# ---- block 1 ----
Block 1, cell sizes after repair:
(4 px per micron)
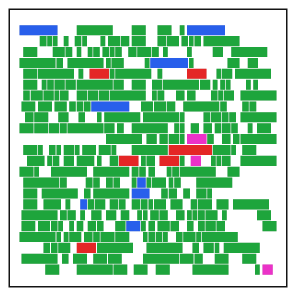

File: config.mk
export PLATFORM = sky130hd
export DESIGN_NAME = sum_pair_driver_flat
export DESIGN_NICKNAME = d
export VERILOG_FILES = /design/src/rtl/sum_pair_driver_if.sv /design/src/rtl/sum_pair_driver.sv /design/src/flat_wrapper.sv
export SDC_FILE = /design/constraint.sdc
export NUM_CORES = 1
export LEC_CHECK = 0
export CAP_MARGIN = 20
export CORE_MARGIN = 2
export CORE_UTILIZATION = 58
export DETAILED_ROUTE_END_ITERATION = 7
export GPL_ROUTABILITY_DRIVEN = 0
export PLACE_DENSITY = 0.84
export SLEW_MARGIN = 15
export SYNTH_ARGS = -nofsm -noshare
export SYNTH_HDL_FRONTEND = slang
export SYNTH_SLANG_ARGS = --single-unit
File: constraint.sdc
create_clock -name clk -period 3.95 [get_ports clk]
set_clock_uncertainty 0.15 [all_clocks]
set_input_delay 0.9875 -clock clk [delete_from_list [all_inputs] [get_ports clk]]
set_output_delay 0.9875 -clock clk [all_outputs]
set_load 0.05 [all_outputs]
File: src/rtl/sum_pair_driver_if.sv
// Operand/result handshake between the stimulus driver and a 1-bit registered-sum responder.
// A transfer is valid_out & ready_in at a rising clock edge.
interface sum_pair_driver_if;
    logic data1_out;
    logic data2_out;
    logic valid_out;
    logic ready_in;
    logic result_in;

    modport master (
        output data1_out,
        output data2_out,
        output valid_out,
        input  ready_in,
        input  result_in
    );

    modport slave (
        input  data1_out,
        input  data2_out,
        input  valid_out,
        output ready_in,
        output result_in
    );
endinterface

File: src/rtl/sum_pair_driver.sv
// Sends LFSR-generated operand pairs to a registered-sum responder and counts wrong results.
// All outputs are decoded from registered state, so nothing combinational reaches them from inputs.
module sum_pair_driver #(
    parameter int unsigned NUM_VECTORS = 16,
    parameter logic [7:0]  LFSR_SEED   = 8'hA5,
    parameter int unsigned GAP_CYCLES  = 0
) (
    input  logic                    clk,
    input  logic                    rst,
    input  logic                    start_in,
    sum_pair_driver_if.master       bus,
    output logic                    busy_out,
    output logic                    done_out,
    output logic                    pass_out,
    output logic [7:0]              err_count_out,
    output logic [15:0]             vec_count_out
);

    localparam logic [15:0] NumVec  = 16'(NUM_VECTORS);
    localparam logic [7:0]  GapLast = 8'(GAP_CYCLES - 1);

    typedef enum logic [2:0] {StIdle, StSend, StCheck, StGap, StDone} state_e;

    state_e      state_q, state_d;
    logic [7:0]  lfsr_q, lfsr_d;
    logic        exp_q, exp_d;
    logic [7:0]  err_q, err_d;
    logic [15:0] vec_q, vec_d;
    logic [7:0]  gap_q, gap_d;

    always_ff @(posedge clk or posedge rst) begin
        if (rst) begin
            state_q <= StIdle;
        end else begin
            state_q <= state_d;
        end
    end

    always_comb begin
        state_d = state_q;
        unique case (state_q)
            StIdle, StDone: begin
                if (start_in) state_d = StSend;
            end
            StSend: begin
                if (bus.ready_in) state_d = StCheck;
            end
            StCheck: begin
                if (vec_q + 16'd1 == NumVec) begin
                    state_d = StDone;
                end else if (GAP_CYCLES > 0) begin
                    state_d = StGap;
                end else begin
                    state_d = StSend;
                end
            end
            StGap: begin
                if (gap_q == GapLast) state_d = StSend;
            end
            default: state_d = StIdle;
        endcase
    end

    always_ff @(posedge clk or posedge rst) begin
        if (rst) begin
            lfsr_q <= LFSR_SEED;
            exp_q  <= 1'b0;
            err_q  <= 8'd0;
            vec_q  <= 16'd0;
            gap_q  <= 8'd0;
        end else begin
            lfsr_q <= lfsr_d;
            exp_q  <= exp_d;
            err_q  <= err_d;
            vec_q  <= vec_d;
            gap_q  <= gap_d;
        end
    end

    always_comb begin
        lfsr_d = lfsr_q;
        exp_d  = exp_q;
        err_d  = err_q;
        vec_d  = vec_q;
        gap_d  = gap_q;
        unique case (state_q)
            StIdle, StDone: begin
                if (start_in) begin
                    lfsr_d = LFSR_SEED;
                    err_d  = 8'd0;
                    vec_d  = 16'd0;
                end
            end
            StSend: begin
                if (bus.ready_in) begin
                    exp_d  = lfsr_q[0] ^ lfsr_q[1];
                    lfsr_d = {lfsr_q[6:0], lfsr_q[7] ^ lfsr_q[5] ^ lfsr_q[4] ^ lfsr_q[3]};
                end
            end
            StCheck: begin
                vec_d = vec_q + 16'd1;
                gap_d = 8'd0;
                // Saturate so a badly broken responder still reads as "many" errors.
                if ((bus.result_in != exp_q) && (err_q != 8'hFF)) err_d = err_q + 8'd1;
            end
            StGap: begin
                gap_d = gap_q + 8'd1;
            end
            default: ;
        endcase
    end

    always_comb begin
        bus.valid_out = (state_q == StSend);
        // Operands are masked outside SEND so every output reads 0 while idle or in reset.
        bus.data1_out = bus.valid_out & lfsr_q[0];
        bus.data2_out = bus.valid_out & lfsr_q[1];
        busy_out      = (state_q == StSend) || (state_q == StCheck) || (state_q == StGap);
        done_out      = (state_q == StDone);
        pass_out      = (state_q == StDone) && (err_q == 8'd0);
        err_count_out = err_q;
        vec_count_out = vec_q;
    end

endmodule

File: src/flat_wrapper.sv
// flat-port wrapper written by rule: the top's interface ports become plain ports
module sum_pair_driver_flat 
#(
    parameter int unsigned NUM_VECTORS = 16,
    parameter logic [7:0]  LFSR_SEED   = 8'hA5,
    parameter int unsigned GAP_CYCLES  = 0
)
  (clk, rst, start_in, busy_out, done_out, pass_out, err_count_out, vec_count_out, bus_data1_out, bus_data2_out, bus_valid_out, bus_ready_in, bus_result_in);
  sum_pair_driver_if bus_i ();
  input  logic clk;
  input  logic rst;
  input  logic start_in;
  output logic busy_out;
  output logic done_out;
  output logic pass_out;
  output logic [7:0] err_count_out;
  output logic [15:0] vec_count_out;
  output wire logic [$bits(bus_i.data1_out)-1:0] bus_data1_out;
  output wire logic [$bits(bus_i.data2_out)-1:0] bus_data2_out;
  output wire logic [$bits(bus_i.valid_out)-1:0] bus_valid_out;
  input wire logic [$bits(bus_i.ready_in)-1:0] bus_ready_in;
  input wire logic [$bits(bus_i.result_in)-1:0] bus_result_in;
  assign bus_data1_out = bus_i.data1_out;
  assign bus_data2_out = bus_i.data2_out;
  assign bus_valid_out = bus_i.valid_out;
  assign bus_i.ready_in = bus_ready_in;
  assign bus_i.result_in = bus_result_in;
  sum_pair_driver #(.NUM_VECTORS(NUM_VECTORS), .LFSR_SEED(LFSR_SEED), .GAP_CYCLES(GAP_CYCLES)) u_core (.clk(clk), .rst(rst), .start_in(start_in), .bus(bus_i), .busy_out(busy_out), .done_out(done_out), .pass_out(pass_out), .err_count_out(err_count_out), .vec_count_out(vec_count_out));
endmodule
# ---- block 2 ----
File: config.mk
export PLATFORM = sky130hd
export DESIGN_NAME = thread_regfile_flat
export DESIGN_NICKNAME = d
export VERILOG_FILES = /design/src/rtl/thread_regfile_if.sv /design/src/rtl/thread_regfile.sv /design/src/flat_wrapper.sv
export SDC_FILE = /design/constraint.sdc
export NUM_CORES = 1
export LEC_CHECK = 0
export ABC_AREA = 1
export CORE_MARGIN = 5
export CORE_UTILIZATION = 55
export DETAILED_ROUTE_END_ITERATION = 6
export GPL_TIMING_DRIVEN = 0
export HOLD_SLACK_MARGIN = 0.08
export MAX_ROUTING_LAYER = met4
export PLACE_DENSITY = 0.77
export SLEW_MARGIN = 40
export SYNTH_ARGS = -nofsm -noshare
export SYNTH_HDL_FRONTEND = slang
export SYNTH_SLANG_ARGS = --single-unit
File: constraint.sdc
create_clock -name clk -period 2.38 [get_ports clk]
set_input_delay 0.476 -clock clk [delete_from_list [all_inputs] [get_ports clk]]
set_output_delay 0.476 -clock clk [all_outputs]
set_load 0.005 [all_outputs]
File: src/rtl/thread_regfile_if.sv
// Core-side bus of a single thread's register file.
// Carries the thread-active flag, block index, core FSM state, decoded
// instruction fields, the ALU/LSU write-back sources and the registered
// rs/rt operands.
//   master : core / decoder / ALU / LSU side (drives requests, reads operands)
//   slave  : register file side (consumes requests, drives rs/rt)
interface thread_regfile_if #(
   parameter int unsigned DATA_BITS = 8
);
   logic                 enable;
   logic [7:0]           block_id;
   logic [2:0]           core_state;
   logic [3:0]           decoded_rd_address;
   logic [3:0]           decoded_rs_address;
   logic [3:0]           decoded_rt_address;
   logic                 decoded_reg_write_enable;
   logic [1:0]           decoded_reg_input_mux;
   logic [7:0]           decoded_immediate;
   logic [DATA_BITS-1:0] alu_out;
   logic [DATA_BITS-1:0] lsu_out;
   logic [DATA_BITS-1:0] rs;
   logic [DATA_BITS-1:0] rt;

   modport master (
      output enable, block_id, core_state,
      output decoded_rd_address, decoded_rs_address, decoded_rt_address,
      output decoded_reg_write_enable, decoded_reg_input_mux, decoded_immediate,
      output alu_out, lsu_out,
      input  rs, rt
   );

   modport slave (
      input  enable, block_id, core_state,
      input  decoded_rd_address, decoded_rs_address, decoded_rt_address,
      input  decoded_reg_write_enable, decoded_reg_input_mux, decoded_immediate,
      input  alu_out, lsu_out,
      output rs, rt
   );
endinterface

File: src/rtl/thread_regfile.sv
// Per-thread register file for the SIMT compute core.
// 16 registers of DATA_BITS: R0-R12 general purpose, R13 mirrors block_id
// (one-cycle lag), R14 = THREADS_PER_BLOCK, R15 = THREAD_ID (read-only).
// Ports:
//   clk       : core clock, all updates on rising edge
//   reset     : synchronous active-high reset
//   bus       : thread_regfile_if.slave (enable, block_id, core_state,
//               decoded fields, alu_out, lsu_out in; rs, rt out)
//   write_err : sticky illegal-write flag, only when
//               THREAD_REGFILE_WRITE_ERR_EN is defined
module thread_regfile #(
   parameter int unsigned THREADS_PER_BLOCK = 4,
   parameter int unsigned THREAD_ID         = 0,
   parameter int unsigned DATA_BITS         = 8
) (
   input  logic                 clk,
   input  logic                 reset,
   thread_regfile_if.slave      bus
`ifdef THREAD_REGFILE_WRITE_ERR_EN
   ,
   output logic                 write_err
`endif
);

   localparam int unsigned NUM_GP   = 13;
   localparam int unsigned NUM_REGS = 16;

   localparam logic [2:0] ST_REQUEST = 3'b010;
   localparam logic [2:0] ST_UPDATE  = 3'b110;

   localparam logic [1:0] MUX_ALU   = 2'b00;
   localparam logic [1:0] MUX_MEM   = 2'b01;
   localparam logic [1:0] MUX_CONST = 2'b10;

   localparam logic [DATA_BITS-1:0] BLOCK_DIM = DATA_BITS'(THREADS_PER_BLOCK);
   localparam logic [DATA_BITS-1:0] THREAD_IX = DATA_BITS'(THREAD_ID);

   logic [DATA_BITS-1:0] gp [NUM_GP];
   logic [DATA_BITS-1:0] block_idx;
   logic [DATA_BITS-1:0] view [NUM_REGS];
   logic [DATA_BITS-1:0] wdata;
   logic                 is_request;
   logic                 is_update_we;
   logic                 wr_legal;

   // Architectural view of all 16 registers for the operand read ports.
   always_comb begin
      for (int i = 0; i < int'(NUM_GP); i++) begin
         view[i] = gp[i];
      end
      view[13] = block_idx;
      view[14] = BLOCK_DIM;
      view[15] = THREAD_IX;
   end

   // Write-back source select; reserved mux code is flagged as illegal below.
   always_comb begin
      wdata = '0;
      case (bus.decoded_reg_input_mux)
         MUX_ALU:   wdata = bus.alu_out;
         MUX_MEM:   wdata = bus.lsu_out;
         MUX_CONST: wdata = DATA_BITS'(bus.decoded_immediate);
         default:   wdata = '0;
      endcase
   end

   always_comb begin
      is_request   = (bus.core_state == ST_REQUEST);
      is_update_we = (bus.core_state == ST_UPDATE) && bus.decoded_reg_write_enable;
      wr_legal     = is_update_we
                     && (bus.decoded_rd_address < 4'(NUM_GP))
                     && (bus.decoded_reg_input_mux != 2'b11);
   end

   // Register state and operand latches; enable low freezes everything.
   always_ff @(posedge clk) begin
      if (reset) begin
         for (int i = 0; i < int'(NUM_GP); i++) begin
            gp[i] <= '0;
         end
         block_idx <= '0;
         bus.rs    <= '0;
         bus.rt    <= '0;
      end else if (bus.enable) begin
         block_idx <= DATA_BITS'(bus.block_id);
         if (is_request) begin
            bus.rs <= view[bus.decoded_rs_address];
            bus.rt <= view[bus.decoded_rt_address];
         end
         for (int i = 0; i < int'(NUM_GP); i++) begin
            if (wr_legal && (bus.decoded_rd_address == 4'(i))) begin
               gp[i] <= wdata;
            end
         end
      end
   end

`ifdef THREAD_REGFILE_WRITE_ERR_EN
   // Sticky flag for writes aimed at read-only registers or the reserved source.
   always_ff @(posedge clk) begin
      if (reset) begin
         write_err <= 1'b0;
      end else if (bus.enable && is_update_we
                   && ((bus.decoded_rd_address >= 4'(NUM_GP))
                       || (bus.decoded_reg_input_mux == 2'b11))) begin
         write_err <= 1'b1;
      end
   end
`endif

endmodule

File: src/flat_wrapper.sv
// flat-port wrapper written by rule: the top's interface ports become plain ports
module thread_regfile_flat 
#(
   parameter int unsigned THREADS_PER_BLOCK = 4,
   parameter int unsigned THREAD_ID         = 0,
   parameter int unsigned DATA_BITS         = 8
)
  (clk, reset, bus_enable, bus_block_id, bus_core_state, bus_decoded_rd_address, bus_decoded_rs_address, bus_decoded_rt_address, bus_decoded_reg_write_enable, bus_decoded_reg_input_mux, bus_decoded_immediate, bus_alu_out, bus_lsu_out, bus_rs, bus_rt);
  thread_regfile_if #(.DATA_BITS(DATA_BITS)) bus_i ();
  input  logic clk;
  input  logic reset;
  input wire logic [$bits(bus_i.enable)-1:0] bus_enable;
  input wire logic [$bits(bus_i.block_id)-1:0] bus_block_id;
  input wire logic [$bits(bus_i.core_state)-1:0] bus_core_state;
  input wire logic [$bits(bus_i.decoded_rd_address)-1:0] bus_decoded_rd_address;
  input wire logic [$bits(bus_i.decoded_rs_address)-1:0] bus_decoded_rs_address;
  input wire logic [$bits(bus_i.decoded_rt_address)-1:0] bus_decoded_rt_address;
  input wire logic [$bits(bus_i.decoded_reg_write_enable)-1:0] bus_decoded_reg_write_enable;
  input wire logic [$bits(bus_i.decoded_reg_input_mux)-1:0] bus_decoded_reg_input_mux;
  input wire logic [$bits(bus_i.decoded_immediate)-1:0] bus_decoded_immediate;
  input wire logic [$bits(bus_i.alu_out)-1:0] bus_alu_out;
  input wire logic [$bits(bus_i.lsu_out)-1:0] bus_lsu_out;
  output wire logic [$bits(bus_i.rs)-1:0] bus_rs;
  output wire logic [$bits(bus_i.rt)-1:0] bus_rt;
  assign bus_i.enable = bus_enable;
  assign bus_i.block_id = bus_block_id;
  assign bus_i.core_state = bus_core_state;
  assign bus_i.decoded_rd_address = bus_decoded_rd_address;
  assign bus_i.decoded_rs_address = bus_decoded_rs_address;
  assign bus_i.decoded_rt_address = bus_decoded_rt_address;
  assign bus_i.decoded_reg_write_enable = bus_decoded_reg_write_enable;
  assign bus_i.decoded_reg_input_mux = bus_decoded_reg_input_mux;
  assign bus_i.decoded_immediate = bus_decoded_immediate;
  assign bus_i.alu_out = bus_alu_out;
  assign bus_i.lsu_out = bus_lsu_out;
  assign bus_rs = bus_i.rs;
  assign bus_rt = bus_i.rt;
  thread_regfile #(.THREADS_PER_BLOCK(THREADS_PER_BLOCK), .THREAD_ID(THREAD_ID), .DATA_BITS(DATA_BITS)) u_core (.clk(clk), .reset(reset), .bus(bus_i));
endmodule

==> screenshots <==
Placement view.
shot_01.png
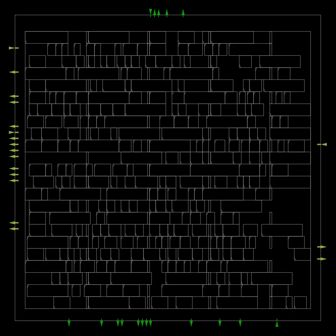
shot_02.png
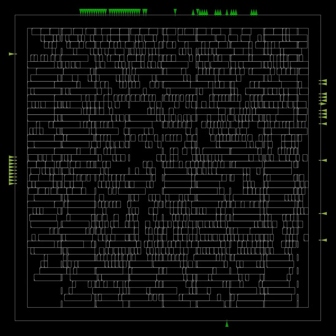
| picture | from |
|---|---|
| shot_02.png | block 2 |
| shot_01.png | block 1 |
Of these, most cells: shot_02.png
Of these, most sequential cells: shot_02.png

Block 1, where the registers sit:
(6 px per micron) Other sequential cells in the stronger gray, the rest of the logic in the fainter gray.
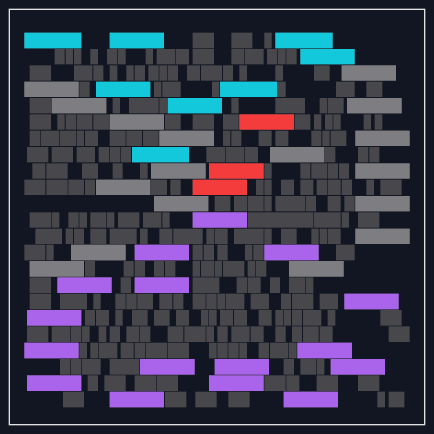
Key: u_core.vec_count_out = purple [placed flops 16]; u_core.state_q = red [placed flops 3]; u_core.lfsr_q = cyan [placed flops 8]
Another 17 sequential cells are not colored.

Notes on 'cell sizes after repair' of block 1 above:
Key: _2 cells = blue [cells 8]; _6 and larger = red [cells 6]; _3 and _4 cells = magenta [cells 3]; _0 and _1 cells = green [cells 292]

==> flow_summary_export.csv, block 1 <==
group,metric,value,unit
finish,comb_area_share,0.4299,
hold_path,min_from,"u_core.lfsr_q[6]$_DFFE_PP0P_",
grt,grt_pass1_wl,8652,microns
grt,grt_max_degree,45,
worst_setup_path,start_kind,"flop",
finish,fin_cells,359,
placed_design,dpl.hpwl,3583,microns
finish,finish.utilization,0.7202,
routing,route.detailed.drc,0,
logic_synthesis,compound_area_frac,0.1915,
power,p_int,1.130,mW
worst_setup_path,slowest_delay,0.79,ns
logic_synthesis,synth-edff-count,0,
logic_synthesis,top_cell_area_share,0.4086,
finish,logic_area,1247,sq um
finish,regArea,1106,sq um
placed_design,port_buffers,34,
run_status,status,"complete, no violations",
grt,grt_util_met3,0.05519,
floorplan,die-area,4760,sq um
logic_synthesis,ys_seq_share,0.4515,
finish,fillCellCount,329,
cts,cts_num_sinks,44,
power,peakVddDrop,0.0004491,V
power,pwr-share-clk,0.167,
logic_synthesis,synth.distinct_cells,43,
cts,cts_resized,0,
finish,clock_buffers,6,
grt,grt_pass1_vias,1895,
logic_synthesis,ys_sh_simple,0.2497,
worst_setup_path,worstPathArrival,2.32,ns
finish,largest_reg_flops,16,
hold_path,holdPathEnd,"u_core.lfsr_q[7]$_DFFE_PP1P_",
floorplan,die_x,68.99,microns
routing,met2_length,2439,microns
cts,clk_path_buf_depth,2,
final_timing,hold_violations,0,
worst_setup_path,worstReg2RegStart,"u_core.state_q[2]$_DFFE_PP0P_",
power,p_sw_frac,0.4479,
worst_setup_path,crit_slowest_cell,"clkdlybuf4s50_1",
floorplan,num_rows,23,
logic_synthesis,ys_ff,44,
placed_design,placedCellCount,351,
cts,h-tree-depth,2,
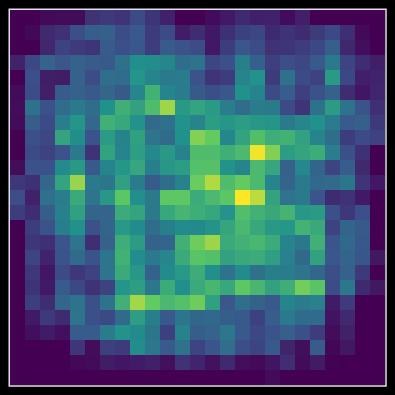
Block 2: wiring heat map
(3 px per micron) The die is cut into 25 by 25 equal tiles; dark purple is low, yellow is high, scaled to the fullest tile. Values are wire area over tile area, all layers added.
12% of the tiles are nearly empty. The mean over all tiles is 0.27. The emptiest ninth of the die: lower left. The fullest tile reaches 0.85. The densest ninth of the die: center. 23% of the tiles are over half the peak.

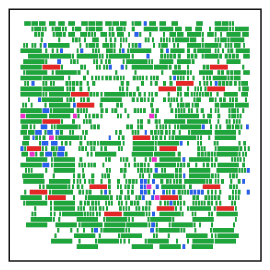
Block 2: cell sizes after repair
(2 px per micron)
Key: _3 and _4 cells = magenta [cells 8]; _2 cells = blue [cells 65]; _6 and larger = red [cells 19]; _0 and _1 cells = green [cells 982]
Layout area overhead: 18.22%
setup ws final: 0.09585 ns
count of plain and timing-repair buffers in the layout: 116
fin area: 8613 sq um

==> flow_summary_export.csv, block 2 <==
group,metric,value,unit
final_timing,drv_slew,0,
placed_design,port_buffers,58,
routing,wl_met3,2474,microns
grt,grt_util_met3,0.06183,
finish,clock_cell_area_share,0.05956,
finish,regMostFlops,"u_core.gp",
logic_synthesis,yosys-top-cells-count,"326 x nand2_1, 156 x nand3_1, 120 x inv_1",
finish,num_antenna_cells,0,
grt,grt_pass1_vias,6675,
grt,grt.busiest_layer,"met2",
run_status,status,"complete, no violations",
finish,clock_buffers,25,
hold_path,holdPathStages,4,
cts,post_cts_buffers,0,
finish,comb_area_share,0.3401,
grt,met2_usage,0.4701,
power,p_int,4.200,mW
routing,met2_length,10630,microns
finish,inverters_excl_clock,127,
finish,logic_area,2929,sq um
floorplan,pin_count,69,
final_timing,fin_setup_tns,0,ns
cts,cts_buffers,17,
finish,fillCellCount,1137,
logic_synthesis,async_flop_share,0,
worst_setup_path,worst_setup_path_end_kind,"flop",
cts,ctsHoldBuffers,0,
placed_design,place_worst_setup_slack,-0.4966,ns
logic_synthesis,top_cells_by_area,"edfxtp_1 43%, nand2_1 17%, nand3_1 11%, dfxtp_1 6.6%, inv_1 6.2%",
finish,finish.utilization,0.6556,
logic_synthesis,compound_area_frac,0.04946,
logic_synthesis,syn_nets,1037,

# ---- block 3 ----
Block 3, wiring heat map:
(4 px per micron) The die is cut into 19 by 15 equal tiles; dark purple is low, yellow is high, scaled to the fullest tile. Values are wire area over tile area, all layers added.
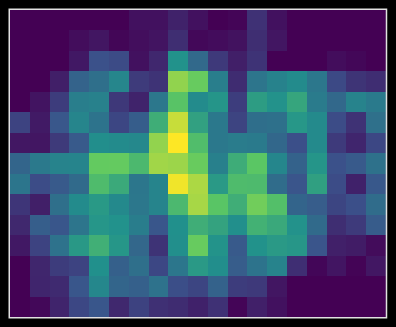

--- config.mk ---
export PLATFORM = sky130hd
export DESIGN_NAME = uart_bus_bridge_flat
export DESIGN_NICKNAME = d
export VERILOG_FILES = /design/src/rtl/uart_pkg.sv /design/src/rtl/uart_bus_bridge_if.sv /design/src/rtl/uart_rx_read_seq.sv /design/src/rtl/uart_bus_bridge.sv /design/src/flat_wrapper.sv
export SDC_FILE = /design/constraint.sdc
export NUM_CORES = 1
export LEC_CHECK = 0
export ABC_AREA = 1
export ABC_CLOCK_PERIOD_IN_PS = 3450
export CORE_ASPECT_RATIO = 0.8
export CORE_MARGIN = 4
export CORE_UTILIZATION = 44
export DETAILED_ROUTE_END_ITERATION = 7
export HOLD_SLACK_MARGIN = 0.02
export PLACE_DENSITY = 0.74
export SLEW_MARGIN = 40
export SYNTH_ARGS = -nofsm -noshare
export SYNTH_HDL_FRONTEND = slang
export SYNTH_SLANG_ARGS = --single-unit
--- constraint.sdc ---
create_clock -name clk -period 3.45 [get_ports clk]
set_input_delay 1.035 -clock clk [delete_from_list [all_inputs] [get_ports clk]]
set_output_delay 1.035 -clock clk [all_outputs]
set_load 0.005 [all_outputs]
--- src/rtl/uart_pkg.sv ---
// Shared definitions for the UART bus bridge: register map, STATUS bit
// positions, FSM state encodings and the STATUS packing helper.
package uart_pkg;

    localparam int unsigned DATA_W   = 8;
    localparam int unsigned REG_W    = 3;

    // STATUS bit positions
    localparam int unsigned ST_EMPTY = 0;
    localparam int unsigned ST_FULL  = 1;
    localparam int unsigned ST_BUSY  = 2;
    localparam int unsigned ST_TXOVF = 3;
    localparam int unsigned ST_RXUDF = 4;

    typedef enum logic [REG_W-1:0] {
        REG_CTRL1  = 3'd0,
        REG_CTRL2  = 3'd1,
        REG_CTRL3  = 3'd2,
        REG_APPLY  = 3'd3,
        REG_TXDATA = 3'd4,
        REG_RXDATA = 3'd5,
        REG_STATUS = 3'd6,
        REG_CLEAR  = 3'd7
    } reg_addr_e;

    // Bus-side transaction FSM
    typedef enum logic [1:0] {
        BUS_IDLE = 2'd0,
        BUS_ACK  = 2'd1,
        BUS_RX   = 2'd2
    } bus_state_e;

    // RX FIFO read sequencer FSM
    typedef enum logic [1:0] {
        RX_IDLE    = 2'd0,
        RX_STROBE  = 2'd1,
        RX_WAIT    = 2'd2,
        RX_CAPTURE = 2'd3
    } rx_state_e;

    typedef struct packed {
        logic rx_udf;
        logic tx_ovf;
    } sticky_flags_t;

    function automatic logic [DATA_W-1:0] status_byte(
        input sticky_flags_t flags,
        input logic          busy,
        input logic          full,
        input logic          empty
    );
        logic [DATA_W-1:0] s;
        s           = '0;
        s[ST_RXUDF] = flags.rx_udf;
        s[ST_TXOVF] = flags.tx_ovf;
        s[ST_BUSY]  = busy;
        s[ST_FULL]  = full;
        s[ST_EMPTY] = empty;
        return s;
    endfunction

endpackage

--- src/rtl/uart_bus_bridge_if.sv ---
// Register bus between a host (master) and the bridge (slave).
// bus_addr_i/bus_we_i/bus_re_i/bus_wdata_i: request; bus_rdata_o/bus_ack_o/bus_rdy_o: response.
interface uart_bus_bridge_if #(
    parameter int unsigned ADDR_W = 3
) ();
    logic [ADDR_W-1:0] bus_addr_i;
    logic              bus_we_i;
    logic              bus_re_i;
    logic [7:0]        bus_wdata_i;
    logic [7:0]        bus_rdata_o;
    logic              bus_ack_o;
    logic              bus_rdy_o;

    modport master (
        output bus_addr_i, bus_we_i, bus_re_i, bus_wdata_i,
        input  bus_rdata_o, bus_ack_o, bus_rdy_o
    );

    modport slave (
        input  bus_addr_i, bus_we_i, bus_re_i, bus_wdata_i,
        output bus_rdata_o, bus_ack_o, bus_rdy_o
    );
endinterface

--- src/rtl/uart_rx_read_seq.sv ---
// RX FIFO read sequencer: one-cycle active-low read strobe, RD_LATENCY-1 wait
// cycles, then a one-cycle capture window in which rx data is valid.
// Ports: clk, rst (sync, active-high), start_i (launch), n_rd_o (strobe),
//        capture_o (high during the cycle rx data must be latched).
module uart_rx_read_seq
    import uart_pkg::*;
#(
    parameter int unsigned RD_LATENCY = 1
) (
    input  logic clk,
    input  logic rst,
    input  logic start_i,
    output logic n_rd_o,
    output logic capture_o
);

    localparam int unsigned CNT_W     = 2;
    localparam int unsigned WAIT_LOAD = (RD_LATENCY > 1) ? RD_LATENCY - 2 : 0;

    rx_state_e          state_q, state_d;
    logic [CNT_W-1:0]   cnt_q, cnt_d;
    logic               n_rd_q, n_rd_d;
    logic               capture_q, capture_d;

    // Next-state and registered-output decode
    always_comb begin
        state_d   = state_q;
        cnt_d     = cnt_q;
        unique case (state_q)
            RX_IDLE: begin
                if (start_i) state_d = RX_STROBE;
            end
            RX_STROBE: begin
                if (RD_LATENCY > 1) begin
                    state_d = RX_WAIT;
                    cnt_d   = CNT_W'(WAIT_LOAD);
                end else begin
                    state_d = RX_CAPTURE;
                end
            end
            RX_WAIT: begin
                if (cnt_q == '0) state_d = RX_CAPTURE;
                else             cnt_d   = cnt_q - CNT_W'(1);
            end
            RX_CAPTURE: begin
                state_d = RX_IDLE;
            end
            default: state_d = RX_IDLE;
        endcase
        // outputs follow the state being entered so they line up with it
        n_rd_d    = (state_d != RX_STROBE);
        capture_d = (state_d == RX_CAPTURE);
    end

    // State register
    always_ff @(posedge clk) begin
        if (rst) begin
            state_q   <= RX_IDLE;
            cnt_q     <= '0;
            n_rd_q    <= 1'b1;
            capture_q <= 1'b0;
        end else begin
            state_q   <= state_d;
            cnt_q     <= cnt_d;
            n_rd_q    <= n_rd_d;
            capture_q <= capture_d;
        end
    end

    assign n_rd_o    = n_rd_q;
    assign capture_o = capture_q;

endmodule

--- src/rtl/uart_bus_bridge.sv ---
// Register-bus to UART FIFO bridge: control registers, apply pulse, TX FIFO
// write, RX FIFO read with configurable latency, sticky status flags.
// Ports: clk, rst (sync, active-high); bus (register bus slave);
//        p_We_o, CtrlReg1_o..CtrlReg3_o (control); tx_data_o, n_we_o, p_full_i (TX FIFO);
//        rx_data_i, n_rd_o, p_empty_i (RX FIFO); n_clr_o (FIFO clear).
module uart_bus_bridge
    import uart_pkg::*;
#(
    parameter int unsigned RD_LATENCY = 1,
    parameter int unsigned ADDR_W     = 3
) (
    input  logic                clk,
    input  logic                rst,
    uart_bus_bridge_if.slave    bus,
    output logic                p_We_o,
    output logic [DATA_W-1:0]   CtrlReg1_o,
    output logic [DATA_W-1:0]   CtrlReg2_o,
    output logic [DATA_W-1:0]   CtrlReg3_o,
    output logic [DATA_W-1:0]   tx_data_o,
    output logic                n_we_o,
    input  logic                p_full_i,
    input  logic [DATA_W-1:0]   rx_data_i,
    output logic                n_rd_o,
    input  logic                p_empty_i,
    output logic                n_clr_o
);

    bus_state_e         state_q, state_d;
    logic [DATA_W-1:0]  ctrl1_q, ctrl1_d;
    logic [DATA_W-1:0]  ctrl2_q, ctrl2_d;
    logic [DATA_W-1:0]  ctrl3_q, ctrl3_d;
    logic [DATA_W-1:0]  txd_q, txd_d;
    logic [DATA_W-1:0]  rdata_q, rdata_d;
    logic               pwe_q, pwe_d;
    logic               nwe_q, nwe_d;
    logic               nclr_q, nclr_d;
    logic               ack_q, ack_d;
    logic               rdy_q, rdy_d;
    sticky_flags_t      flags_q, flags_d;

    logic [ADDR_W-1:0]  addr_c;
    logic               addr_hit_c;
    reg_addr_e          reg_sel_c;
    logic               wr_acc_c, rd_acc_c;
    logic               busy_c;
    logic [DATA_W-1:0]  rd_val_c;
    logic               seq_start_c;
    logic               seq_capture;
    logic               set_ovf_c, set_udf_c, clr_flags_c;

    // Address decode; anything above the 8-entry map is unmapped
    assign addr_c     = ADDR_W'(bus.bus_addr_i);
    assign addr_hit_c = ((addr_c >> REG_W) == '0);
    assign reg_sel_c  = reg_addr_e'(REG_W'(addr_c));

    // Write wins over a simultaneous read
    assign wr_acc_c = rdy_q & bus.bus_we_i;
    assign rd_acc_c = rdy_q & bus.bus_re_i & ~bus.bus_we_i;
    assign busy_c   = (state_q != BUS_IDLE);

    // Read mux for single-cycle reads; write-only and unmapped return zero
    always_comb begin
        rd_val_c = '0;
        if (addr_hit_c) begin
            unique case (reg_sel_c)
                REG_CTRL1:  rd_val_c = ctrl1_q;
                REG_CTRL2:  rd_val_c = ctrl2_q;
                REG_CTRL3:  rd_val_c = ctrl3_q;
                REG_STATUS: rd_val_c = status_byte(flags_q, busy_c, p_full_i, p_empty_i);
                default:    rd_val_c = '0;
            endcase
        end
    end

    // Transaction FSM next-state and registered-output decode
    always_comb begin
        state_d     = state_q;
        ctrl1_d     = ctrl1_q;
        ctrl2_d     = ctrl2_q;
        ctrl3_d     = ctrl3_q;
        txd_d       = txd_q;
        rdata_d     = rdata_q;
        pwe_d       = 1'b0;
        nwe_d       = 1'b1;
        nclr_d      = 1'b1;
        ack_d       = 1'b0;
        seq_start_c = 1'b0;
        set_ovf_c   = 1'b0;
        set_udf_c   = 1'b0;
        clr_flags_c = 1'b0;

        unique case (state_q)
            BUS_IDLE: begin
                if (wr_acc_c) begin
                    state_d = BUS_ACK;
                    ack_d   = 1'b1;
                    if (addr_hit_c) begin
                        unique case (reg_sel_c)
                            REG_CTRL1:  ctrl1_d = bus.bus_wdata_i;
                            REG_CTRL2:  ctrl2_d = bus.bus_wdata_i;
                            REG_CTRL3:  ctrl3_d = bus.bus_wdata_i;
                            REG_APPLY:  pwe_d   = 1'b1;
                            REG_TXDATA: begin
                                if (p_full_i) begin
                                    set_ovf_c = 1'b1;
                                end else begin
                                    txd_d = bus.bus_wdata_i;
                                    nwe_d = 1'b0;
                                end
                            end
                            REG_CLEAR: begin
                                nclr_d      = ~bus.bus_wdata_i[0];
                                clr_flags_c = bus.bus_wdata_i[1];
                            end
                            default: ;
                        endcase
                    end
                end else if (rd_acc_c) begin
                    if (addr_hit_c && (reg_sel_c == REG_RXDATA) && !p_empty_i) begin
                        state_d     = BUS_RX;
                        seq_start_c = 1'b1;
                    end else begin
                        state_d = BUS_ACK;
                        ack_d   = 1'b1;
                        rdata_d = rd_val_c;
                        set_udf_c = addr_hit_c && (reg_sel_c == REG_RXDATA);
                    end
                end
            end
            BUS_ACK: begin
                state_d = BUS_IDLE;
            end
            BUS_RX: begin
                if (seq_capture) begin
                    state_d = BUS_ACK;
                    ack_d   = 1'b1;
                    rdata_d = rx_data_i;
                end
            end
            default: state_d = BUS_IDLE;
        endcase

        // Clear beats a same-cycle set
        flags_d.tx_ovf = (flags_q.tx_ovf | set_ovf_c) & ~clr_flags_c;
        flags_d.rx_udf = (flags_q.rx_udf | set_udf_c) & ~clr_flags_c;
        rdy_d          = (state_d == BUS_IDLE);
    end

    // State and output registers
    always_ff @(posedge clk) begin
        if (rst) begin
            state_q <= BUS_IDLE;
            ctrl1_q <= '0;
            ctrl2_q <= '0;
            ctrl3_q <= '0;
            txd_q   <= '0;
            rdata_q <= '0;
            pwe_q   <= 1'b0;
            nwe_q   <= 1'b1;
            nclr_q  <= 1'b1;
            ack_q   <= 1'b0;
            rdy_q   <= 1'b1;
            flags_q <= '0;
        end else begin
            state_q <= state_d;
            ctrl1_q <= ctrl1_d;
            ctrl2_q <= ctrl2_d;
            ctrl3_q <= ctrl3_d;
            txd_q   <= txd_d;
            rdata_q <= rdata_d;
            pwe_q   <= pwe_d;
            nwe_q   <= nwe_d;
            nclr_q  <= nclr_d;
            ack_q   <= ack_d;
            rdy_q   <= rdy_d;
            flags_q <= flags_d;
        end
    end

    uart_rx_read_seq #(
        .RD_LATENCY (RD_LATENCY)
    ) u_rx_seq (
        .clk       (clk),
        .rst       (rst),
        .start_i   (seq_start_c),
        .n_rd_o    (n_rd_o),
        .capture_o (seq_capture)
    );

    assign bus.bus_rdata_o = rdata_q;
    assign bus.bus_ack_o   = ack_q;
    assign bus.bus_rdy_o   = rdy_q;
    assign p_We_o          = pwe_q;
    assign CtrlReg1_o      = ctrl1_q;
    assign CtrlReg2_o      = ctrl2_q;
    assign CtrlReg3_o      = ctrl3_q;
    assign tx_data_o       = txd_q;
    assign n_we_o          = nwe_q;
    assign n_clr_o         = nclr_q;

endmodule

--- src/flat_wrapper.sv ---
// flat-port wrapper written by rule: the top's interface ports become plain ports
module uart_bus_bridge_flat import uart_pkg::*;
#(
    parameter int unsigned RD_LATENCY = 1,
    parameter int unsigned ADDR_W     = 3
)
  (clk, rst, p_We_o, CtrlReg1_o, CtrlReg2_o, CtrlReg3_o, tx_data_o, n_we_o, p_full_i, rx_data_i, n_rd_o, p_empty_i, n_clr_o, bus_bus_addr_i, bus_bus_we_i, bus_bus_re_i, bus_bus_wdata_i, bus_bus_rdata_o, bus_bus_ack_o, bus_bus_rdy_o);
  uart_bus_bridge_if #(.ADDR_W(ADDR_W)) bus_i ();
  input  logic clk;
  input  logic rst;
  output logic p_We_o;
  output logic [DATA_W-1:0] CtrlReg1_o;
  output logic [DATA_W-1:0] CtrlReg2_o;
  output logic [DATA_W-1:0] CtrlReg3_o;
  output logic [DATA_W-1:0] tx_data_o;
  output logic n_we_o;
  input  logic p_full_i;
  input  logic [DATA_W-1:0] rx_data_i;
  output logic n_rd_o;
  input  logic p_empty_i;
  output logic n_clr_o;
  input wire logic [$bits(bus_i.bus_addr_i)-1:0] bus_bus_addr_i;
  input wire logic [$bits(bus_i.bus_we_i)-1:0] bus_bus_we_i;
  input wire logic [$bits(bus_i.bus_re_i)-1:0] bus_bus_re_i;
  input wire logic [$bits(bus_i.bus_wdata_i)-1:0] bus_bus_wdata_i;
  output wire logic [$bits(bus_i.bus_rdata_o)-1:0] bus_bus_rdata_o;
  output wire logic [$bits(bus_i.bus_ack_o)-1:0] bus_bus_ack_o;
  output wire logic [$bits(bus_i.bus_rdy_o)-1:0] bus_bus_rdy_o;
  assign bus_i.bus_addr_i = bus_bus_addr_i;
  assign bus_i.bus_we_i = bus_bus_we_i;
  assign bus_i.bus_re_i = bus_bus_re_i;
  assign bus_i.bus_wdata_i = bus_bus_wdata_i;
  assign bus_bus_rdata_o = bus_i.bus_rdata_o;
  assign bus_bus_ack_o = bus_i.bus_ack_o;
  assign bus_bus_rdy_o = bus_i.bus_rdy_o;
  uart_bus_bridge #(.RD_LATENCY(RD_LATENCY), .ADDR_W(ADDR_W)) u_core (.clk(clk), .rst(rst), .bus(bus_i), .p_We_o(p_We_o), .CtrlReg1_o(CtrlReg1_o), .CtrlReg2_o(CtrlReg2_o), .CtrlReg3_o(CtrlReg3_o), .tx_data_o(tx_data_o), .n_we_o(n_we_o), .p_full_i(p_full_i), .rx_data_i(rx_data_i), .n_rd_o(n_rd_o), .p_empty_i(p_empty_i), .n_clr_o(n_clr_o));
endmodule
# ---- block 4 ----
`config.mk`:
```
export PLATFORM = sky130hd
export DESIGN_NAME = mdr_nibble_writer
export DESIGN_NICKNAME = d
export VERILOG_FILES = /design/src/rtl/mdr_pkg.sv /design/src/rtl/mdr_nibble_mux.sv /design/src/rtl/mdr_nibble_writer.sv
export SDC_FILE = /design/constraint.sdc
export NUM_CORES = 1
export LEC_CHECK = 0
export CORE_UTILIZATION = 47
export CTS_CLUSTER_SIZE = 28
export DETAILED_ROUTE_END_ITERATION = 7
export PLACE_DENSITY_LB_ADDON = 0.25
export SYNTH_ARGS = -nofsm -noshare
export SYNTH_HDL_FRONTEND = slang
export SYNTH_SLANG_ARGS = --single-unit
```
`constraint.sdc`:
```
create_clock -name clk -period 3.9 [get_ports clk]
set_input_delay 0.78 -clock clk [delete_from_list [all_inputs] [get_ports clk]]
set_output_delay 0.78 -clock clk [all_outputs]
set_load 0.01 [all_outputs]
```
`src/rtl/mdr_pkg.sv`:
```
// Shared definitions for the memory data register (MDR) nibble paths.
// The load path and the write-back path both use these.
// Holds the data geometry, the write-back FSM state encoding and the one-hot
// nibble-enable constants. Decode helpers map a write state to its nibble
// index and its enable.
package mdr_pkg;

  localparam int NIB_W   = 4;
  localparam int WORD_W  = 16;
  localparam int NIB_CNT = 4;

  // The nibble enables are one-hot, MS nibble first. They match the load path.
  localparam logic [NIB_CNT-1:0] EN_N3   = 4'b1000;
  localparam logic [NIB_CNT-1:0] EN_N2   = 4'b0100;
  localparam logic [NIB_CNT-1:0] EN_N1   = 4'b0010;
  localparam logic [NIB_CNT-1:0] EN_N0   = 4'b0001;
  localparam logic [NIB_CNT-1:0] EN_NONE = 4'b0000;

  // The write-back sequence walks W3 -> W0, which is MS nibble first.
  typedef enum logic [2:0] {
    S_IDLE = 3'd0,
    S_W3   = 3'd1,
    S_W2   = 3'd2,
    S_W1   = 3'd3,
    S_W0   = 3'd4
  } state_t;

  // Nibble index within the word for a write state. Index 0 is the MS nibble.
  function automatic logic [1:0] idx_of(input state_t s);
    logic [1:0] idx;
    idx = 2'b00;
    case (s)
      S_W3:    idx = 2'b00;
      S_W2:    idx = 2'b01;
      S_W1:    idx = 2'b10;
      S_W0:    idx = 2'b11;
      default: idx = 2'b00;
    endcase
    return idx;
  endfunction

  // One-hot nibble enable for a write state. It is all zeros outside a write.
  function automatic logic [NIB_CNT-1:0] nib_en_of(input state_t s);
    logic [NIB_CNT-1:0] en;
    en = EN_NONE;
    case (s)
      S_W3:    en = EN_N3;
      S_W2:    en = EN_N2;
      S_W1:    en = EN_N1;
      S_W0:    en = EN_N0;
      default: en = EN_NONE;
    endcase
    return en;
  endfunction

endpackage

```
`src/rtl/mdr_nibble_mux.sv`:
```
// Combinational 16->4 nibble select.
// idx 0 selects the MS nibble [15:12] and idx 3 selects the LS nibble [3:0].
// The debug read port reuses this block, so it carries no state.
module mdr_nibble_mux
  import mdr_pkg::*;
(
  input  logic [WORD_W-1:0] word,
  input  logic [1:0]        idx,
  output logic [NIB_W-1:0]  nib
);

  // Select the nibble; index order runs from the MS end of the word.
  always_comb begin
    nib = '0;
    case (idx)
      2'b00: nib = word[15:12];
      2'b01: nib = word[11:8];
      2'b10: nib = word[7:4];
      2'b11: nib = word[3:0];
      default: nib = '0;
    endcase
  end

endmodule

```
`src/rtl/mdr_nibble_writer.sv`:
```
// MDR write-back path: writes one 16-bit word to the 4-bit data memory as
// four nibble writes, MS nibble first, at nibble address {word_addr, idx}.
//
// Handshake: a word transfers on a rising clk edge where in_valid and
// in_ready are both high. in_ready is high only in IDLE. The word and
// address are captured at that edge, so later input changes are ignored.
// The source must hold in_valid until it sees in_ready. Nothing is queued
// while busy.
//
// Optional feature, macro MDR_WR_STALL_EN: adds a mem_ready input.
// Each write state then advances only on mem_ready = 1, and the write
// outputs hold steady while the memory stalls. Without the macro the
// memory takes one nibble every cycle.
//
// state_dbg exposes the FSM state encoding (mdr_pkg::state_t) for observation.
module mdr_nibble_writer
  import mdr_pkg::*;
#(
  parameter int ADDR_W = 8
) (
  input  logic              clk,
  input  logic              reset_n,
  input  logic              in_valid,
  output logic              in_ready,
  input  logic [15:0]       in_word,
  input  logic [ADDR_W-1:0] in_addr,
`ifdef MDR_WR_STALL_EN
  input  logic              mem_ready,
`endif
  output logic              mem_we,
  output logic [ADDR_W+1:0] mem_addr,
  output logic [3:0]        mem_wdata,
  output logic [3:0]        nib_en,
  output logic              busy,
  output logic              done,
  output logic [2:0]        state_dbg
);

  state_t              state;
  logic [WORD_W-1:0]   word_q;
  logic [ADDR_W-1:0]   addr_q;
  logic [1:0]          idx;
  logic [NIB_W-1:0]    nib_sel;
  logic                adv;
  logic                accept;

`ifdef MDR_WR_STALL_EN
  // The memory may stall a write; the write state holds until it is taken.
  assign adv = mem_ready;
`else
  // The memory accepts a nibble every cycle.
  assign adv = 1'b1;
`endif

  assign accept = in_valid && (state == S_IDLE);

  // FSM and capture registers. The reset is asynchronous, so an
  // in-flight sequence is abandoned at once.
  always_ff @(posedge clk or negedge reset_n) begin
    if (!reset_n) begin
      state  <= S_IDLE;
      word_q <= '0;
      addr_q <= '0;
    end else begin
      case (state)
        S_IDLE: begin
          if (accept) begin
            word_q <= in_word;
            addr_q <= in_addr;
            state  <= S_W3;
          end
        end
        S_W3:    if (adv) state <= S_W2;
        S_W2:    if (adv) state <= S_W1;
        S_W1:    if (adv) state <= S_W0;
        S_W0:    if (adv) state <= S_IDLE;
        default: state <= S_IDLE;
      endcase
    end
  end

  // The nibble data comes from the captured word, never from the live input.
  mdr_nibble_mux u_nib_mux (
    .word (word_q),
    .idx  (idx),
    .nib  (nib_sel)
  );

  // Decode the outputs from the registered state. Address and data are
  // zeroed outside a write, so an idle bus shows the reset values.
  always_comb begin
    idx       = idx_of(state);
    nib_en    = nib_en_of(state);
    in_ready  = (state == S_IDLE);
    busy      = (state != S_IDLE);
    mem_we    = (state != S_IDLE);
    done      = (state == S_W0) && adv;
    mem_addr  = '0;
    mem_wdata = '0;
    if (state != S_IDLE) begin
      mem_addr  = {addr_q, idx};
      mem_wdata = nib_sel;
    end
  end

  assign state_dbg = state;

endmodule

```

## Gallery

Cell sizes after repair.
(a)
(4 px per micron)
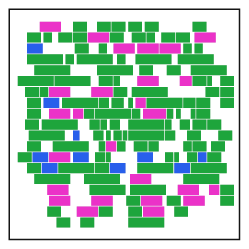
(b)
(3 px per micron)
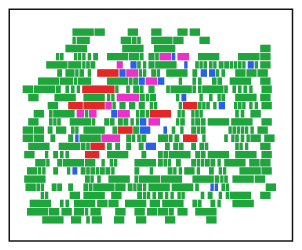
Of these, most cells: (b)
Of these, largest die: (b)
Block 3 is (b).
Block 4 is (a).

Block 3, PDN straps and rails:
(4 px per micron) Pins as bars on the die edge.
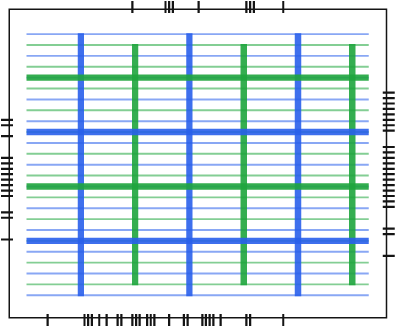
Key: VSS = blue; VDD = green
The core has 24 rows. 4 straps on met5. 71 signal pins sit on the boundary.

Notes on 'wiring heat map' of block 3 above:
The mean over all tiles is 0.16. 17% of the tiles are nearly empty. The emptiest ninth of the die: upper left. The fullest tile reaches 0.54. The densest ninth of the die: center.

==> flow_summary_export.csv, block 3 <==
group,metric,value,unit
run_status,status,"complete, no violations",
grt,met2_usage,0.2821,
finish,inverters_excl_clock,30,
grt,grtUsageTotal,0.1907,
logic_synthesis,synthAdderAreaFrac,0.01925,
finish,logic_area,1299,sq um
hold_path,holdPathEnd,"u_core.flags_q[1]$_SDFF_PP0_",
final_timing,hold_violations,0,
worst_setup_path,cpLargestDelayFamily,"buffers and inverters",
finish,area_growth_syn_to_layout,32.68,%
finish,regArea,1101,sq um
power,power_density,421.3,nW/um^2
run,warning_count,28,
worst_setup_path,path_cells,"clkdlybuf4s50_1 > inv_2 > nand3_2 > inv_2 > nor2_1 > nor2_1",
logic_synthesis,yosys.area.top_type,"dfxtp_1",
routing,drt_iter0_drc,210,
finish,fin_cells,504,
logic_synthesis,avgSynthCellArea,7.263,sq um
finish,num_antenna_cells,0,
floorplan,num_rows,24,
cts,cts_tree,"yes",
cts,cts_resized,0,
logic_synthesis,yosys-top-cells-count,"103 x nor2_1, 55 x dfxtp_1, 46 x nand2_1",
finish,logic_gate_count,261,
logic_synthesis,ys_ff,55,
floorplan,core,5585,sq um
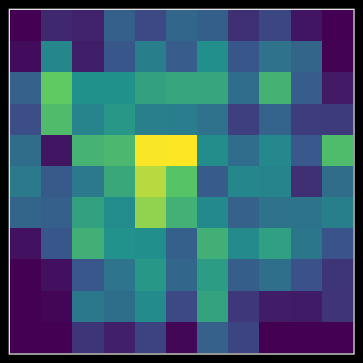
Block 4: wiring heat map
(6 px per micron) The die is cut into 11 by 11 equal tiles; dark purple is low, yellow is high, scaled to the fullest tile. Values are wire area over tile area, all layers added.
The fullest tile reaches 0.37. 9.9% of the tiles are nearly empty. 22% of the tiles are over half the peak. The mean over all tiles is 0.13. The densest ninth of the die: center. The emptiest ninth of the die: lower left.

==> flow_summary_export.csv, block 4 <==
group,metric,value,unit
finish,area_growth_syn_to_layout,33.36,%
finish,largest_reg_flops,16,
worst_setup_path,worst_setup_path_end_kind,"output pin",
floorplan,core,2829,sq um
finish,final_area,1911,sq um
logic_synthesis,ys_sh_mux,0.2725,
final_timing,max_clock_freq,325.3,MHz
hold_path,holdPathStages,1,
worst_setup_path,r2r-end,"word_q[2]$_DFFE_PN0P_",
logic_synthesis,yosysMostFrequentCell,"dfrtp_1",
routing,route.detailed.drc,3,
floorplan,num_rows,19,
logic_synthesis,syn_nets,134,
run_status,status,"complete, but fails checks",
finish,logic_area,646.9,sq um
worst_setup_path,timing_worst_setup_path_type,"reg -> out",
run_status,violations,"design-rule violations",
final_timing,skew,0.006882,ns
logic_synthesis,ys_sh_simple,0.1249,
worst_setup_path,worstReg2RegStart,"state_dbg[0]$_DFFE_PN0P_",
power,comb_cell_power,958,uW
worst_setup_path,cp_data_required_time,3.12,ns
logic_synthesis,async_flop_share,1.000,
power,p_leak,0.7963,nW
routing,wl_met1,1148,microns
hold_path,hold_class,"reg -> reg",
finish,final_cell_mix,"51 x clkdlybuf4s50_1, 27 x dfrtp_1, 20 x mux2_4, 11 x nor2b_1, 8 x mux2_2",

# ---- block 5 ----
Block 5, close-up of the layout:
Region (35, 35) to (85, 85) microns. Cells in gray, sequential cells in the stronger gray; small squares are vias.
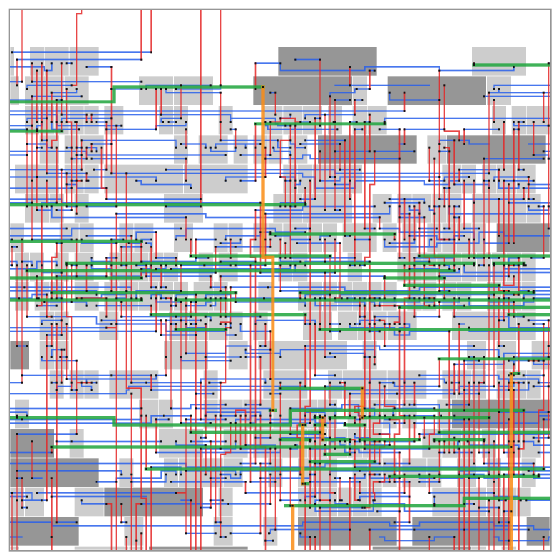

File: src/rtl/dft_mac_sequencer.sv
// ============================================================================
// dft_mac_sequencer
// ----------------------------------------------------------------------------
// Controller for a direct-DFT multiply-accumulate datapath. For every output
// bin k = 0..N-1 it sweeps the sample addresses n = 0..N-1 and issues the
// twiddle index (k*n) mod N. The product reaches the accumulator PIPE_LAT
// cycles after the read strobe, so the accumulator enable and clear are
// delayed copies of the read strobe. Each finished bin is handed to the
// write side with a valid/ready handshake. After the last bin is accepted,
// a one-cycle calculation-end pulse is produced.
//
// Parameters:
//   ADDR_W    width of sample address, twiddle index, bin index and N
//   PIPE_LAT  cycles from o_rd_en to the product at the accumulator (1..7)
//
// Ports:
//   clk            system clock, rising edge
//   nrst           asynchronous active-low reset
//   i_start        start request, only looked at while idle
//   i_samp_number  transform length N, captured on an accepted start
//   i_data_loaded  sample RAM holds all N samples
//   o_busy         high in every state except idle
//   o_rd_adr       sample address n
//   o_rd_en        sample read strobe
//   o_tw_idx       twiddle ROM index, aligned with o_rd_adr
//   o_acc_ce       accumulator enable (o_rd_en delayed PIPE_LAT cycles)
//   o_acc_clr      first enable of a bin: accumulator loads instead of adds
//   o_bin_valid    accumulator holds a complete bin
//   o_bin_idx      index k of the presented bin
//   i_bin_ready    write side accepts the bin
//   o_calc_end     one-cycle pulse after the last bin is accepted
// ============================================================================
module dft_mac_sequencer #(
   parameter int ADDR_W   = 12,
   parameter int PIPE_LAT = 2
) (
   input  logic              clk,
   input  logic              nrst,
   input  logic              i_start,
   input  logic [ADDR_W-1:0] i_samp_number,
   input  logic              i_data_loaded,
   output logic              o_busy,
   output logic [ADDR_W-1:0] o_rd_adr,
   output logic              o_rd_en,
   output logic [ADDR_W-1:0] o_tw_idx,
   output logic              o_acc_ce,
   output logic              o_acc_clr,
   output logic              o_bin_valid,
   output logic [ADDR_W-1:0] o_bin_idx,
   input  logic              i_bin_ready,
   output logic              o_calc_end
);

   localparam int CNT_W = 3;

   typedef enum logic [2:0] {
      S_IDLE,
      S_WAIT_LOAD,
      S_RUN,
      S_DRAIN,
      S_EMIT,
      S_DONE
   } state_t;

   state_t state, state_nx;

   logic [ADDR_W-1:0] len, len_nx;
   logic [ADDR_W-1:0] k, k_nx;
   logic [ADDR_W-1:0] n, n_nx;
   logic [ADDR_W-1:0] tw, tw_nx;
   logic [CNT_W-1:0]  drain_cnt, drain_cnt_nx;

   logic [ADDR_W:0]   tw_sum;
   logic [ADDR_W-1:0] tw_wrap;
   logic              last_addr;
   logic              last_bin;

   logic              rd_en;
   logic              busy;
   logic              bin_valid;
   logic              calc_end;
   logic [PIPE_LAT-1:0] ce_pipe;
   logic [PIPE_LAT-1:0] clr_pipe;

   // Incremental twiddle index: (k*n) mod N is built by adding k once per
   // address. Both operands are below N, so the sum is below 2N and a single
   // conditional subtraction keeps it in range. The extra sum bit keeps the
   // carry so the compare against N is exact.
   always_comb begin
      tw_sum  = {1'b0, tw} + {1'b0, k};
      tw_wrap = ADDR_W'(tw_sum);
      if (tw_sum >= {1'b0, len}) begin
         tw_wrap = ADDR_W'(tw_sum - {1'b0, len});
      end
   end

   // Sweep-end flags. N is at least 2 whenever these are used, so N-1
   // cannot wrap.
   always_comb begin
      last_addr = (n == (len - ADDR_W'(1)));
      last_bin  = (k == (len - ADDR_W'(1)));
   end

   // Next-state and next-counter logic. Every register holds its value
   // unless the current state explicitly moves it.
   always_comb begin
      state_nx     = state;
      len_nx       = len;
      k_nx         = k;
      n_nx         = n;
      tw_nx        = tw;
      drain_cnt_nx = drain_cnt;

      case (state)
         S_IDLE: begin
            if (i_start) begin
               len_nx = i_samp_number;
               k_nx   = '0;
               n_nx   = '0;
               tw_nx  = '0;
               // A transform shorter than two points has no bins to sweep,
               // so it finishes immediately.
               if (i_samp_number < ADDR_W'(2)) begin
                  state_nx = S_DONE;
               end else begin
                  state_nx = S_WAIT_LOAD;
               end
            end
         end

         S_WAIT_LOAD: begin
            if (i_data_loaded) begin
               state_nx = S_RUN;
            end
         end

         S_RUN: begin
            if (last_addr) begin
               state_nx     = S_DRAIN;
               drain_cnt_nx = '0;
            end else begin
               n_nx  = n + ADDR_W'(1);
               tw_nx = tw_wrap;
            end
         end

         // Wait for the last product of the bin to leave the pipeline.
         S_DRAIN: begin
            if (drain_cnt == CNT_W'(PIPE_LAT - 1)) begin
               state_nx = S_EMIT;
            end else begin
               drain_cnt_nx = drain_cnt + CNT_W'(1);
            end
         end

         S_EMIT: begin
            if (i_bin_ready) begin
               if (last_bin) begin
                  state_nx = S_DONE;
               end else begin
                  k_nx     = k + ADDR_W'(1);
                  n_nx     = '0;
                  tw_nx    = '0;
                  state_nx = S_RUN;
               end
            end
         end

         S_DONE: begin
            state_nx = S_IDLE;
         end

         default: begin
            state_nx = S_IDLE;
         end
      endcase
   end

   // State, counters and output flags. The flags are registered from the
   // next state so each one is high during exactly the cycles the machine
   // sits in the matching state, without decoding glitches on the outputs.
   always_ff @(posedge clk or negedge nrst) begin
      if (!nrst) begin
         state     <= S_IDLE;
         len       <= '0;
         k         <= '0;
         n         <= '0;
         tw        <= '0;
         drain_cnt <= '0;
         rd_en     <= 1'b0;
         busy      <= 1'b0;
         bin_valid <= 1'b0;
         calc_end  <= 1'b0;
      end else begin
         state     <= state_nx;
         len       <= len_nx;
         k         <= k_nx;
         n         <= n_nx;
         tw        <= tw_nx;
         drain_cnt <= drain_cnt_nx;
         rd_en     <= (state_nx == S_RUN);
         busy      <= (state_nx != S_IDLE);
         bin_valid <= (state_nx == S_EMIT);
         calc_end  <= (state_nx == S_DONE);
      end
   end

   // Accumulator control delay line. The clear tag travels with the read
   // of address 0 so it lands on the first enable of each bin.
   always_ff @(posedge clk or negedge nrst) begin
      if (!nrst) begin
         ce_pipe  <= '0;
         clr_pipe <= '0;
      end else begin
         ce_pipe  <= (ce_pipe << 1) | PIPE_LAT'(rd_en);
         clr_pipe <= (clr_pipe << 1) | PIPE_LAT'(rd_en && (n == '0));
      end
   end

   assign o_busy      = busy;
   assign o_rd_adr    = n;
   assign o_rd_en     = rd_en;
   assign o_tw_idx    = tw;
   assign o_acc_ce    = ce_pipe[PIPE_LAT-1];
   assign o_acc_clr   = clr_pipe[PIPE_LAT-1];
   assign o_bin_valid = bin_valid;
   assign o_bin_idx   = k;
   assign o_calc_end  = calc_end;

endmodule

File: config.mk
export PLATFORM = sky130hd
export DESIGN_NAME = dft_mac_sequencer
export DESIGN_NICKNAME = d
export VERILOG_FILES = /design/src/rtl/dft_mac_sequencer.sv
export SDC_FILE = /design/constraint.sdc
export NUM_CORES = 1
export LEC_CHECK = 0
export ABC_AREA = 1
export CORE_ASPECT_RATIO = 0.7
export CORE_MARGIN = 1.5
export CORE_UTILIZATION = 55
export CTS_BUF_LIST = sky130_fd_sc_hd__clkbuf_4 sky130_fd_sc_hd__clkbuf_8
export CTS_CLUSTER_DIAMETER = 120
export DETAILED_ROUTE_END_ITERATION = 10
export PLACE_DENSITY = 0.77
export SYNTH_ARGS = -nofsm -noshare
export SYNTH_HDL_FRONTEND = slang
export SYNTH_SLANG_ARGS = --single-unit
File: constraint.sdc
create_clock -name clk -period 6.5 [get_ports clk]
set_input_delay 0.65 -clock clk [delete_from_list [all_inputs] [get_ports clk]]
set_output_delay 0.65 -clock clk [all_outputs]
set_load 0.01 [all_outputs]
# ---- block 6 ----
`src/rtl/p_reg_unit_pkg.sv`:
```
// Shared 6502 status-register constants: flag bit positions, flag_op and branch codes, reset image.
package p_reg_unit_pkg;

    localparam int unsigned kP_C = 0;
    localparam int unsigned kP_Z = 1;
    localparam int unsigned kP_I = 2;
    localparam int unsigned kP_D = 3;
    localparam int unsigned kP_B = 4;
    localparam int unsigned kP_U = 5;
    localparam int unsigned kP_V = 6;
    localparam int unsigned kP_N = 7;

    localparam logic [2:0] kFLAG_CLC = 3'd0;
    localparam logic [2:0] kFLAG_SEC = 3'd1;
    localparam logic [2:0] kFLAG_CLI = 3'd2;
    localparam logic [2:0] kFLAG_SEI = 3'd3;
    localparam logic [2:0] kFLAG_CLD = 3'd4;
    localparam logic [2:0] kFLAG_SED = 3'd5;
    localparam logic [2:0] kFLAG_CLV = 3'd6;

    localparam logic [2:0] kBR_BPL = 3'b000;
    localparam logic [2:0] kBR_BMI = 3'b001;
    localparam logic [2:0] kBR_BVC = 3'b010;
    localparam logic [2:0] kBR_BVS = 3'b011;
    localparam logic [2:0] kBR_BCC = 3'b100;
    localparam logic [2:0] kBR_BCS = 3'b101;
    localparam logic [2:0] kBR_BNE = 3'b110;
    localparam logic [2:0] kBR_BEQ = 3'b111;

    localparam logic [7:0] kP_RESET = 8'h34;

    typedef struct packed {
        logic n;
        logic v;
        logic d;
        logic i;
        logic z;
        logic c;
    } flags_t;

    localparam flags_t kFLAGS_RESET = '{n: 1'b0, v: 1'b0, d: 1'b0, i: 1'b1, z: 1'b0, c: 1'b0};

endpackage

```
`src/rtl/p_reg_unit_irq_mask_delay.sv`:
```
// IRQ mask delay pipe: I shifted through DEPTH ce-qualified stages, with a set-all bypass.
module p_irq_mask_delay #(
    parameter int unsigned DEPTH = 1
) (
    input  logic clk,
    input  logic reset_n,
    input  logic ce,
    input  logic set_all,
    input  logic i_bit,
    output logic mask
);

    localparam int unsigned PW = (DEPTH == 0) ? 1 : DEPTH;

    logic [PW-1:0] pipe;

    always_ff @(posedge clk or negedge reset_n) begin
        if (!reset_n) begin
            pipe <= '1;
        end else if (ce) begin
            if (set_all) begin
                pipe <= '1;
            end else begin
                pipe[0] <= i_bit;
                for (int unsigned k = 1; k < PW; k++) begin
                    pipe[k] <= pipe[k-1];
                end
            end
        end
    end

    // With no delay the mask follows the registered I directly.
    assign mask = (DEPTH == 0) ? i_bit : pipe[PW-1];

endmodule

```
`src/rtl/p_reg_unit.sv`:
```
// 6502 processor status register: flag loads, stacked image, IRQ mask delay, branch decode.
module p_reg_unit
    import p_reg_unit_pkg::*;
#(
    parameter bit          CMOS_CLD_ON_INT = 1'b0,
    parameter int unsigned IRQ_MASK_DELAY  = 1
) (
    input  logic       clk,
    input  logic       reset_n,
    input  logic       ce,
    input  logic       alu_c,
    input  logic       alu_v,
    input  logic       alu_z,
    input  logic       alu_n,
    input  logic [7:0] db_in,
    input  logic       ld_nz,
    input  logic       ld_c,
    input  logic       ld_v,
    input  logic       ld_bit,
    input  logic       ld_p,
    input  logic       flag_op_en,
    input  logic [2:0] flag_op,
    input  logic       int_entry,
    input  logic       push_b,
    input  logic [2:0] br_cond,
    output logic [7:0] p_out,
    output logic [7:0] p_push,
    output logic       dec_mode,
    output logic       irq_mask,
    output logic       br_taken
);

    flags_t flags_q;
    flags_t flags_d;

    // Sources applied lowest priority first so higher ones overwrite only the bits they own.
    always_comb begin
        flags_d = flags_q;
        if (ld_nz) begin
            flags_d.n = alu_n;
            flags_d.z = alu_z;
        end
        if (ld_c) flags_d.c = alu_c;
        if (ld_v) flags_d.v = alu_v;
        if (ld_bit) begin
            flags_d.n = db_in[kP_N];
            flags_d.v = db_in[kP_V];
        end
        if (flag_op_en) begin
            case (flag_op)
                kFLAG_CLC: flags_d.c = 1'b0;
                kFLAG_SEC: flags_d.c = 1'b1;
                kFLAG_CLI: flags_d.i = 1'b0;
                kFLAG_SEI: flags_d.i = 1'b1;
                kFLAG_CLD: flags_d.d = 1'b0;
                kFLAG_SED: flags_d.d = 1'b1;
                kFLAG_CLV: flags_d.v = 1'b0;
                default:   ;
            endcase
        end
        if (int_entry) begin
            flags_d.i = 1'b1;
            if (CMOS_CLD_ON_INT) flags_d.d = 1'b0;
        end
        if (ld_p) begin
            flags_d.n = db_in[kP_N];
            flags_d.v = db_in[kP_V];
            flags_d.d = db_in[kP_D];
            flags_d.i = db_in[kP_I];
            flags_d.z = db_in[kP_Z];
            flags_d.c = db_in[kP_C];
        end
    end

    always_ff @(posedge clk or negedge reset_n) begin
        if (!reset_n) begin
            flags_q <= kFLAGS_RESET;
        end else if (ce) begin
            flags_q <= flags_d;
        end
    end

    p_irq_mask_delay #(
        .DEPTH(IRQ_MASK_DELAY)
    ) u_irq_mask_delay (
        .clk    (clk),
        .reset_n(reset_n),
        .ce     (ce),
        .set_all(int_entry & ~ld_p),
        .i_bit  (flags_q.i),
        .mask   (irq_mask)
    );

    assign p_out    = {flags_q.n, flags_q.v, 1'b1, 1'b1, flags_q.d, flags_q.i, flags_q.z, flags_q.c};
    assign p_push   = {flags_q.n, flags_q.v, 1'b1, push_b, flags_q.d, flags_q.i, flags_q.z, flags_q.c};
    assign dec_mode = flags_q.d;

    always_comb begin
        br_taken = 1'b0;
        case (br_cond)
            kBR_BPL: br_taken = ~flags_q.n;
            kBR_BMI: br_taken =  flags_q.n;
            kBR_BVC: br_taken = ~flags_q.v;
            kBR_BVS: br_taken =  flags_q.v;
            kBR_BCC: br_taken = ~flags_q.c;
            kBR_BCS: br_taken =  flags_q.c;
            kBR_BNE: br_taken = ~flags_q.z;
            kBR_BEQ: br_taken =  flags_q.z;
            default: br_taken = 1'b0;
        endcase
    end

endmodule

```
`config.mk`:
```
export PLATFORM = sky130hd
export DESIGN_NAME = p_reg_unit
export DESIGN_NICKNAME = d
export VERILOG_FILES = /design/src/rtl/p_reg_unit_pkg.sv /design/src/rtl/p_reg_unit_irq_mask_delay.sv /design/src/rtl/p_reg_unit.sv
export SDC_FILE = /design/constraint.sdc
export NUM_CORES = 1
export LEC_CHECK = 0
export ABC_AREA = 1
export CORE_MARGIN = 3
export CORE_UTILIZATION = 35
export DETAILED_ROUTE_END_ITERATION = 12
export HOLD_SLACK_MARGIN = 0.12
export PLACE_DENSITY_LB_ADDON = 0.08
export SYNTH_ARGS = -nofsm -noshare
export SYNTH_HDL_FRONTEND = slang
export SYNTH_SLANG_ARGS = --single-unit
```
`constraint.sdc`:
```
create_clock -name clk -period 2.7 [get_ports clk]
set_clock_uncertainty 0.05 [all_clocks]
set_input_delay 0.405 -clock clk [delete_from_list [all_inputs] [get_ports clk]]
set_output_delay 0.405 -clock clk [all_outputs]
set_load 0.01 [all_outputs]
```
# ---- block 7 ----
<file path="config.mk">
export PLATFORM = sky130hd
export DESIGN_NAME = spi_master
export DESIGN_NICKNAME = d
export VERILOG_FILES = /design/src/rtl/spi_master.sv
export SDC_FILE = /design/constraint.sdc
export NUM_CORES = 1
export LEC_CHECK = 0
export CAP_MARGIN = 25
export CORE_UTILIZATION = 50
export DETAILED_ROUTE_END_ITERATION = 7
export PLACE_DENSITY = 0.76
export REMOVE_ABC_BUFFERS = 1
export SLEW_MARGIN = 15
export SYNTH_ARGS = -nofsm -noshare
export SYNTH_HDL_FRONTEND = slang
export SYNTH_SLANG_ARGS = --single-unit
</file>
<file path="constraint.sdc">
create_clock -name clk -period 2.59 [get_ports clk]
set_input_delay 0.518 -clock clk [delete_from_list [all_inputs] [get_ports clk]]
set_output_delay 0.518 -clock clk [all_outputs]
set_load 0.03 [all_outputs]
</file>
<file path="src/rtl/spi_master.sv">
// spi_master: SPI mode-0 master (CPOL=0, CPHA=0), MSB first, one WIDTH-bit full-duplex word per start.
// Define SPI_MASTER_MISO_SYNC_EN to pass miso through a 2-flop synchronizer (requires CLK_DIV >= 3).
module spi_master #(
    parameter int WIDTH   = 8,
    parameter int CLK_DIV = 4
) (
    input  logic             clk,
    input  logic             rst,
    input  logic             start,
    input  logic [WIDTH-1:0] tx_data,
    output logic             busy,
    output logic             done,
    output logic [WIDTH-1:0] rx_data,
    output logic             sclk,
    output logic             cs_n,
    output logic             mosi,
    input  logic             miso
);
    typedef enum logic [2:0] {IDLE, SETUP, HIGH, LOW, HOLD} state_t;
    localparam int CW = $clog2(CLK_DIV);
    localparam int BW = $clog2(WIDTH);
    localparam logic [CW-1:0] CNT_LAST = CW'(CLK_DIV - 1);
    localparam logic [BW-1:0] BIT_LAST = BW'(WIDTH - 1);

    state_t           state_q, state_d;
    logic [CW-1:0]    cnt_q, cnt_d;
    logic [BW-1:0]    bit_q, bit_d;
    logic [WIDTH-1:0] tx_q, tx_d, rx_q, rx_d, rx_data_q, rx_data_d;
    logic             sclk_q, sclk_d, cs_n_q, cs_n_d, done_q, done_d;
    logic             last, sample, miso_s;

    assign last = cnt_q == CNT_LAST;
`ifdef SPI_MASTER_MISO_SYNC_EN
    logic [1:0] sync_q;
    always_ff @(posedge clk) begin
        if (rst) sync_q <= 2'b00;
        else     sync_q <= {sync_q[0], miso};
    end
    // two clocks after the rising sclk edge, sync_q[1] holds miso as it was on that edge
    assign miso_s = sync_q[1];
    assign sample = state_q == HIGH && cnt_q == CW'(1);
`else
    assign miso_s = miso;
    assign sample = (state_q == SETUP || state_q == LOW) && last;
`endif

    // the tx register shifts in zeros, so mosi falls to 0 after the last bit
    assign mosi    = tx_q[WIDTH-1];
    assign sclk    = sclk_q;
    assign cs_n    = cs_n_q;
    assign done    = done_q;
    assign busy    = state_q != IDLE;
    assign rx_data = rx_data_q;

    always_comb begin
        state_d   = state_q;
        cnt_d     = (state_q == IDLE || last) ? '0 : cnt_q + CW'(1);
        bit_d     = bit_q;
        tx_d      = tx_q;
        rx_d      = sample ? {rx_q[WIDTH-2:0], miso_s} : rx_q;
        rx_data_d = rx_data_q;
        sclk_d    = sclk_q;
        cs_n_d    = cs_n_q;
        done_d    = 1'b0;
        case (state_q)
            IDLE: if (start) begin
                tx_d    = tx_data;
                cs_n_d  = 1'b0;
                state_d = SETUP;
            end
            SETUP: if (last) begin
                sclk_d  = 1'b1;
                state_d = HIGH;
            end
            HIGH: if (last) begin
                sclk_d  = 1'b0;
                tx_d    = {tx_q[WIDTH-2:0], 1'b0};
                state_d = bit_q == BIT_LAST ? HOLD : LOW;
            end
            LOW: if (last) begin
                sclk_d  = 1'b1;
                bit_d   = bit_q + BW'(1);
                state_d = HIGH;
            end
            HOLD: if (last) begin
                cs_n_d    = 1'b1;
                rx_data_d = rx_q;
                done_d    = 1'b1;
                bit_d     = '0;
                state_d   = IDLE;
            end
            default: state_d = IDLE;
        endcase
    end

    always_ff @(posedge clk) begin
        if (rst) begin
            state_q   <= IDLE;
            cnt_q     <= '0;
            bit_q     <= '0;
            tx_q      <= '0;
            rx_q      <= '0;
            rx_data_q <= '0;
            sclk_q    <= 1'b0;
            cs_n_q    <= 1'b1;
            done_q    <= 1'b0;
        end else begin
            state_q   <= state_d;
            cnt_q     <= cnt_d;
            bit_q     <= bit_d;
            tx_q      <= tx_d;
            rx_q      <= rx_d;
            rx_data_q <= rx_data_d;
            sclk_q    <= sclk_d;
            cs_n_q    <= cs_n_d;
            done_q    <= done_d;
        end
    end
endmodule

</file>
# ---- block 8 ----
--- src/rtl/wave_gen.sv ---
// Multi-mode DAC waveform generator: saw up/down, triangle and square with a
// programmable step divider; mode/rate are reloaded only at period boundaries.
module wave_gen #(
  parameter int DAC_W = 4,
  parameter int DIV_W = 10
) (
  input  logic             sys_clk,
  input  logic             sys_rst_n,
  input  logic             en,
  input  logic             restart,
  input  logic [1:0]       mode,
  input  logic [DIV_W-1:0] div_val,
  output logic [DAC_W-1:0] dac_out,
  output logic             period_start
);

  localparam logic [DAC_W-1:0] MAX   = '1;
  localparam logic [DAC_W-1:0] P_ONE = DAC_W'(1);
  localparam logic [DIV_W-1:0] D_ONE = DIV_W'(1);

  typedef enum logic {DIR_UP = 1'b0, DIR_DOWN = 1'b1} dir_e;

  logic [DIV_W-1:0] div_cnt_q, div_cnt_d;
  logic [DAC_W-1:0] p_q, p_d;
  dir_e             dir_q, dir_d;
  logic [1:0]       mode_q, mode_d;
  logic [DIV_W-1:0] div_q, div_d;
  logic             ps_q, ps_d;
  logic             tick;
  logic             wrap;

  assign tick = (div_cnt_q == div_q);

  always_comb begin
    div_cnt_d = div_cnt_q;
    p_d       = p_q;
    dir_d     = dir_q;
    mode_d    = mode_q;
    div_d     = div_q;
    ps_d      = 1'b0;
    wrap      = 1'b0;

    if (restart) begin
      div_cnt_d = '0;
      p_d       = '0;
      dir_d     = DIR_UP;
      mode_d    = mode;
      div_d     = div_val;
      ps_d      = 1'b1;
    end else if (en) begin
      if (tick) begin
        div_cnt_d = '0;
        if (mode_q == 2'd2) begin
          // Triangle turns around without repeating either endpoint.
          if (dir_q == DIR_UP) begin
            if (p_q == MAX) begin
              p_d   = MAX - P_ONE;
              dir_d = DIR_DOWN;
            end else begin
              p_d = p_q + P_ONE;
            end
          end else if (p_q == P_ONE) begin
            p_d   = '0;
            dir_d = DIR_UP;
            wrap  = 1'b1;
          end else begin
            p_d = p_q - P_ONE;
          end
        end else begin
          p_d  = p_q + P_ONE;
          wrap = (p_q == MAX);
        end

        if (wrap) begin
          mode_d = mode;
          div_d  = div_val;
          ps_d   = 1'b1;
        end
      end else begin
        div_cnt_d = div_cnt_q + D_ONE;
      end
    end
  end

  always_ff @(posedge sys_clk or negedge sys_rst_n) begin
    if (!sys_rst_n) begin
      div_cnt_q <= '0;
      p_q       <= '0;
      dir_q     <= DIR_UP;
      mode_q    <= 2'd0;
      div_q     <= '1;
      ps_q      <= 1'b0;
    end else begin
      div_cnt_q <= div_cnt_d;
      p_q       <= p_d;
      dir_q     <= dir_d;
      mode_q    <= mode_d;
      div_q     <= div_d;
      ps_q      <= ps_d;
    end
  end

  always_comb begin
    dac_out = p_q;
    case (mode_q)
      2'd1:    dac_out = MAX - p_q;
      2'd3:    dac_out = p_q[DAC_W-1] ? '0 : MAX;
      default: dac_out = p_q;
    endcase
  end

  assign period_start = ps_q;

endmodule

--- config.mk ---
export PLATFORM = sky130hd
export DESIGN_NAME = wave_gen
export DESIGN_NICKNAME = d
export VERILOG_FILES = /design/src/rtl/wave_gen.sv
export SDC_FILE = /design/constraint.sdc
export NUM_CORES = 1
export LEC_CHECK = 0
export CORE_UTILIZATION = 40
export CTS_BUF_LIST = sky130_fd_sc_hd__clkbuf_8 sky130_fd_sc_hd__clkbuf_16
export DETAILED_ROUTE_END_ITERATION = 10
export SKIP_LAST_GASP = 1
export SLEW_MARGIN = 25
export SYNTH_ARGS = -nofsm -noshare
export SYNTH_HDL_FRONTEND = slang
export SYNTH_SLANG_ARGS = --single-unit
--- constraint.sdc ---
create_clock -name sys_clk -period 2.4 [get_ports sys_clk]
set_clock_uncertainty 0.15 [all_clocks]
set_input_delay 0.24 -clock sys_clk [delete_from_list [all_inputs] [get_ports sys_clk]]
set_output_delay 0.24 -clock sys_clk [all_outputs]
set_load 0.03 [all_outputs]
# ---- block 9 ----
File: src/rtl/m2p_pipe_arbiter.sv
// m2p_pipe_arbiter: round-robin, message-granular sharing of one indication pipe
// between NREQ method-to-pipe adapters, with a one-entry registered output stage.
module m2p_pipe_arbiter #(
    parameter int  NREQ   = 4,
    parameter int  DWIDTH = 128,
    parameter int  LWIDTH = 16,
    localparam int GW     = (NREQ > 1) ? $clog2(NREQ) : 1
) (
    input  logic                     CLK,
    input  logic                     RST,
    input  logic [NREQ-1:0]          in_req,
    input  logic [NREQ-1:0]          in_enq__ENA,
    input  logic [NREQ*DWIDTH-1:0]   in_enq_v,
    input  logic [NREQ*LWIDTH-1:0]   in_enq_length,
    output logic [NREQ-1:0]          in_enq__RDY,
    output logic                     pipe_enq__ENA,
    output logic [DWIDTH-1:0]        pipe_enq_v,
    output logic [LWIDTH-1:0]        pipe_enq_length,
    input  logic                     pipe_enq__RDY,
    output logic                     busy,
    output logic [GW-1:0]            grant_id
);

    typedef enum logic [1:0] {
        ST_IDLE  = 2'd0,
        ST_GRANT = 2'd1,
        ST_BURST = 2'd2
    } state_t;

    localparam logic [LWIDTH-1:0] LEN_ONE  = LWIDTH'(1'b1);
    localparam logic [LWIDTH-1:0] LEN_ZERO = {LWIDTH{1'b0}};

    state_t              state_r;
    logic [GW-1:0]       rr_ptr_r;
    logic [GW-1:0]       grant_id_r;
    logic [LWIDTH-1:0]   beats_left_r;
    logic                out_valid_r;
    logic [DWIDTH-1:0]   out_v_r;
    logic [LWIDTH-1:0]   out_len_r;

    logic                pipe_fire_s;
    logic                accept_s;
    logic                lane_open_s;
    logic                beat_s;
    logic                found_s;
    logic [NREQ-1:0]     rdy_s;
    logic [DWIDTH-1:0]   sel_v_s;
    logic [LWIDTH-1:0]   sel_len_s;
    logic [LWIDTH-1:0]   first_len_s;
    logic [GW-1:0]       next_g_s;

    // Lane index k positions after ptr, wrapping modulo NREQ (sum is below 2*NREQ).
    function automatic logic [GW-1:0] rr_index(input logic [GW-1:0] ptr, input int k);
        int sum;
        sum = int'(ptr) + k;
        return (sum >= NREQ) ? GW'(sum - NREQ) : GW'(sum);
    endfunction

    // Output-stage handshake: a held beat leaving this cycle frees the slot for a refill.
    always_comb begin
        pipe_fire_s = out_valid_r & pipe_enq__RDY;
        accept_s    = ~out_valid_r | pipe_fire_s;
        lane_open_s = accept_s & ((state_r == ST_GRANT) | (state_r == ST_BURST));
        rdy_s       = lane_open_s ? (NREQ'(1'b1) << grant_id_r) : {NREQ{1'b0}};
        beat_s      = |(in_enq__ENA & rdy_s);
    end

    // Select the granted lane's beat and length; a zero length means a single beat.
    always_comb begin
        sel_v_s   = {DWIDTH{1'b0}};
        sel_len_s = LEN_ZERO;
        for (int i = 0; i < NREQ; i++) begin
            sel_v_s   = (grant_id_r == GW'(i)) ? in_enq_v[i*DWIDTH +: DWIDTH] : sel_v_s;
            sel_len_s = (grant_id_r == GW'(i)) ? in_enq_length[i*LWIDTH +: LWIDTH] : sel_len_s;
        end
        first_len_s = (sel_len_s == LEN_ZERO) ? LEN_ONE : sel_len_s;
    end

    // Round-robin search for the first requester after the last served one.
    always_comb begin
        found_s  = 1'b0;
        next_g_s = {GW{1'b0}};
        for (int k = 1; k <= NREQ; k++) begin
            next_g_s = (!found_s && in_req[rr_index(rr_ptr_r, k)]) ? rr_index(rr_ptr_r, k) : next_g_s;
            found_s  = found_s | in_req[rr_index(rr_ptr_r, k)];
        end
    end

    // Arbitration FSM and output stage.
    always_ff @(posedge CLK) begin
        if (RST) begin
            state_r      <= ST_IDLE;
            rr_ptr_r     <= GW'(NREQ - 1);
            grant_id_r   <= {GW{1'b0}};
            beats_left_r <= LEN_ZERO;
            out_valid_r  <= 1'b0;
            out_v_r      <= {DWIDTH{1'b0}};
            out_len_r    <= LEN_ZERO;
        end else begin
            // Length is only meaningful on the first beat; later beats keep the latched value.
            if (beat_s) begin
                out_valid_r <= 1'b1;
                out_v_r     <= sel_v_s;
                if (state_r == ST_GRANT) begin
                    out_len_r <= sel_len_s;
                end
            end else if (pipe_fire_s) begin
                out_valid_r <= 1'b0;
            end

            case (state_r)
                ST_IDLE: begin
                    if (found_s) begin
                        grant_id_r <= next_g_s;
                        state_r    <= ST_GRANT;
                    end
                end
                ST_GRANT: begin
                    if (beat_s) begin
                        if (first_len_s == LEN_ONE) begin
                            state_r  <= ST_IDLE;
                            rr_ptr_r <= grant_id_r;
                        end else begin
                            beats_left_r <= first_len_s - LEN_ONE;
                            state_r      <= ST_BURST;
                        end
                    end else if (!in_req[grant_id_r]) begin
                        state_r  <= ST_IDLE;
                        rr_ptr_r <= grant_id_r;
                    end
                end
                ST_BURST: begin
                    if (beat_s) begin
                        beats_left_r <= beats_left_r - LEN_ONE;
                        if (beats_left_r == LEN_ONE) begin
                            state_r  <= ST_IDLE;
                            rr_ptr_r <= grant_id_r;
                        end
                    end
                end
                default: begin
                    state_r <= ST_IDLE;
                end
            endcase
        end
    end

    assign in_enq__RDY     = rdy_s;
    assign pipe_enq__ENA   = pipe_fire_s;
    assign pipe_enq_v      = out_v_r;
    assign pipe_enq_length = out_len_r;
    assign grant_id        = grant_id_r;
    assign busy            = (state_r != ST_IDLE) | out_valid_r;

endmodule

File: config.mk
export PLATFORM = sky130hd
export DESIGN_NAME = m2p_pipe_arbiter
export DESIGN_NICKNAME = d
export VERILOG_FILES = /design/src/rtl/m2p_pipe_arbiter.sv
export SDC_FILE = /design/constraint.sdc
export NUM_CORES = 1
export LEC_CHECK = 0
export CORE_AREA = 5 5 286 288
export DETAILED_ROUTE_END_ITERATION = 6
export DIE_AREA = 0 0 291 293
export REMOVE_ABC_BUFFERS = 1
export SLEW_MARGIN = 25
export SYNTH_ARGS = -nofsm -noshare
export SYNTH_HDL_FRONTEND = slang
export SYNTH_SLANG_ARGS = --single-unit
File: constraint.sdc
create_clock -name CLK -period 3.85 [get_ports CLK]
set_input_delay 0.77 -clock CLK [delete_from_list [all_inputs] [get_ports CLK]]
set_output_delay 0.77 -clock CLK [all_outputs]
set_load 0.005 [all_outputs]

## Gallery

Where the registers sit.
image #1
(6 px per micron) Other sequential cells in the stronger gray, the rest of the logic in the fainter gray.
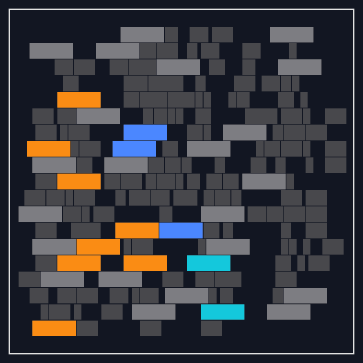
image #2
(1 px per micron) Other sequential cells in the stronger gray, the rest of the logic in the fainter gray.
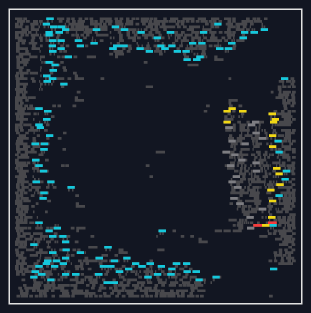
image #3
(6 px per micron) Other sequential cells in the stronger gray, the rest of the logic in the fainter gray.
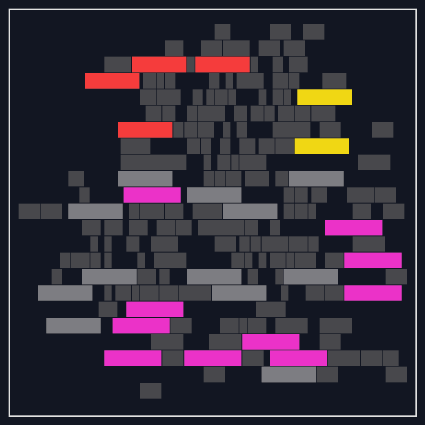
For block 9, see image #2.
For block 8, see image #3.
For block 7, see image #1.

Block 9, placement view:
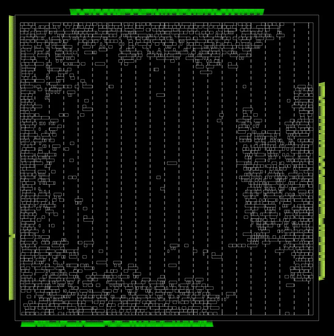
layout filler cell count: 8483
Flops: 167
Tapcells: 1050

==> flow_summary_export.csv, block 9 <==
group,metric,value,unit
power,power_density,419.7,nW/um^2
finish,inverters_excl_clock,9,
placed_design,dpl.hpwl,49830,microns
power,p_comb_frac,0.513,
logic_synthesis,synth-edff-count,0,
grt,grtUsageMet1,0.1648,
logic_synthesis,yosysChipArea,10310,sq um
floorplan,die_x,291,microns
final_timing,fin_setup_tns,0,ns
worst_setup_path,timing_worst_setup_path_type,"in -> reg",
grt,grtUsageTotal,0.1347,
cts,ctsHoldBuffers,0,
cts,cts_tree,"yes",
worst_setup_path,cp_data_required_time,4.25,ns
finish,logic_gate_count,792,
worst_setup_path,cpMostUsedCell,"or4_4",
worst_setup_path,path_depth,12,
final_timing,skew,0.01819,ns
logic_synthesis,ys_sh_xor,0.004247,
run_status,status,"complete, no violations",
power,seq_power,2.24,mW
floorplan,fp_util,0.1312,
routing,wl_met3,5522,microns
grt,grt_pass1_vias,11960,
grt,grt_pass1_wl,84530,microns
finish,regArea,3351,sq um
finish,comb_area_share,0.3321,
cts,cts_buffers,17,
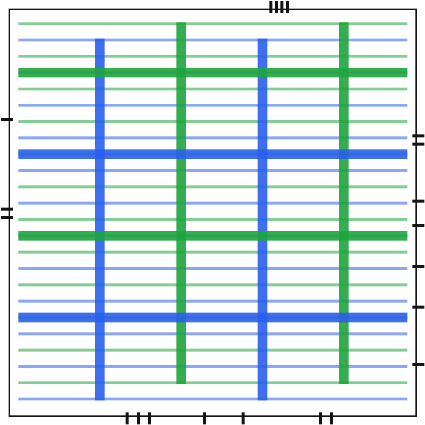
Block 8: PDN straps and rails
(6 px per micron) Pins as bars on the die edge.
Key: VDD = green; VSS = blue
4 straps on met5. The core has 23 rows.
DIE HEIGHT: 67.56 microns
die x size: 67.56 microns
core area: 4058 sq um

==> flow_summary_export.csv, block 8 <==
group,metric,value,unit
power,power_density,532.9,nW/um^2
cts,post_cts_buffers,0,
worst_setup_path,timing_worst_setup_path_type,"reg -> reg",
cts,cts_num_sinks,28,
worst_setup_path,r2r-end,"mode_q[1]$_DFFE_PN0P_",
worst_setup_path,slowest_delay,0.41,ns
finish,fillCellCount,356,
logic_synthesis,yosys-top-cells-count,"18 x dfrtp_1, 12 x nand2_1, 12 x xnor2_1",
grt,met2_usage,0.2760,
worst_setup_path,start_kind,"flop",
placed_design,place_congestion,0.8917,
worst_setup_path,worstPathArrival,2.26,ns
finish,comb_area_share,0.4507,
worst_setup_path,worstReg2RegStart,"p_q[1]$_DFFE_PN0P_",
finish,top_regs,"div_cnt_q: 10 flops, div_q: 10 flops, p_q: 4 flops",
placed_design,dpl.hpwl,2518,microns
grt,grt_overflow,0,
finish,final_area,2016,sq um
grt,grtUsageTotal,0.1735,
final_timing,fin_setup_tns,0,ns
finish,finish.utilization,0.4968,
routing,wl_per_cell,14.92,microns
finish,clock_buffers,3,
final_timing,hold_violations,0,
logic_synthesis,avgSynthCellArea,10.88,sq um
power,comb_cell_power,168,uW
finish,num_antenna_cells,0,
finish,signal_buffers,26,
finish,fin_cells,230,
routing,wirelength,3432,microns
worst_setup_path,worst_setup_path_end_kind,"flop",
final_timing,tightest_slew,0.4968,ns
worst_setup_path,path_depth,6,
worst_setup_path,cp_data_required_time,2.43,ns
worst_setup_path,crit_fanout,13,
power,seqPwrFrac,0.496,
cts,clockRootBuffer,"clkbuf_8",
logic_synthesis,top_cell_area_share,0.2620,
finish,nNetsFinal,201,
logic_synthesis,ys_sh_xor,0.08661,
finish,final_cell_mix,"20 x clkdlybuf4s50_1, 18 x dfrtp_1, 12 x nand2_1, 12 x xnor2_1, 11 x o21ai_0",
logic_synthesis,async_flop_share,1.000,
run_status,status,"complete, no violations",
logic_synthesis,yosysMostFrequentCell,"dfrtp_1",
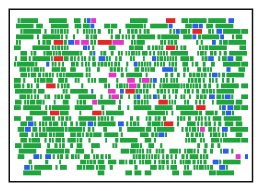
Block 5: cell sizes after repair
(2 px per micron)
Key: _6 and larger = red [cells 13]; _2 cells = blue [cells 47]; _0 and _1 cells = green [cells 768]; _3 and _4 cells = magenta [cells 13]

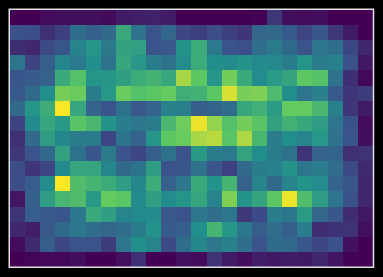
Block 5: wiring heat map
(3 px per micron) The die is cut into 24 by 17 equal tiles; dark purple is low, yellow is high, scaled to the fullest tile. Values are wire area over tile area, all layers added.
The fullest tile reaches 0.67. 5.1% of the tiles are nearly empty. 29% of the tiles are over half the peak. The densest ninth of the die: center.
GRT Util Overall: 0.3247
Vias: 5414
WL/cell: 16.11 microns
final WL: 15540 microns

## Picture notes: 'close-up of the layout' of block 5
Key: metal 2 = red; metal 1 = blue; metal 3 = green; metal 4 = orange
Netlist names of flops here include len (6), drain_cnt (3), o_rd_adr (2). Sequential cells in the window: 12. Most frequent: nand2_1 (85), nand3_1 (38), inv_1 (29). 240 logic cells have their middle in the window.

==> flow_summary_export.csv, block 5 <==
group,metric,value,unit
logic_synthesis,ys_seq_share,0.2900,
cts,h-tree-depth,3,
cts,cts.clk_slew.worst_paths,0.06,ns
hold_path,holdPathEnd,"clr_pipe[1]$_DFF_PN0_",
run_status,violations,"design-rule violations",
cts,cts_num_sinks,62,
cts,clk_path_buf_depth,2,
worst_setup_path,start_kind,"flop",
finish,finish.utilization,0.6661,
logic_synthesis,ys_sh_xor,0.04981,
cts,clock_latency,0.35,ns
power,comb_cell_power,901,uW
power,pg_clk,314,uW
floorplan,pin_count,59,
final_timing,holdWs,0.3534,ns
logic_synthesis,yosysMostFrequentCell,"nand2_1",
routing,route.detailed.drc,1,
worst_setup_path,cpLargestDelayFamily,"simple AND/OR/NAND/NOR gates",
grt,grt_pass1_wl,25970,microns
grt,grtUsageMet1,0.4675,
logic_synthesis,async_flop_share,1.000,
run_status,status,"complete, but fails checks",
finish,dominant_cells,"multi-input combinational cells",
floorplan,fp_util,0.5782,
grt,grt_overflow,0,
floorplan,num_rows,29,
cts,cts_tree,"yes",
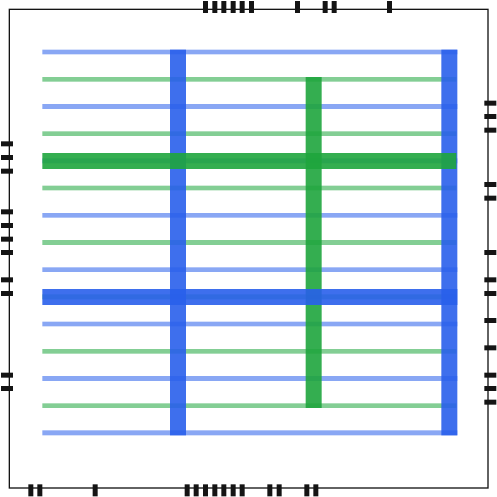
Block 6: PDN straps and rails
(10 px per micron) Pins as bars on the die edge.
Key: VSS = blue; VDD = green
The core has 14 rows. 15 met1 rails follow the rows. 2 straps on met5. 48 signal pins sit on the boundary. 3 straps on met4.

==> flow_summary_export.csv, block 6 <==
group,metric,value,unit
logic_synthesis,async_flop_share,1.000,
floorplan,fp_util,0.3865,
logic_synthesis,ys_cells,101,
logic_synthesis,yosys.area.top_type,"nand2_1",
power,p_comb_frac,0.420,
final_timing,max_clock_freq,424.9,MHz
worst_setup_path,worstPathArrival,1.90,ns
cts,h-tree-depth,1,
worst_setup_path,worstReg2RegStart,"p_out[0]$_DFFE_PN0P_",
run_status,status,"complete, no violations",
finish,regArea,177.7,sq um
cts,cts_resized,0,
logic_synthesis,synth-main-ff-cell,"dfrtp_1",
worst_setup_path,r2r-end,"p_out[0]$_DFFE_PN0P_",
worst_setup_path,start_kind,"input port",
power,seqPwrFrac,0.335,
finish,final_area,973.4,sq um
power,p_leak,0.4809,nW
routing,dr.max_layer_used,"met4",
finish,final_cell_mix,"40 x clkdlybuf4s50_1, 38 x nand2_1, 12 x nor2_1, 10 x inv_1, 8 x nand3_1",
cts,post_cts_buffers,0,
routing,via_per_inst,4.616,
final_timing,drv_slew,0,
floorplan,die_x,47.73,microns
routing,wl_per_cell,9.695,microns
worst_setup_path,reg2reg_slack,1.78,ns
finish,logic_gate_count,73,
worst_setup_path,startpoint,"br_cond[1]",
grt,grt_overflow,0,
cts,cts_num_sinks,7,
worst_setup_path,worst_setup_path_end_kind,"output pin",
finish,num_antenna_cells,0,
finish,area_growth_syn_to_layout,59.75,%
logic_synthesis,ys_sh_xor,0,
power,power_density,414.8,nW/um^2
worst_setup_path,cpMostUsedCell,"clkdlybuf4s50_1",
finish,inverters_excl_clock,11,
grt,grtUsageMet1,0.1697,
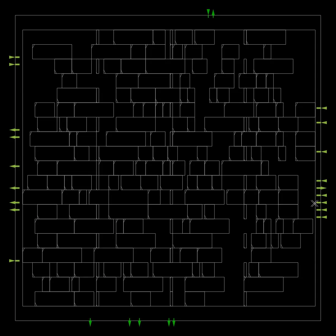
Block 7: placement view
Finished Layout Cells: 203
layout filler cell count: 245
Tapcells: 31
core area: 2829 sq um

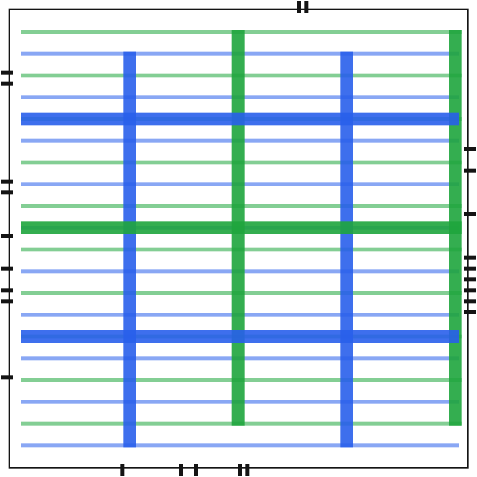
Block 7: PDN straps and rails
(8 px per micron) Pins as bars on the die edge.
Key: VDD = green; VSS = blue
The core has 19 rows. 3 straps on met5. 25 signal pins sit on the boundary. 4 straps on met4.

==> flow_summary_export.csv, block 7 <==
group,metric,value,unit
run_status,status,"complete, but fails checks",
run_status,violations,"design-rule violations",
logic_synthesis,ys_ff,35,
worst_setup_path,path_buffers,2,
power,top_power_group,"sequential cells",
grt,grtUsageMet1,0.2388,
logic_synthesis,top_cell_area_share,0.4609,
logic_synthesis,ys_sh_mux,0.06255,
placed_design,place_congestion,0.7296,
finish,inverters_excl_clock,7,
floorplan,pin_count,25,
final_timing,setup_violations,0,
power,p_leak,0.7316,nW
floorplan,num_rows,19,
cts,cts.clk_slew.worst_paths,0.10,ns
final_timing,rsz0062_at_grt,"no",
worst_setup_path,slowest_delay,0.59,ns
logic_synthesis,yosysChipArea,1520,sq um
finish,flops,35,
routing,dr.max_layer_used,"met4",
routing,via_per_inst,5.778,
floorplan,fp_util,0.5374,
finish,num_antenna_cells,0,
placed_design,place_worst_setup_slack,0.4825,ns
grt,met2_usage,0.3445,
grt,grt.busiest_layer,"met2",
final_timing,skew,0.006223,ns
logic_synthesis,yosysMostFrequentCell,"dfxtp_1",
routing,route.detailed.drc,2,
finish,clock_cell_area_share,0.03156,
power,peakVddDrop,0.0004723,V

# ---- block 10 ----
**src/rtl/hazard_ctrl_if.sv**
```systemverilog
// Pipeline hazard interface: datapath-side stage information in,
// forwarding selects, stall/flush controls and event counters out.
interface hazard_ctrl_if #(
    parameter int REG_AW = 5,
    parameter int CNT_W  = 16
);
    logic              RegWriteM;
    logic              RegWriteW;
    logic [REG_AW-1:0] RDM;
    logic [REG_AW-1:0] RdW;
    logic [REG_AW-1:0] RS1E;
    logic [REG_AW-1:0] RS2E;
    logic [REG_AW-1:0] RS1D;
    logic [REG_AW-1:0] RS2D;
    logic [REG_AW-1:0] RDE;
    logic              LoadE;
    logic              PCSrcE;
    logic              cnt_clr;
    logic [1:0]        ForwardA_E;
    logic [1:0]        ForwardB_E;
    logic              StallF;
    logic              StallD;
    logic              FlushD;
    logic              FlushE;
    logic              stall_busy;
    logic [CNT_W-1:0]  stall_count;
    logic [CNT_W-1:0]  flush_count;

    // Datapath side
    modport master (
        output RegWriteM, RegWriteW, RDM, RdW, RS1E, RS2E, RS1D, RS2D, RDE,
               LoadE, PCSrcE, cnt_clr,
        input  ForwardA_E, ForwardB_E, StallF, StallD, FlushD, FlushE,
               stall_busy, stall_count, flush_count
    );

    // Hazard controller side
    modport slave (
        input  RegWriteM, RegWriteW, RDM, RdW, RS1E, RS2E, RS1D, RS2D, RDE,
               LoadE, PCSrcE, cnt_clr,
        output ForwardA_E, ForwardB_E, StallF, StallD, FlushD, FlushE,
               stall_busy, stall_count, flush_count
    );
endinterface

```
**src/rtl/hazard_ctrl.sv**
```systemverilog
// Hazard controller for the 5-stage core: E-stage forwarding selects,
// multi-cycle load-use stall sequencing, taken-branch flush and
// saturating stall/flush event counters.
module hazard_ctrl #(
    parameter int REG_AW   = 5,
    parameter int LOAD_LAT = 1,
    parameter int CNT_W    = 16
) (
    input  logic         clk,
    input  logic         reset,
    hazard_ctrl_if.slave hif
);
    typedef enum logic {
        IDLE  = 1'b0,
        STALL = 1'b1
    } state_t;

    localparam logic [3:0] REM_INIT = 4'(LOAD_LAT - 1);

    state_t           state;
    logic [3:0]       rem;
    logic             lw_haz;
    logic [1:0]       fwd_a;
    logic [1:0]       fwd_b;
    logic             stall_f;
    logic             stall_d;
    logic             flush_d;
    logic             flush_e;
    logic [CNT_W-1:0] stall_cnt;
    logic [CNT_W-1:0] flush_cnt;

    // M-stage result wins over W-stage; x0 is never forwarded
    function automatic logic [1:0] fwd_sel(
        input logic              wr_m,
        input logic [REG_AW-1:0] rd_m,
        input logic              wr_w,
        input logic [REG_AW-1:0] rd_w,
        input logic [REG_AW-1:0] rs
    );
        if (wr_m && (rd_m != '0) && (rd_m == rs)) begin
            return 2'b10;
        end else if (wr_w && (rd_w != '0) && (rd_w == rs)) begin
            return 2'b01;
        end else begin
            return 2'b00;
        end
    endfunction

    // Forwarding, load-use detection and stall/flush controls; forced low in reset
    always_comb begin
        fwd_a   = 2'b00;
        fwd_b   = 2'b00;
        lw_haz  = 1'b0;
        stall_f = 1'b0;
        stall_d = 1'b0;
        flush_d = 1'b0;
        flush_e = 1'b0;
        if (reset) begin
            fwd_a  = fwd_sel(hif.RegWriteM, hif.RDM, hif.RegWriteW, hif.RdW, hif.RS1E);
            fwd_b  = fwd_sel(hif.RegWriteM, hif.RDM, hif.RegWriteW, hif.RdW, hif.RS2E);
            lw_haz = hif.LoadE && (hif.RDE != '0) &&
                     ((hif.RDE == hif.RS1D) || (hif.RDE == hif.RS2D));
            if (hif.PCSrcE) begin
                // taken branch overrides any load-use stall, including one in progress
                flush_d = 1'b1;
                flush_e = 1'b1;
            end else if ((state == STALL) || lw_haz) begin
                stall_f = 1'b1;
                stall_d = 1'b1;
                flush_e = 1'b1;
            end
        end
    end

    // Stall sequencer: the IDLE detection cycle counts as the first stall cycle
    always_ff @(posedge clk or negedge reset) begin
        if (!reset) begin
            state <= IDLE;
            rem   <= '0;
        end else if (hif.PCSrcE) begin
            state <= IDLE;
            rem   <= '0;
        end else begin
            case (state)
                IDLE: begin
                    if (lw_haz && (LOAD_LAT > 1)) begin
                        state <= STALL;
                        rem   <= REM_INIT;
                    end
                end
                STALL: begin
                    if (rem == 4'd1) begin
                        state <= IDLE;
                        rem   <= '0;
                    end else begin
                        rem <= rem - 4'd1;
                    end
                end
                default: begin
                    state <= IDLE;
                    rem   <= '0;
                end
            endcase
        end
    end

    // Saturating event counters; clear wins over increment
    always_ff @(posedge clk or negedge reset) begin
        if (!reset) begin
            stall_cnt <= '0;
            flush_cnt <= '0;
        end else if (hif.cnt_clr) begin
            stall_cnt <= '0;
            flush_cnt <= '0;
        end else begin
            if (stall_d && (stall_cnt != '1)) begin
                stall_cnt <= stall_cnt + 1'b1;
            end
            if (hif.PCSrcE && (flush_cnt != '1)) begin
                flush_cnt <= flush_cnt + 1'b1;
            end
        end
    end

    assign hif.ForwardA_E  = fwd_a;
    assign hif.ForwardB_E  = fwd_b;
    assign hif.StallF      = stall_f;
    assign hif.StallD      = stall_d;
    assign hif.FlushD      = flush_d;
    assign hif.FlushE      = flush_e;
    assign hif.stall_busy  = (state == STALL);
    assign hif.stall_count = stall_cnt;
    assign hif.flush_count = flush_cnt;
endmodule

```
**src/flat_wrapper.sv**
```systemverilog
// flat-port wrapper written by rule: the top's interface ports become plain ports
module hazard_ctrl_flat 
#(
    parameter int REG_AW   = 5,
    parameter int LOAD_LAT = 1,
    parameter int CNT_W    = 16
)
  (clk, reset, hif_RegWriteM, hif_RegWriteW, hif_RDM, hif_RdW, hif_RS1E, hif_RS2E, hif_RS1D, hif_RS2D, hif_RDE, hif_LoadE, hif_PCSrcE, hif_cnt_clr, hif_ForwardA_E, hif_ForwardB_E, hif_StallF, hif_StallD, hif_FlushD, hif_FlushE, hif_stall_busy, hif_stall_count, hif_flush_count);
  hazard_ctrl_if #(.REG_AW(REG_AW), .CNT_W(CNT_W)) hif_i ();
  input  logic clk;
  input  logic reset;
  input wire logic [$bits(hif_i.RegWriteM)-1:0] hif_RegWriteM;
  input wire logic [$bits(hif_i.RegWriteW)-1:0] hif_RegWriteW;
  input wire logic [$bits(hif_i.RDM)-1:0] hif_RDM;
  input wire logic [$bits(hif_i.RdW)-1:0] hif_RdW;
  input wire logic [$bits(hif_i.RS1E)-1:0] hif_RS1E;
  input wire logic [$bits(hif_i.RS2E)-1:0] hif_RS2E;
  input wire logic [$bits(hif_i.RS1D)-1:0] hif_RS1D;
  input wire logic [$bits(hif_i.RS2D)-1:0] hif_RS2D;
  input wire logic [$bits(hif_i.RDE)-1:0] hif_RDE;
  input wire logic [$bits(hif_i.LoadE)-1:0] hif_LoadE;
  input wire logic [$bits(hif_i.PCSrcE)-1:0] hif_PCSrcE;
  input wire logic [$bits(hif_i.cnt_clr)-1:0] hif_cnt_clr;
  output wire logic [$bits(hif_i.ForwardA_E)-1:0] hif_ForwardA_E;
  output wire logic [$bits(hif_i.ForwardB_E)-1:0] hif_ForwardB_E;
  output wire logic [$bits(hif_i.StallF)-1:0] hif_StallF;
  output wire logic [$bits(hif_i.StallD)-1:0] hif_StallD;
  output wire logic [$bits(hif_i.FlushD)-1:0] hif_FlushD;
  output wire logic [$bits(hif_i.FlushE)-1:0] hif_FlushE;
  output wire logic [$bits(hif_i.stall_busy)-1:0] hif_stall_busy;
  output wire logic [$bits(hif_i.stall_count)-1:0] hif_stall_count;
  output wire logic [$bits(hif_i.flush_count)-1:0] hif_flush_count;
  assign hif_i.RegWriteM = hif_RegWriteM;
  assign hif_i.RegWriteW = hif_RegWriteW;
  assign hif_i.RDM = hif_RDM;
  assign hif_i.RdW = hif_RdW;
  assign hif_i.RS1E = hif_RS1E;
  assign hif_i.RS2E = hif_RS2E;
  assign hif_i.RS1D = hif_RS1D;
  assign hif_i.RS2D = hif_RS2D;
  assign hif_i.RDE = hif_RDE;
  assign hif_i.LoadE = hif_LoadE;
  assign hif_i.PCSrcE = hif_PCSrcE;
  assign hif_i.cnt_clr = hif_cnt_clr;
  assign hif_ForwardA_E = hif_i.ForwardA_E;
  assign hif_ForwardB_E = hif_i.ForwardB_E;
  assign hif_StallF = hif_i.StallF;
  assign hif_StallD = hif_i.StallD;
  assign hif_FlushD = hif_i.FlushD;
  assign hif_FlushE = hif_i.FlushE;
  assign hif_stall_busy = hif_i.stall_busy;
  assign hif_stall_count = hif_i.stall_count;
  assign hif_flush_count = hif_i.flush_count;
  hazard_ctrl #(.REG_AW(REG_AW), .LOAD_LAT(LOAD_LAT), .CNT_W(CNT_W)) u_core (.clk(clk), .reset(reset), .hif(hif_i));
endmodule
```
**config.mk**
```make
export PLATFORM = sky130hd
export DESIGN_NAME = hazard_ctrl_flat
export DESIGN_NICKNAME = d
export VERILOG_FILES = /design/src/rtl/hazard_ctrl_if.sv /design/src/rtl/hazard_ctrl.sv /design/src/flat_wrapper.sv
export SDC_FILE = /design/constraint.sdc
export NUM_CORES = 1
export LEC_CHECK = 0
export CORE_UTILIZATION = 41
export CTS_BUF_LIST = sky130_fd_sc_hd__clkbuf_8
export CTS_CLUSTER_SIZE = 8
export DETAILED_ROUTE_END_ITERATION = 12
export PLACE_DENSITY_LB_ADDON = 0.2
export SKIP_LAST_GASP = 1
export SLEW_MARGIN = 10
export SYNTH_ARGS = -nofsm -noshare
export SYNTH_HDL_FRONTEND = slang
export SYNTH_SLANG_ARGS = --single-unit
```
**constraint.sdc**
```tcl
create_clock -name clk -period 4.6 [get_ports clk]
set_clock_uncertainty 0.2 [all_clocks]
set_input_delay 1.15 -clock clk [delete_from_list [all_inputs] [get_ports clk]]
set_output_delay 1.15 -clock clk [all_outputs]
set_load 0.1 [all_outputs]
```
# ---- block 11 ----
## config.mk

```make
export PLATFORM = sky130hd
export DESIGN_NAME = fetch_unit
export DESIGN_NICKNAME = d
export VERILOG_FILES = /design/src/rtl/riscv_pkg.sv /design/src/rtl/fetch_buffer.sv /design/src/rtl/fetch_unit.sv
export SDC_FILE = /design/constraint.sdc
export NUM_CORES = 1
export LEC_CHECK = 0
export CORE_MARGIN = 2
export CORE_UTILIZATION = 30
export CTS_BUF_LIST = sky130_fd_sc_hd__clkbuf_16
export CTS_CLUSTER_DIAMETER = 40
export DETAILED_ROUTE_END_ITERATION = 10
export PLACE_DENSITY_LB_ADDON = 0.1
export RECOVER_POWER = 25
export SYNTH_ARGS = -nofsm -noshare
export SYNTH_HDL_FRONTEND = slang
export SYNTH_SLANG_ARGS = --single-unit
export TNS_END_PERCENT = 20
```

## constraint.sdc

```tcl
create_clock -name clk -period 5.5 [get_ports clk]
set_input_delay 1.65 -clock clk [delete_from_list [all_inputs] [get_ports clk]]
set_output_delay 1.65 -clock clk [all_outputs]
set_load 0.02 [all_outputs]
```

## src/rtl/riscv_pkg.sv

```systemverilog
// rtl/riscv_pkg.sv - shared constants and fetch-state encoding for the fetch stage
package riscv_pkg;
    localparam logic [31:0] NOP_INSTR    = 32'h0000_0013;
    localparam logic [31:0] RESET_PC_DEF = 32'h0000_0000;
    localparam int          FETCH_DEPTH  = 2;

    typedef enum logic [1:0] {
        ST_WAIT,
        ST_FETCH,
        ST_HALTED
    } fetch_state_e;
endpackage

```

## src/rtl/fetch_buffer.sv

```systemverilog
// rtl/fetch_buffer.sv - 2-entry {pc, instr} FIFO between instruction memory and decode
module fetch_buffer
    import riscv_pkg::*;
(
    input  logic        clk,
    input  logic        reset_n,
    input  logic        push,
    input  logic        pop,
    input  logic        flush,
    input  logic [63:0] push_data,
    output logic [1:0]  count,
    output logic [63:0] head_data
);
    logic [63:0] head_q, head_d;
    logic [63:0] tail_q, tail_d;
    logic [1:0]  count_q, count_d;

    // The head register is never cleared on pop or flush, so if_pc/if_instr hold when empty.
    always_comb begin
        head_d  = head_q;
        tail_d  = tail_q;
        count_d = count_q;
        if (flush) begin
            count_d = 2'd0;
        end else begin
            case ({push, pop})
                2'b10: begin
                    if (count_q == 2'd0) begin
                        head_d  = push_data;
                        count_d = 2'd1;
                    end else if (count_q == 2'd1) begin
                        tail_d  = push_data;
                        count_d = 2'd2;
                    end
                end
                2'b01: begin
                    if (count_q == 2'd2) begin
                        head_d  = tail_q;
                        count_d = 2'd1;
                    end else if (count_q == 2'd1) begin
                        count_d = 2'd0;
                    end
                end
                2'b11: begin
                    if (count_q == 2'd2) begin
                        head_d = tail_q;
                        tail_d = push_data;
                    end else begin
                        head_d  = push_data;
                        count_d = 2'd1;
                    end
                end
                default: ;
            endcase
        end
    end

    always_ff @(posedge clk or negedge reset_n) begin
        if (!reset_n) begin
            head_q  <= {32'h0000_0000, NOP_INSTR};
            tail_q  <= 64'h0;
            count_q <= 2'd0;
        end else begin
            head_q  <= head_d;
            tail_q  <= tail_d;
            count_q <= count_d;
        end
    end

    assign count     = count_q;
    assign head_data = head_q;
endmodule

```

## src/rtl/fetch_unit.sv

```systemverilog
// rtl/fetch_unit.sv - instruction fetch stage: PC register, fetch FSM, redirect and misalign flag
module fetch_unit
    import riscv_pkg::*;
#(
    parameter logic [31:0] RESET_PC  = RESET_PC_DEF,
    parameter int          MEM_BYTES = 32,
    parameter int          DEPTH     = FETCH_DEPTH
) (
    input  logic        clk,
    input  logic        reset_n,
    output logic [31:0] imem_pc,
    input  logic [31:0] imem_instr,
    input  logic        halt,
    input  logic        redirect_valid,
    input  logic [31:0] redirect_pc,
    output logic        if_valid,
    output logic [31:0] if_pc,
    output logic [31:0] if_instr,
    input  logic        id_ready,
    output logic        misalign_err
);
    localparam logic [31:0] PC_MASK = 32'(MEM_BYTES - 1);

    fetch_state_e state_q, state_d;
    logic [31:0]  pc_q, pc_d;
    logic         misalign_err_q, misalign_err_d;
    logic [1:0]   count;
    logic [63:0]  head_data;
    logic         push, pop;

    assign if_valid = (count != 2'd0);
    assign pop      = if_valid & id_ready;
    assign push     = (state_q == ST_FETCH) & ~halt & ~redirect_valid &
                      ((count < 2'(DEPTH)) | pop);

    // WAIT lasts one cycle so the instruction memory is out of its own reset before the first push.
    always_comb begin
        state_d = state_q;
        case (state_q)
            ST_WAIT:   state_d = ST_FETCH;
            ST_FETCH:  if (halt) state_d = ST_HALTED;
            ST_HALTED: if (!halt) state_d = ST_FETCH;
            default:   state_d = ST_WAIT;
        endcase
    end

    always_comb begin
        pc_d           = pc_q;
        misalign_err_d = misalign_err_q | (redirect_valid & (redirect_pc[1:0] != 2'b00));
        if (redirect_valid) begin
            pc_d = redirect_pc & ~32'd3 & PC_MASK;
        end else if (push) begin
            pc_d = (pc_q + 32'd4) & PC_MASK;
        end
    end

    always_ff @(posedge clk or negedge reset_n) begin
        if (!reset_n) begin
            state_q        <= ST_WAIT;
            pc_q           <= RESET_PC;
            misalign_err_q <= 1'b0;
        end else begin
            state_q        <= state_d;
            pc_q           <= pc_d;
            misalign_err_q <= misalign_err_d;
        end
    end

    fetch_buffer u_buf (
        .clk       (clk),
        .reset_n   (reset_n),
        .push      (push),
        .pop       (pop),
        .flush     (redirect_valid),
        .push_data ({pc_q, imem_instr}),
        .count     (count),
        .head_data (head_data)
    );

    assign imem_pc      = pc_q;
    assign if_pc        = head_data[63:32];
    assign if_instr     = head_data[31:0];
    assign misalign_err = misalign_err_q;
endmodule

```

# ---- block 12 ----
## src/rtl/timekeeper_pkg.sv

```systemverilog
// Shared types and constants for the timekeeper: operating modes, keypad codes
// and time-field limits.
package timekeeper_pkg;

    localparam logic [1:0] MODE_CLOCK = 2'd0;
    localparam logic [1:0] MODE_SET   = 2'd1;
    localparam logic [1:0] MODE_TIMER = 2'd2;

    typedef enum logic [1:0] {
        CLOCK = MODE_CLOCK,
        SET   = MODE_SET,
        TIMER = MODE_TIMER
    } mode_t;

    localparam logic [4:0] KEY_NULL = 5'd0;
    localparam logic [4:0] KEY_MODE = 5'd1;
    localparam logic [4:0] KEY_HOUR = 5'd2;
    localparam logic [4:0] KEY_MIN  = 5'd3;
    localparam logic [4:0] KEY_SEC  = 5'd4;
    localparam logic [4:0] KEY_ACK  = 5'd5;

    localparam logic [5:0] SEC_MAX = 6'd59;
    localparam logic [5:0] MIN_MAX = 6'd59;

    function automatic mode_t next_mode(input mode_t m);
        case (m)
            CLOCK:   return SET;
            SET:     return TIMER;
            default: return CLOCK;
        endcase
    endfunction

endpackage

```

## src/rtl/tick_gen.sv

```systemverilog
// Seconds prescaler: counts mclk cycles while run is high and emits a one-cycle
// registered tick on every wrap from CLK_HZ-1 back to 0.
module tick_gen #(
    parameter int CLK_HZ = 32000000
) (
    input  logic mclk,
    input  logic rst,
    input  logic run,
    output logic tick
);

    localparam int CNT_W = (CLK_HZ > 1) ? $clog2(CLK_HZ) : 1;
    localparam logic [CNT_W-1:0] CNT_MAX = CNT_W'(CLK_HZ - 1);

    logic [CNT_W-1:0] cnt;

    always_ff @(posedge mclk or posedge rst) begin
        if (rst) begin
            cnt  <= '0;
            tick <= 1'b0;
        end else begin
            tick <= 1'b0;
            if (run) begin
                if (cnt == CNT_MAX) begin
                    cnt  <= '0;
                    tick <= 1'b1;
                end else begin
                    cnt <= cnt + 1'b1;
                end
            end
        end
    end

endmodule

```

## src/rtl/timekeeper.sv

```systemverilog
// Keypad-driven wall clock with SET and countdown TIMER modes; time fields, the
// mode FSM and key edge detection live here, the seconds prescaler in tick_gen.
module timekeeper
    import timekeeper_pkg::*;
#(
    parameter int CLK_HZ = 32000000,
    parameter int HOURS  = 24
) (
    input  logic       mclk,
    input  logic       rst,
    input  logic       en,
    input  logic [4:0] key_code,
    output logic [4:0] hour,
    output logic [5:0] minute,
    output logic [5:0] sec,
    output logic [1:0] mode,
    output logic       sec_tick,
    output logic       alarm
);

    localparam logic [4:0] HOUR_MAX = 5'(HOURS - 1);

    mode_t      mode_q;
    logic       in_set;
    logic [4:0] key_q;
    logic       key_armed;
    logic       key_evt;
    logic       mode_key;
    logic       edit_key;
    logic       tick_ok;
    logic       at_zero;
    logic       pre_rst;

    // The prescaler sits in reset for the whole of SET so it is held at 0 and
    // cannot tick; in_set is a flop, so this reset term is glitch-free.
    assign pre_rst = rst | in_set;

    tick_gen #(.CLK_HZ(CLK_HZ)) u_tick_gen (
        .mclk (mclk),
        .rst  (pre_rst),
        .run  (en & ~in_set),
        .tick (sec_tick)
    );

    assign mode = mode_q;

    // key_armed stays low after reset until a released keypad is seen, so a key
    // held through reset release never counts as a press.
    always_comb begin
        key_evt  = (key_code != KEY_NULL) && (key_q == KEY_NULL) && key_armed;
        mode_key = key_evt && (key_code == KEY_MODE);
        edit_key = key_evt && (mode_q == SET) &&
                   ((key_code == KEY_HOUR) || (key_code == KEY_MIN) || (key_code == KEY_SEC));
        tick_ok  = sec_tick && !mode_key && !edit_key;
        at_zero  = (hour == 5'd0) && (minute == 6'd0) && (sec == 6'd0);
    end

    always_ff @(posedge mclk or posedge rst) begin
        if (rst) begin
            key_q     <= KEY_NULL;
            key_armed <= 1'b0;
        end else begin
            key_q <= key_code;
            if (key_code == KEY_NULL)
                key_armed <= 1'b1;
        end
    end

    always_ff @(posedge mclk or posedge rst) begin
        if (rst) begin
            mode_q <= CLOCK;
            in_set <= 1'b0;
            hour   <= 5'd0;
            minute <= 6'd0;
            sec    <= 6'd0;
            alarm  <= 1'b0;
        end else begin
            if (mode_key) begin
                mode_q <= next_mode(mode_q);
                in_set <= (next_mode(mode_q) == SET);
                if (mode_q == TIMER)
                    alarm <= 1'b0;
            end else if (edit_key) begin
                case (key_code)
                    KEY_HOUR: hour   <= (hour == HOUR_MAX) ? 5'd0 : hour + 5'd1;
                    KEY_MIN:  minute <= (minute == MIN_MAX) ? 6'd0 : minute + 6'd1;
                    default:  sec    <= 6'd0;
                endcase
            end else if (tick_ok && (mode_q == CLOCK)) begin
                if (sec == SEC_MAX) begin
                    sec <= 6'd0;
                    if (minute == MIN_MAX) begin
                        minute <= 6'd0;
                        hour   <= (hour == HOUR_MAX) ? 5'd0 : hour + 5'd1;
                    end else begin
                        minute <= minute + 6'd1;
                    end
                end else begin
                    sec <= sec + 6'd1;
                end
            end else if (tick_ok && (mode_q == TIMER) && !at_zero) begin
                // Countdown parks at 00:00:00; the tick that lands there raises alarm.
                if (sec == 6'd0) begin
                    sec <= SEC_MAX;
                    if (minute == 6'd0) begin
                        minute <= MIN_MAX;
                        hour   <= hour - 5'd1;
                    end else begin
                        minute <= minute - 6'd1;
                    end
                end else begin
                    sec <= sec - 6'd1;
                end
                if ((hour == 5'd0) && (minute == 6'd0) && (sec == 6'd1))
                    alarm <= 1'b1;
            end

            if (key_evt && (key_code == KEY_ACK))
                alarm <= 1'b0;
        end
    end

endmodule

```

## config.mk

```make
export PLATFORM = sky130hd
export DESIGN_NAME = timekeeper
export DESIGN_NICKNAME = d
export VERILOG_FILES = /design/src/rtl/timekeeper_pkg.sv /design/src/rtl/tick_gen.sv /design/src/rtl/timekeeper.sv
export SDC_FILE = /design/constraint.sdc
export NUM_CORES = 1
export LEC_CHECK = 0
export ABC_AREA = 0
export CAP_MARGIN = 20
export CORE_MARGIN = 3
export CORE_UTILIZATION = 44
export CTS_BUF_LIST = sky130_fd_sc_hd__clkbuf_8
export CTS_CLUSTER_DIAMETER = 60
export DETAILED_ROUTE_END_ITERATION = 7
export PLACE_DENSITY = 0.75
export SLEW_MARGIN = 40
export SYNTH_ARGS = -nofsm -noshare
export SYNTH_HDL_FRONTEND = slang
export SYNTH_SLANG_ARGS = --single-unit
export TNS_END_PERCENT = 1
```

## constraint.sdc

```tcl
create_clock -name mclk -period 1.9 [get_ports mclk]
set_input_delay 0.475 -clock mclk [delete_from_list [all_inputs] [get_ports mclk]]
set_output_delay 0.475 -clock mclk [all_outputs]
set_load 0.01 [all_outputs]
```

# ---- block 13 ----
**config.mk**
```make
export PLATFORM = sky130hd
export DESIGN_NAME = button_conditioner
export DESIGN_NICKNAME = d
export VERILOG_FILES = /design/src/rtl/clock_pkg.sv /design/src/rtl/debounce_filter.sv /design/src/rtl/button_conditioner.sv
export SDC_FILE = /design/constraint.sdc
export NUM_CORES = 1
export LEC_CHECK = 0
export ABC_AREA = 1
export CORE_ASPECT_RATIO = 1.2
export CORE_MARGIN = 3
export CORE_UTILIZATION = 56
export DETAILED_ROUTE_END_ITERATION = 12
export GPL_TIMING_DRIVEN = 0
export PLACE_DENSITY = 0.78
export SYNTH_ARGS = -nofsm -noshare
export SYNTH_HDL_FRONTEND = slang
export SYNTH_SLANG_ARGS = --single-unit
```
**constraint.sdc**
```tcl
create_clock -name clk -period 6.9 [get_ports clk]
set_input_delay 1.725 -clock clk [delete_from_list [all_inputs] [get_ports clk]]
set_output_delay 1.725 -clock clk [all_outputs]
set_load 0.05 [all_outputs]
```
**src/rtl/clock_pkg.sv**
```systemverilog
// Shared constants and types for the clock/timer front end.
// Default timing constants are derived from the 12 MHz system clock.
package clock_pkg;

  localparam int unsigned CLK_HZ       = 12000000;
  localparam int unsigned DEBOUNCE_20MS = CLK_HZ / 50;
  localparam int unsigned LONG_1S       = CLK_HZ;
  localparam int unsigned REPEAT_200MS  = CLK_HZ / 5;

  typedef enum logic [1:0] {
    IDLE       = 2'd0,
    HELD_SHORT = 2'd1,
    HELD_LONG  = 2'd2
  } btn_state_t;

endpackage

```
**src/rtl/debounce_filter.sv**
```systemverilog
// Two-flop synchroniser plus counting debouncer for one push-button.
// rise_c/fall_c flag the edge on which level is about to flip.
module debounce_filter
  import clock_pkg::*;
#(
  parameter int unsigned DEBOUNCE_CYCLES = DEBOUNCE_20MS
) (
  input  logic clk,
  input  logic rst,
  input  logic btn_raw,
  output logic level,
  output logic rise_c,
  output logic fall_c
);

  localparam int unsigned CNT_W = $clog2(DEBOUNCE_CYCLES) + 1;

  logic             s_meta;
  logic             s_sync;
  logic [CNT_W-1:0] deb_cnt;
  logic             flip_c;

  // Level flips once the synced input has disagreed for the full window.
  always_comb begin
    flip_c = (s_sync != level) && (deb_cnt == CNT_W'(DEBOUNCE_CYCLES - 1));
    rise_c = flip_c && s_sync;
    fall_c = flip_c && !s_sync;
  end

  always_ff @(posedge clk or posedge rst) begin
    if (rst) begin
      s_meta  <= 1'b0;
      s_sync  <= 1'b0;
      level   <= 1'b0;
      deb_cnt <= '0;
    end else begin
      s_meta <= btn_raw;
      s_sync <= s_meta;
      if (s_sync == level) begin
        deb_cnt <= '0;
      end else if (flip_c) begin
        level   <= s_sync;
        deb_cnt <= '0;
      end else begin
        deb_cnt <= deb_cnt + CNT_W'(1);
      end
    end
  end

endmodule

```
**src/rtl/button_conditioner.sv**
```systemverilog
// Push-button front end: debounced level plus press/release/click/long/repeat
// one-cycle event pulses, all registered and aligned with the level change.
module button_conditioner
  import clock_pkg::*;
#(
  parameter int unsigned DEBOUNCE_CYCLES = DEBOUNCE_20MS,
  parameter int unsigned LONG_CYCLES     = LONG_1S,
  parameter int unsigned REPEAT_CYCLES   = REPEAT_200MS
) (
  input  logic clk,
  input  logic rst,
  input  logic btn_raw,
  output logic level,
  output logic press_pulse,
  output logic release_pulse,
  output logic click_pulse,
  output logic long_pulse,
  output logic repeat_pulse
);

  localparam int unsigned HOLD_W = $clog2(LONG_CYCLES) + 1;
  localparam int unsigned RPT_W  = $clog2(REPEAT_CYCLES) + 1;

  logic rise_c;
  logic fall_c;

  btn_state_t        state, state_d;
  logic [HOLD_W-1:0] hold_cnt, hold_d;
  logic [RPT_W-1:0]  rpt_cnt, rpt_d;
  logic              press_d, release_d, click_d, long_d, repeat_d;

  debounce_filter #(
    .DEBOUNCE_CYCLES(DEBOUNCE_CYCLES)
  ) u_debounce (
    .clk    (clk),
    .rst    (rst),
    .btn_raw(btn_raw),
    .level  (level),
    .rise_c (rise_c),
    .fall_c (fall_c)
  );

  // Hold FSM; a release always takes priority over a coinciding threshold.
  always_comb begin
    state_d   = state;
    hold_d    = hold_cnt;
    rpt_d     = rpt_cnt;
    press_d   = 1'b0;
    release_d = 1'b0;
    click_d   = 1'b0;
    long_d    = 1'b0;
    repeat_d  = 1'b0;
    case (state)
      IDLE: begin
        if (rise_c) begin
          press_d = 1'b1;
          hold_d  = '0;
          state_d = HELD_SHORT;
        end
      end
      HELD_SHORT: begin
        if (fall_c) begin
          release_d = 1'b1;
          click_d   = 1'b1;
          state_d   = IDLE;
        end else if (hold_cnt == HOLD_W'(LONG_CYCLES - 1)) begin
          long_d  = 1'b1;
          rpt_d   = '0;
          state_d = HELD_LONG;
        end else begin
          hold_d = hold_cnt + HOLD_W'(1);
        end
      end
      HELD_LONG: begin
        if (fall_c) begin
          release_d = 1'b1;
          state_d   = IDLE;
        end else if (rpt_cnt == RPT_W'(REPEAT_CYCLES - 1)) begin
          repeat_d = 1'b1;
          rpt_d    = '0;
        end else begin
          rpt_d = rpt_cnt + RPT_W'(1);
        end
      end
      default: begin
        state_d = IDLE;
      end
    endcase
  end

  always_ff @(posedge clk or posedge rst) begin
    if (rst) begin
      state         <= IDLE;
      hold_cnt      <= '0;
      rpt_cnt       <= '0;
      press_pulse   <= 1'b0;
      release_pulse <= 1'b0;
      click_pulse   <= 1'b0;
      long_pulse    <= 1'b0;
      repeat_pulse  <= 1'b0;
    end else begin
      state         <= state_d;
      hold_cnt      <= hold_d;
      rpt_cnt       <= rpt_d;
      press_pulse   <= press_d;
      release_pulse <= release_d;
      click_pulse   <= click_d;
      long_pulse    <= long_d;
      repeat_pulse  <= repeat_d;
    end
  end

endmodule
```

==> layout pictures side by side <==
Placement view.
panel A
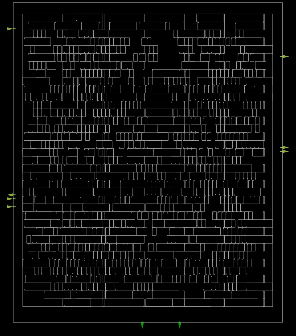
panel B
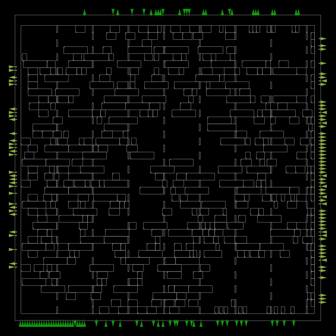
panel C
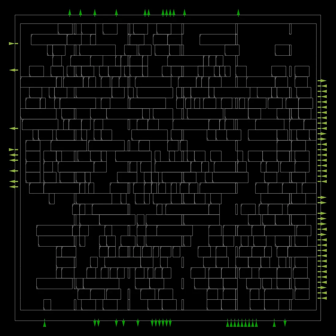
panel D
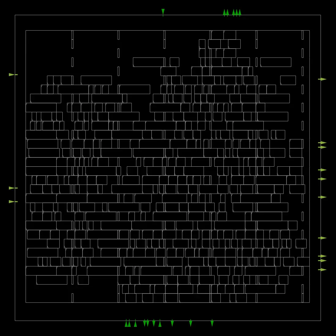
block 11 -> panel B
block 12 -> panel D
block 10 -> panel C
block 13 -> panel A
- fewest sequential cells: panel C

Block 12, close-up of the layout:
Region (21, 39) to (71, 89) microns. Cells in gray, sequential cells in the stronger gray; small squares are vias.
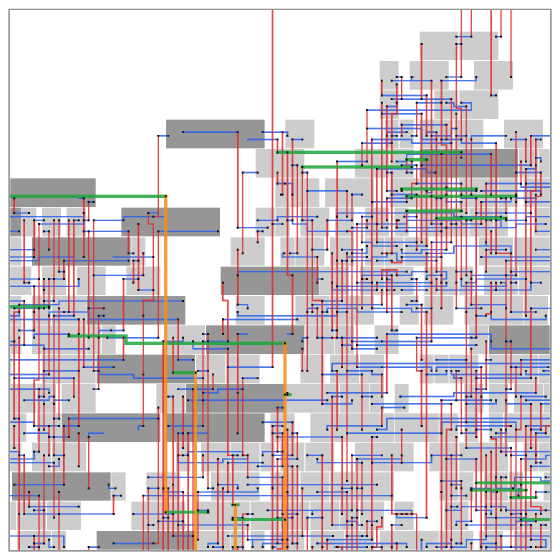
Key: metal 2 = red; metal 4 = orange; metal 1 = blue; metal 3 = green
Most frequent: buf_4 (25), dfrtp_1 (15), nor2_1 (13). 175 logic cells have their middle in the window. Netlist names of flops here include u_tick_gen.cnt (7), minute (4), key_q (2). Sequential cells in the window: 15.

==> flow_summary_export.csv, block 12 <==
group,metric,value,unit
final_timing,setup_violations,17,
logic_synthesis,logic_family,"simple AND/OR/NAND/NOR gates",
logic_synthesis,ys_sh_xor,0.07323,
power,p_comb_frac,0.120,
routing,route.detailed.drc,0,
run_status,violations,"negative setup slack",
final_timing,worst_slack,-0.3742,ns
placed_design,place_congestion,0.9175,
logic_synthesis,async_flop_share,1.000,
final_timing,fin_setup_tns,-3.612,ns
run_status,status,"complete, but fails checks",
finish,flops,52,
hold_path,holdPathStages,1,
logic_synthesis,yosys.area.top_type,"dfrtp_1",
power,p_int,1.642,mW
placed_design,place_worst_setup_slack,-0.9057,ns
finish,largest_reg_flops,25,
power,peakVddDrop,0.0006320,V
final_timing,max_clock_freq,439.7,MHz
finish,nNetsFinal,467,
logic_synthesis,synth.distinct_cells,67,
routing,wl_per_cell,14.81,microns
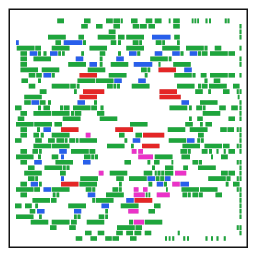
Block 11: cell sizes after repair
(2 px per micron)
Key: _3 and _4 cells = magenta [cells 13]; _2 cells = blue [cells 39]; _6 and larger = red [cells 12]; _0 and _1 cells = green [cells 358]
setup ws final: 1.740 ns
Layout area overhead: 28.12%
fin area: 5022 sq um
count of plain and timing-repair buffers in the layout: 88

==> flow_summary_export.csv, block 11 <==
group,metric,value,unit
finish,comb_area_share,0.3216,
power,top_power_group,"combinational cells",
routing,dr.max_layer_used,"met4",
grt,grt_max_degree,80,
grt,antenna_found_initial,0,
routing,wl_met1,4565,microns
worst_setup_path,path_buffers,2,
worst_setup_path,crit_slowest_cell,"clkdlybuf4s50_1",
finish,fillCellCount,1253,
run,cap_violations,1,
routing,dr.pass1.iters,4,
power,power_density,514.9,nW/um^2
placed_design,placed_area,4688,sq um
final_timing,drv_slew,80,
placed_design,placedCellCount,578,
worst_setup_path,reg2reg_slack,2.89,ns
run_status,violations,"max-capacitance violations, max-slew violations",
final_timing,max_clock_freq,266.0,MHz
worst_setup_path,path_depth,5,
cts,clk_path_buf_depth,2,
worst_setup_path,r2r-end,"u_buf.head_data[28]$_DFFE_PN0P_",
floorplan,die_x,118.3,microns
run_status,status,"complete, but fails checks",
final_timing,holdWs,0.4620,ns
power,seq_power,914,uW
run,warning_count,55,
floorplan,fp_util,0.3094,
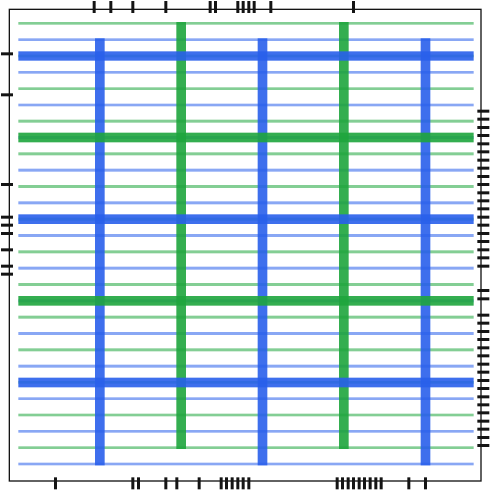
Block 10: PDN straps and rails
(6 px per micron) Pins as bars on the die edge.
Key: VDD = green; VSS = blue
5 straps on met5. 28 met1 rails follow the rows.

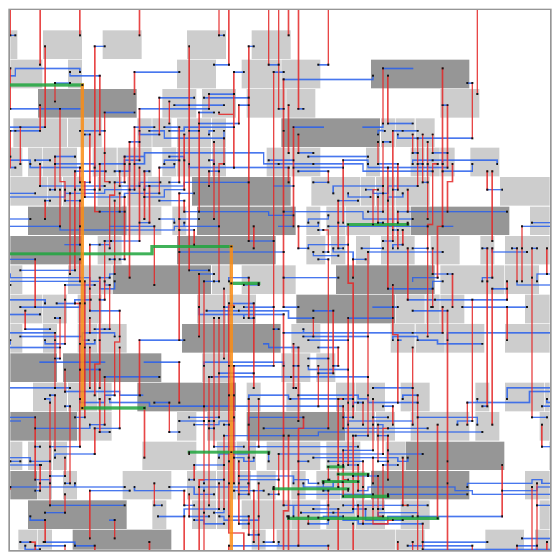
Block 10: close-up of the layout
Region (14, 28) to (64, 78) microns. Cells in gray, sequential cells in the stronger gray; small squares are vias.
Key: metal 2 = red; metal 3 = green; metal 4 = orange; metal 1 = blue
161 logic cells have their middle in the window. Netlist names of flops here include u_core.hif.flush_count (10), u_core.hif.stall_count (6), u_core.rem (4). Sequential cells in the window: 21. Most frequent: dfrtp_1 (21), nor2_1 (14), clkdlybuf4s50_1 (14).

==> flow_summary_export.csv, block 10 <==
group,metric,value,unit
power,top_power_group,"sequential cells",
routing,dr.max_layer_used,"met4",
power,power.total,755.5,uW
final_timing,setup_violations,0,
routing,via_per_inst,5.411,
final_timing,hold_violations,0,
power,peakVddDrop,0.0001967,V
logic_synthesis,yosysMostFrequentCell,"dfrtp_1",
power,p_sw_frac,0.2535,
routing,dr.pass1.iters,4,
logic_synthesis,ys_sh_mux,0.008368,
logic_synthesis,ys_sh_simple,0.2500,
run_status,status,"complete, no violations",
finish,mostFrequentLayoutCell,"clkdlybuf4s50_1",
floorplan,die_y,78.39,microns
grt,grt_pass1_vias,2240,
finish,buffer_area_frac,0.2622,
finish,fin_cells,418,
worst_setup_path,slowest_delay,0.52,ns
grt,grtUsageMet1,0.2768,
cts,h-tree-depth,2,
cts,cts_buffers,5,
power,switching_power,191.5,uW
worst_setup_path,worst_setup_path_end_kind,"output pin",
floorplan,fp_util,0.4292,
worst_setup_path,worstReg2RegStart,"u_core.hif.stall_count[0]$_DFFE_PN0P_",
final_timing,holdWs,0.3537,ns
finish,dominant_cells,"multi-input combinational cells",
logic_synthesis,synthAdderAreaFrac,0.02092,
worst_setup_path,ff2ff_path_depth,7,
finish,area_growth_syn_to_layout,45.61,%
cts,cts.clk_slew.worst_paths,0.07,ns
power,pg_clk,286,uW
power,p_comb_frac,0.185,
logic_synthesis,logic_family,"simple AND/OR/NAND/NOR gates",
logic_synthesis,compound_area_frac,0.1271,
power,comb_cell_power,140,uW
logic_synthesis,synth.distinct_cells,41,
final_timing,fin_setup_tns,0,ns
placed_design,place_worst_setup_slack,0.09219,ns
cts,ctsHoldBuffers,0,
worst_setup_path,crit_end,"hif_ForwardA_E[0]",
hold_path,holdPathStages,2,
finish,comb_area_share,0.4041,
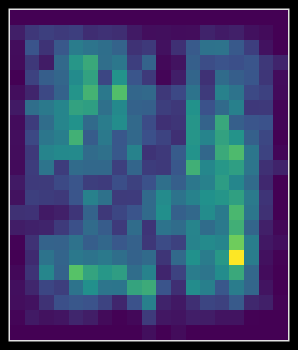
Block 13: wiring heat map
(3 px per micron) The die is cut into 19 by 22 equal tiles; dark purple is low, yellow is high, scaled to the fullest tile. Values are wire area over tile area, all layers added.
The densest ninth of the die: middle right. 9.6% of the tiles are over half the peak. 14% of the tiles are nearly empty. The fullest tile reaches 0.82. The mean over all tiles is 0.20.
GRT Util Overall: 0.2677
WL/cell: 13.94 microns
final WL: 12560 microns
Vias: 4842

==> flow_summary_export.csv, block 13 <==
group,metric,value,unit
finish,fin_cells,901,
logic_synthesis,avgSynthCellArea,6.652,sq um
cts,cts_tree,"yes",
floorplan,fp_util,0.5832,
power,seqPwrFrac,0.538,
run_status,status,"complete, no violations",
power,p_leak,2.382,nW
finish,clock_buffers,9,
floorplan,tapCellCount,117,
run,cap_violations,0,
worst_setup_path,cpLargestDelayFamily,"buffers and inverters",
cts,cts.clk_slew.worst_paths,0.09,ns
logic_synthesis,yosys.area.top_type,"dfrtp_1",
finish,dominant_cells,"multi-input combinational cells",
routing,met2_length,6347,microns
cts,post_cts_buffers,0,
finish,finish.utilization,0.6377,
logic_synthesis,yosys-top-cells-count,"258 x nand2_1, 132 x nor2_1, 77 x dfrtp_1",
logic_synthesis,synth-main-ff-cell,"dfrtp_1",
floorplan,die_x,92.68,microns
grt,grt_util_met3,0.05227,
power,comb_cell_power,18.8,uW
cts,h-tree-depth,3,
finish,flops,77,
finish,final_area,5520,sq um
logic_synthesis,yosysMostFrequentCell,"nand2_1",
logic_synthesis,ys_seq_share,0.3817,
power,p_sw_frac,0.2504,
logic_synthesis,top_cells_by_area,"dfrtp_1 38%, nand2_1 19%, nor2_1 9.8%, nand3_1 6.6%, inv_1 5.4%",
worst_setup_path,cp_data_required_time,5.18,ns
power,seq_power,455,uW
final_timing,holdWs,0.3757,ns
final_timing,hold_violations,0,


==> gallery <==
Wiring heat map.
picture 1
(6 px per micron) The die is cut into 11 by 11 equal tiles; dark purple is low, yellow is high, scaled to the fullest tile. Values are wire area over tile area, all layers added.
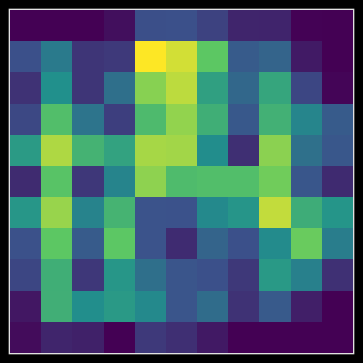
picture 2
(6 px per micron) The die is cut into 14 by 14 equal tiles; dark purple is low, yellow is high, scaled to the fullest tile. Values are wire area over tile area, all layers added.
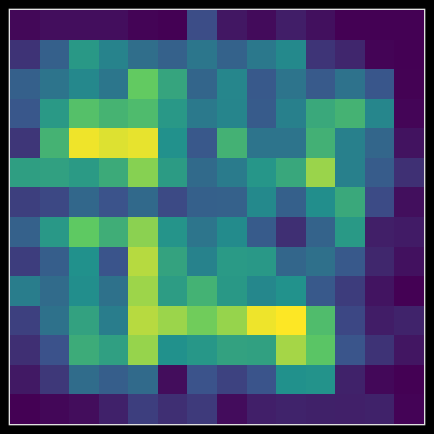
picture 3
(4 px per micron) The die is cut into 16 by 16 equal tiles; dark purple is low, yellow is high, scaled to the fullest tile. Values are wire area over tile area, all layers added.
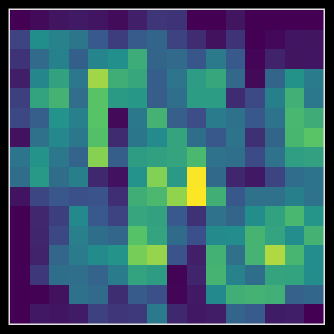
picture 4
(8 px per micron) The die is cut into 10 by 10 equal tiles; dark purple is low, yellow is high, scaled to the fullest tile. Values are wire area over tile area, all layers added.
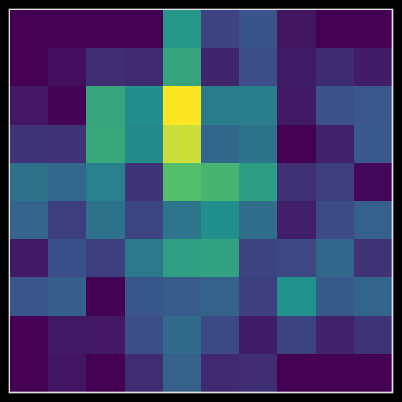
picture 5
(3 px per micron) The die is cut into 24 by 24 equal tiles; dark purple is low, yellow is high, scaled to the fullest tile. Values are wire area over tile area, all layers added.
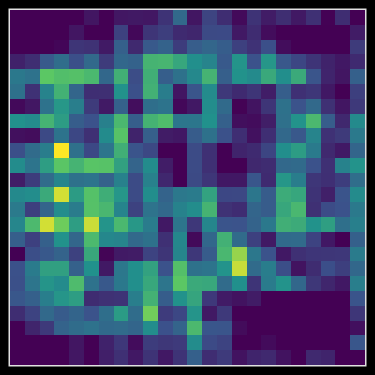
picture 6
(6 px per micron) The die is cut into 14 by 14 equal tiles; dark purple is low, yellow is high, scaled to the fullest tile. Values are wire area over tile area, all layers added.
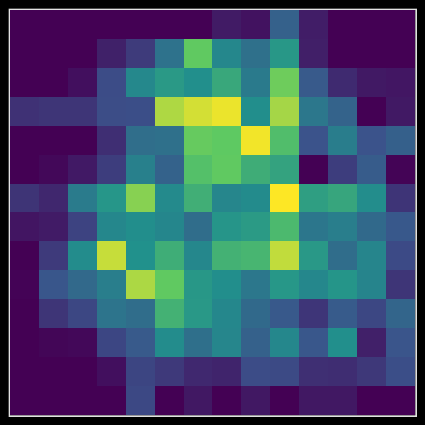
| from | picture |
|---|---|
| block 8 | picture 6 |
| block 6 | picture 4 |
| block 10 | picture 3 |
| block 1 | picture 2 |
| block 11 | picture 5 |
| block 7 | picture 1 |
The one with the largest die is picture 5.
The one with the smallest die is picture 4.

Key to picture 2:
The mean over all tiles is 0.18. 32% of the tiles are over half the peak. The fullest tile reaches 0.49. 7.1% of the tiles are nearly empty.


==> screenshots <==
PDN straps and rails.
Plate I
(1.5 px per micron) Pins as bars on the die edge.
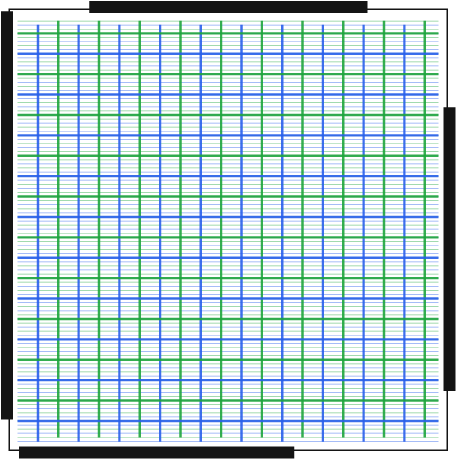
Plate II
(6 px per micron) Pins as bars on the die edge.
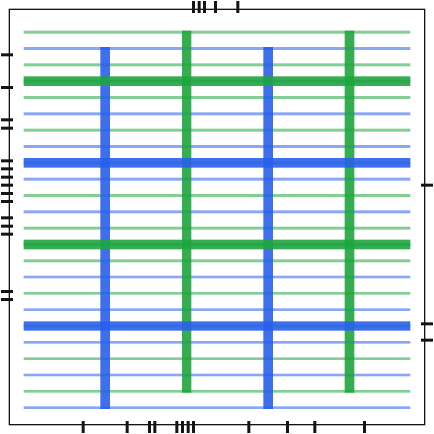
Plate III
(4 px per micron) Pins as bars on the die edge.
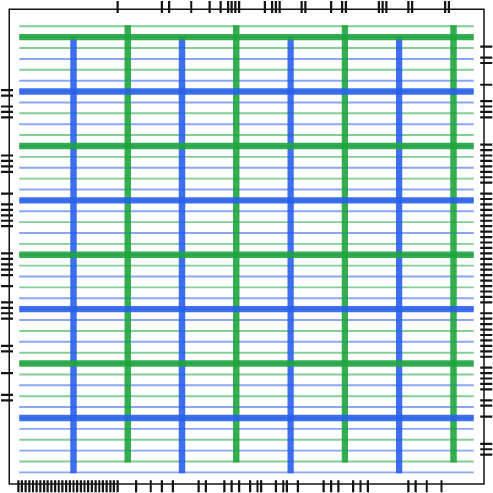
Plate IV
(8 px per micron) Pins as bars on the die edge.
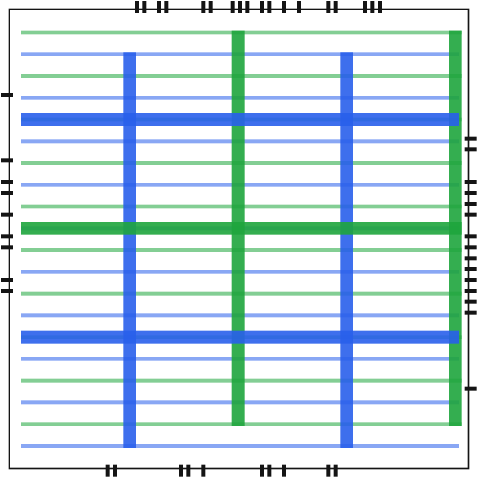
Plate V
(4 px per micron) Pins as bars on the die edge.
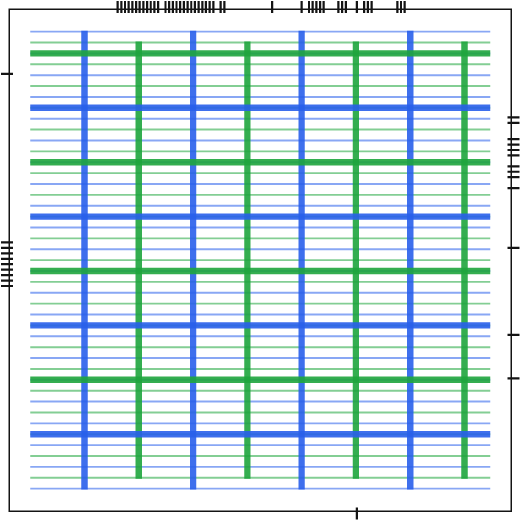
Plate VI
(4 px per micron) Pins as bars on the die edge.
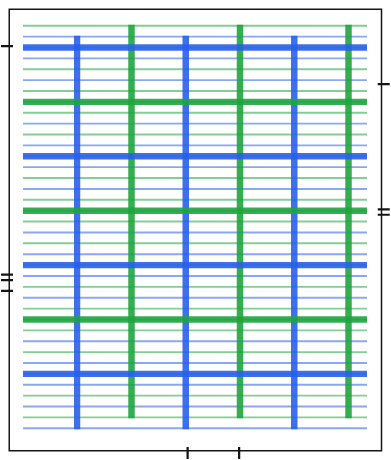
block 2: Plate V
block 1: Plate II
block 13: Plate VI
block 11: Plate III
block 4: Plate IV
block 9: Plate I
The one with the smallest die is Plate IV.

Key to Plate V:
Key: VDD = green; VSS = blue
8 straps on met5. 69 signal pins sit on the boundary. 8 straps on met4.

Power figures rest on the tool's default switching activity, not on a simulated workload.
